=== design 1 ===
`config.mk`:
```
export PLATFORM = sky130hd
export DESIGN_NAME = run_controller
export DESIGN_NICKNAME = d
export VERILOG_FILES = /design/src/rtl/run_controller.sv
export SDC_FILE = /design/constraint.sdc
export NUM_CORES = 1
export LEC_CHECK = 0
export CAP_MARGIN = 20
export CORE_MARGIN = 1.5
export CORE_UTILIZATION = 49
export DETAILED_ROUTE_END_ITERATION = 10
export PLACE_DENSITY = 0.91
export SYNTH_ARGS = -nofsm -noshare
export SYNTH_HDL_FRONTEND = slang
export SYNTH_SLANG_ARGS = --single-unit
export TNS_END_PERCENT = 50
```
`constraint.sdc`:
```
create_clock -name clk -period 4.94 [get_ports clk]
set_input_delay 0.741 -clock clk [delete_from_list [all_inputs] [get_ports clk]]
set_output_delay 0.741 -clock clk [all_outputs]
set_load 0.05 [all_outputs]
```
`src/rtl/run_controller.sv`:
```
// run_controller: run/reset sequencer for the single-cycle core.
// Drives the core's active-low reset and clock enable, counts executed cycles
// and detects program halt (PC unchanged for HALT_REPEAT consecutive cycles).
// Modes (latched at start): 0/3 fixed budget, 1 run-to-halt with timeout,
// 2 single-step (one core cycle per cycle step_req is high).
// Ports:
//   clk, rst            clock, synchronous active-high reset
//   start               launch a run (accepted only when not busy)
//   run_mode            run mode, latched at start
//   cycle_budget        run length / timeout (0 = unlimited in modes 1/2)
//   step_req            mode 2 step request
//   pc_in               core program counter
//   core_rst_n          active-low core reset
//   core_clk_en         core advance enable
//   busy                high during RESET/RUN
//   done/halted/timeout run completion flags
//   cycle_count         enabled RUN cycles executed (saturating)
//   last_pc             pc_in at the last enabled RUN cycle
module run_controller #(
  parameter int unsigned PC_W         = 32,
  parameter int unsigned CNT_W        = 16,
  parameter int unsigned RESET_CYCLES = 2,
  parameter int unsigned HALT_REPEAT  = 4
) (
  input  logic             clk,
  input  logic             rst,
  input  logic             start,
  input  logic [1:0]       run_mode,
  input  logic [CNT_W-1:0] cycle_budget,
  input  logic             step_req,
  input  logic [PC_W-1:0]  pc_in,
  output logic             core_rst_n,
  output logic             core_clk_en,
  output logic             busy,
  output logic             done,
  output logic             halted,
  output logic             timeout,
  output logic [CNT_W-1:0] cycle_count,
  output logic [PC_W-1:0]  last_pc
);

  localparam int unsigned REP_W = $clog2(HALT_REPEAT + 1);
  localparam int unsigned RC_W  = (RESET_CYCLES > 1) ? $clog2(RESET_CYCLES) : 1;

  typedef enum logic [2:0] {
    S_IDLE,
    S_RESET,
    S_RUN,
    S_DONE,
    S_TIMEOUT
  } state_t;

  state_t           state, state_d;
  logic [1:0]       mode_q, mode_d;
  logic [CNT_W-1:0] budget_q, budget_d;
  logic [RC_W-1:0]  rcnt_q, rcnt_d;
  logic [REP_W-1:0] rep_q, rep_d;
  logic             first_q, first_d;

  logic             core_rst_n_d, core_clk_en_d, busy_d, done_d, halted_d, timeout_d;
  logic [CNT_W-1:0] cycle_count_d;
  logic [PC_W-1:0]  last_pc_d;

  logic             stop_mode_c;   // modes 0/3: budget ends the run normally
  logic             halt_mode_c;   // modes 1/2: halt detect active, budget is a timeout
  logic [REP_W-1:0] rep_nx_c;
  logic             halt_hit_c;
  logic             budget_hit_c;

  assign stop_mode_c = (mode_q == 2'd0) || (mode_q == 2'd3);
  assign halt_mode_c = (mode_q == 2'd1) || (mode_q == 2'd2);

  // State and output registers
  always_ff @(posedge clk) begin
    if (rst) begin
      state       <= S_IDLE;
      mode_q      <= 2'd0;
      budget_q    <= '0;
      rcnt_q      <= '0;
      rep_q       <= '0;
      first_q     <= 1'b1;
      core_rst_n  <= 1'b0;
      core_clk_en <= 1'b0;
      busy        <= 1'b0;
      done        <= 1'b0;
      halted      <= 1'b0;
      timeout     <= 1'b0;
      cycle_count <= '0;
      last_pc     <= '0;
    end else begin
      state       <= state_d;
      mode_q      <= mode_d;
      budget_q    <= budget_d;
      rcnt_q      <= rcnt_d;
      rep_q       <= rep_d;
      first_q     <= first_d;
      core_rst_n  <= core_rst_n_d;
      core_clk_en <= core_clk_en_d;
      busy        <= busy_d;
      done        <= done_d;
      halted      <= halted_d;
      timeout     <= timeout_d;
      cycle_count <= cycle_count_d;
      last_pc     <= last_pc_d;
    end
  end

  // Per-enabled-cycle bookkeeping: repeat tracking and completion conditions
  always_comb begin
    rep_nx_c = '0;
    if (!first_q && (pc_in == last_pc)) begin
      rep_nx_c = (rep_q == REP_W'(HALT_REPEAT)) ? rep_q : rep_q + REP_W'(1);
    end
    halt_hit_c   = halt_mode_c && (rep_nx_c == REP_W'(HALT_REPEAT));
    // Zero budget means unlimited in the halt-detect modes
    budget_hit_c = (cycle_count == budget_q - CNT_W'(1)) &&
                   !(halt_mode_c && (budget_q == '0));
  end

  // Next-state and next-output logic
  always_comb begin
    state_d       = state;
    mode_d        = mode_q;
    budget_d      = budget_q;
    rcnt_d        = rcnt_q;
    rep_d         = rep_q;
    first_d       = first_q;
    core_rst_n_d  = core_rst_n;
    core_clk_en_d = core_clk_en;
    busy_d        = busy;
    done_d        = done;
    halted_d      = halted;
    timeout_d     = timeout;
    cycle_count_d = cycle_count;
    last_pc_d     = last_pc;

    case (state)
      S_IDLE, S_DONE, S_TIMEOUT: begin
        core_clk_en_d = 1'b0;
        busy_d        = 1'b0;
        if (start) begin
          state_d       = S_RESET;
          mode_d        = run_mode;
          budget_d      = cycle_budget;
          rcnt_d        = '0;
          rep_d         = '0;
          first_d       = 1'b1;
          core_rst_n_d  = 1'b0;
          core_clk_en_d = 1'b1;
          busy_d        = 1'b1;
          done_d        = 1'b0;
          halted_d      = 1'b0;
          timeout_d     = 1'b0;
          cycle_count_d = '0;
        end
      end

      S_RESET: begin
        if (rcnt_q == RC_W'(RESET_CYCLES - 1)) begin
          core_rst_n_d = 1'b1;
          if (stop_mode_c && (budget_q == '0)) begin
            state_d       = S_DONE;
            done_d        = 1'b1;
            core_clk_en_d = 1'b0;
            busy_d        = 1'b0;
          end else begin
            state_d       = S_RUN;
            core_clk_en_d = (mode_q == 2'd2) ? step_req : 1'b1;
          end
        end else begin
          rcnt_d = rcnt_q + RC_W'(1);
        end
      end

      S_RUN: begin
        core_clk_en_d = (mode_q == 2'd2) ? step_req : 1'b1;
        if (core_clk_en) begin
          cycle_count_d = (&cycle_count) ? cycle_count : cycle_count + CNT_W'(1);
          last_pc_d     = pc_in;
          first_d       = 1'b0;
          rep_d         = rep_nx_c;
          // Halt takes priority over a coincident budget hit
          if (halt_hit_c) begin
            state_d       = S_DONE;
            done_d        = 1'b1;
            halted_d      = 1'b1;
            core_clk_en_d = 1'b0;
            busy_d        = 1'b0;
          end else if (budget_hit_c) begin
            core_clk_en_d = 1'b0;
            busy_d        = 1'b0;
            if (stop_mode_c) begin
              state_d = S_DONE;
              done_d  = 1'b1;
            end else begin
              state_d   = S_TIMEOUT;
              timeout_d = 1'b1;
            end
          end
        end
      end

      default: begin
        state_d = S_IDLE;
      end
    endcase
  end

endmodule
```
=== design 2 ===
**src/rtl/capture_dump_ctrl.sv**
```systemverilog
// Capture/dump sequencer: decodes UART command bytes, triggers the sampler and
// streams the whole sample memory out through the UART transmitter, one byte per handshake.
module capture_dump_ctrl #(
    parameter int         ADDR_WIDTH = 16,
    parameter logic [7:0] CMD_SAMPLE = 8'h53,
    parameter logic [7:0] CMD_DUMP   = 8'h44,
    parameter logic [7:0] CMD_ABORT  = 8'h41
) (
    input  logic                  iClock,
    input  logic                  iReset_n,
    input  logic [7:0]            iRx_Data,
    input  logic                  iRx_Done,
    output logic [7:0]            oTx_Data,
    output logic                  oTx_Start,
    input  logic                  iTx_Busy,
    output logic                  oStart_Sampling,
    input  logic                  iSampling_Finished,
    output logic [ADDR_WIDTH-1:0] oAddress,
    input  logic [7:0]            iMem_Data,
    output logic                  oBusy,
    output logic                  oDone
);

    typedef enum logic [3:0] {
        S_IDLE,
        S_ARM,
        S_WAIT_SAMPLE,
        S_FETCH,
        S_LOAD,
        S_SEND,
        S_WAIT_HI,
        S_WAIT_LO,
        S_NEXT
    } state_e;

    state_e                state_q, state_d;
    logic                  abort_q, abort_d;
    logic [ADDR_WIDTH-1:0] addr_q, addr_d;
    logic [7:0]            tx_data_q, tx_data_d;
    logic                  tx_start_q, tx_start_d;
    logic                  start_sampling_q, start_sampling_d;
    logic                  done_q, done_d;
    logic                  abort_cmd;

    assign abort_cmd = iRx_Done && (iRx_Data == CMD_ABORT);

    // NOTE: every variable gets its default before the case so no path leaves
    // one unassigned; an unassigned path in always_comb would infer a latch.
    always_comb begin
        state_d          = state_q;
        abort_d          = abort_q;
        addr_d           = addr_q;
        tx_data_d        = tx_data_q;
        done_d           = 1'b0;

        // An abort outside WAIT_SAMPLE only arms the flag; the byte in flight finishes first.
        if (abort_cmd && state_q != S_IDLE) begin
            abort_d = 1'b1;
        end

        case (state_q)
            S_IDLE: begin
                abort_d = 1'b0;
                if (iRx_Done && iRx_Data == CMD_SAMPLE) begin
                    state_d = S_ARM;
                end else if (iRx_Done && iRx_Data == CMD_DUMP) begin
                    state_d = S_FETCH;
                    addr_d  = '0;
                end
            end
            S_ARM:         state_d = S_WAIT_SAMPLE;
            S_WAIT_SAMPLE: begin
                if (abort_cmd || abort_q) begin
                    state_d = S_IDLE;
                    abort_d = 1'b0;
                end else if (iSampling_Finished) begin
                    state_d = S_FETCH;
                    addr_d  = '0;
                end
            end
            S_FETCH:       state_d = S_LOAD;
            S_LOAD: begin
                tx_data_d = iMem_Data;
                state_d   = S_SEND;
            end
            S_SEND:        state_d = S_WAIT_HI;
            S_WAIT_HI:     if (iTx_Busy)  state_d = S_WAIT_LO;
            S_WAIT_LO:     if (!iTx_Busy) state_d = S_NEXT;
            S_NEXT: begin
                if (abort_q || abort_cmd) begin
                    state_d = S_IDLE;
                    abort_d = 1'b0;
                end else if (addr_q == '1) begin
                    state_d = S_IDLE;
                    done_d  = 1'b1;
                    addr_d  = '0;
                end else begin
                    state_d = S_FETCH;
                    addr_d  = addr_q + 1'b1;
                end
            end
            default: begin
                state_d = S_IDLE;
                abort_d = 1'b0;
            end
        endcase

        // Pulses are registered alongside the state they belong to, so each lasts exactly that state.
        start_sampling_d = (state_d == S_ARM);
        tx_start_d       = (state_d == S_SEND);
    end

    // NOTE: state flops use non-blocking assignments so every register samples
    // the pre-edge values; blocking here would create order-dependent races.
    // NOTE: the transmit data register is reset too, because oTx_Data is a
    // visible output that must read zero out of reset.
    always_ff @(posedge iClock or negedge iReset_n) begin
        if (!iReset_n) begin
            state_q          <= S_IDLE;
            abort_q          <= 1'b0;
            addr_q           <= '0;
            tx_data_q        <= '0;
            tx_start_q       <= 1'b0;
            start_sampling_q <= 1'b0;
            done_q           <= 1'b0;
        end else begin
            state_q          <= state_d;
            abort_q          <= abort_d;
            addr_q           <= addr_d;
            tx_data_q        <= tx_data_d;
            tx_start_q       <= tx_start_d;
            start_sampling_q <= start_sampling_d;
            done_q           <= done_d;
        end
    end

    assign oTx_Data        = tx_data_q;
    assign oTx_Start       = tx_start_q;
    assign oStart_Sampling = start_sampling_q;
    assign oAddress        = addr_q;
    assign oDone           = done_q;
    assign oBusy           = (state_q != S_IDLE);

endmodule

```
**config.mk**
```make
export PLATFORM = sky130hd
export DESIGN_NAME = capture_dump_ctrl
export DESIGN_NICKNAME = d
export VERILOG_FILES = /design/src/rtl/capture_dump_ctrl.sv
export SDC_FILE = /design/constraint.sdc
export NUM_CORES = 1
export LEC_CHECK = 0
export CAP_MARGIN = 20
export CORE_ASPECT_RATIO = 0.7
export CORE_UTILIZATION = 35
export CTS_BUF_LIST = sky130_fd_sc_hd__clkbuf_8
export DETAILED_ROUTE_END_ITERATION = 10
export PLACE_DENSITY = 0.61
export SLEW_MARGIN = 5
export SYNTH_ARGS = -nofsm -noshare
export SYNTH_HDL_FRONTEND = slang
export SYNTH_SLANG_ARGS = --single-unit
```
**constraint.sdc**
```tcl
create_clock -name iClock -period 4.9 [get_ports iClock]
set_input_delay 0.98 -clock iClock [delete_from_list [all_inputs] [get_ports iClock]]
set_output_delay 0.98 -clock iClock [all_outputs]
set_load 0.005 [all_outputs]
```
=== design 3 ===
--- src/rtl/decode_stage_pkg.sv ---
// ---------------------------------------------------------------------------
// decode_stage_pkg
// Shared definitions for the instruction decode stage:
//   - major opcode constants (bits [6:0] of the instruction word)
//   - bit positions of each class inside the one-hot decoded vector
//   - the four fixed SYSTEM instruction words (ecall/ebreak/mret/wfi)
//   - the bundle carried through the stage registers
//   - a helper that recognises the supported AMO funct5 encodings
// No ports (package).
// ---------------------------------------------------------------------------
package decode_stage_pkg;

    localparam logic [6:0] OPCODE_RTYPE  = 7'b0110011;
    localparam logic [6:0] OPCODE_ITYPE  = 7'b0010011;
    localparam logic [6:0] OPCODE_LOAD   = 7'b0000011;
    localparam logic [6:0] OPCODE_STORE  = 7'b0100011;
    localparam logic [6:0] OPCODE_BRANCH = 7'b1100011;
    localparam logic [6:0] OPCODE_JAL    = 7'b1101111;
    localparam logic [6:0] OPCODE_JALR   = 7'b1100111;
    localparam logic [6:0] OPCODE_LUI    = 7'b0110111;
    localparam logic [6:0] OPCODE_AUIPC  = 7'b0010111;
    localparam logic [6:0] OPCODE_SYSTEM = 7'b1110011;
    localparam logic [6:0] OPCODE_FENCE  = 7'b0001111;
    localparam logic [6:0] OPCODE_AMO    = 7'b0101111;

    localparam int CLASS_W    = 12;
    localparam int CLS_RTYPE  = 11;
    localparam int CLS_ITYPE  = 10;
    localparam int CLS_LOAD   = 9;
    localparam int CLS_STORE  = 8;
    localparam int CLS_BRANCH = 7;
    localparam int CLS_JAL    = 6;
    localparam int CLS_JALR   = 5;
    localparam int CLS_LUI    = 4;
    localparam int CLS_AUIPC  = 3;
    localparam int CLS_SYSTEM = 2;
    localparam int CLS_FENCE  = 1;
    localparam int CLS_AMO    = 0;

    localparam logic [31:0] SYS_ECALL  = 32'h0000_0073;
    localparam logic [31:0] SYS_EBREAK = 32'h0010_0073;
    localparam logic [31:0] SYS_MRET   = 32'h3020_0073;
    localparam logic [31:0] SYS_WFI    = 32'h1050_0073;

    // Everything the stage hands downstream for one instruction.
    typedef struct packed {
        logic [31:0]        instr;
        logic [31:0]        pc;
        logic [CLASS_W-1:0] decoded;
        logic               illegal;
        logic               ecall;
        logic               ebreak;
        logic               mret;
        logic               wfi;
        logic               csr;
    } decode_bundle_t;

    // LR, SC, AMOSWAP, AMOADD, AMOXOR, AMOAND, AMOOR, AMOMIN/MAX(U).
    function automatic logic amoFunct5Ok(input logic [4:0] funct5);
        case (funct5)
            5'b00000, 5'b00001, 5'b00010, 5'b00011, 5'b00100,
            5'b01000, 5'b01100, 5'b10000, 5'b10100, 5'b11000,
            5'b11100: return 1'b1;
            default:  return 1'b0;
        endcase
    endfunction

endpackage

--- src/rtl/decode_stage_comb.sv ---
// ---------------------------------------------------------------------------
// decode_comb
// Purely combinational instruction classifier.
// Ports:
//   i_instr    32-bit instruction word
//   o_decoded  one-hot class vector (zero when illegal)
//   o_illegal  encoding not supported by this core configuration
//   o_ecall, o_ebreak, o_mret, o_wfi, o_csr
//              SYSTEM sub-decode, only ever set for a legal SYSTEM word
// Parameters EN_M / EN_A / EN_ZICSR enable the M, A and Zicsr extensions.
// ---------------------------------------------------------------------------
module decode_comb
    import decode_stage_pkg::*;
#(
    parameter bit EN_M     = 1'b1,
    parameter bit EN_A     = 1'b1,
    parameter bit EN_ZICSR = 1'b1
) (
    input  logic [31:0]        i_instr,
    output logic [CLASS_W-1:0] o_decoded,
    output logic               o_illegal,
    output logic               o_ecall,
    output logic               o_ebreak,
    output logic               o_mret,
    output logic               o_wfi,
    output logic               o_csr
);

    logic [6:0]         w_opcode;
    logic [2:0]         w_funct3;
    logic [6:0]         w_funct7;
    logic [4:0]         w_funct5;
    logic [4:0]         w_rs2;
    logic [CLASS_W-1:0] w_class;
    logic               w_illegal;
    logic               w_ecall;
    logic               w_ebreak;
    logic               w_mret;
    logic               w_wfi;
    logic               w_csr;

    assign w_opcode = i_instr[6:0];
    assign w_funct3 = i_instr[14:12];
    assign w_funct7 = i_instr[31:25];
    assign w_funct5 = i_instr[31:27];
    assign w_rs2    = i_instr[24:20];

    // The opcode compare covers instr[1:0] too, so a compressed-looking
    // word (low bits != 11) falls into the default and is flagged illegal.
    always_comb begin
        w_class   = '0;
        w_illegal = 1'b0;
        w_ecall   = 1'b0;
        w_ebreak  = 1'b0;
        w_mret    = 1'b0;
        w_wfi     = 1'b0;
        w_csr     = 1'b0;
        case (w_opcode)
            OPCODE_RTYPE: begin
                w_class[CLS_RTYPE] = 1'b1;
                case (w_funct7)
                    7'b0000000: w_illegal = 1'b0;
                    7'b0100000: w_illegal = !(w_funct3 == 3'b000 || w_funct3 == 3'b101);
                    7'b0000001: w_illegal = !EN_M;
                    default:    w_illegal = 1'b1;
                endcase
            end
            OPCODE_ITYPE: begin
                w_class[CLS_ITYPE] = 1'b1;
                if (w_funct3 == 3'b001) begin
                    w_illegal = (w_funct7 != 7'b0000000);
                end else if (w_funct3 == 3'b101) begin
                    w_illegal = !(w_funct7 == 7'b0000000 || w_funct7 == 7'b0100000);
                end
            end
            OPCODE_LOAD: begin
                w_class[CLS_LOAD] = 1'b1;
                w_illegal = (w_funct3 == 3'b011) || (w_funct3 == 3'b110) || (w_funct3 == 3'b111);
            end
            OPCODE_STORE: begin
                w_class[CLS_STORE] = 1'b1;
                w_illegal = (w_funct3 >= 3'b011);
            end
            OPCODE_BRANCH: begin
                w_class[CLS_BRANCH] = 1'b1;
                w_illegal = (w_funct3 == 3'b010) || (w_funct3 == 3'b011);
            end
            OPCODE_JAL: begin
                w_class[CLS_JAL] = 1'b1;
            end
            OPCODE_JALR: begin
                w_class[CLS_JALR] = 1'b1;
                w_illegal = (w_funct3 != 3'b000);
            end
            OPCODE_LUI: begin
                w_class[CLS_LUI] = 1'b1;
            end
            OPCODE_AUIPC: begin
                w_class[CLS_AUIPC] = 1'b1;
            end
            OPCODE_FENCE: begin
                w_class[CLS_FENCE] = 1'b1;
                w_illegal = !(w_funct3 == 3'b000 || w_funct3 == 3'b001);
            end
            OPCODE_AMO: begin
                w_class[CLS_AMO] = 1'b1;
                // LR (funct5 00010) has no rs2 operand, so a non-zero rs2 is reserved.
                w_illegal = !EN_A || (w_funct3 != 3'b010) || !amoFunct5Ok(w_funct5)
                          || ((w_funct5 == 5'b00010) && (w_rs2 != 5'd0));
            end
            OPCODE_SYSTEM: begin
                w_class[CLS_SYSTEM] = 1'b1;
                if (w_funct3 == 3'b000) begin
                    // funct3=000 only has four fixed encodings; every other bit must match.
                    case (i_instr)
                        SYS_ECALL:  w_ecall  = 1'b1;
                        SYS_EBREAK: w_ebreak = 1'b1;
                        SYS_MRET:   w_mret   = 1'b1;
                        SYS_WFI:    w_wfi    = 1'b1;
                        default:    w_illegal = 1'b1;
                    endcase
                end else if (w_funct3 == 3'b100) begin
                    w_illegal = 1'b1;
                end else begin
                    w_csr     = 1'b1;
                    w_illegal = !EN_ZICSR;
                end
            end
            default: begin
                w_illegal = 1'b1;
            end
        endcase
    end

    // Illegal words carry no class and no sideband flags.
    assign o_decoded = w_illegal ? '0 : w_class;
    assign o_illegal = w_illegal;
    assign o_ecall   = w_ecall  & !w_illegal;
    assign o_ebreak  = w_ebreak & !w_illegal;
    assign o_mret    = w_mret   & !w_illegal;
    assign o_wfi     = w_wfi    & !w_illegal;
    assign o_csr     = w_csr    & !w_illegal;

endmodule

--- src/rtl/decode_stage.sv ---
// ---------------------------------------------------------------------------
// decode_stage
// Registered decode stage between fetch and register read. Each accepted
// instruction is classified by decode_comb and appears on the outputs one
// cycle later together with its PC. Illegal words are not dropped.
// Ports:
//   clk_in, rst_n_in      clock / asynchronous active-low reset
//   flush_in              kill everything held in the stage
//   valid_in, ready_out   upstream handshake; instr_in, pc_in payload
//   valid_out, ready_in   downstream handshake
//   instr_out, pc_out     registered instruction and PC
//   decoded_out           one-hot class {RTYPE..AMO}, bits 11..0
//   illegal_ins_out       illegal encoding
//   ecall_out, ebreak_out, mret_out, wfi_out, csr_out   SYSTEM sub-decode
// SKID=1 adds a one-entry skid buffer so ready_out comes straight from a flop.
// ---------------------------------------------------------------------------
module decode_stage
    import decode_stage_pkg::*;
#(
    parameter bit EN_M     = 1'b1,
    parameter bit EN_A     = 1'b1,
    parameter bit EN_ZICSR = 1'b1,
    parameter bit SKID     = 1'b1
) (
    input  logic               clk_in,
    input  logic               rst_n_in,
    input  logic               flush_in,
    input  logic               valid_in,
    output logic               ready_out,
    input  logic [31:0]        instr_in,
    input  logic [31:0]        pc_in,
    output logic               valid_out,
    input  logic               ready_in,
    output logic [31:0]        instr_out,
    output logic [31:0]        pc_out,
    output logic [CLASS_W-1:0] decoded_out,
    output logic               illegal_ins_out,
    output logic               ecall_out,
    output logic               ebreak_out,
    output logic               mret_out,
    output logic               wfi_out,
    output logic               csr_out
);

    decode_bundle_t w_in;
    decode_bundle_t r_out;
    logic           r_outValid;

    assign w_in.instr = instr_in;
    assign w_in.pc    = pc_in;

    decode_comb #(
        .EN_M     (EN_M),
        .EN_A     (EN_A),
        .EN_ZICSR (EN_ZICSR)
    ) u_decode_comb (
        .i_instr   (instr_in),
        .o_decoded (w_in.decoded),
        .o_illegal (w_in.illegal),
        .o_ecall   (w_in.ecall),
        .o_ebreak  (w_in.ebreak),
        .o_mret    (w_in.mret),
        .o_wfi     (w_in.wfi),
        .o_csr     (w_in.csr)
    );

    generate
        if (SKID) begin : g_skid
            decode_bundle_t r_skid;
            logic           r_skValid;
            logic           r_ready;
            logic           w_accept;
            logic           w_outFree;
            logic           w_outValidNext;
            logic           w_skValidNext;
            logic           w_loadOutFromSkid;
            logic           w_loadOutFromIn;
            logic           w_loadSkid;

            assign w_accept  = valid_in & r_ready;
            assign w_outFree = !r_outValid | ready_in;

            // The skid entry is always older than anything arriving now, so it
            // drains into the output register first; while it is full r_ready
            // is low and no new beat can compete with it.
            always_comb begin
                w_outValidNext    = r_outValid;
                w_skValidNext     = r_skValid;
                w_loadOutFromSkid = 1'b0;
                w_loadOutFromIn   = 1'b0;
                w_loadSkid        = 1'b0;
                if (flush_in) begin
                    w_outValidNext = 1'b0;
                    w_skValidNext  = 1'b0;
                end else if (w_outFree) begin
                    if (r_skValid) begin
                        w_outValidNext    = 1'b1;
                        w_skValidNext     = 1'b0;
                        w_loadOutFromSkid = 1'b1;
                    end else if (w_accept) begin
                        w_outValidNext  = 1'b1;
                        w_loadOutFromIn = 1'b1;
                    end else begin
                        w_outValidNext = 1'b0;
                    end
                end else if (w_accept) begin
                    w_skValidNext = 1'b1;
                    w_loadSkid    = 1'b1;
                end
            end

            always_ff @(posedge clk_in or negedge rst_n_in) begin
                if (!rst_n_in) begin
                    r_outValid <= 1'b0;
                    r_out      <= '0;
                    r_skValid  <= 1'b0;
                    r_skid     <= '0;
                    r_ready    <= 1'b1;
                end else begin
                    r_outValid <= w_outValidNext;
                    r_skValid  <= w_skValidNext;
                    r_ready    <= !w_skValidNext;
                    if (w_loadOutFromSkid) begin
                        r_out <= r_skid;
                    end else if (w_loadOutFromIn) begin
                        r_out <= w_in;
                    end
                    if (w_loadSkid) begin
                        r_skid <= w_in;
                    end
                end
            end

            assign ready_out = r_ready;
        end else begin : g_noskid
            logic w_accept;

            assign ready_out = !r_outValid | ready_in;
            assign w_accept  = valid_in & ready_out;

            always_ff @(posedge clk_in or negedge rst_n_in) begin
                if (!rst_n_in) begin
                    r_outValid <= 1'b0;
                    r_out      <= '0;
                end else if (flush_in) begin
                    r_outValid <= 1'b0;
                end else if (w_accept) begin
                    r_outValid <= 1'b1;
                    r_out      <= w_in;
                end else if (ready_in) begin
                    r_outValid <= 1'b0;
                end
            end
        end
    endgenerate

    assign valid_out       = r_outValid;
    assign instr_out       = r_out.instr;
    assign pc_out          = r_out.pc;
    assign decoded_out     = r_out.decoded;
    assign illegal_ins_out = r_out.illegal;
    assign ecall_out       = r_out.ecall;
    assign ebreak_out      = r_out.ebreak;
    assign mret_out        = r_out.mret;
    assign wfi_out         = r_out.wfi;
    assign csr_out         = r_out.csr;

endmodule
--- config.mk ---
export PLATFORM = sky130hd
export DESIGN_NAME = decode_stage
export DESIGN_NICKNAME = d
export VERILOG_FILES = /design/src/rtl/decode_stage_pkg.sv /design/src/rtl/decode_stage_comb.sv /design/src/rtl/decode_stage.sv
export SDC_FILE = /design/constraint.sdc
export NUM_CORES = 1
export LEC_CHECK = 0
export CAP_MARGIN = 20
export CORE_ASPECT_RATIO = 0.9
export CORE_MARGIN = 2
export CORE_UTILIZATION = 55
export CTS_CLUSTER_SIZE = 10
export DETAILED_ROUTE_END_ITERATION = 10
export PLACE_DENSITY = 0.86
export SYNTH_ARGS = -nofsm -noshare
export SYNTH_HDL_FRONTEND = slang
export SYNTH_SLANG_ARGS = --single-unit
--- constraint.sdc ---
create_clock -name clk_in -period 2.8 [get_ports clk_in]
set_input_delay 0.56 -clock clk_in [delete_from_list [all_inputs] [get_ports clk_in]]
set_output_delay 0.56 -clock clk_in [all_outputs]
set_load 0.005 [all_outputs]
Fig. 1: design 1, metal layers overlaid
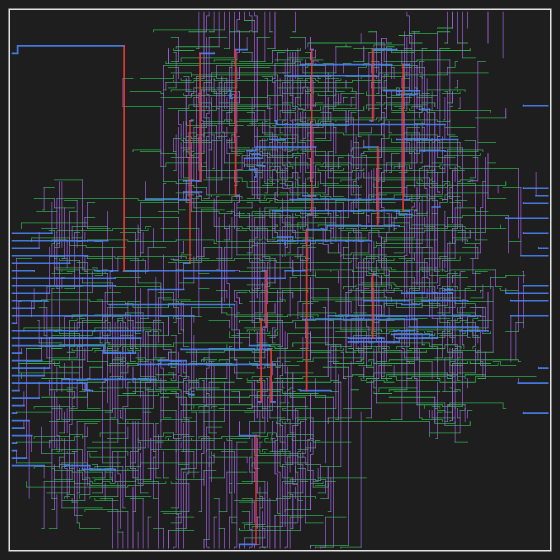
legend:
  M2:
    colour: purple
    wire_length: 6,050 um
  M4:
    colour: red
    wire_length: 295 um
  M3:
    colour: blue
    wire_length: 906 um
  M1:
    colour: green
    wire_length: 5,200 um
GRT Total Usage: 0.254
Total Wirelength: 12,400 um
post-DR wirelength/cell: 15.9 um
vias after detailed routing: 4,583

==> run_results.csv, design 1 <==
group,metric,value,unit
critical_path,cp.arrival,3490,ps
cells_and_area,final_core_utilization,0.662,
cells_and_area,layout.nets,727,
place,dp_hpwl,8990,um
power_and_ir_drop,power_density,440,mW/mm^2
timing,finalClockPeriodUsage,0.657,
cells_and_area,layout_top_cell,"clkdlybuf4s50_1",
routing,vias_per_cell,5.87,
timing,post-route-min-period,3250,ps
floorplan,ios,108,
clock_network,insertion_delay,360,ps
critical_path,required,5180,ps
cells_and_area,layout-drive-gt1-share,0.0520,
yosys,synth-main-ff-cell,"dfxtp_1",
yosys,synth_cell_types,58,
hold_path,hp-start,"first_q",
run_status,run_status,"finished, final reports clean",
clock_network,root_buffer,"clkbuf_8",
critical_path,critPathMostFrequentCell,"nor2_1",
global_routing,met3_usage,0.0580,
timing,grt_setup_unrepaired,"no",
critical_path,critPathBufInv,1,
yosys,synth.most_common_cell,"nand2_1",
global_routing,overflow,0,
clock_network,cts_made_buffers,9,
hold_path,min_path_type,"reg -> reg",
critical_path,r2r-start,"state[0]",
floorplan,die_y,98.0,um
yosys,avgSynthCellArea,7.67,um^2
global_routing,grtUsageMet1,0.319,
run,cap_violations,0,
critical_path,r2r_end,"state[2]",
clock_network,clockBufferDepth,2,
yosys,yosysWarnings,0,
cells_and_area,area_growth,30.6,%
power_and_ir_drop,ir_drop,0.239,mV
power_and_ir_drop,combPwrFrac,0.447,
yosys,top_area_frac,0.363,
yosys,yosysChipArea,0.00442,mm^2
power_and_ir_drop,swShare,0.413,
global_routing,grt_use_met2,0.420,
place,portBuffers,107,
clock_network,cts_tree,"yes",
-- design 1: final cells by class --
class                      count  area, um^2  share of cell area
multi-input combinational    449        2630               0.456
clock inverter                 6        91.3              0.0158
sequential                    80        1600               0.277
clock buffer                  10         138              0.0238
timing repair buffer         113        1120               0.194
tap                          108         135              0.0234
inverter                      15        56.3             0.00976
-- design 1: power groups by stage --
stage	Clock (mW)	Sequential [mW]	Combinational, mW
detailed placement	0	0.864	1.10
CTS	0.557	0.849	1.12
global route	0.586	0.869	1.24
global placement	0	0.857	1.07
finish	0.550	0.855	1.13
floorplan	0	0.942	0.730
-- design 1: cells by family after synthesis --
logic type,share of synthesized area
xor+xnor,0.117
flops,0.363
buf+inv,0.0419
fa+ha+maj,0.0142
simple gates,0.268
compound gates,0.185
mux,0.0113
-- design 1: metal layers --
metal / share of wire / up-vias
met4: 0.024 / 0
met2: 0.49 / 184
met5: 0 / -
met3: 0.073 / 30
met1: 0.42 / 2169
li1: - / 2200
-- design 1: through the flow --
step | cells | cell area [um^2] | hold WS [ps]
floorplan | 576 | 4420 | 422
global placement | 764 | 5530 | 436
detailed placement | 764 | 5530 | 445
CTS | 780 | 5760 | 459
global route | 781 | 5770 | 489
finish | 781 | 5770 | 461
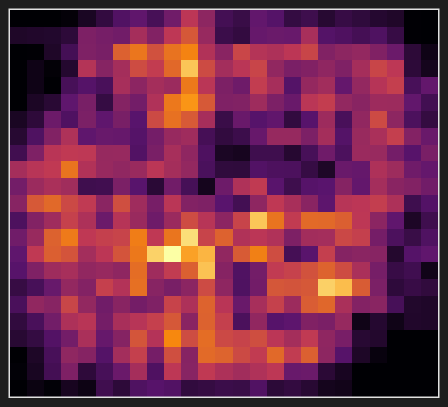
Fig. 2. Routed metal per tile (design 3).
25 x 23 tiles, from black (low) to pale yellow (high), scaled to the fullest tile. Values are wire area over tile area, all layers added.
mean over tiles: 0.23
fullest tile: 0.66
nearly empty tiles: 6.1%
tiles over half the peak: 21%
Total Wirelength: 20,000 um
post-DR wirelength/cell: 17.3 um

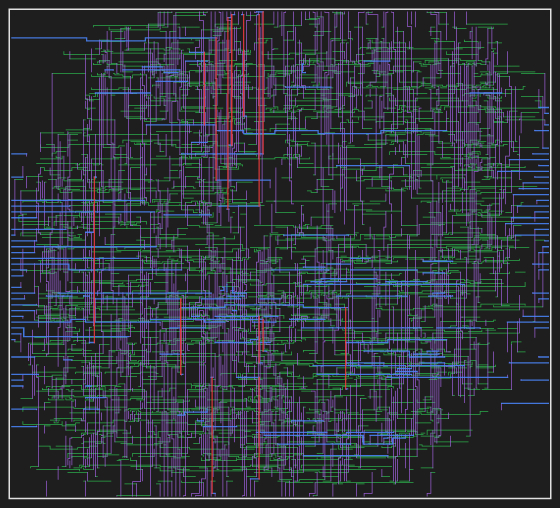
Fig. 3. Metal layers overlaid (design 3).
legend:
  M4:
    colour: red
    wire_length: 373 um
  M3:
    colour: blue
    wire_length: 1,530 um
  M1:
    colour: green
    wire_length: 8,300 um
  M2:
    colour: purple
    wire_length: 9,810 um
GRT Total Usage: 0.288
vias after detailed routing: 6,534

==> run_results.csv, design 3 <==
group,metric,value,unit
yosys,topCombFamilyByArea,"simple AND/OR/NAND/NOR gates",
yosys,avgSynthCellArea,9.22,um^2
clock_network,clockBufferDepth,2,
yosys,top_area_frac,0.559,
timing,slew_headroom,0.589,
global_routing,antenna_found_initial,0,
global_routing,grt_pass1_vias,6485,
yosys,yosysWarnings,0,
critical_path,r2r_cells,6,
critical_path,cp-end-kind,"flop",
power_and_ir_drop,ir_drop,0.542,mV
cells_and_area,layout.nets,1052,
critical_path,r2r_end,"instr_out[4]",
run_status,run_status,"finished, final reports clean",
floorplan,chipWidth,127,um
clock_network,clk_pin_slew,60,ps
yosys,synth-main-ff-cell,"dfrtp_1",
cells_and_area,layout-drive-gt1-share,0.0928,
yosys,syn-num-nets,876,
yosys,ys_async_sr_fraction,1.00,
place,dp_hpwl,13300,um
floorplan,die_y,114,um
critical_path,required,3140,ps
power_and_ir_drop,power.total,6.38,mW
routing,vias_per_cell,5.64,
power_and_ir_drop,p_leak,4.39,nW
timing,finalClockPeriodUsage,0.950,
yosys,ys_top_cells_by_count,"nand2_1, dfrtp_1, nor2_1",
clock_network,cts_hold_buf,0,
yosys,ys_seq_elements,167,
timing,fmax,376,MHz
yosys,ys_sh_simple,0.226,
routing,drt_iter0_drc,633,
critical_path,crit_type,"in -> reg",
timing,setup_tns,0,ps
place,portBuffers,152,
critical_path,crit_fanout,7,
yosys,yosysChipArea,0.00744,mm^2
critical_path,cp-start-kind,"primary input",
clock_network,root_buffer,"clkbuf_16",
timing,skew,11.8,ps
## design 3: area by class of cell
cell class	count	share of cell area
clock buffer	23	0.0467
timing repair buffer	208	0.203
inverter	3	0.00112
tap	168	0.0210
sequential	167	0.417
multi-input combinational	586	0.307
clock inverter	4	0.00499
## design 3: sequential cells by signal (all words and copies together) (netlist names), 12 cells and up
register and cells:
pc_out 32, decoded_out 12, instr_out 32, g_skid.r_skid 82
## design 3: routing by layer
layer	wire length (um)	part of all wire	GRT usage	vias to the layer above
met5	0	0	0	-
met4	372	0.019	0.0908	0
met3	1530	0.077	0.0827	31
met2	9810	0.49	0.465	263
met1	8300	0.41	0.380	3174
li1	-	-	-	3066
## design 3: stage by stage
stage / hold slack, ps / setup WS [ps] / cell area, um^2 / utilization / instances
detailed placement: 461 / -265 / 9510 / 0.717 / 1132
finish: 117 / 140 / 10000 / 0.756 / 1159
global placement: 451 / -183 / 9510 / 0.717 / 1132
global route: 161 / 44.1 / 10000 / 0.756 / 1159
CTS: 148 / 161 / 10000 / 0.756 / 1159
floorplan: 264 / 368 / 7440 / - / 807
## design 3: where the power goes
group	internal [mW]	switching, mW
combinational	0.659	0.556
sequential	2.82	0.230
clock	1.24	0.878
total	4.72	1.66
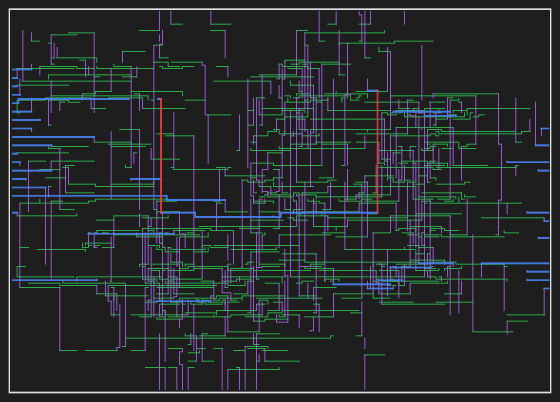
Fig. 4. Metal layers overlaid (design 2).
legend:
  M4:
    colour: red
    wire_length: 38.1 um
  M1:
    colour: green
    wire_length: 2,080 um
  M3:
    colour: blue
    wire_length: 264 um
  M2:
    colour: purple
    wire_length: 1,670 um

==> run_results.csv, design 2 <==
group,metric,value,unit
clock_network,insertion_delay,280,ps
place,post-place-ws,1650,ps
yosys,yosysWarnings,0,
timing,setup_tns,0,ps
place,gp_congestion,0.754,
yosys,ys_sh_simple,0.236,
clock_network,cts_tree,"yes",
cells_and_area,ff_count,32,
cells_and_area,comb_cells,131,
global_routing,grt_pass1_vias,1444,
floorplan,die_y,61.6,um
routing,dr.max_layer_used,"met4",
cells_and_area,layout_top_cells,"clkdlybuf4s50_1, dfrtp_1, nand2_1, a31oi_1",
yosys,topCombFamilyByArea,"simple AND/OR/NAND/NOR gates",
hold_path,min_path_type,"reg -> reg",
cells_and_area,comb_area,910,um^2
power_and_ir_drop,clkPwrFrac,0.226,
run_status,run_status,"finished, final reports clean",
place,placed_area,0.00230,mm^2
critical_path,cp-end-kind,"flop",
cells_and_area,layout.nets,245,
timing,slew_headroom,0.335,
routing,drt_pass1_iterations,4,
place,portBuffers,48,
critical_path,crit_fanout,12,
yosys,top_cells_by_area,"dfrtp_1, mux2_2, a31oi_1",
cells_and_area,clkbuf_count,6,
floorplan,ios,49,
routing,wire_per_inst,13.8,um
power_and_ir_drop,p_seq_frac,0.414,
yosys,synth_cell_types,54,
power_and_ir_drop,clock_power,210,uW
cells_and_area,seq_area,801,um^2
-- design 2: path summary, 6_finish.rpt --
path                                   from            to  slack [ps]  cells past startpoint
max in group asynchronous          iReset_n    state_q[3]        3500                      2
worst min register to register  oTx_Data[1]   oTx_Data[1]         510                      1
worst min-delay path            oTx_Data[1]   oTx_Data[1]         510                      1
worst max register to register   state_q[1]  oAddress[13]        2650                      5
min in group asynchronous          iReset_n   oAddress[6]        1100                      2
worst max-delay path            iRx_Data[6]   oAddress[5]        1980                      7
-- design 2: cells in the mapped netlist, types with 2 or more instances --
library cell  instances
a41oi_1               4
dfrtp_1              32
and3_1                2
and2_1                2
and4_1                2
inv_1                 3
mux2_2                9
nand2_1              19
nand2b_1              8
clkbuf_1              2
nor2_1                9
nor4_1                3
buf_6                 2
nand3_1               4
nor3_1                4
or2_2                 2
a21oi_1               8
nand3b_1              2
a22o_1                2
nand4_1               3
a31oi_1              16
buf_2                 3
o21ai_0               3
-- design 2: worst max-delay path: stages --
cell and delay, ps:
clkdlybuf4s50_1 440, nor4bb_1 260, buf_4 200, and4_1 200
a311oi_2 70, nor2_1 700, a31oi_1 190

=== design 4 ===
Fig. 5: design 4, routed metal per tile
22 x 27 tiles, from black (low) to pale yellow (high), scaled to the fullest tile. Values are wire area over tile area, all layers added.
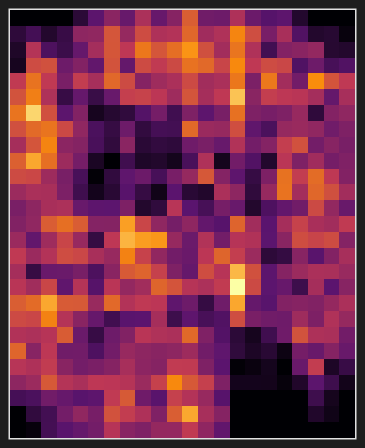

[config.mk]
export PLATFORM = sky130hd
export DESIGN_NAME = mem_access_ctrl_flat
export DESIGN_NICKNAME = d
export VERILOG_FILES = /design/src/rtl/mem_access_ctrl_pkg.sv /design/src/rtl/mem_access_ctrl_if.sv /design/src/rtl/mem_access_ctrl_wait_timer.sv /design/src/rtl/mem_access_ctrl.sv /design/src/flat_wrapper.sv
export SDC_FILE = /design/constraint.sdc
export NUM_CORES = 1
export LEC_CHECK = 0
export CAP_MARGIN = 25
export CORE_ASPECT_RATIO = 1.25
export CORE_MARGIN = 2
export CORE_UTILIZATION = 42
export CTS_CLUSTER_SIZE = 20
export DETAILED_ROUTE_END_ITERATION = 16
export PLACE_DENSITY = 0.78
export SLEW_MARGIN = 25
export SYNTH_ARGS = -nofsm -noshare
export SYNTH_HDL_FRONTEND = slang
export SYNTH_SLANG_ARGS = --single-unit
[constraint.sdc]
create_clock -name clk -period 2.36 [get_ports clk]
set_input_delay 0.472 -clock clk [delete_from_list [all_inputs] [get_ports clk]]
set_output_delay 0.472 -clock clk [all_outputs]
set_load 0.01 [all_outputs]
[src/rtl/mem_access_ctrl_pkg.sv]
// Shared encodings for the memory access sequencer: FSM states, access ops
// and fault codes. The control unit decodes the same constants.
package mem_access_ctrl_pkg;

    typedef enum logic [1:0] {
        ST_IDLE   = 2'd0,
        ST_ACCESS = 2'd1,
        ST_DONE   = 2'd2,
        ST_FAULT  = 2'd3
    } state_t;

    typedef enum logic [1:0] {
        OP_FETCH = 2'd0,
        OP_LOAD  = 2'd1,
        OP_STORE = 2'd2
    } op_t;

    localparam logic [1:0] FC_NONE    = 2'b00;
    localparam logic [1:0] FC_ANA     = 2'b01;
    localparam logic [1:0] FC_ROM     = 2'b10;
    localparam logic [1:0] FC_TIMEOUT = 2'b11;

    // True when a word address falls inside the read-only region.
    function automatic logic in_rom(input logic [31:0] addr, input logic [31:0] rom_top);
        return (addr <= rom_top);
    endfunction

endpackage

[src/rtl/mem_access_ctrl_if.sv]
// Request/capture bus between the control unit and the sequencer, plus the
// memory interface wrapper lines the sequencer drives and observes.
interface mem_access_ctrl_if;
    logic        fetch_req;
    logic        load_req;
    logic        store_req;
    logic [31:0] pc;
    logic [31:0] rz;
    logic [31:0] rm;
    logic [31:0] mem_data_out;
    logic        mem_mfc;
    logic        mem_ana_flag;
    logic [31:0] mem_address;
    logic [31:0] mem_data_in;
    logic        mem_read;
    logic        mem_write;
    logic [31:0] ir;
    logic [31:0] mdr;
    logic        busy;
    logic        done;
    logic        fault;
    logic [1:0]  fault_code;

    modport master (
        output fetch_req, load_req, store_req, pc, rz, rm,
               mem_data_out, mem_mfc, mem_ana_flag,
        input  mem_address, mem_data_in, mem_read, mem_write,
               ir, mdr, busy, done, fault, fault_code
    );

    modport slave (
        input  fetch_req, load_req, store_req, pc, rz, rm,
               mem_data_out, mem_mfc, mem_ana_flag,
        output mem_address, mem_data_in, mem_read, mem_write,
               ir, mdr, busy, done, fault, fault_code
    );
endinterface

[src/rtl/mem_access_ctrl_wait_timer.sv]
// Wait/timeout counter pair: counts down the fixed memory latency, then
// counts cycles spent waiting for MFC, saturating at the timeout limit.
module mac_wait_timer #(
    parameter int unsigned WAIT_CYCLES = 1,
    parameter int unsigned TIMEOUT     = 8
) (
    input  logic clk,
    input  logic rst,
    input  logic load,
    input  logic step,
    output logic wait_zero,
    output logic expired
);
    localparam logic [3:0] WAIT_INIT = 4'(WAIT_CYCLES);
    localparam logic [7:0] TMO_LIMIT = 8'(TIMEOUT);

    logic [3:0] wait_cnt_r;
    logic [7:0] tmo_cnt_r;

    // Counter pair: reload on acceptance, otherwise drain wait then count timeout.
    always_ff @(posedge clk) begin
        if (rst) begin
            wait_cnt_r <= 4'd0;
            tmo_cnt_r  <= 8'd0;
        end else if (load) begin
            wait_cnt_r <= WAIT_INIT;
            tmo_cnt_r  <= 8'd0;
        end else if (step) begin
            if (wait_cnt_r != 4'd0) begin
                wait_cnt_r <= wait_cnt_r - 4'd1;
            end else if (tmo_cnt_r != TMO_LIMIT) begin
                tmo_cnt_r <= tmo_cnt_r + 8'd1;
            end else begin
                tmo_cnt_r <= tmo_cnt_r;
            end
        end else begin
            wait_cnt_r <= wait_cnt_r;
            tmo_cnt_r  <= tmo_cnt_r;
        end
    end

    assign wait_zero = (wait_cnt_r == 4'd0);
    assign expired   = (tmo_cnt_r == TMO_LIMIT);

endmodule

[src/rtl/mem_access_ctrl.sv]
// Multi-cycle memory access sequencer: serves fetch/load/store requests over a
// bounded access window and reports ANA, ROM-write and MFC-timeout faults.
module mem_access_ctrl
    import mem_access_ctrl_pkg::*;
#(
    parameter int unsigned WAIT_CYCLES = 1,
    parameter int unsigned TIMEOUT     = 8,
    parameter logic [31:0] ROM_TOP     = 32'h0000_003F
) (
    input  logic            clk,
    input  logic            rst,
    mem_access_ctrl_if.slave bus
);
    state_t      state_r, state_next_s;
    op_t         op_r, op_next_s;
    logic        accept_s;
    logic [31:0] addr_r, addr_next_s;
    logic [31:0] wdata_r, wdata_next_s;
    logic [1:0]  fault_code_r, fault_code_next_s;
    logic        capture_ir_s, capture_mdr_s;
    logic [31:0] ir_r, mdr_r;
    logic        mem_read_r, mem_write_r;
    logic        busy_r, done_r, fault_r;
    logic        wait_zero_s, expired_s, timer_step_s;

    mac_wait_timer #(
        .WAIT_CYCLES (WAIT_CYCLES),
        .TIMEOUT     (TIMEOUT)
    ) u_timer (
        .clk       (clk),
        .rst       (rst),
        .load      (accept_s),
        .step      (timer_step_s),
        .wait_zero (wait_zero_s),
        .expired   (expired_s)
    );

    assign timer_step_s = (state_r == ST_ACCESS);

    // Next-state, request arbitration (Store > Load > Fetch) and capture decode.
    always_comb begin
        state_next_s      = state_r;
        op_next_s         = op_r;
        accept_s          = 1'b0;
        addr_next_s       = addr_r;
        wdata_next_s      = wdata_r;
        fault_code_next_s = fault_code_r;
        capture_ir_s      = 1'b0;
        capture_mdr_s     = 1'b0;
        case (state_r)
            ST_IDLE: begin
                if (bus.store_req) begin
                    accept_s  = 1'b1;
                    op_next_s = OP_STORE;
                end else if (bus.load_req) begin
                    accept_s  = 1'b1;
                    op_next_s = OP_LOAD;
                end else if (bus.fetch_req) begin
                    accept_s  = 1'b1;
                    op_next_s = OP_FETCH;
                end else begin
                    accept_s  = 1'b0;
                end
                if (accept_s) begin
                    addr_next_s       = (op_next_s == OP_FETCH) ? bus.pc : bus.rz;
                    wdata_next_s      = (op_next_s == OP_STORE) ? bus.rm : wdata_r;
                    fault_code_next_s = FC_NONE;
                    // ROM stores are rejected before any strobe is raised.
                    if ((op_next_s == OP_STORE) && in_rom(bus.rz, ROM_TOP)) begin
                        state_next_s      = ST_FAULT;
                        fault_code_next_s = FC_ROM;
                    end else begin
                        state_next_s = ST_ACCESS;
                    end
                end else begin
                    state_next_s = ST_IDLE;
                end
            end
            ST_ACCESS: begin
                if (!wait_zero_s) begin
                    state_next_s = ST_ACCESS;
                end else if (bus.mem_ana_flag) begin
                    state_next_s      = ST_FAULT;
                    fault_code_next_s = FC_ANA;
                end else if (bus.mem_mfc) begin
                    state_next_s  = ST_DONE;
                    capture_ir_s  = (op_r == OP_FETCH);
                    capture_mdr_s = (op_r == OP_LOAD);
                end else if (expired_s) begin
                    state_next_s      = ST_FAULT;
                    fault_code_next_s = FC_TIMEOUT;
                end else begin
                    state_next_s = ST_ACCESS;
                end
            end
            ST_DONE:  state_next_s = ST_IDLE;
            ST_FAULT: state_next_s = ST_IDLE;
            default:  state_next_s = ST_IDLE;
        endcase
    end

    // State, latched bus, capture registers and registered status/strobes.
    always_ff @(posedge clk) begin
        if (rst) begin
            state_r      <= ST_IDLE;
            op_r         <= OP_FETCH;
            addr_r       <= 32'd0;
            wdata_r      <= 32'd0;
            fault_code_r <= FC_NONE;
            ir_r         <= 32'd0;
            mdr_r        <= 32'd0;
            mem_read_r   <= 1'b0;
            mem_write_r  <= 1'b0;
            busy_r       <= 1'b0;
            done_r       <= 1'b0;
            fault_r      <= 1'b0;
        end else begin
            state_r      <= state_next_s;
            op_r         <= op_next_s;
            addr_r       <= addr_next_s;
            wdata_r      <= wdata_next_s;
            fault_code_r <= fault_code_next_s;
            ir_r         <= capture_ir_s  ? bus.mem_data_out : ir_r;
            mdr_r        <= capture_mdr_s ? bus.mem_data_out : mdr_r;
            mem_read_r   <= (state_next_s == ST_ACCESS) && (op_next_s != OP_STORE);
            mem_write_r  <= (state_next_s == ST_ACCESS) && (op_next_s == OP_STORE);
            busy_r       <= (state_next_s != ST_IDLE);
            done_r       <= (state_next_s == ST_DONE);
            fault_r      <= (state_next_s == ST_FAULT);
        end
    end

    assign bus.mem_address = addr_r;
    assign bus.mem_data_in = wdata_r;
    assign bus.mem_read    = mem_read_r;
    assign bus.mem_write   = mem_write_r;
    assign bus.ir          = ir_r;
    assign bus.mdr         = mdr_r;
    assign bus.busy        = busy_r;
    assign bus.done        = done_r;
    assign bus.fault       = fault_r;
    assign bus.fault_code  = fault_code_r;

endmodule

[src/flat_wrapper.sv]
// flat-port wrapper written by rule: the top's interface ports become plain ports
module mem_access_ctrl_flat import mem_access_ctrl_pkg::*;
#(
    parameter int unsigned WAIT_CYCLES = 1,
    parameter int unsigned TIMEOUT     = 8,
    parameter logic [31:0] ROM_TOP     = 32'h0000_003F
)
  (clk, rst, bus_fetch_req, bus_load_req, bus_store_req, bus_pc, bus_rz, bus_rm, bus_mem_data_out, bus_mem_mfc, bus_mem_ana_flag, bus_mem_address, bus_mem_data_in, bus_mem_read, bus_mem_write, bus_ir, bus_mdr, bus_busy, bus_done, bus_fault, bus_fault_code);
  mem_access_ctrl_if bus_i ();
  input  logic clk;
  input  logic rst;
  input wire logic [$bits(bus_i.fetch_req)-1:0] bus_fetch_req;
  input wire logic [$bits(bus_i.load_req)-1:0] bus_load_req;
  input wire logic [$bits(bus_i.store_req)-1:0] bus_store_req;
  input wire logic [$bits(bus_i.pc)-1:0] bus_pc;
  input wire logic [$bits(bus_i.rz)-1:0] bus_rz;
  input wire logic [$bits(bus_i.rm)-1:0] bus_rm;
  input wire logic [$bits(bus_i.mem_data_out)-1:0] bus_mem_data_out;
  input wire logic [$bits(bus_i.mem_mfc)-1:0] bus_mem_mfc;
  input wire logic [$bits(bus_i.mem_ana_flag)-1:0] bus_mem_ana_flag;
  output wire logic [$bits(bus_i.mem_address)-1:0] bus_mem_address;
  output wire logic [$bits(bus_i.mem_data_in)-1:0] bus_mem_data_in;
  output wire logic [$bits(bus_i.mem_read)-1:0] bus_mem_read;
  output wire logic [$bits(bus_i.mem_write)-1:0] bus_mem_write;
  output wire logic [$bits(bus_i.ir)-1:0] bus_ir;
  output wire logic [$bits(bus_i.mdr)-1:0] bus_mdr;
  output wire logic [$bits(bus_i.busy)-1:0] bus_busy;
  output wire logic [$bits(bus_i.done)-1:0] bus_done;
  output wire logic [$bits(bus_i.fault)-1:0] bus_fault;
  output wire logic [$bits(bus_i.fault_code)-1:0] bus_fault_code;
  assign bus_i.fetch_req = bus_fetch_req;
  assign bus_i.load_req = bus_load_req;
  assign bus_i.store_req = bus_store_req;
  assign bus_i.pc = bus_pc;
  assign bus_i.rz = bus_rz;
  assign bus_i.rm = bus_rm;
  assign bus_i.mem_data_out = bus_mem_data_out;
  assign bus_i.mem_mfc = bus_mem_mfc;
  assign bus_i.mem_ana_flag = bus_mem_ana_flag;
  assign bus_mem_address = bus_i.mem_address;
  assign bus_mem_data_in = bus_i.mem_data_in;
  assign bus_mem_read = bus_i.mem_read;
  assign bus_mem_write = bus_i.mem_write;
  assign bus_ir = bus_i.ir;
  assign bus_mdr = bus_i.mdr;
  assign bus_busy = bus_i.busy;
  assign bus_done = bus_i.done;
  assign bus_fault = bus_i.fault;
  assign bus_fault_code = bus_i.fault_code;
  mem_access_ctrl #(.WAIT_CYCLES(WAIT_CYCLES), .TIMEOUT(TIMEOUT), .ROM_TOP(ROM_TOP)) u_core (.clk(clk), .rst(rst), .bus(bus_i));
endmodule
=== design 5 ===
==> config.mk <==
export PLATFORM = sky130hd
export DESIGN_NAME = dmem_arbiter_flat
export DESIGN_NICKNAME = d
export VERILOG_FILES = /design/src/rtl/dmem_arb_pkg.sv /design/src/rtl/dmem_arbiter_if.sv /design/src/rtl/dmem_arb_starve_ctr.sv /design/src/rtl/dmem_arbiter.sv /design/src/flat_wrapper.sv
export SDC_FILE = /design/constraint.sdc
export NUM_CORES = 1
export LEC_CHECK = 0
export CAP_MARGIN = 30
export CORE_MARGIN = 4
export CORE_UTILIZATION = 35
export DETAILED_ROUTE_END_ITERATION = 10
export PLACE_DENSITY = 0.92
export SLEW_MARGIN = 20
export SYNTH_ARGS = -nofsm -noshare
export SYNTH_HDL_FRONTEND = slang
export SYNTH_SLANG_ARGS = --single-unit
==> constraint.sdc <==
create_clock -name clock -period 3.6 [get_ports clock]
set_input_delay 0.36 -clock clock [delete_from_list [all_inputs] [get_ports clock]]
set_output_delay 0.36 -clock clock [all_outputs]
set_load 0.01 [all_outputs]
==> src/rtl/dmem_arb_pkg.sv <==
// Shared types and default widths for the data-memory arbiter and its clients.
package dmem_arb_pkg;
  localparam int DMEM_ADDR_W = 12;
  localparam int DMEM_DATA_W = 32;

  typedef enum logic [1:0] {
    OWN_NONE   = 2'd0,
    OWN_CPU_RD = 2'd1,
    OWN_VGA_RD = 2'd2
  } owner_e;
endpackage

==> src/rtl/dmem_arbiter_if.sv <==
// Bus bundle between the CPU / VGA requesters, the arbiter and the dmem macro.
interface dmem_arbiter_if
  import dmem_arb_pkg::*;
#(
  parameter int ADDR_W = DMEM_ADDR_W,
  parameter int DATA_W = DMEM_DATA_W
);
  logic              cpu_req;
  logic              cpu_we;
  logic [ADDR_W-1:0] cpu_addr;
  logic [DATA_W-1:0] cpu_wdata;
  logic              cpu_gnt;
  logic              cpu_rvalid;
  logic [DATA_W-1:0] cpu_rdata;

  logic              vga_req;
  logic [ADDR_W-1:0] vga_addr;
  logic              vga_gnt;
  logic              vga_rvalid;
  logic [DATA_W-1:0] vga_rdata;

  logic [ADDR_W-1:0] mem_address;
  logic [DATA_W-1:0] mem_data;
  logic              mem_wren;
  logic [DATA_W-1:0] mem_q;

  logic [ADDR_W-1:0] dmem_address;
  logic [DATA_W-1:0] dmem_data_in;

  modport slave (
    input  cpu_req, cpu_we, cpu_addr, cpu_wdata, vga_req, vga_addr, mem_q,
    output cpu_gnt, cpu_rvalid, cpu_rdata, vga_gnt, vga_rvalid, vga_rdata,
           mem_address, mem_data, mem_wren, dmem_address, dmem_data_in
  );

  modport master (
    output cpu_req, cpu_we, cpu_addr, cpu_wdata, vga_req, vga_addr, mem_q,
    input  cpu_gnt, cpu_rvalid, cpu_rdata, vga_gnt, vga_rvalid, vga_rdata,
           mem_address, mem_data, mem_wren, dmem_address, dmem_data_in
  );
endinterface

==> src/rtl/dmem_arb_starve_ctr.sv <==
// VGA wait counter: counts consecutive denied VGA cycles and raises force_vga
// once MAX_WAIT is reached. Used only when DMEM_ARB_STARVE_GUARD_EN is defined.
module dmem_arb_starve_ctr #(
  parameter int MAX_WAIT = 4
) (
  input  logic clock,
  input  logic reset,
  input  logic vga_req,
  input  logic vga_gnt,
  output logic force_vga
);
  localparam int CW = $clog2(MAX_WAIT + 1);
  localparam logic [CW-1:0] MAX_CNT = CW'(MAX_WAIT);

  logic [CW-1:0] wait_cnt;

  always_ff @(posedge clock or negedge reset) begin
    if (!reset) begin
      wait_cnt <= '0;
    end else if (vga_gnt || !vga_req) begin
      wait_cnt <= '0;
    end else if (wait_cnt != MAX_CNT) begin
      wait_cnt <= wait_cnt + CW'(1);
    end
  end

  assign force_vga = (wait_cnt == MAX_CNT);
endmodule

==> src/rtl/dmem_arbiter.sv <==
// Single-port dmem arbiter: CPU load/store vs VGA read, one grant per cycle.
// Optional VGA starvation guard enabled by defining DMEM_ARB_STARVE_GUARD_EN.
//
//  state      | meaning
//  OWN_NONE   | no read returns this cycle
//  OWN_CPU_RD | mem_q carries the CPU load issued last edge
//  OWN_VGA_RD | mem_q carries the VGA read issued last edge
module dmem_arbiter
  import dmem_arb_pkg::*;
#(
  parameter int ADDR_W   = DMEM_ADDR_W,
  parameter int DATA_W   = DMEM_DATA_W,
  parameter int MAX_WAIT = 4
) (
  input logic          clock,
  input logic          reset,
  dmem_arbiter_if.slave bus
);
  owner_e            owner_q, owner_d;
  logic              cpu_gnt, vga_gnt, force_vga;
  logic [ADDR_W-1:0] addr_mux;
  logic [DATA_W-1:0] data_mux;
  logic              wren_mux;
  logic [DATA_W-1:0] cpu_hold_q, vga_hold_q;

  if (MAX_WAIT < 1) begin : g_bad_max_wait
    $error("dmem_arbiter: MAX_WAIT must be >= 1");
  end

`ifdef DMEM_ARB_STARVE_GUARD_EN
  dmem_arb_starve_ctr #(.MAX_WAIT(MAX_WAIT)) u_starve_ctr (
    .clock     (clock),
    .reset     (reset),
    .vga_req   (bus.vga_req),
    .vga_gnt   (vga_gnt),
    .force_vga (force_vga)
  );
`else
  assign force_vga = 1'b0;
`endif

  // force_vga comes from a register, so there is no loop through vga_gnt.
  always_comb begin
    cpu_gnt = 1'b0;
    vga_gnt = 1'b0;
    if (reset) begin
      if (bus.vga_req && (force_vga || !bus.cpu_req)) vga_gnt = 1'b1;
      else if (bus.cpu_req)                             cpu_gnt = 1'b1;
    end
  end

  always_comb begin
    addr_mux = '0;
    data_mux = '0;
    wren_mux = 1'b0;
    if (cpu_gnt) begin
      addr_mux = bus.cpu_addr;
      data_mux = bus.cpu_wdata;
      wren_mux = bus.cpu_we;
    end else if (vga_gnt) begin
      addr_mux = bus.vga_addr;
    end
  end

  assign bus.cpu_gnt      = cpu_gnt;
  assign bus.vga_gnt      = vga_gnt;
  assign bus.mem_address  = addr_mux;
  assign bus.mem_data     = data_mux;
  assign bus.mem_wren     = wren_mux;
  assign bus.dmem_address = addr_mux;
  assign bus.dmem_data_in = data_mux;

  always_ff @(posedge clock or negedge reset) begin
    if (!reset) owner_q <= OWN_NONE;
    else        owner_q <= owner_d;
  end

  always_comb begin
    owner_d = OWN_NONE;
    if (cpu_gnt && !bus.cpu_we) owner_d = OWN_CPU_RD;
    else if (vga_gnt)           owner_d = OWN_VGA_RD;
  end

  always_ff @(posedge clock or negedge reset) begin
    if (!reset) begin
      cpu_hold_q <= '0;
      vga_hold_q <= '0;
    end else begin
      if (owner_q == OWN_CPU_RD) cpu_hold_q <= bus.mem_q;
      if (owner_q == OWN_VGA_RD) vga_hold_q <= bus.mem_q;
    end
  end

  assign bus.cpu_rvalid = (owner_q == OWN_CPU_RD);
  assign bus.vga_rvalid = (owner_q == OWN_VGA_RD);
  assign bus.cpu_rdata  = bus.cpu_rvalid ? bus.mem_q : cpu_hold_q;
  assign bus.vga_rdata  = bus.vga_rvalid ? bus.mem_q : vga_hold_q;
endmodule

==> src/flat_wrapper.sv <==
// flat-port wrapper written by rule: the top's interface ports become plain ports
module dmem_arbiter_flat import dmem_arb_pkg::*;
#(
  parameter int ADDR_W   = DMEM_ADDR_W,
  parameter int DATA_W   = DMEM_DATA_W,
  parameter int MAX_WAIT = 4
)
  (clock, reset, bus_cpu_req, bus_cpu_we, bus_cpu_addr, bus_cpu_wdata, bus_vga_req, bus_vga_addr, bus_mem_q, bus_cpu_gnt, bus_cpu_rvalid, bus_cpu_rdata, bus_vga_gnt, bus_vga_rvalid, bus_vga_rdata, bus_mem_address, bus_mem_data, bus_mem_wren, bus_dmem_address, bus_dmem_data_in);
  dmem_arbiter_if #(.ADDR_W(ADDR_W), .DATA_W(DATA_W)) bus_i ();
  input logic clock;
  input logic reset;
  input wire logic [$bits(bus_i.cpu_req)-1:0] bus_cpu_req;
  input wire logic [$bits(bus_i.cpu_we)-1:0] bus_cpu_we;
  input wire logic [$bits(bus_i.cpu_addr)-1:0] bus_cpu_addr;
  input wire logic [$bits(bus_i.cpu_wdata)-1:0] bus_cpu_wdata;
  input wire logic [$bits(bus_i.vga_req)-1:0] bus_vga_req;
  input wire logic [$bits(bus_i.vga_addr)-1:0] bus_vga_addr;
  input wire logic [$bits(bus_i.mem_q)-1:0] bus_mem_q;
  output wire logic [$bits(bus_i.cpu_gnt)-1:0] bus_cpu_gnt;
  output wire logic [$bits(bus_i.cpu_rvalid)-1:0] bus_cpu_rvalid;
  output wire logic [$bits(bus_i.cpu_rdata)-1:0] bus_cpu_rdata;
  output wire logic [$bits(bus_i.vga_gnt)-1:0] bus_vga_gnt;
  output wire logic [$bits(bus_i.vga_rvalid)-1:0] bus_vga_rvalid;
  output wire logic [$bits(bus_i.vga_rdata)-1:0] bus_vga_rdata;
  output wire logic [$bits(bus_i.mem_address)-1:0] bus_mem_address;
  output wire logic [$bits(bus_i.mem_data)-1:0] bus_mem_data;
  output wire logic [$bits(bus_i.mem_wren)-1:0] bus_mem_wren;
  output wire logic [$bits(bus_i.dmem_address)-1:0] bus_dmem_address;
  output wire logic [$bits(bus_i.dmem_data_in)-1:0] bus_dmem_data_in;
  assign bus_i.cpu_req = bus_cpu_req;
  assign bus_i.cpu_we = bus_cpu_we;
  assign bus_i.cpu_addr = bus_cpu_addr;
  assign bus_i.cpu_wdata = bus_cpu_wdata;
  assign bus_i.vga_req = bus_vga_req;
  assign bus_i.vga_addr = bus_vga_addr;
  assign bus_i.mem_q = bus_mem_q;
  assign bus_cpu_gnt = bus_i.cpu_gnt;
  assign bus_cpu_rvalid = bus_i.cpu_rvalid;
  assign bus_cpu_rdata = bus_i.cpu_rdata;
  assign bus_vga_gnt = bus_i.vga_gnt;
  assign bus_vga_rvalid = bus_i.vga_rvalid;
  assign bus_vga_rdata = bus_i.vga_rdata;
  assign bus_mem_address = bus_i.mem_address;
  assign bus_mem_data = bus_i.mem_data;
  assign bus_mem_wren = bus_i.mem_wren;
  assign bus_dmem_address = bus_i.dmem_address;
  assign bus_dmem_data_in = bus_i.dmem_data_in;
  dmem_arbiter #(.ADDR_W(ADDR_W), .DATA_W(DATA_W), .MAX_WAIT(MAX_WAIT)) u_core (.clock(clock), .reset(reset), .bus(bus_i));
endmodule
=== design 6 ===
## config.mk

```make
export PLATFORM = sky130hd
export DESIGN_NAME = proc_mem_axi_arb
export DESIGN_NICKNAME = d
export VERILOG_FILES = /design/src/rtl/proc_mem_axi_arb.sv
export SDC_FILE = /design/constraint.sdc
export NUM_CORES = 1
export LEC_CHECK = 0
export CAP_MARGIN = 0
export CORE_AREA = 4 4 244 246
export CTS_BUF_LIST = sky130_fd_sc_hd__clkbuf_4 sky130_fd_sc_hd__clkbuf_8
export DETAILED_ROUTE_END_ITERATION = 6
export DIE_AREA = 0 0 248 250
export PLACE_DENSITY_LB_ADDON = 0.08
export SYNTH_ARGS = -nofsm -noshare
export SYNTH_HDL_FRONTEND = slang
export SYNTH_SLANG_ARGS = --single-unit
export TNS_END_PERCENT = 5
```

## constraint.sdc

```tcl
create_clock -name clk -period 2.9 [get_ports clk]
set_clock_uncertainty 0.2 [all_clocks]
set_input_delay 0.58 -clock clk [delete_from_list [all_inputs] [get_ports clk]]
set_output_delay 0.58 -clock clk [all_outputs]
set_load 0.01 [all_outputs]
```

## src/rtl/proc_mem_axi_arb.sv

```systemverilog
`default_nettype none
// =============================================================================
// proc_mem_axi_arb : round-robin arbiter of processor memory ports onto AXI4.
// Optional macro PROC_MEM_AXI_ERR_EN adds sticky per-port response errors.
// Revision: 1.0
// =============================================================================
module proc_mem_axi_arb #(
    parameter int NUM_PORTS = 4,
    parameter int ADDR_W    = 32,
    parameter int DATA_W    = 32,
    parameter int ID_W      = 4
) (
    input  logic                              clk,
    input  logic                              rst,
    input  logic [NUM_PORTS-1:0]              mem_ce_i,
    input  logic [NUM_PORTS-1:0]              mem_we_i,
    input  logic [NUM_PORTS-1:0][ADDR_W-1:0]  mem_addr_i,
    input  logic [NUM_PORTS-1:0][3:0]         mem_width_i,
    input  logic [NUM_PORTS-1:0][DATA_W-1:0]  mem_data_i,
    output logic [NUM_PORTS-1:0][DATA_W-1:0]  mem_data_o,
    output logic [NUM_PORTS-1:0]              mem_ready_o,
`ifdef PROC_MEM_AXI_ERR_EN
    output logic [NUM_PORTS-1:0]              mem_err_o,
    input  logic [NUM_PORTS-1:0]              err_clr_i,
`endif
    output logic [ID_W-1:0]                   axi_awid_o,
    output logic [ADDR_W-1:0]                 axi_awaddr_o,
    output logic [7:0]                        axi_awlen_o,
    output logic [2:0]                        axi_awsize_o,
    output logic [1:0]                        axi_awburst_o,
    output logic                              axi_awlock_o,
    output logic [3:0]                        axi_awcache_o,
    output logic [2:0]                        axi_awprot_o,
    output logic [3:0]                        axi_awqos_o,
    output logic                              axi_awvalid_o,
    input  logic                              axi_awready_i,
    output logic [DATA_W-1:0]                 axi_wdata_o,
    output logic [DATA_W/8-1:0]               axi_wstrb_o,
    output logic                              axi_wlast_o,
    output logic                              axi_wvalid_o,
    input  logic                              axi_wready_i,
    input  logic [ID_W-1:0]                   axi_bid_i,
    input  logic [1:0]                        axi_bresp_i,
    input  logic                              axi_bvalid_i,
    output logic                              axi_bready_o,
    output logic [ID_W-1:0]                   axi_arid_o,
    output logic [ADDR_W-1:0]                 axi_araddr_o,
    output logic [7:0]                        axi_arlen_o,
    output logic [2:0]                        axi_arsize_o,
    output logic [1:0]                        axi_arburst_o,
    output logic                              axi_arlock_o,
    output logic [3:0]                        axi_arcache_o,
    output logic [2:0]                        axi_arprot_o,
    output logic [3:0]                        axi_arqos_o,
    output logic                              axi_arvalid_o,
    input  logic                              axi_arready_i,
    input  logic [ID_W-1:0]                   axi_rid_i,
    input  logic [DATA_W-1:0]                 axi_rdata_i,
    input  logic [1:0]                        axi_rresp_i,
    input  logic                              axi_rlast_i,
    input  logic                              axi_rvalid_i,
    output logic                              axi_rready_o
);

    localparam int          STRB_W    = DATA_W / 8;
    localparam int          OFF       = $clog2(STRB_W);
    localparam int          PW        = (NUM_PORTS > 1) ? $clog2(NUM_PORTS) : 1;
    localparam logic [3:0]  BUS_BYTES = 4'(STRB_W);

    typedef enum logic [2:0] {
        S_IDLE  = 3'd0,
        S_RADDR = 3'd1,
        S_RDATA = 3'd2,
        S_WREQ  = 3'd3,
        S_WRESP = 3'd4,
        S_DONE  = 3'd5
    } state_t;

    function automatic logic [3:0] norm_width(input logic [3:0] w);
        case (w)
            4'd1, 4'd2, 4'd4: norm_width = w;
            4'd8:             norm_width = (STRB_W == 8) ? 4'd8 : BUS_BYTES;
            default:          norm_width = BUS_BYTES;
        endcase
    endfunction

    function automatic logic [2:0] width_to_size(input logic [3:0] w);
        case (w)
            4'd1:    width_to_size = 3'd0;
            4'd2:    width_to_size = 3'd1;
            4'd4:    width_to_size = 3'd2;
            default: width_to_size = 3'd3;
        endcase
    endfunction

    state_t                              state_q;
    logic [PW-1:0]                       ptr_q, grant_q;
    logic [ADDR_W-1:0]                   addr_q;
    logic [ID_W-1:0]                     id_q;
    logic [2:0]                          size_q;
    logic [3:0]                          width_q;
    logic [DATA_W-1:0]                   wdata_q;
    logic [STRB_W-1:0]                   wstrb_q;
    logic                                arvalid_q, awvalid_q, wvalid_q, rready_q, bready_q;
    logic [NUM_PORTS-1:0]                ready_q;
    logic [NUM_PORTS-1:0][DATA_W-1:0]    data_q;

    logic                                hit_d;
    logic [PW-1:0]                       grant_d;
    logic [PW:0]                         idx_d;
    logic [ADDR_W-1:0]                   req_addr_d;
    logic [3:0]                          req_width_d;
    logic [OFF-1:0]                      req_off_d;
    logic [DATA_W-1:0]                   req_wdata_d;
    logic [2*STRB_W-1:0]                 req_strb_d;
    logic [DATA_W-1:0]                   rd_shift_d, rd_fmt_d, rd_data_d;

    // Scan from ptr_q upward; iterating downward lets the nearest requester win.
    always_comb begin
        hit_d   = 1'b0;
        grant_d = '0;
        idx_d   = '0;
        for (int i = NUM_PORTS - 1; i >= 0; i--) begin
            idx_d = {1'b0, ptr_q} + (PW+1)'(i);
            if (idx_d >= (PW+1)'(NUM_PORTS)) begin
                idx_d = idx_d - (PW+1)'(NUM_PORTS);
            end
            if (mem_ce_i[idx_d[PW-1:0]]) begin
                hit_d   = 1'b1;
                grant_d = idx_d[PW-1:0];
            end
        end
    end

    assign req_addr_d  = mem_addr_i[grant_d];
    assign req_width_d = norm_width(mem_width_i[grant_d]);
    assign req_off_d   = req_addr_d[OFF-1:0];
    assign req_wdata_d = mem_data_i[grant_d] << {req_off_d, 3'b000};
    // Wide intermediate so misaligned strobes simply fall off the top of the bus.
    assign req_strb_d  = ((((2*STRB_W)'(1)) << req_width_d) - (2*STRB_W)'(1)) << req_off_d;

    assign rd_shift_d  = axi_rdata_i >> {addr_q[OFF-1:0], 3'b000};

    always_comb begin
        rd_fmt_d = '0;
        for (int b = 0; b < STRB_W; b++) begin
            if (4'(b) < width_q) begin
                rd_fmt_d[8*b +: 8] = rd_shift_d[8*b +: 8];
            end
        end
    end

`ifdef PROC_MEM_AXI_ERR_EN
    logic [NUM_PORTS-1:0] err_q, err_set_d;

    assign rd_data_d = (axi_rresp_i != 2'b00) ? '0 : rd_fmt_d;

    always_comb begin
        err_set_d = '0;
        if ((state_q == S_RDATA && axi_rvalid_i && axi_rresp_i != 2'b00) ||
            (state_q == S_WRESP && axi_bvalid_i && axi_bresp_i != 2'b00)) begin
            err_set_d[grant_q] = 1'b1;
        end
    end

    always_ff @(posedge clk) begin
        if (!rst) begin
            err_q <= '0;
        end else begin
            err_q <= (err_q & ~err_clr_i) | err_set_d;
        end
    end

    assign mem_err_o = err_q;
`else
    logic unused_resp;
    assign rd_data_d   = rd_fmt_d;
    assign unused_resp = ^{axi_rresp_i, axi_bresp_i};
`endif

    always_ff @(posedge clk) begin
        if (!rst) begin
            state_q   <= S_IDLE;
            ptr_q     <= '0;
            grant_q   <= '0;
            addr_q    <= '0;
            id_q      <= '0;
            size_q    <= '0;
            width_q   <= '0;
            wdata_q   <= '0;
            wstrb_q   <= '0;
            arvalid_q <= 1'b0;
            awvalid_q <= 1'b0;
            wvalid_q  <= 1'b0;
            rready_q  <= 1'b0;
            bready_q  <= 1'b0;
            ready_q   <= '0;
            data_q    <= '0;
        end else begin
            ready_q <= '0;
            case (state_q)
                S_IDLE: begin
                    if (hit_d) begin
                        grant_q <= grant_d;
                        addr_q  <= req_addr_d;
                        id_q    <= ID_W'(grant_d);
                        size_q  <= width_to_size(req_width_d);
                        width_q <= req_width_d;
                        if (mem_we_i[grant_d]) begin
                            wdata_q   <= req_wdata_d;
                            wstrb_q   <= req_strb_d[STRB_W-1:0];
                            awvalid_q <= 1'b1;
                            wvalid_q  <= 1'b1;
                            state_q   <= S_WREQ;
                        end else begin
                            arvalid_q <= 1'b1;
                            state_q   <= S_RADDR;
                        end
                    end
                end
                S_RADDR: begin
                    if (axi_arready_i) begin
                        arvalid_q <= 1'b0;
                        rready_q  <= 1'b1;
                        state_q   <= S_RDATA;
                    end
                end
                S_RDATA: begin
                    if (axi_rvalid_i) begin
                        rready_q         <= 1'b0;
                        data_q[grant_q]  <= rd_data_d;
                        ready_q[grant_q] <= 1'b1;
                        state_q          <= S_DONE;
                    end
                end
                S_WREQ: begin
                    if (axi_awready_i) awvalid_q <= 1'b0;
                    if (axi_wready_i)  wvalid_q  <= 1'b0;
                    if ((!awvalid_q || axi_awready_i) && (!wvalid_q || axi_wready_i)) begin
                        bready_q <= 1'b1;
                        state_q  <= S_WRESP;
                    end
                end
                S_WRESP: begin
                    if (axi_bvalid_i) begin
                        bready_q         <= 1'b0;
                        ready_q[grant_q] <= 1'b1;
                        state_q          <= S_DONE;
                    end
                end
                S_DONE: begin
                    ptr_q   <= (grant_q == PW'(NUM_PORTS - 1)) ? '0 : grant_q + 1'b1;
                    state_q <= S_IDLE;
                end
                default: state_q <= S_IDLE;
            endcase
        end
    end

    logic unused_ok;
    assign unused_ok = ^{axi_rid_i, axi_bid_i, axi_rlast_i};

    assign mem_data_o    = data_q;
    assign mem_ready_o   = ready_q;

    assign axi_awid_o    = id_q;
    assign axi_awaddr_o  = addr_q;
    assign axi_awlen_o   = 8'd0;
    assign axi_awsize_o  = size_q;
    assign axi_awburst_o = 2'b01;
    assign axi_awlock_o  = 1'b0;
    assign axi_awcache_o = 4'b0011;
    assign axi_awprot_o  = 3'b000;
    assign axi_awqos_o   = 4'd0;
    assign axi_awvalid_o = awvalid_q;
    assign axi_wdata_o   = wdata_q;
    assign axi_wstrb_o   = wstrb_q;
    assign axi_wlast_o   = 1'b1;
    assign axi_wvalid_o  = wvalid_q;
    assign axi_bready_o  = bready_q;

    assign axi_arid_o    = id_q;
    assign axi_araddr_o  = addr_q;
    assign axi_arlen_o   = 8'd0;
    assign axi_arsize_o  = size_q;
    assign axi_arburst_o = 2'b01;
    assign axi_arlock_o  = 1'b0;
    assign axi_arcache_o = 4'b0011;
    assign axi_arprot_o  = 3'b000;
    assign axi_arqos_o   = 4'd0;
    assign axi_arvalid_o = arvalid_q;
    assign axi_rready_o  = rready_q;

endmodule
`default_nettype wire

```

Fig. 6: design 5, cell placement
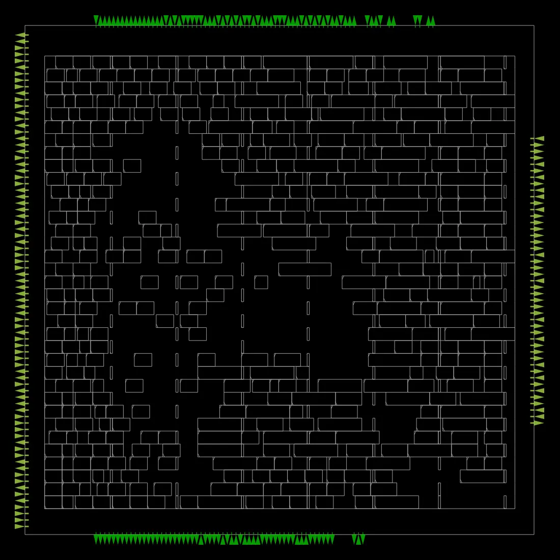
Filler cells: 704
Seq area share: 0.280
Flops: 66
Core Area: 0.00942 mm^2

==> run_results.csv, design 5 <==
group,metric,value,unit
global_routing,top_usage_layer,"met2",
cells_and_area,comb_area_frac,0.224,
yosys,top_area_frac,0.481,
yosys,yosysWarnings,0,
yosys,synth_top_cell_by_area,"dfrtp_1",
clock_network,cts_tree,"yes",
critical_path,ff2ff_setup_slack,1820,ps
yosys,ys_cells,245,
clock_network,clock_sinks,66,
place,gp_congestion,0.835,
cells_and_area,n_antenna_cell,0,
yosys,topCombFamilyByArea,"multiplexers",
run_status,run_status,"finished, final reports clean",
cells_and_area,non_clock_inverter_count,1,
critical_path,crit_fanout,38,
cells_and_area,final_core_utilization,0.626,
clock_network,post_cts_resize_count,0,
floorplan,die_y,107,um
place,dp_hpwl,9530,um
yosys,top_cells_by_area,"dfrtp_1, mux2_4, buf_4",
hold_path,min_path_type,"reg -> reg",
routing,drt_drc_violations_left,0,
## design 5: worst max-delay path, cell delays in order
cell and delay [ps]:
dlygate4sd3_1 570, buf_4 290, and2_1 530, a32o_1 240, clkdlybuf4s50_1 590
## design 5: power by group
group | switching [mW] | internal, mW
Combinational | 0.362 | 0.624
Clock | 0.279 | 0.407
Sequential | 0.0490 | 0.890
Total | 0.690 | 1.92
## design 5: metrics by stage
step / hold WS [ps] / total power [mW]
detailed placement: 251 / 1.94
finish: 494 / 2.61
floorplan: 64.4 / 1.39
global route: 507 / 2.73
CTS: 487 / 2.64
global placement: 247 / 1.91
## design 5: cell families (layout without fill, tap and decap cells)
group	count (synthesis)	after routing
DFF	66	66
muxes	64	64
buffers and inverters	63	272
and+or+nand+nor	40	40
AOI/OAI and AO/OA	12	12
## design 5: cells in the final DEF (no fill, tap or decap)
cell type,instances
and3_1,33
nand2b_2,1
inv_1,1
and2_1,3
dfrtp_1,66
mux2_2,6
and2b_4,1
mux2_4,58
clkdlybuf4s50_1,248
clkinv_2,2
a32o_1,12
clkbuf_8,10
clkbuf_1,1
buf_4,6
nor2b_1,1
bufinv_16,2
nor2b_4,1
dlygate4sd3_1,1
clkinvlp_4,1
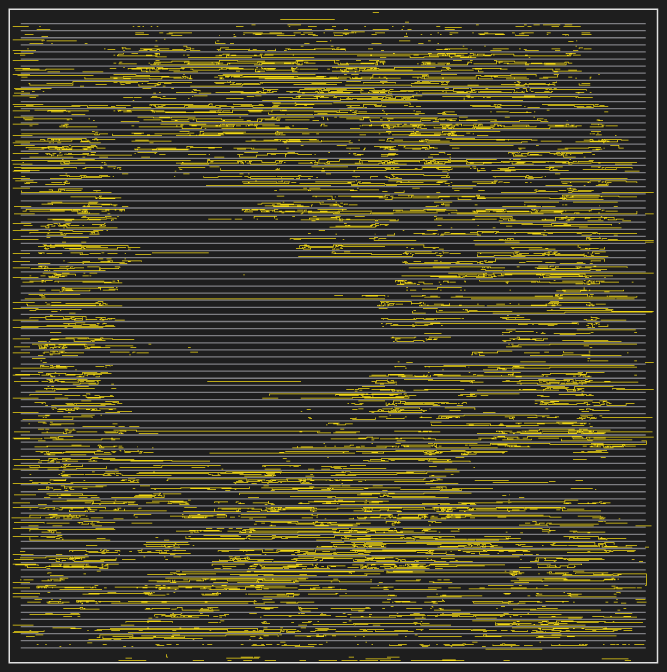
Fig. 7. Met1 routing (design 6).
Supply wires on this layer in grey.
nets with wire on the layer: 2,207
wire length on this layer: 25.4 mm
share of all routed wire: 42%
main direction: horizontal
longest straight run: 138 um

==> run_results.csv, design 6 <==
group,metric,value,unit
clock_network,clockBufferDepth,3,
power_and_ir_drop,internal_power,7.83,mW
timing,fmax,345,MHz
timing,setup_viol,0,
floorplan,chipWidth,248,um
clock_network,htree_levels,2,
global_routing,overflow,0,
critical_path,critPathSlowestCell,"clkdlybuf4s50_1",
floorplan,ios,628,
global_routing,grt_pass1_vias,13300,
place,portBuffers,563,
routing,met1_length,25400,um
power_and_ir_drop,p_leak,7.16,nW
place,placed_area,0.0184,mm^2
routing,vias,12900,
yosys,synth-edff-count,0,
global_routing,grtUsageMet1,0.236,
place,gp_congestion,0.886,
cells_and_area,final_core_utilization,0.338,
yosys,synth_area,0.0117,mm^2
routing,dr.max_layer_used,"met5",
clock_network,cts_hold_buf,0,
clock_network,postCtsSetupBuffers,0,
yosys,avgSynthCellArea,7.45,um^2
routing,drt_iter0_drc,626,
global_routing,grt_use_met2,0.321,
hold_path,hold_depth,2,
routing,met2_length,29600,um
yosys,topCombFamilyByArea,"simple AND/OR/NAND/NOR gates",
yosys,synth_cell_types,63,
run,cap_violations,0,
power_and_ir_drop,p_sw,4.68,mW
floorplan,design.core.area,0.0574,mm^2
yosys,syn_inst,1567,
run_status,run_status,"finished, final reports clean",
floorplan,dieArea,0.0620,mm^2
hold_path,min_path_type,"reg -> reg",
place,dp_hpwl,47000,um
critical_path,slowest_delay,510,ps
yosys,top_area_frac,0.374,
timing,hold_violations,0,
critical_path,path_depth,11,
critical_path,critPathBufInv,4,
clock_network,cts_made_buffers,43,
critical_path,cp-end-kind,"flop",
routing,ant_nets,0,
run,warnings,42,
power_and_ir_drop,ir_drop,0.318,mV
yosys,mux_share,0.106,
yosys,synth.most_common_cell,"nand2_1",
design 6: power groups by stage:
stage / Sequential [mW] / Clock [mW] / Combinational [mW]
after floorplan: 3.80 / 0 / 2.60
after global placement: 3.81 / 0 / 5.51
after detailed placement: 3.80 / 0 / 5.52
after CTS: 3.75 / 3.43 / 5.55
after global routing: 3.79 / 3.56 / 5.96
final: 3.73 / 3.30 / 5.49
design 6: state kept, by name, indices dropped and copies added, names as in the netlist:
signal	cells
mem_data_o	128
axi_araddr_o	32
axi_wdata_o	32
axi_wstrb_o	4
mem_ready_o	4
width_q	4
state_q	3
axi_arid_o	2
axi_arsize_o	2
ptr_q	2
axi_arvalid_o	1
axi_awvalid_o	1
axi_bready_o	1
axi_rready_o	1
axi_wvalid_o	1
design 6: layout make-up:
cell class	count	area [um^2]	share of cell area
clock buffer	71	865	0.0447
timing repair buffer	675	6800	0.351
sequential	218	4360	0.225
inverter	7	31.3	0.00162
multi-input combinational	1182	6310	0.326
tap	765	957	0.0494
clock inverter	5	27.5	0.00142
antenna	3	7.51	0.000388
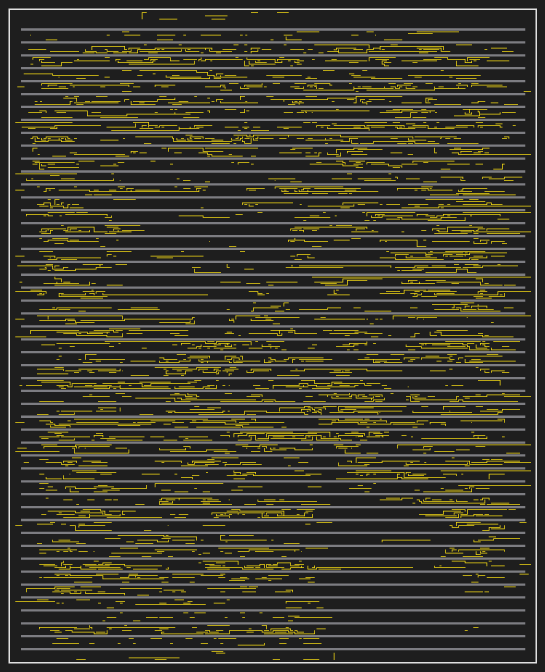
Fig. 8. Met1 routing (design 4).
Supply wires on this layer in grey.
nets with wire on the layer: 924
share of all routed wire: 39%
wire length on this layer: 6,520 um
longest straight run: 46.0 um
Total Wirelength: 16,600 um
vias after detailed routing: 5,535

Notes on Fig. 5 above:
fullest tile: 0.49
emptiest ninth of the die: lower right
tiles over half the peak: 24%

==> run_results.csv, design 4 <==
group,metric,value,unit
clock_network,clk_pin_slew,60,ps
yosys,ys_cells,662,
place,post-place-ws,234,ps
power_and_ir_drop,clkPwrFrac,0.401,
yosys,synth-main-ff-cell,"dfxtp_1",
floorplan,num_rows,48,
global_routing,grt_max_degree,103,
critical_path,crit_fanout,2,
floorplan,design.core.area,0.0139,mm^2
place,dp_hpwl,12200,um
power_and_ir_drop,p_leak,3.82,nW
run_status,run_status,"finished, final reports clean",
yosys,yosysChipArea,0.00598,mm^2
critical_path,ff2ff_setup_slack,580,ps
cells_and_area,final_core_utilization,0.682,
yosys,yosys.stat.seqShare,0.506,
cells_and_area,area_growth,58.3,%
hold_path,hold_end,"u_core.state_r[0]",
cells_and_area,seq_area_frac,0.319,
clock_network,post_cts_resize_count,0,
clock_network,cts_tree,"yes",
clock_network,cts_hold_buf,0,
hold_path,hold_depth,2,
yosys,xor_share,0.00879,
power_and_ir_drop,power.total,6.95,mW
global_routing,overflow,0,
cells_and_area,fillers,1115,
floorplan,chipWidth,111,um
cells_and_area,layout-drive-gt1-share,0.0632,
critical_path,crit_type,"reg -> out",
yosys,synth_area,0.00598,mm^2
power_and_ir_drop,power_density,735,mW/mm^2
global_routing,grt_pass1_vias,5283,
## design 4: state kept, by name, indices dropped and copies added, names as in the netlist
name                       cells
u_core.bus.done                1
u_core.bus.mem_read            1
u_core.bus.busy                1
u_core.op_r                    2
u_core.bus.mem_write           1
u_core.bus.fault_code          2
u_core.u_timer.tmo_cnt_r       8
u_core.bus.fault               1
u_core.state_r                 2
u_core.bus.mem_data_in        32
u_core.u_timer.wait_cnt_r      4
u_core.bus.ir                 32
u_core.bus.mdr                32
u_core.bus.mem_address        32
## design 4: power by group through the flow
| stage | clock network [mW] | logic [mW] | registers (mW) |
|---|---|---|---|
| 6_report | 2.79 | 1.34 | 2.83 |
| 5_1_grt | 2.96 | 1.46 | 2.85 |
| 4_1_cts | 2.84 | 1.35 | 2.83 |
| 3_3_place_gp | 0 | 1.34 | 2.88 |
| 2_1_floorplan | 0 | 0.563 | 2.95 |
| 3_5_place_dp | 0 | 1.35 | 2.88 |
## design 4: routing by layer
layer	routed length, um	track usage
met1	6520	0.233
met2	8510	0.386
met3	1160	0.0669
met4	440	0.104
met5	0	0

=== design 7 ===
Fig. 9: design 7, routed metal per tile
25 x 22 tiles, from black (low) to pale yellow (high), scaled to the fullest tile. Values are wire area over tile area, all layers added.
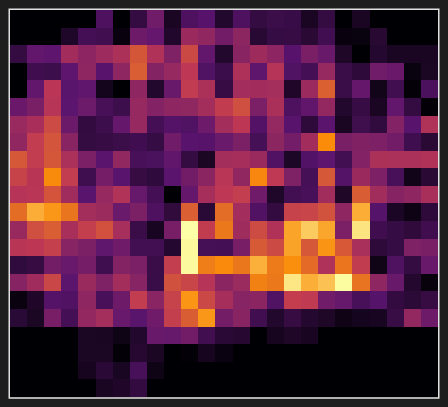

File: src/rtl/matrix_copro_ctrl_if.sv
// Handshake bundle of the matrix coprocessor controller.
//   instruction / activate_instruction : host request (opcode, address, data, size n)
//   busy / instr_done / error          : host status
//   mem_* / res_sel                    : word-wide memory request/ack channel
//   alu_*                              : matrix ALU request/ack channel
// master = controller side, slave = host + memory + ALU side.
interface matrix_copro_ctrl_if #(
    parameter int DATA_W = 16,
    parameter int ADDR_W = 8
);
    logic [31:0]       instruction;
    logic              activate_instruction;
    logic              busy;
    logic              instr_done;
    logic              error;
    logic              mem_start;
    logic              mem_wr;
    logic [ADDR_W-1:0] mem_addr;
    logic [DATA_W-1:0] mem_wdata;
    logic              mem_done;
    logic              alu_start;
    logic [3:0]        alu_opcode;
    logic [15:0]       alu_data;
    logic [2:0]        alu_n;
    logic              alu_done;
    logic              res_sel;

    modport master (
        input  instruction, activate_instruction, mem_done, alu_done,
        output busy, instr_done, error,
        output mem_start, mem_wr, mem_addr, mem_wdata, res_sel,
        output alu_start, alu_opcode, alu_data, alu_n
    );

    modport slave (
        output instruction, activate_instruction, mem_done, alu_done,
        input  busy, instr_done, error,
        input  mem_start, mem_wr, mem_addr, mem_wdata, res_sel,
        input  alu_start, alu_opcode, alu_data, alu_n
    );
endinterface

File: src/rtl/matrix_copro_ctrl.sv
// Matrix coprocessor sequencer. Accepts one instruction at a time, validates it,
// then either does a single memory access (READ/WRITE) or streams operand A
// (and B for SUM/SUB/MUL) from memory, runs one ALU handshake and writes the
// result words back to the C region.
//   clk, rst_n : clock (rising edge), asynchronous active-low reset
//   bus        : matrix_copro_ctrl_if.master (host, memory and ALU channels)
module matrix_copro_ctrl #(
    parameter int DATA_W = 16,
    parameter int ELEM_W = 8,
    parameter int MAX_N  = 5,
    parameter int A_BASE = 0,
    parameter int B_BASE = 16,
    parameter int C_BASE = 32,
    parameter int ADDR_W = 8
) (
    input  logic                clk,
    input  logic                rst_n,
    matrix_copro_ctrl_if.master bus
);
    localparam int EPW   = DATA_W / ELEM_W;                            // elements per word
    localparam int W_MAX = (MAX_N * MAX_N * ELEM_W + DATA_W - 1) / DATA_W;
    localparam int CNT_W = $clog2(W_MAX + 1);

    localparam logic [3:0] OP_READ  = 4'd1;
    localparam logic [3:0] OP_WRITE = 4'd2;
    localparam logic [3:0] OP_SUM   = 4'd3;
    localparam logic [3:0] OP_MUL   = 4'd5;
    localparam logic [3:0] OP_DET2  = 4'd9;
    localparam logic [3:0] OP_DET5  = 4'd12;

    typedef enum logic [2:0] {
        S_IDLE, S_DECODE, S_MEM_OP, S_LOAD_A, S_LOAD_B, S_EXEC, S_STORE
    } state_t;

    // Bit 31 of the instruction word carries nothing and is not stored.
    typedef struct packed {
        logic [2:0]  n;
        logic [15:0] data;
        logic [7:0]  addr;
        logic [3:0]  op;
    } instr_t;

    state_t            state_q, state_nxt;
    instr_t            instr_q;
    logic [CNT_W-1:0]  cnt_q, cnt_nxt;
    logic              busy_q, busy_nxt;
    logic              done_q, done_nxt;
    logic              err_q, err_nxt;
    logic              mem_start_q, mem_start_nxt;
    logic              mem_wr_q, mem_wr_nxt;
    logic [ADDR_W-1:0] mem_addr_q, mem_addr_nxt;
    logic [DATA_W-1:0] mem_wdata_q, mem_wdata_nxt;
    logic              alu_start_q, alu_start_nxt;
    logic              res_sel_q, res_sel_nxt;

    // ---- decode of the latched instruction ----
    logic             is_det, is_rw, need_b, bad_instr;
    logic [5:0]       n_sq;
    logic [CNT_W-1:0] words, stores;
    logic             ack_mem, ack_alu, last_word, last_store, mem_state;

    assign is_det    = (instr_q.op >= OP_DET2) && (instr_q.op <= OP_DET5);
    assign is_rw     = (instr_q.op == OP_READ) || (instr_q.op == OP_WRITE);
    assign need_b    = (instr_q.op >= OP_SUM) && (instr_q.op <= OP_MUL);
    // DETk is only legal with n == k, i.e. n == op - 7.
    assign bad_instr = (instr_q.op == 4'd0) || (instr_q.op > OP_DET5) ||
                       (instr_q.n == 3'd0) || (32'(instr_q.n) > MAX_N) ||
                       (is_det && ({1'b0, instr_q.n} != instr_q.op - 4'd7));

    assign n_sq   = 6'(instr_q.n) * 6'(instr_q.n);
    assign words  = CNT_W'((32'(n_sq) + EPW - 1) / EPW);
    assign stores = is_det ? CNT_W'(1) : words;

    // Acks only count while the matching request is actually outstanding.
    assign ack_mem    = mem_start_q & bus.mem_done;
    assign ack_alu    = alu_start_q & bus.alu_done;
    assign last_word  = (cnt_q == words - CNT_W'(1));
    assign last_store = (cnt_q == stores - CNT_W'(1));
    assign mem_state  = (state_q == S_MEM_OP) || (state_q == S_LOAD_A) ||
                        (state_q == S_LOAD_B) || (state_q == S_STORE);

    // ---- state register ----
    always_ff @(posedge clk or negedge rst_n) begin
        if (!rst_n) state_q <= S_IDLE;
        else        state_q <= state_nxt;
    end

    // ---- next state ----
    always_comb begin
        state_nxt = state_q;
        unique case (state_q)
            S_IDLE:   if (bus.activate_instruction) state_nxt = S_DECODE;
            S_DECODE: begin
                if (bad_instr)  state_nxt = S_IDLE;
                else if (is_rw) state_nxt = S_MEM_OP;
                else            state_nxt = S_LOAD_A;
            end
            S_MEM_OP: if (ack_mem) state_nxt = S_IDLE;
            S_LOAD_A: if (ack_mem && last_word) state_nxt = need_b ? S_LOAD_B : S_EXEC;
            S_LOAD_B: if (ack_mem && last_word) state_nxt = S_EXEC;
            S_EXEC:   if (ack_alu) state_nxt = S_STORE;
            S_STORE:  if (ack_mem && last_store) state_nxt = S_IDLE;
            default:  state_nxt = S_IDLE;
        endcase
    end

    // ---- outputs (next values of the registered outputs) ----
    always_comb begin
        mem_start_nxt = 1'b0;
        mem_addr_nxt  = mem_addr_q;
        mem_wr_nxt    = mem_wr_q;
        mem_wdata_nxt = mem_wdata_q;
        if (mem_start_q) begin
            // Hold the request until acked; dropping it forces one idle cycle.
            mem_start_nxt = !bus.mem_done;
            if (bus.mem_done) mem_wr_nxt = 1'b0;
        end else if (mem_state) begin
            mem_start_nxt = 1'b1;
            mem_wdata_nxt = DATA_W'(instr_q.data);
            case (state_q)
                S_MEM_OP: begin
                    mem_addr_nxt = ADDR_W'(instr_q.addr);
                    mem_wr_nxt   = (instr_q.op == OP_WRITE);
                end
                S_LOAD_A: begin
                    mem_addr_nxt = ADDR_W'(A_BASE) + ADDR_W'(cnt_q);
                    mem_wr_nxt   = 1'b0;
                end
                S_LOAD_B: begin
                    mem_addr_nxt = ADDR_W'(B_BASE) + ADDR_W'(cnt_q);
                    mem_wr_nxt   = 1'b0;
                end
                default: begin
                    mem_addr_nxt = ADDR_W'(C_BASE) + ADDR_W'(cnt_q);
                    mem_wr_nxt   = 1'b1;
                end
            endcase
        end

        alu_start_nxt = alu_start_q ? !bus.alu_done : (state_q == S_EXEC);
        busy_nxt      = (state_nxt != S_IDLE);
        done_nxt      = ((state_q == S_MEM_OP) && ack_mem) ||
                        ((state_q == S_STORE) && ack_mem && last_store);
        err_nxt       = (state_q == S_DECODE) && bad_instr;
        res_sel_nxt   = (state_nxt == S_STORE);

        // Cleared on every state change; the last word always changes state,
        // so the count never runs past W-1.
        cnt_nxt = cnt_q;
        if (state_nxt != state_q) cnt_nxt = '0;
        else if (ack_mem)         cnt_nxt = cnt_q + CNT_W'(1);
    end

    // ---- output / datapath registers ----
    always_ff @(posedge clk or negedge rst_n) begin
        if (!rst_n) begin
            instr_q     <= '0;
            cnt_q       <= '0;
            busy_q      <= 1'b0;
            done_q      <= 1'b0;
            err_q       <= 1'b0;
            mem_start_q <= 1'b0;
            mem_wr_q    <= 1'b0;
            mem_addr_q  <= '0;
            mem_wdata_q <= '0;
            alu_start_q <= 1'b0;
            res_sel_q   <= 1'b0;
        end else begin
            if (state_q == S_IDLE && bus.activate_instruction)
                instr_q <= instr_t'(bus.instruction[30:0]);
            cnt_q       <= cnt_nxt;
            busy_q      <= busy_nxt;
            done_q      <= done_nxt;
            err_q       <= err_nxt;
            mem_start_q <= mem_start_nxt;
            mem_wr_q    <= mem_wr_nxt;
            mem_addr_q  <= mem_addr_nxt;
            mem_wdata_q <= mem_wdata_nxt;
            alu_start_q <= alu_start_nxt;
            res_sel_q   <= res_sel_nxt;
        end
    end

    assign bus.busy       = busy_q;
    assign bus.instr_done = done_q;
    assign bus.error      = err_q;
    assign bus.mem_start  = mem_start_q;
    assign bus.mem_wr     = mem_wr_q;
    assign bus.mem_addr   = mem_addr_q;
    assign bus.mem_wdata  = mem_wdata_q;
    assign bus.res_sel    = res_sel_q;
    assign bus.alu_start  = alu_start_q;
    assign bus.alu_opcode = instr_q.op;
    assign bus.alu_data   = instr_q.data;
    assign bus.alu_n      = instr_q.n;
endmodule

File: src/flat_wrapper.sv
// flat-port wrapper written by rule: the top's interface ports become plain ports
module matrix_copro_ctrl_flat 
#(
    parameter int DATA_W = 16,
    parameter int ELEM_W = 8,
    parameter int MAX_N  = 5,
    parameter int A_BASE = 0,
    parameter int B_BASE = 16,
    parameter int C_BASE = 32,
    parameter int ADDR_W = 8
)
  (clk, rst_n, bus_instruction, bus_activate_instruction, bus_mem_done, bus_alu_done, bus_busy, bus_instr_done, bus_error, bus_mem_start, bus_mem_wr, bus_mem_addr, bus_mem_wdata, bus_res_sel, bus_alu_start, bus_alu_opcode, bus_alu_data, bus_alu_n);
  matrix_copro_ctrl_if #(.DATA_W(DATA_W), .ADDR_W(ADDR_W)) bus_i ();
  input  logic clk;
  input  logic rst_n;
  input wire logic [$bits(bus_i.instruction)-1:0] bus_instruction;
  input wire logic [$bits(bus_i.activate_instruction)-1:0] bus_activate_instruction;
  input wire logic [$bits(bus_i.mem_done)-1:0] bus_mem_done;
  input wire logic [$bits(bus_i.alu_done)-1:0] bus_alu_done;
  output wire logic [$bits(bus_i.busy)-1:0] bus_busy;
  output wire logic [$bits(bus_i.instr_done)-1:0] bus_instr_done;
  output wire logic [$bits(bus_i.error)-1:0] bus_error;
  output wire logic [$bits(bus_i.mem_start)-1:0] bus_mem_start;
  output wire logic [$bits(bus_i.mem_wr)-1:0] bus_mem_wr;
  output wire logic [$bits(bus_i.mem_addr)-1:0] bus_mem_addr;
  output wire logic [$bits(bus_i.mem_wdata)-1:0] bus_mem_wdata;
  output wire logic [$bits(bus_i.res_sel)-1:0] bus_res_sel;
  output wire logic [$bits(bus_i.alu_start)-1:0] bus_alu_start;
  output wire logic [$bits(bus_i.alu_opcode)-1:0] bus_alu_opcode;
  output wire logic [$bits(bus_i.alu_data)-1:0] bus_alu_data;
  output wire logic [$bits(bus_i.alu_n)-1:0] bus_alu_n;
  assign bus_i.instruction = bus_instruction;
  assign bus_i.activate_instruction = bus_activate_instruction;
  assign bus_i.mem_done = bus_mem_done;
  assign bus_i.alu_done = bus_alu_done;
  assign bus_busy = bus_i.busy;
  assign bus_instr_done = bus_i.instr_done;
  assign bus_error = bus_i.error;
  assign bus_mem_start = bus_i.mem_start;
  assign bus_mem_wr = bus_i.mem_wr;
  assign bus_mem_addr = bus_i.mem_addr;
  assign bus_mem_wdata = bus_i.mem_wdata;
  assign bus_res_sel = bus_i.res_sel;
  assign bus_alu_start = bus_i.alu_start;
  assign bus_alu_opcode = bus_i.alu_opcode;
  assign bus_alu_data = bus_i.alu_data;
  assign bus_alu_n = bus_i.alu_n;
  matrix_copro_ctrl #(.DATA_W(DATA_W), .ELEM_W(ELEM_W), .MAX_N(MAX_N), .A_BASE(A_BASE), .B_BASE(B_BASE), .C_BASE(C_BASE), .ADDR_W(ADDR_W)) u_core (.clk(clk), .rst_n(rst_n), .bus(bus_i));
endmodule
File: config.mk
export PLATFORM = sky130hd
export DESIGN_NAME = matrix_copro_ctrl_flat
export DESIGN_NICKNAME = d
export VERILOG_FILES = /design/src/rtl/matrix_copro_ctrl_if.sv /design/src/rtl/matrix_copro_ctrl.sv /design/src/flat_wrapper.sv
export SDC_FILE = /design/constraint.sdc
export NUM_CORES = 1
export LEC_CHECK = 0
export CAP_MARGIN = 20
export CORE_ASPECT_RATIO = 0.9
export CORE_MARGIN = 3
export CORE_UTILIZATION = 30
export CTS_CLUSTER_SIZE = 12
export DETAILED_ROUTE_END_ITERATION = 10
export PLACE_DENSITY_LB_ADDON = 0.1
export SKIP_LAST_GASP = 1
export SLEW_MARGIN = 10
export SYNTH_ARGS = -nofsm -noshare
export SYNTH_HDL_FRONTEND = slang
export SYNTH_SLANG_ARGS = --single-unit
File: constraint.sdc
create_clock -name clk -period 4.1 [get_ports clk]
set_input_delay 0.41 -clock clk [delete_from_list [all_inputs] [get_ports clk]]
set_output_delay 0.41 -clock clk [all_outputs]
set_load 0.005 [all_outputs]
=== design 8 ===
$ cat config.mk
export PLATFORM = sky130hd
export DESIGN_NAME = uart_rx_frame_buffer_flat
export DESIGN_NICKNAME = d
export VERILOG_FILES = /design/src/rtl/uart_rx_frame_buffer_if.sv /design/src/rtl/uart_rx_frame_buffer.sv /design/src/flat_wrapper.sv
export SDC_FILE = /design/constraint.sdc
export NUM_CORES = 1
export LEC_CHECK = 0
export ABC_AREA = 0
export CAP_MARGIN = 5
export CORE_ASPECT_RATIO = 1.1
export CORE_UTILIZATION = 35
export CTS_BUF_LIST = sky130_fd_sc_hd__clkbuf_4
export CTS_CLUSTER_SIZE = 16
export DETAILED_ROUTE_END_ITERATION = 8
export GPL_TIMING_DRIVEN = 0
export PLACE_DENSITY = 0.47
export SYNTH_ARGS = -nofsm -noshare
export SYNTH_HDL_FRONTEND = slang
export SYNTH_SLANG_ARGS = --single-unit
$ cat constraint.sdc
create_clock -name clk_clk -period 4.15 [get_ports clk_clk]
set_clock_uncertainty 0.15 [all_clocks]
set_input_delay 0.83 -clock clk_clk [delete_from_list [all_inputs] [get_ports clk_clk]]
set_output_delay 0.83 -clock clk_clk [all_outputs]
set_load 0.05 [all_outputs]
$ cat src/rtl/uart_rx_frame_buffer_if.sv
// ---------------------------------------------------------------------------
// uart_rx_frame_buffer_if
// Groups the byte-input and read/status signals of uart_rx_frame_buffer.
// Signal names carry the frame buffer's own direction (i_ = into the block).
//   i_rx_dv, i_rx_byte : byte strobe and byte from the UART receiver
//   i_rd, i_clr_err    : pop head byte / clear sticky overflow (PIO side)
//   o_data, o_empty    : first-word-fall-through head byte and empty flag
//   o_count            : committed bytes available
//   o_frame_ok/err     : one-cycle frame commit / discard pulses
//   o_overflow         : sticky frame-lost-to-full flag
// Modports: slave = frame buffer, master = receiver/poller side.
// ---------------------------------------------------------------------------
interface uart_rx_frame_buffer_if #(
  parameter int unsigned DEPTH = 16
) ();
  logic                     i_rx_dv;
  logic [7:0]               i_rx_byte;
  logic                     i_rd;
  logic                     i_clr_err;
  logic [7:0]               o_data;
  logic                     o_empty;
  logic [$clog2(DEPTH):0]   o_count;
  logic                     o_frame_ok;
  logic                     o_frame_err;
  logic                     o_overflow;

  modport slave (
    input  i_rx_dv, i_rx_byte, i_rd, i_clr_err,
    output o_data, o_empty, o_count, o_frame_ok, o_frame_err, o_overflow
  );

  modport master (
    output i_rx_dv, i_rx_byte, i_rd, i_clr_err,
    input  o_data, o_empty, o_count, o_frame_ok, o_frame_err, o_overflow
  );
endinterface

$ cat src/rtl/uart_rx_frame_buffer.sv
// ---------------------------------------------------------------------------
// uart_rx_frame_buffer
// Hunts for SYNC_BYTE in the UART byte stream, parses a length-prefixed,
// checksummed frame and writes its payload into a FIFO. Payload becomes
// readable only once the checksum passes (speculative write pointer that is
// either committed or rolled back).
// Ports:
//   clk_clk     : system clock
//   reset_reset : asynchronous active-low reset
//   bus         : uart_rx_frame_buffer_if.slave (byte input, read/status)
// ---------------------------------------------------------------------------
module uart_rx_frame_buffer #(
  parameter int unsigned DEPTH       = 16,
  parameter logic [7:0]  SYNC_BYTE   = 8'hA5,
  parameter int unsigned MAX_LEN     = 16,
  parameter int unsigned TIMEOUT_CYC = 50000
) (
  input logic                   clk_clk,
  input logic                   reset_reset,
  uart_rx_frame_buffer_if.slave bus
);
  localparam int unsigned AW = $clog2(DEPTH);
  localparam int unsigned PW = AW + 1;
  localparam int unsigned TW = $clog2(TIMEOUT_CYC + 1);

  typedef enum logic [1:0] {StIdle, StLen, StPayload, StCheck} state_e;

  state_e        r_state;
  logic [PW-1:0] r_rd_ptr;
  logic [PW-1:0] r_wr_commit;
  logic [PW-1:0] r_wr_spec;
  logic [PW-1:0] r_len;        // payload bytes still to come
  logic [7:0]    r_sum;
  logic [TW-1:0] r_tmo;
  logic          r_frame_ok;
  logic          r_frame_err;
  logic          r_overflow;
  logic [7:0]    r_mem [DEPTH];

  logic          w_empty;
  logic          w_full;
  logic          w_rd;
  logic          w_wr;
  logic          w_timeout;
  logic          w_len_bad;
  logic [PW-1:0] w_fill;
  logic [TW-1:0] w_tmo_next;
  logic [7:0]    w_sum_next;

  assign w_empty    = (r_wr_commit == r_rd_ptr);
  // Fill counts speculative bytes too, so a pending frame cannot overrun
  // committed data that has not been read yet.
  assign w_fill     = r_wr_spec - r_rd_ptr;
  assign w_full     = (w_fill == PW'(DEPTH));
  assign w_rd       = bus.i_rd & ~w_empty;
  assign w_wr       = (r_state == StPayload) & bus.i_rx_dv & ~w_full;
  assign w_sum_next = r_sum + bus.i_rx_byte;
  assign w_len_bad  = (bus.i_rx_byte == 8'h00) || (32'(bus.i_rx_byte) > MAX_LEN);
  assign w_tmo_next = r_tmo + 1'b1;
  // Fires on the idle cycle that would take the counter to TIMEOUT_CYC, so
  // the error pulse lands TIMEOUT_CYC+1 cycles after the last byte.
  assign w_timeout  = (r_state != StIdle) & ~bus.i_rx_dv & (w_tmo_next == TW'(TIMEOUT_CYC));

  always_ff @(posedge clk_clk or negedge reset_reset) begin
    if (!reset_reset) begin
      r_state     <= StIdle;
      r_rd_ptr    <= '0;
      r_wr_commit <= '0;
      r_wr_spec   <= '0;
      r_len       <= '0;
      r_sum       <= '0;
      r_tmo       <= '0;
      r_frame_ok  <= 1'b0;
      r_frame_err <= 1'b0;
      r_overflow  <= 1'b0;
    end else begin
      r_frame_ok  <= 1'b0;
      r_frame_err <= 1'b0;

      if (w_rd) r_rd_ptr <= r_rd_ptr + 1'b1;

      // Cleared first so an overflow set later in this block wins.
      if (bus.i_clr_err) r_overflow <= 1'b0;

      if (r_state == StIdle || bus.i_rx_dv) begin
        r_tmo <= '0;
      end else begin
        r_tmo <= w_tmo_next;
      end

      if (w_timeout) begin
        r_wr_spec   <= r_wr_commit;
        r_frame_err <= 1'b1;
        r_tmo       <= '0;
        r_state     <= StIdle;
      end else if (bus.i_rx_dv) begin
        unique case (r_state)
          StIdle: begin
            if (bus.i_rx_byte == SYNC_BYTE) r_state <= StLen;
          end
          StLen: begin
            if (w_len_bad) begin
              r_wr_spec   <= r_wr_commit;
              r_frame_err <= 1'b1;
              r_state     <= StIdle;
            end else begin
              r_len   <= PW'(bus.i_rx_byte);
              r_sum   <= bus.i_rx_byte;
              r_state <= StPayload;
            end
          end
          StPayload: begin
            if (w_full) begin
              r_wr_spec   <= r_wr_commit;
              r_overflow  <= 1'b1;
              r_frame_err <= 1'b1;
              r_state     <= StIdle;
            end else begin
              r_wr_spec <= r_wr_spec + 1'b1;
              r_sum     <= w_sum_next;
              r_len     <= r_len - 1'b1;
              if (r_len == PW'(1)) r_state <= StCheck;
            end
          end
          StCheck: begin
            if (w_sum_next == 8'h00) begin
              r_wr_commit <= r_wr_spec;
              r_frame_ok  <= 1'b1;
            end else begin
              r_wr_spec   <= r_wr_commit;
              r_frame_err <= 1'b1;
            end
            r_state <= StIdle;
          end
          default: r_state <= StIdle;
        endcase
      end
    end
  end

  // Storage is deliberately not reset.
  always_ff @(posedge clk_clk) begin
    if (w_wr) r_mem[r_wr_spec[AW-1:0]] <= bus.i_rx_byte;
  end

  assign bus.o_data      = w_empty ? 8'h00 : r_mem[r_rd_ptr[AW-1:0]];
  assign bus.o_empty     = w_empty;
  assign bus.o_count     = r_wr_commit - r_rd_ptr;
  assign bus.o_frame_ok  = r_frame_ok;
  assign bus.o_frame_err = r_frame_err;
  assign bus.o_overflow  = r_overflow;
endmodule

$ cat src/flat_wrapper.sv
// flat-port wrapper written by rule: the top's interface ports become plain ports
module uart_rx_frame_buffer_flat 
#(
  parameter int unsigned DEPTH       = 16,
  parameter logic [7:0]  SYNC_BYTE   = 8'hA5,
  parameter int unsigned MAX_LEN     = 16,
  parameter int unsigned TIMEOUT_CYC = 50000
)
  (clk_clk, reset_reset, bus_i_rx_dv, bus_i_rx_byte, bus_i_rd, bus_i_clr_err, bus_o_data, bus_o_empty, bus_o_count, bus_o_frame_ok, bus_o_frame_err, bus_o_overflow);
  uart_rx_frame_buffer_if #(.DEPTH(DEPTH)) bus_i ();
  input logic clk_clk;
  input logic reset_reset;
  input wire logic [$bits(bus_i.i_rx_dv)-1:0] bus_i_rx_dv;
  input wire logic [$bits(bus_i.i_rx_byte)-1:0] bus_i_rx_byte;
  input wire logic [$bits(bus_i.i_rd)-1:0] bus_i_rd;
  input wire logic [$bits(bus_i.i_clr_err)-1:0] bus_i_clr_err;
  output wire logic [$bits(bus_i.o_data)-1:0] bus_o_data;
  output wire logic [$bits(bus_i.o_empty)-1:0] bus_o_empty;
  output wire logic [$bits(bus_i.o_count)-1:0] bus_o_count;
  output wire logic [$bits(bus_i.o_frame_ok)-1:0] bus_o_frame_ok;
  output wire logic [$bits(bus_i.o_frame_err)-1:0] bus_o_frame_err;
  output wire logic [$bits(bus_i.o_overflow)-1:0] bus_o_overflow;
  assign bus_i.i_rx_dv = bus_i_rx_dv;
  assign bus_i.i_rx_byte = bus_i_rx_byte;
  assign bus_i.i_rd = bus_i_rd;
  assign bus_i.i_clr_err = bus_i_clr_err;
  assign bus_o_data = bus_i.o_data;
  assign bus_o_empty = bus_i.o_empty;
  assign bus_o_count = bus_i.o_count;
  assign bus_o_frame_ok = bus_i.o_frame_ok;
  assign bus_o_frame_err = bus_i.o_frame_err;
  assign bus_o_overflow = bus_i.o_overflow;
  uart_rx_frame_buffer #(.DEPTH(DEPTH), .SYNC_BYTE(SYNC_BYTE), .MAX_LEN(MAX_LEN), .TIMEOUT_CYC(TIMEOUT_CYC)) u_core (.clk_clk(clk_clk), .reset_reset(reset_reset), .bus(bus_i));
endmodule
=== design 9 ===
===== config.mk =====
export PLATFORM = sky130hd
export DESIGN_NAME = tile_mac_sequencer
export DESIGN_NICKNAME = d
export VERILOG_FILES = /design/src/rtl/tile_mac_sequencer.sv
export SDC_FILE = /design/constraint.sdc
export NUM_CORES = 1
export LEC_CHECK = 0
export CAP_MARGIN = 10
export CORE_ASPECT_RATIO = 1.25
export CORE_UTILIZATION = 35
export CTS_CLUSTER_SIZE = 25
export DETAILED_ROUTE_END_ITERATION = 10
export PLACE_DENSITY_LB_ADDON = 0.25
export SLEW_MARGIN = 5
export SYNTH_ARGS = -nofsm -noshare
export SYNTH_HDL_FRONTEND = slang
export SYNTH_SLANG_ARGS = --single-unit
export TNS_END_PERCENT = 1

===== constraint.sdc =====
create_clock -name clk -period 2.8 [get_ports clk]
set_input_delay 0.42 -clock clk [delete_from_list [all_inputs] [get_ports clk]]
set_output_delay 0.42 -clock clk [all_outputs]
set_load 0.005 [all_outputs]

===== src/rtl/tile_mac_sequencer.sv =====
// tile_mac_sequencer: drives a 16-bit computation tile through one dot-product
// evaluation (clear, N multiply-accumulates, drain, readback) and latches the
// tile's final value into result, pulsing done for one cycle.
// Optional build macro TILE_SEQ_RELU_EN inserts an ACT state that clamps a
// negative (two's complement) result to zero before done is raised.
module tile_mac_sequencer #(
  parameter int LEN_W  = 8,
  parameter int DATA_W = 16
) (
  input  logic              clk,
  input  logic              clear_n,
  input  logic              start,
  input  logic [LEN_W-1:0]  length,
  output logic              busy,
  output logic              done,
  output logic [DATA_W-1:0] result,
  input  logic              op_valid,
  output logic              op_ready,
  input  logic [DATA_W-1:0] op_a,
  input  logic [DATA_W-1:0] op_b,
  output logic [3:0]        tile_opcode,
  output logic              tile_clear,
  output logic [DATA_W-1:0] tile_in0,
  output logic [DATA_W-1:0] tile_in1,
  input  logic [DATA_W-1:0] tile_cell_out
);

  localparam logic [3:0] OP_READ = 4'd8;
  localparam logic [3:0] OP_MAC  = 4'd15;

  typedef enum logic [2:0] {
    S_IDLE,
    S_CLEAR,
    S_MAC,
    S_DRAIN,
    S_READ,
    S_DONE
`ifdef TILE_SEQ_RELU_EN
    , S_ACT
`endif
  } state_t;

  state_t             state_q, state_d;
  logic [LEN_W-1:0]   count_q, count_d;
  logic [DATA_W-1:0]  result_q, result_d;
  logic               resetSeen_q;
  logic               pairsLeft;

  // Pairs are only requested while the remaining-pair counter is non-zero,
  // which also guarantees the counter can never wrap below zero.
  assign pairsLeft = (count_q != '0);
  assign result    = result_q;

  // State, counter and result registers with synchronous active-low reset;
  // resetSeen_q keeps the tile held in clear for the cycle after a reset edge.
  always_ff @(posedge clk) begin
    if (!clear_n) begin
      state_q     <= S_IDLE;
      count_q     <= '0;
      result_q    <= '0;
      resetSeen_q <= 1'b1;
    end else begin
      state_q     <= state_d;
      count_q     <= count_d;
      result_q    <= result_d;
      resetSeen_q <= 1'b0;
    end
  end

  // Next-state logic and all tile/handshake outputs; the MAC operands are a
  // same-cycle pass-through of the accepted upstream pair.
  always_comb begin
    state_d     = state_q;
    count_d     = count_q;
    result_d    = result_q;
    busy        = 1'b1;
    done        = 1'b0;
    op_ready    = 1'b0;
    tile_opcode = OP_READ;
    tile_clear  = 1'b0;
    tile_in0    = '0;
    tile_in1    = '0;

    case (state_q)
      S_IDLE: begin
        busy       = 1'b0;
        tile_clear = resetSeen_q;
        if (start) begin
          count_d = length;
          state_d = S_CLEAR;
        end
      end

      S_CLEAR: begin
        tile_clear = 1'b1;
        state_d    = pairsLeft ? S_MAC : S_DRAIN;
      end

      S_MAC: begin
        op_ready = pairsLeft;
        if (pairsLeft && op_valid) begin
          tile_opcode = OP_MAC;
          tile_in0    = op_a;
          tile_in1    = op_b;
          count_d     = count_q - LEN_W'(1);
          if (count_q == LEN_W'(1)) begin
            state_d = S_DRAIN;
          end
        end else if (!pairsLeft) begin
          state_d = S_DRAIN;
        end
      end

      S_DRAIN: begin
        tile_opcode = OP_MAC;
        state_d     = S_READ;
      end

      S_READ: begin
        result_d = tile_cell_out;
`ifdef TILE_SEQ_RELU_EN
        state_d  = S_ACT;
`else
        state_d  = S_DONE;
`endif
      end

`ifdef TILE_SEQ_RELU_EN
      S_ACT: begin
        if (result_q[DATA_W-1]) begin
          result_d = '0;
        end
        state_d = S_DONE;
      end
`endif

      S_DONE: begin
        done    = 1'b1;
        state_d = S_IDLE;
      end

      default: begin
        state_d = S_IDLE;
      end
    endcase
  end

endmodule


=== design 10 ===
==> src/rtl/traffic_pkg.sv <==
// Shared types and helpers for the intersection controller.
package traffic_pkg;

  typedef enum logic [1:0] {
    ALL_RED = 2'd0,
    GREEN   = 2'd1,
    YELLOW  = 2'd2,
    FLASH   = 2'd3
  } state_t;

  // Index width for n approaches, never narrower than one bit.
  function automatic int dirWidth(input int n);
    return (n > 1) ? $clog2(n) : 1;
  endfunction

endpackage

==> src/rtl/rr_arbiter.sv <==
// Round-robin pick among pending approaches: the search starts just after
// the last-served approach, wraps around, and checks that approach itself last.
module rr_arbiter
  import traffic_pkg::*;
#(
  parameter int NUM_DIR = 4,
  parameter int DIR_W   = dirWidth(NUM_DIR)
) (
  input  logic [NUM_DIR-1:0] pending,
  input  logic [DIR_W-1:0]   active_dir,
  output logic               grant_valid,
  output logic [DIR_W-1:0]   grant_idx
);

  // First pending bit found walking forward from active_dir+1 wins.
  always_comb begin
    int idx;
    logic [DIR_W-1:0] sel;
    grant_valid = 1'b0;
    grant_idx   = '0;
    idx         = 0;
    sel         = '0;
    for (int k = 1; k <= NUM_DIR; k++) begin
      idx = int'(active_dir) + k;
      if (idx >= NUM_DIR) idx = idx - NUM_DIR;
      sel = DIR_W'(idx);
      if (!grant_valid && pending[sel]) begin
        grant_valid = 1'b1;
        grant_idx   = sel;
      end
    end
  end

endmodule

==> src/rtl/traffic_intersection_ctrl.sv <==
// Multi-approach traffic-light controller: timed GREEN -> YELLOW -> ALL_RED
// phases counted in ticks, round-robin service of latched demand with
// min/max green and gap-out, plus a maintenance flash mode.
module traffic_intersection_ctrl
  import traffic_pkg::*;
#(
  parameter int NUM_DIR     = 4,
  parameter int CNT_W       = 8,
  parameter int GREEN_MIN   = 10,
  parameter int GREEN_MAX   = 30,
  parameter int YELLOW_TIME = 3,
  parameter int ALLRED_TIME = 2,
  localparam int DIR_W      = dirWidth(NUM_DIR)
) (
  input  logic               clock,
  input  logic               resetL,
  input  logic               tick,
  input  logic [NUM_DIR-1:0] req,
  input  logic               flash,
  output logic [NUM_DIR-1:0] redout,
  output logic [NUM_DIR-1:0] yellowout,
  output logic [NUM_DIR-1:0] greenout,
  output logic [DIR_W-1:0]   active_dir,
  output logic [NUM_DIR-1:0] pending
);

  localparam logic [CNT_W:0] GMIN  = (CNT_W+1)'(GREEN_MIN);
  localparam logic [CNT_W:0] GMAX  = (CNT_W+1)'(GREEN_MAX);
  localparam logic [CNT_W:0] YTIME = (CNT_W+1)'(YELLOW_TIME);
  localparam logic [CNT_W:0] RTIME = (CNT_W+1)'(ALLRED_TIME);

  state_t             state;
  logic [CNT_W-1:0]   count;
  logic               blink;

  logic               grant_valid;
  logic [DIR_W-1:0]   grant_idx;
  logic [NUM_DIR-1:0] dir_mask;
  logic [NUM_DIR-1:0] grant_mask;
  logic [NUM_DIR-1:0] req_latch;
  logic [NUM_DIR-1:0] other;
  logic [CNT_W:0]     elapsed;
  logic [CNT_W-1:0]   count_inc;

  rr_arbiter #(.NUM_DIR(NUM_DIR), .DIR_W(DIR_W)) u_arb (
    .pending    (pending),
    .active_dir (active_dir),
    .grant_valid(grant_valid),
    .grant_idx  (grant_idx)
  );

  // The served approach's own request only stretches its green and is not latched.
  assign dir_mask   = NUM_DIR'(1) << active_dir;
  assign grant_mask = NUM_DIR'(1) << grant_idx;
  assign req_latch  = req & ~((state == GREEN) ? dir_mask : '0);
  assign other      = pending & ~dir_mask;
  assign elapsed    = {1'b0, count} + (CNT_W+1)'(1);
  assign count_inc  = (count == '1) ? count : count + CNT_W'(1);

  // Phase sequencing, demand latching and flash blink; flash overrides everything.
  always_ff @(posedge clock or negedge resetL) begin
    if (!resetL) begin
      state      <= ALL_RED;
      count      <= '0;
      active_dir <= '0;
      pending    <= '0;
      blink      <= 1'b0;
    end else begin
      pending <= pending | req_latch;
      if (flash) begin
        if (state != FLASH) begin
          state <= FLASH;
          count <= '0;
        end else if (tick) begin
          blink <= ~blink;
          count <= count_inc;
        end
      end else begin
        case (state)
          ALL_RED: begin
            if (tick) begin
              if (elapsed >= RTIME && grant_valid) begin
                state      <= GREEN;
                count      <= '0;
                active_dir <= grant_idx;
                pending    <= (pending | req_latch) & ~grant_mask;
              end else begin
                count <= count_inc;
              end
            end
          end
          GREEN: begin
            if (tick) begin
              if (other != '0 &&
                  ((elapsed >= GMIN && !req[active_dir]) || elapsed >= GMAX)) begin
                state <= YELLOW;
                count <= '0;
              end else begin
                count <= count_inc;
              end
            end
          end
          YELLOW: begin
            if (tick) begin
              if (elapsed >= YTIME) begin
                state <= ALL_RED;
                count <= '0;
              end else begin
                count <= count_inc;
              end
            end
          end
          FLASH: begin
            state <= ALL_RED;
            count <= '0;
          end
          default: begin
            state <= ALL_RED;
            count <= '0;
          end
        endcase
      end
    end
  end

  // Lamp decode straight from registered state, served approach and blink phase.
  always_comb begin
    redout    = '1;
    yellowout = '0;
    greenout  = '0;
    case (state)
      GREEN: begin
        greenout = dir_mask;
        redout   = ~dir_mask;
      end
      YELLOW: begin
        yellowout = dir_mask;
        redout    = ~dir_mask;
      end
      FLASH: begin
        redout    = '0;
        yellowout = {NUM_DIR{blink}};
      end
      default: begin
        redout = '1;
      end
    endcase
  end

endmodule
==> config.mk <==
export PLATFORM = sky130hd
export DESIGN_NAME = traffic_intersection_ctrl
export DESIGN_NICKNAME = d
export VERILOG_FILES = /design/src/rtl/traffic_pkg.sv /design/src/rtl/rr_arbiter.sv /design/src/rtl/traffic_intersection_ctrl.sv
export SDC_FILE = /design/constraint.sdc
export NUM_CORES = 1
export LEC_CHECK = 0
export ABC_CLOCK_PERIOD_IN_PS = 3400
export CORE_MARGIN = 8
export CORE_UTILIZATION = 40
export DETAILED_ROUTE_END_ITERATION = 8
export PLACE_DENSITY = 0.7
export SYNTH_ARGS = -nofsm -noshare
export SYNTH_HDL_FRONTEND = slang
export SYNTH_SLANG_ARGS = --single-unit
==> constraint.sdc <==
create_clock -name clock -period 3.4 [get_ports clock]
set_input_delay 0.34 -clock clock [delete_from_list [all_inputs] [get_ports clock]]
set_output_delay 0.34 -clock clock [all_outputs]
set_load 0.05 [all_outputs]

==> layout pictures side by side <==
Cells coloured by class.
image #1
Scale bar: 20 um. Fill, decap, tap and diode cells in grey.
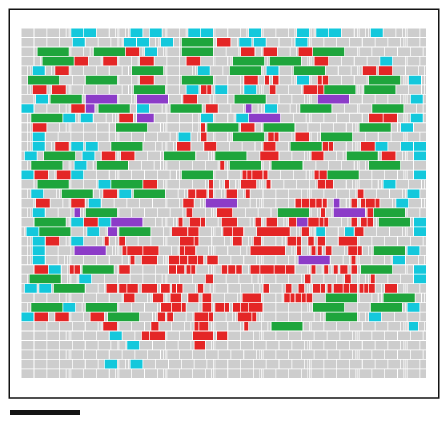
image #2
Scale bar: 20 um. Fill, decap, tap and diode cells in grey.
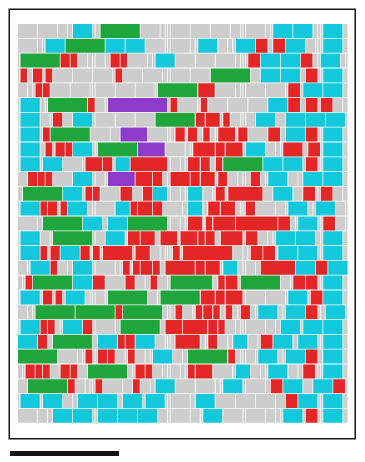
image #3
Scale bar: 50 um. Fill, decap, tap and diode cells in grey.
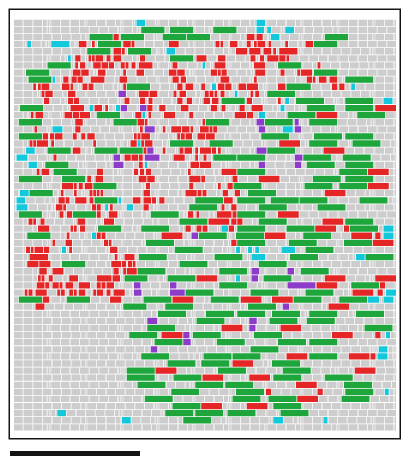
image #4
Scale bar: 20 um. Fill, decap, tap and diode cells in grey.
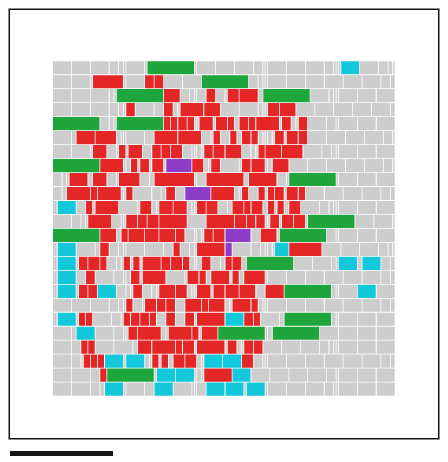
- smallest die: image #2
Image #2 comes from design 9.
Image #4 comes from design 10.
Image #3 comes from design 8.
Image #1 comes from design 7.

Fig. 10: design 8, met1 routing
Supply wires on this layer in grey.
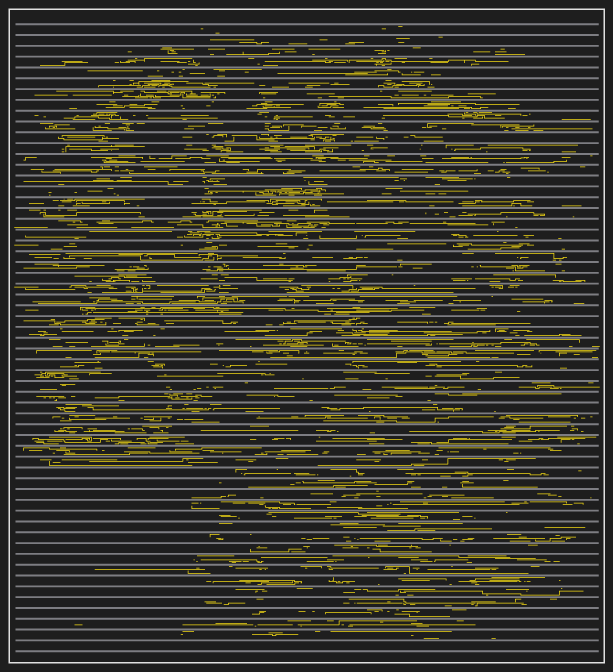
wire length on this layer: 8,630 um
main direction: horizontal
nets with wire on the layer: 626
longest straight run: 41.9 um
share of all routed wire: 45%
Total Wirelength: 19,100 um
vias after detailed routing: 5,000

==> run_results.csv, design 8 <==
group,metric,value,unit
cells_and_area,comb_area,0.00316,mm^2
cells_and_area,finalInstanceArea,0.00946,mm^2
critical_path,slowest_delay,1150,ps
power_and_ir_drop,power.group.top,"combinational logic",
cells_and_area,n_antenna_cell,2,
cells_and_area,layout_top_cell,"edfxtp_1",
timing,report.final.slew_viol_count,0,
critical_path,critical-path-top-delay-family,"buffers and inverters",
cells_and_area,clk_share,0.0319,
critical_path,critPathBufInv,2,
timing,grt_setup_unrepaired,"no",
cells_and_area,clkbuf_count,17,
yosys,avgSynthCellArea,14.4,um^2
floorplan,die_y,164,um
yosys,synth_cell_types,68,
place,placed_area,0.00905,mm^2
run_status,run_status,"finished, final reports clean",
yosys,synth-main-ff-cell,"edfxtp_1",
timing,fmax,250,MHz
yosys,ys_seq_elements,177,
floorplan,chipWidth,149,um
timing,whs,66.6,ps
critical_path,r2r_cells,12,
power_and_ir_drop,combPwrFrac,0.447,
clock_network,insertion_delay,560,ps
cells_and_area,comb_area_frac,0.334,
clock_network,post_cts_resize_count,51,
yosys,xor_share,0.0377,
critical_path,cp.arrival,4300,ps
## design 8: registers in the layout, summed over array words and instances, names as in the netlist
name	flops
u_core.r_len	5
u_core.bus.o_frame_err	1
u_core.r_wr_commit	5
u_core.r_sum	8
u_core.r_state	2
u_core.r_mem	128
u_core.r_tmo	16
u_core.bus.o_overflow	1
u_core.r_rd_ptr	5
u_core.r_wr_spec	5
u_core.bus.o_frame_ok	1
## design 8: layer usage
metal | global-route usage | part of all wire | vias up
met3 | 0.0317 | 0.033 | 9
li1 | - | - | 2337
met2 | 0.290 | 0.51 | 103
met1 | 0.213 | 0.45 | 2551
met5 | 0 | 0 | -
met4 | 0.0431 | 0.0070 | 0
## design 8: cell usage after synthesis, types with 13 or more instances
library cell	number	share of area
a21oi_1	13	0.0078
clkbuf_1	14	0.0063
dfrtp_1	49	0.15
edfxtp_1	128	0.46
ha_1	23	0.034
inv_1	19	0.0085
mux4_2	40	0.11
nand2_1	24	0.011
nand4_1	13	0.0097
nor2_1	54	0.024
o21ai_0	17	0.010
xor2_1	24	0.025
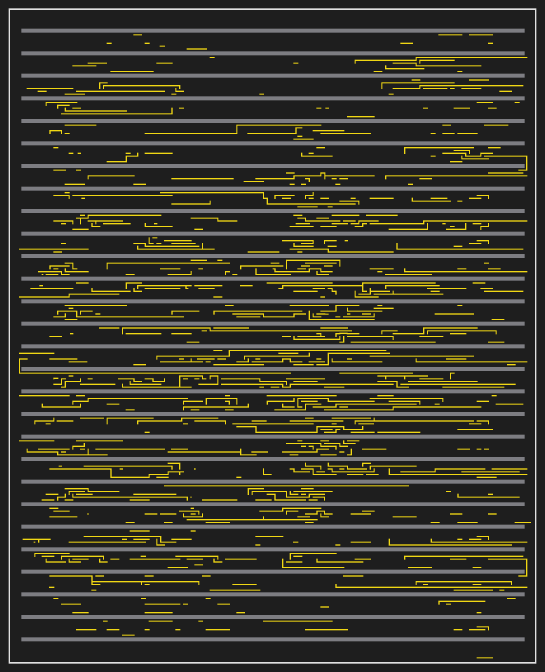
Fig. 11. Met1 routing (design 9).
Supply wires on this layer in grey.
nets with wire on the layer: 323
wire length on this layer: 2,220 um
main direction: horizontal
vias after detailed routing: 1,926
Total Wirelength: 5490 um

==> run_results.csv, design 9 <==
group,metric,value,unit
cells_and_area,area_growth,78.0,%
critical_path,crit_fanout,17,
global_routing,overflow,0,
hold_path,hold_depth,2,
yosys,synthAoiAreaFrac,0.211,
clock_network,cts_tree,"yes",
clock_network,insertion_delay,270,ps
critical_path,cp-start-kind,"flop",
yosys,syn-num-nets,272,
timing,finalClockPeriodUsage,0.961,
cells_and_area,final_core_utilization,0.657,
power_and_ir_drop,p_seq_frac,0.292,
run,cap_violations,0,
cells_and_area,final_cells,381,
place,post-place-ws,178,ps
critical_path,r2r_cells,7,
hold_path,min_path_type,"reg -> reg",
yosys,synth-edff-count,0,
global_routing,antenna_found_initial,0,
timing,whs,459,ps
hold_path,hp-start,"result[7]",
power_and_ir_drop,clkPwrFrac,0.175,
yosys,yosysChipArea,0.00165,mm^2
power_and_ir_drop,p_leak,1.05,nW
hold_path,hold_end,"result[7]",
timing,tightest_slew,556,ps
timing,setup_slack,110,ps
cells_and_area,layout-drive-gt1-share,0.0867,
run_status,run_status,"finished, final reports clean",
cells_and_area,seq_area,562,um^2
timing,fmax,372,MHz
critical_path,slowest_delay,450,ps
critical_path,critical-path-top-delay-family,"simple AND/OR/NAND/NOR gates",
yosys,topCombFamilyByArea,"simple AND/OR/NAND/NOR gates",
yosys,ys_async_sr_fraction,0,
power_and_ir_drop,swShare,0.364,
power_and_ir_drop,comb-power,979,uW
design 9: synthesized netlist by cell type (2+ instances only):
master	number	area share
nor3b_1	2	0.0091
nor2_1	10	0.023
and2_1	32	0.12
ha_1	2	0.015
buf_2	4	0.012
dfxtp_1	28	0.34
nand2_1	43	0.098
nand2b_1	2	0.0076
inv_1	2	0.0046
clkbuf_1	3	0.0068
nor3_1	6	0.018
o32ai_1	5	0.027
o21ai_0	2	0.0061
buf_4	3	0.014
or3b_1	2	0.011
a22oi_1	2	0.0091
nand3_1	2	0.0061
buf_6	3	0.021
a21oi_1	30	0.091
design 9: timing repair:
action                     in CTS  in global routing
cloned                          2                  0
resized                         3                  4
setup endpoints to repair      32                 32
hold buffers                    0                  0
pin swaps                       1                  0
buffers inserted                0                  0
design 9: tightest hold or removal path, delay by kind of cell, from the launching register on:
family,cells,cell delay [ps]
DFF,1,320
and+or+nand+nor,1,50
AOI/OAI and AO/OA,1,50
design 9: area by class of cell:
cell class              instances  area share
multi-input cells             166       0.345
flip-flops and latches         28       0.192
clock inverters                 1      0.0103
well taps                      58      0.0248
repair buffers                122       0.410
clock buffers                   3      0.0141
inverters                       3     0.00384
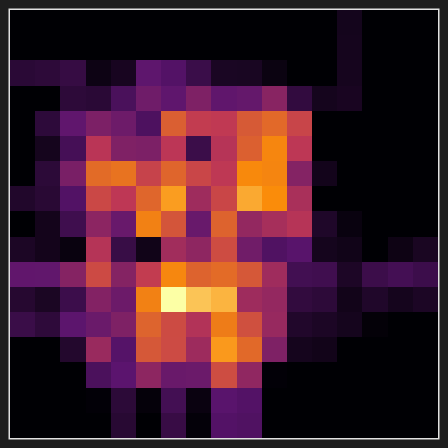
Fig. 12. Routed metal per tile (design 10).
17 x 17 tiles, from black (low) to pale yellow (high), scaled to the fullest tile. Values are wire area over tile area, all layers added.
nearly empty tiles: 39%
densest ninth of the die: centre
mean over tiles: 0.097
tiles over half the peak: 16%

==> run_results.csv, design 10 <==
group,metric,value,unit
yosys,synth.most_common_cell,"nand2_1",
timing,fmax,384,MHz
clock_network,htree_levels,1,
global_routing,overflow,0,
floorplan,dieArea,0.00694,mm^2
critical_path,cp-end-kind,"output pin",
critical_path,crit_type,"reg -> out",
clock_network,clock_sinks,17,
place,gp_congestion,0.900,
cells_and_area,comb_area,0.00122,mm^2
global_routing,grt_pass1_vias,1465,
clock_network,cts_made_buffers,3,
cells_and_area,buf_share,0.124,
clock_network,clockBufferDepth,2,
critical_path,cp-start-kind,"flop",
yosys,synth-main-ff-cell,"dfrtp_1",
timing,post-route-min-period,2610,ps
clock_network,cts_hold_buf,0,
clock_network,root_buffer,"clkbuf_8",
power_and_ir_drop,ir_drop,0.761,mV
yosys,xor_share,0.0338,
floorplan,floorplan.core_util,0.416,
cells_and_area,final_cells,287,
yosys,synth_area,0.00181,mm^2
routing,wire_per_inst,15.4,um
cells_and_area,signal_buffers,26,
cells_and_area,layout_top_cell,"clkdlybuf4s50_1",
timing,skew,6.78,ps
hold_path,hold_end,"blink",
run_status,run_status,"finished, final reports clean",
global_routing,grt.total_usage,0.121,
yosys,top_area_frac,0.235,
design 10: power groups by stage:
stage	clock network (mW)	logic (mW)	registers, mW
CTS	0.163	1.52	0.317
global placement	0	1.51	0.319
detailed placement	0	1.51	0.320
global route	0.174	1.63	0.325
floorplan	0	1.14	0.349
finish	0.161	1.52	0.317
design 10: state kept, by name, summed over array words and instances (netlist names):
signal      count
state           2
pending         4
count           8
blink           1
active_dir      2
design 10: per-layer routing:
metal / routed length (um) / global-route usage
met5: 0 / 0
met4: 21 / 0.0335
met3: 137 / 0.0234
met2: 2020 / 0.191
met1: 2230 / 0.160
design 10: through the flow:
stage | hold slack, ps | instance area, um^2 | setup WS [ps] | util
global route | 496 | 2090 | 680 | 0.479
detailed placement | 469 | 2040 | 926 | 0.469
CTS | 482 | 2090 | 796 | 0.479
global placement | 462 | 2040 | 984 | 0.469
floorplan | 44.4 | 1810 | 771 | -
finish | 482 | 2090 | 793 | 0.479
design 10: worst max-delay path, stage by stage, from the launching register on:
cell             delay (ps)
dfrtp_1                 580
inv_1                   190
ha_1                    280
a21oi_1                 140
clkdlybuf4s50_1         820
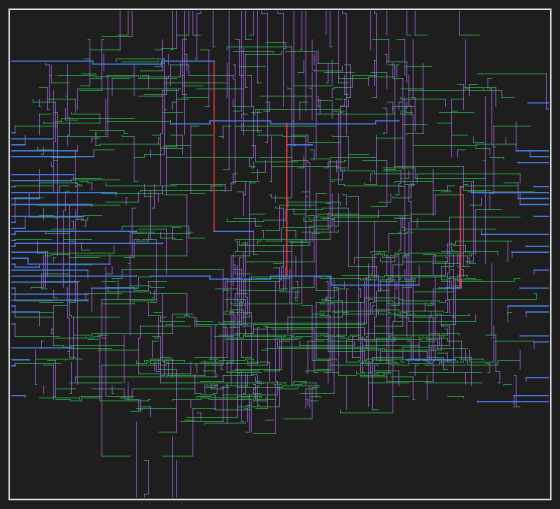
Fig. 13. Metal layers overlaid (design 7).
legend:
  M2:
    colour: purple
    wire_length: 3,790 um
  M4:
    colour: red
    wire_length: 96.6 um
  M3:
    colour: blue
    wire_length: 729 um
  M1:
    colour: green
    wire_length: 4,050 um

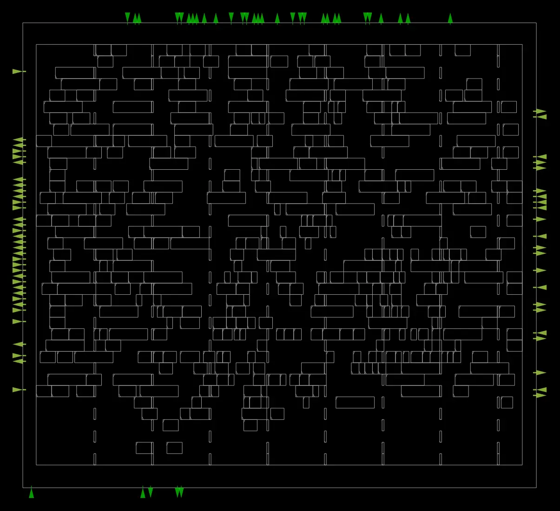
Fig. 14. Cell placement (design 7).
Seq area share: 0.359
tap cells: 156

About Fig. 9:
fullest tile: 0.38
mean over tiles: 0.10
nearly empty tiles: 18%
tiles over half the peak: 16%

==> run_results.csv, design 7 <==
group,metric,value,unit
run_status,run_status,"finished, final reports clean",
critical_path,startpoint,"u_core.bus.alu_opcode[0]",
routing,wire_per_inst,15.5,um
cells_and_area,layout_top_cells,"clkdlybuf4s50_1, dfrtp_1, mux2_2, nor2_1, nand2_1",
timing,finalClockPeriodUsage,0.816,
routing,ant_nets,0,
yosys,yosysWarnings,0,
global_routing,antenna_found_initial,0,
global_routing,met3_usage,0.0679,
timing,post-route-min-period,3350,ps
clock_network,cts_hold_buf,0,
clock_network,root_buffer,"clkbuf_16",
hold_path,min_path_type,"in -> async",
cells_and_area,final_core_utilization,0.411,
yosys,top_cells_by_area,"dfrtp_1, mux2_2, buf_4",
critical_path,cp-end-kind,"flop",
yosys,synthAoiAreaFrac,0.111,
yosys,ys_async_sr_fraction,1.00,
timing,setup_slack,755,ps
critical_path,r2r_end,"u_core.cnt_q[1]",
critical_path,critPathMostFrequentCell,"ha_1",
cells_and_area,final_cells,559,
yosys,ys_seq_elements,69,
yosys,mux_share,0.154,
cells_and_area,comb_area_frac,0.349,
yosys,syn_inst,340,
timing,whs,183,ps
clock_network,clock_sinks,69,
critical_path,r2r_cells,14,
## design 7: metal layers
metal | share of wire | wire (um)
met5 | 0 | 0
met4 | 0.011 | 96
met3 | 0.084 | 729
met2 | 0.44 | 3790
met1 | 0.47 | 4050
## design 7: registers in the layout (all words and copies together), names as in the netlist
| name | count |
|---|---|
| u_core.bus.alu_data | 16 |
| u_core.bus.busy | 1 |
| u_core.bus.alu_start | 1 |
| u_core.bus.error | 1 |
| u_core.bus.instr_done | 1 |
| u_core.bus.mem_wdata | 16 |
| u_core.cnt_q | 4 |
| u_core.bus.alu_n | 3 |
| u_core.bus.alu_opcode | 4 |
| u_core.bus.res_sel | 1 |
| u_core.instr_q | 8 |
| u_core.bus.mem_start | 1 |
| u_core.bus.mem_wr | 1 |
| u_core.state_q | 3 |
| u_core.bus.mem_addr | 8 |
## design 7: power by group through the flow
stage          logic (mW)  clock network [mW]  registers [mW]
6_report             1.88               0.724            1.33
5_1_grt              2.09               0.787            1.40
4_1_cts              1.92               0.751            1.34
3_5_place_dp         1.91                   0            1.35
3_3_place_gp         1.89                   0            1.33
2_1_floorplan        1.39                   0            1.18


==> notes/layouts.md <==
Pictures saved along the way, in no particular order.

Metal layers overlaid.
panel A
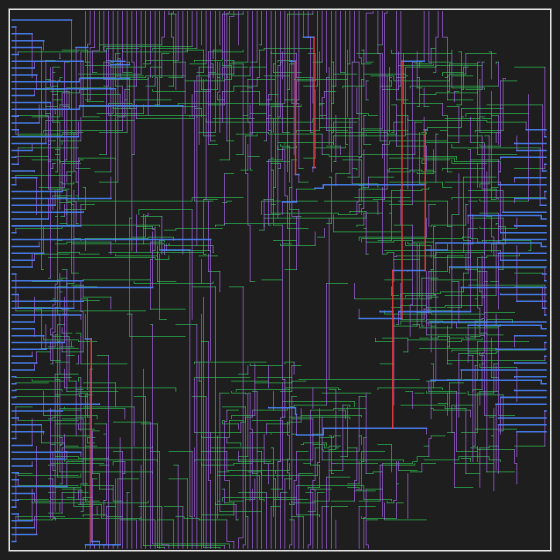
panel B
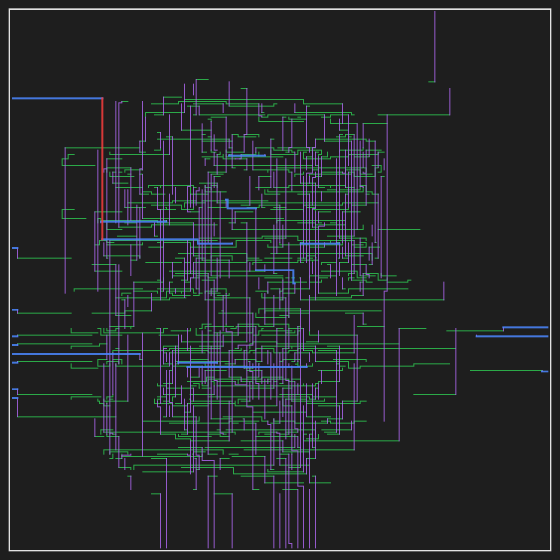
panel C
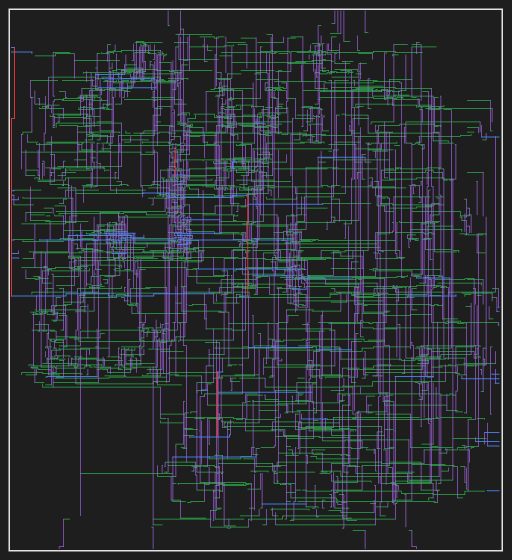
panel D
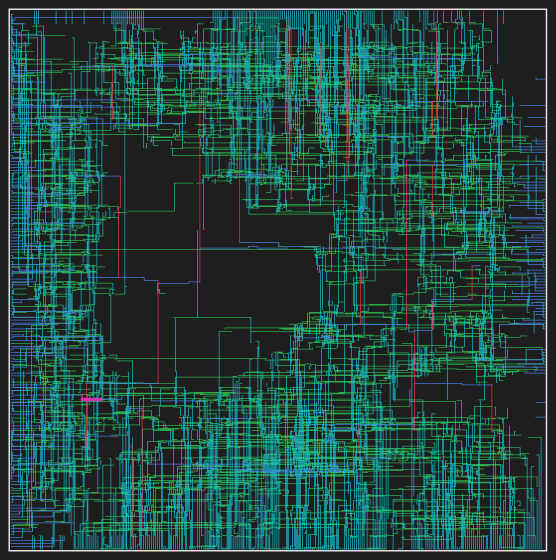
panel E
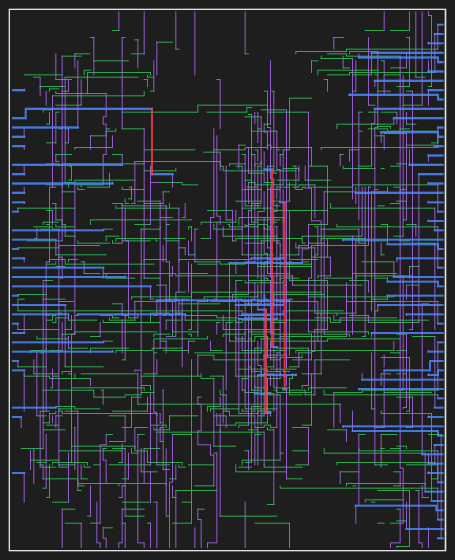
panel F
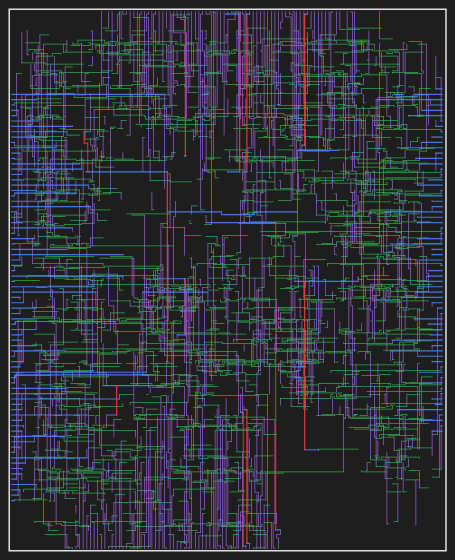
- panel E = design 9
- panel B = design 10
- panel C = design 8
- panel F = design 4
- panel D = design 6
- panel A = design 5


==> screenshots <==
Routed metal per tile.
Plate I
13 x 16 tiles, from black (low) to pale yellow (high), scaled to the fullest tile. Values are wire area over tile area, all layers added.
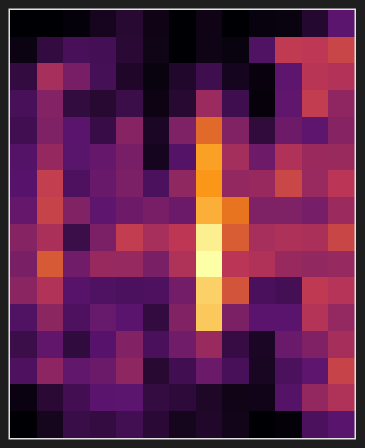
Plate II
17 x 12 tiles, from black (low) to pale yellow (high), scaled to the fullest tile. Values are wire area over tile area, all layers added.
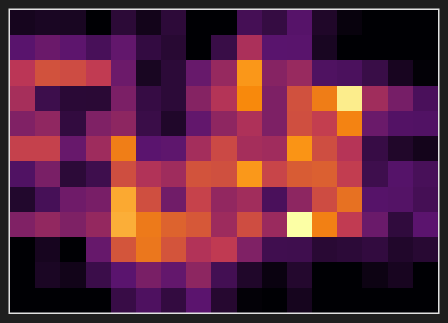
Plate III
25 x 25 tiles, from black (low) to pale yellow (high), scaled to the fullest tile. Values are wire area over tile area, all layers added.
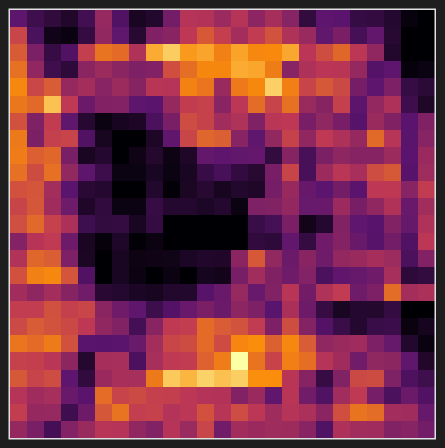
Plate IV
30 x 33 tiles, from black (low) to pale yellow (high), scaled to the fullest tile. Values are wire area over tile area, all layers added.
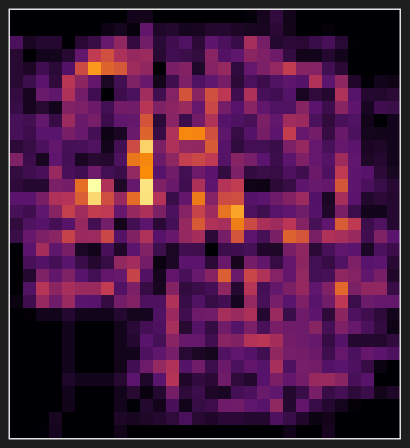
Plate V
20 x 20 tiles, from black (low) to pale yellow (high), scaled to the fullest tile. Values are wire area over tile area, all layers added.
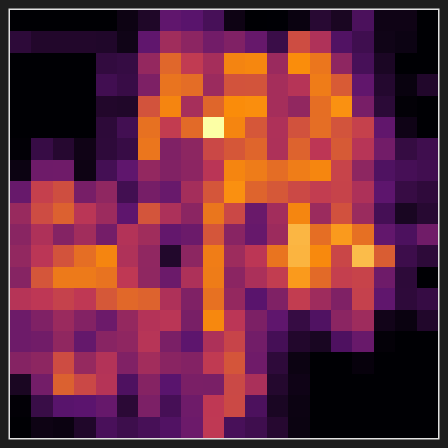
Plate VI
21 x 21 tiles, from black (low) to pale yellow (high), scaled to the fullest tile. Values are wire area over tile area, all layers added.
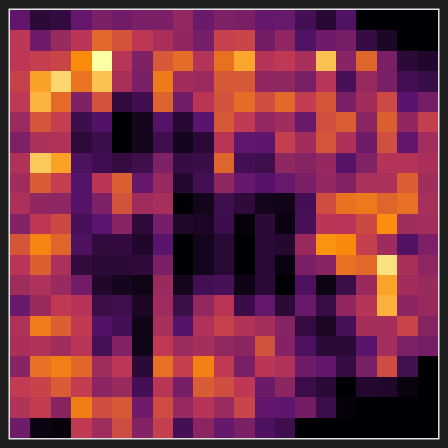
For design 1, see Plate V.
For design 9, see Plate I.
For design 5, see Plate VI.
For design 6, see Plate III.
For design 2, see Plate II.
For design 8, see Plate IV.

No activity file was given, so power comes from the tool's default toggle rates.
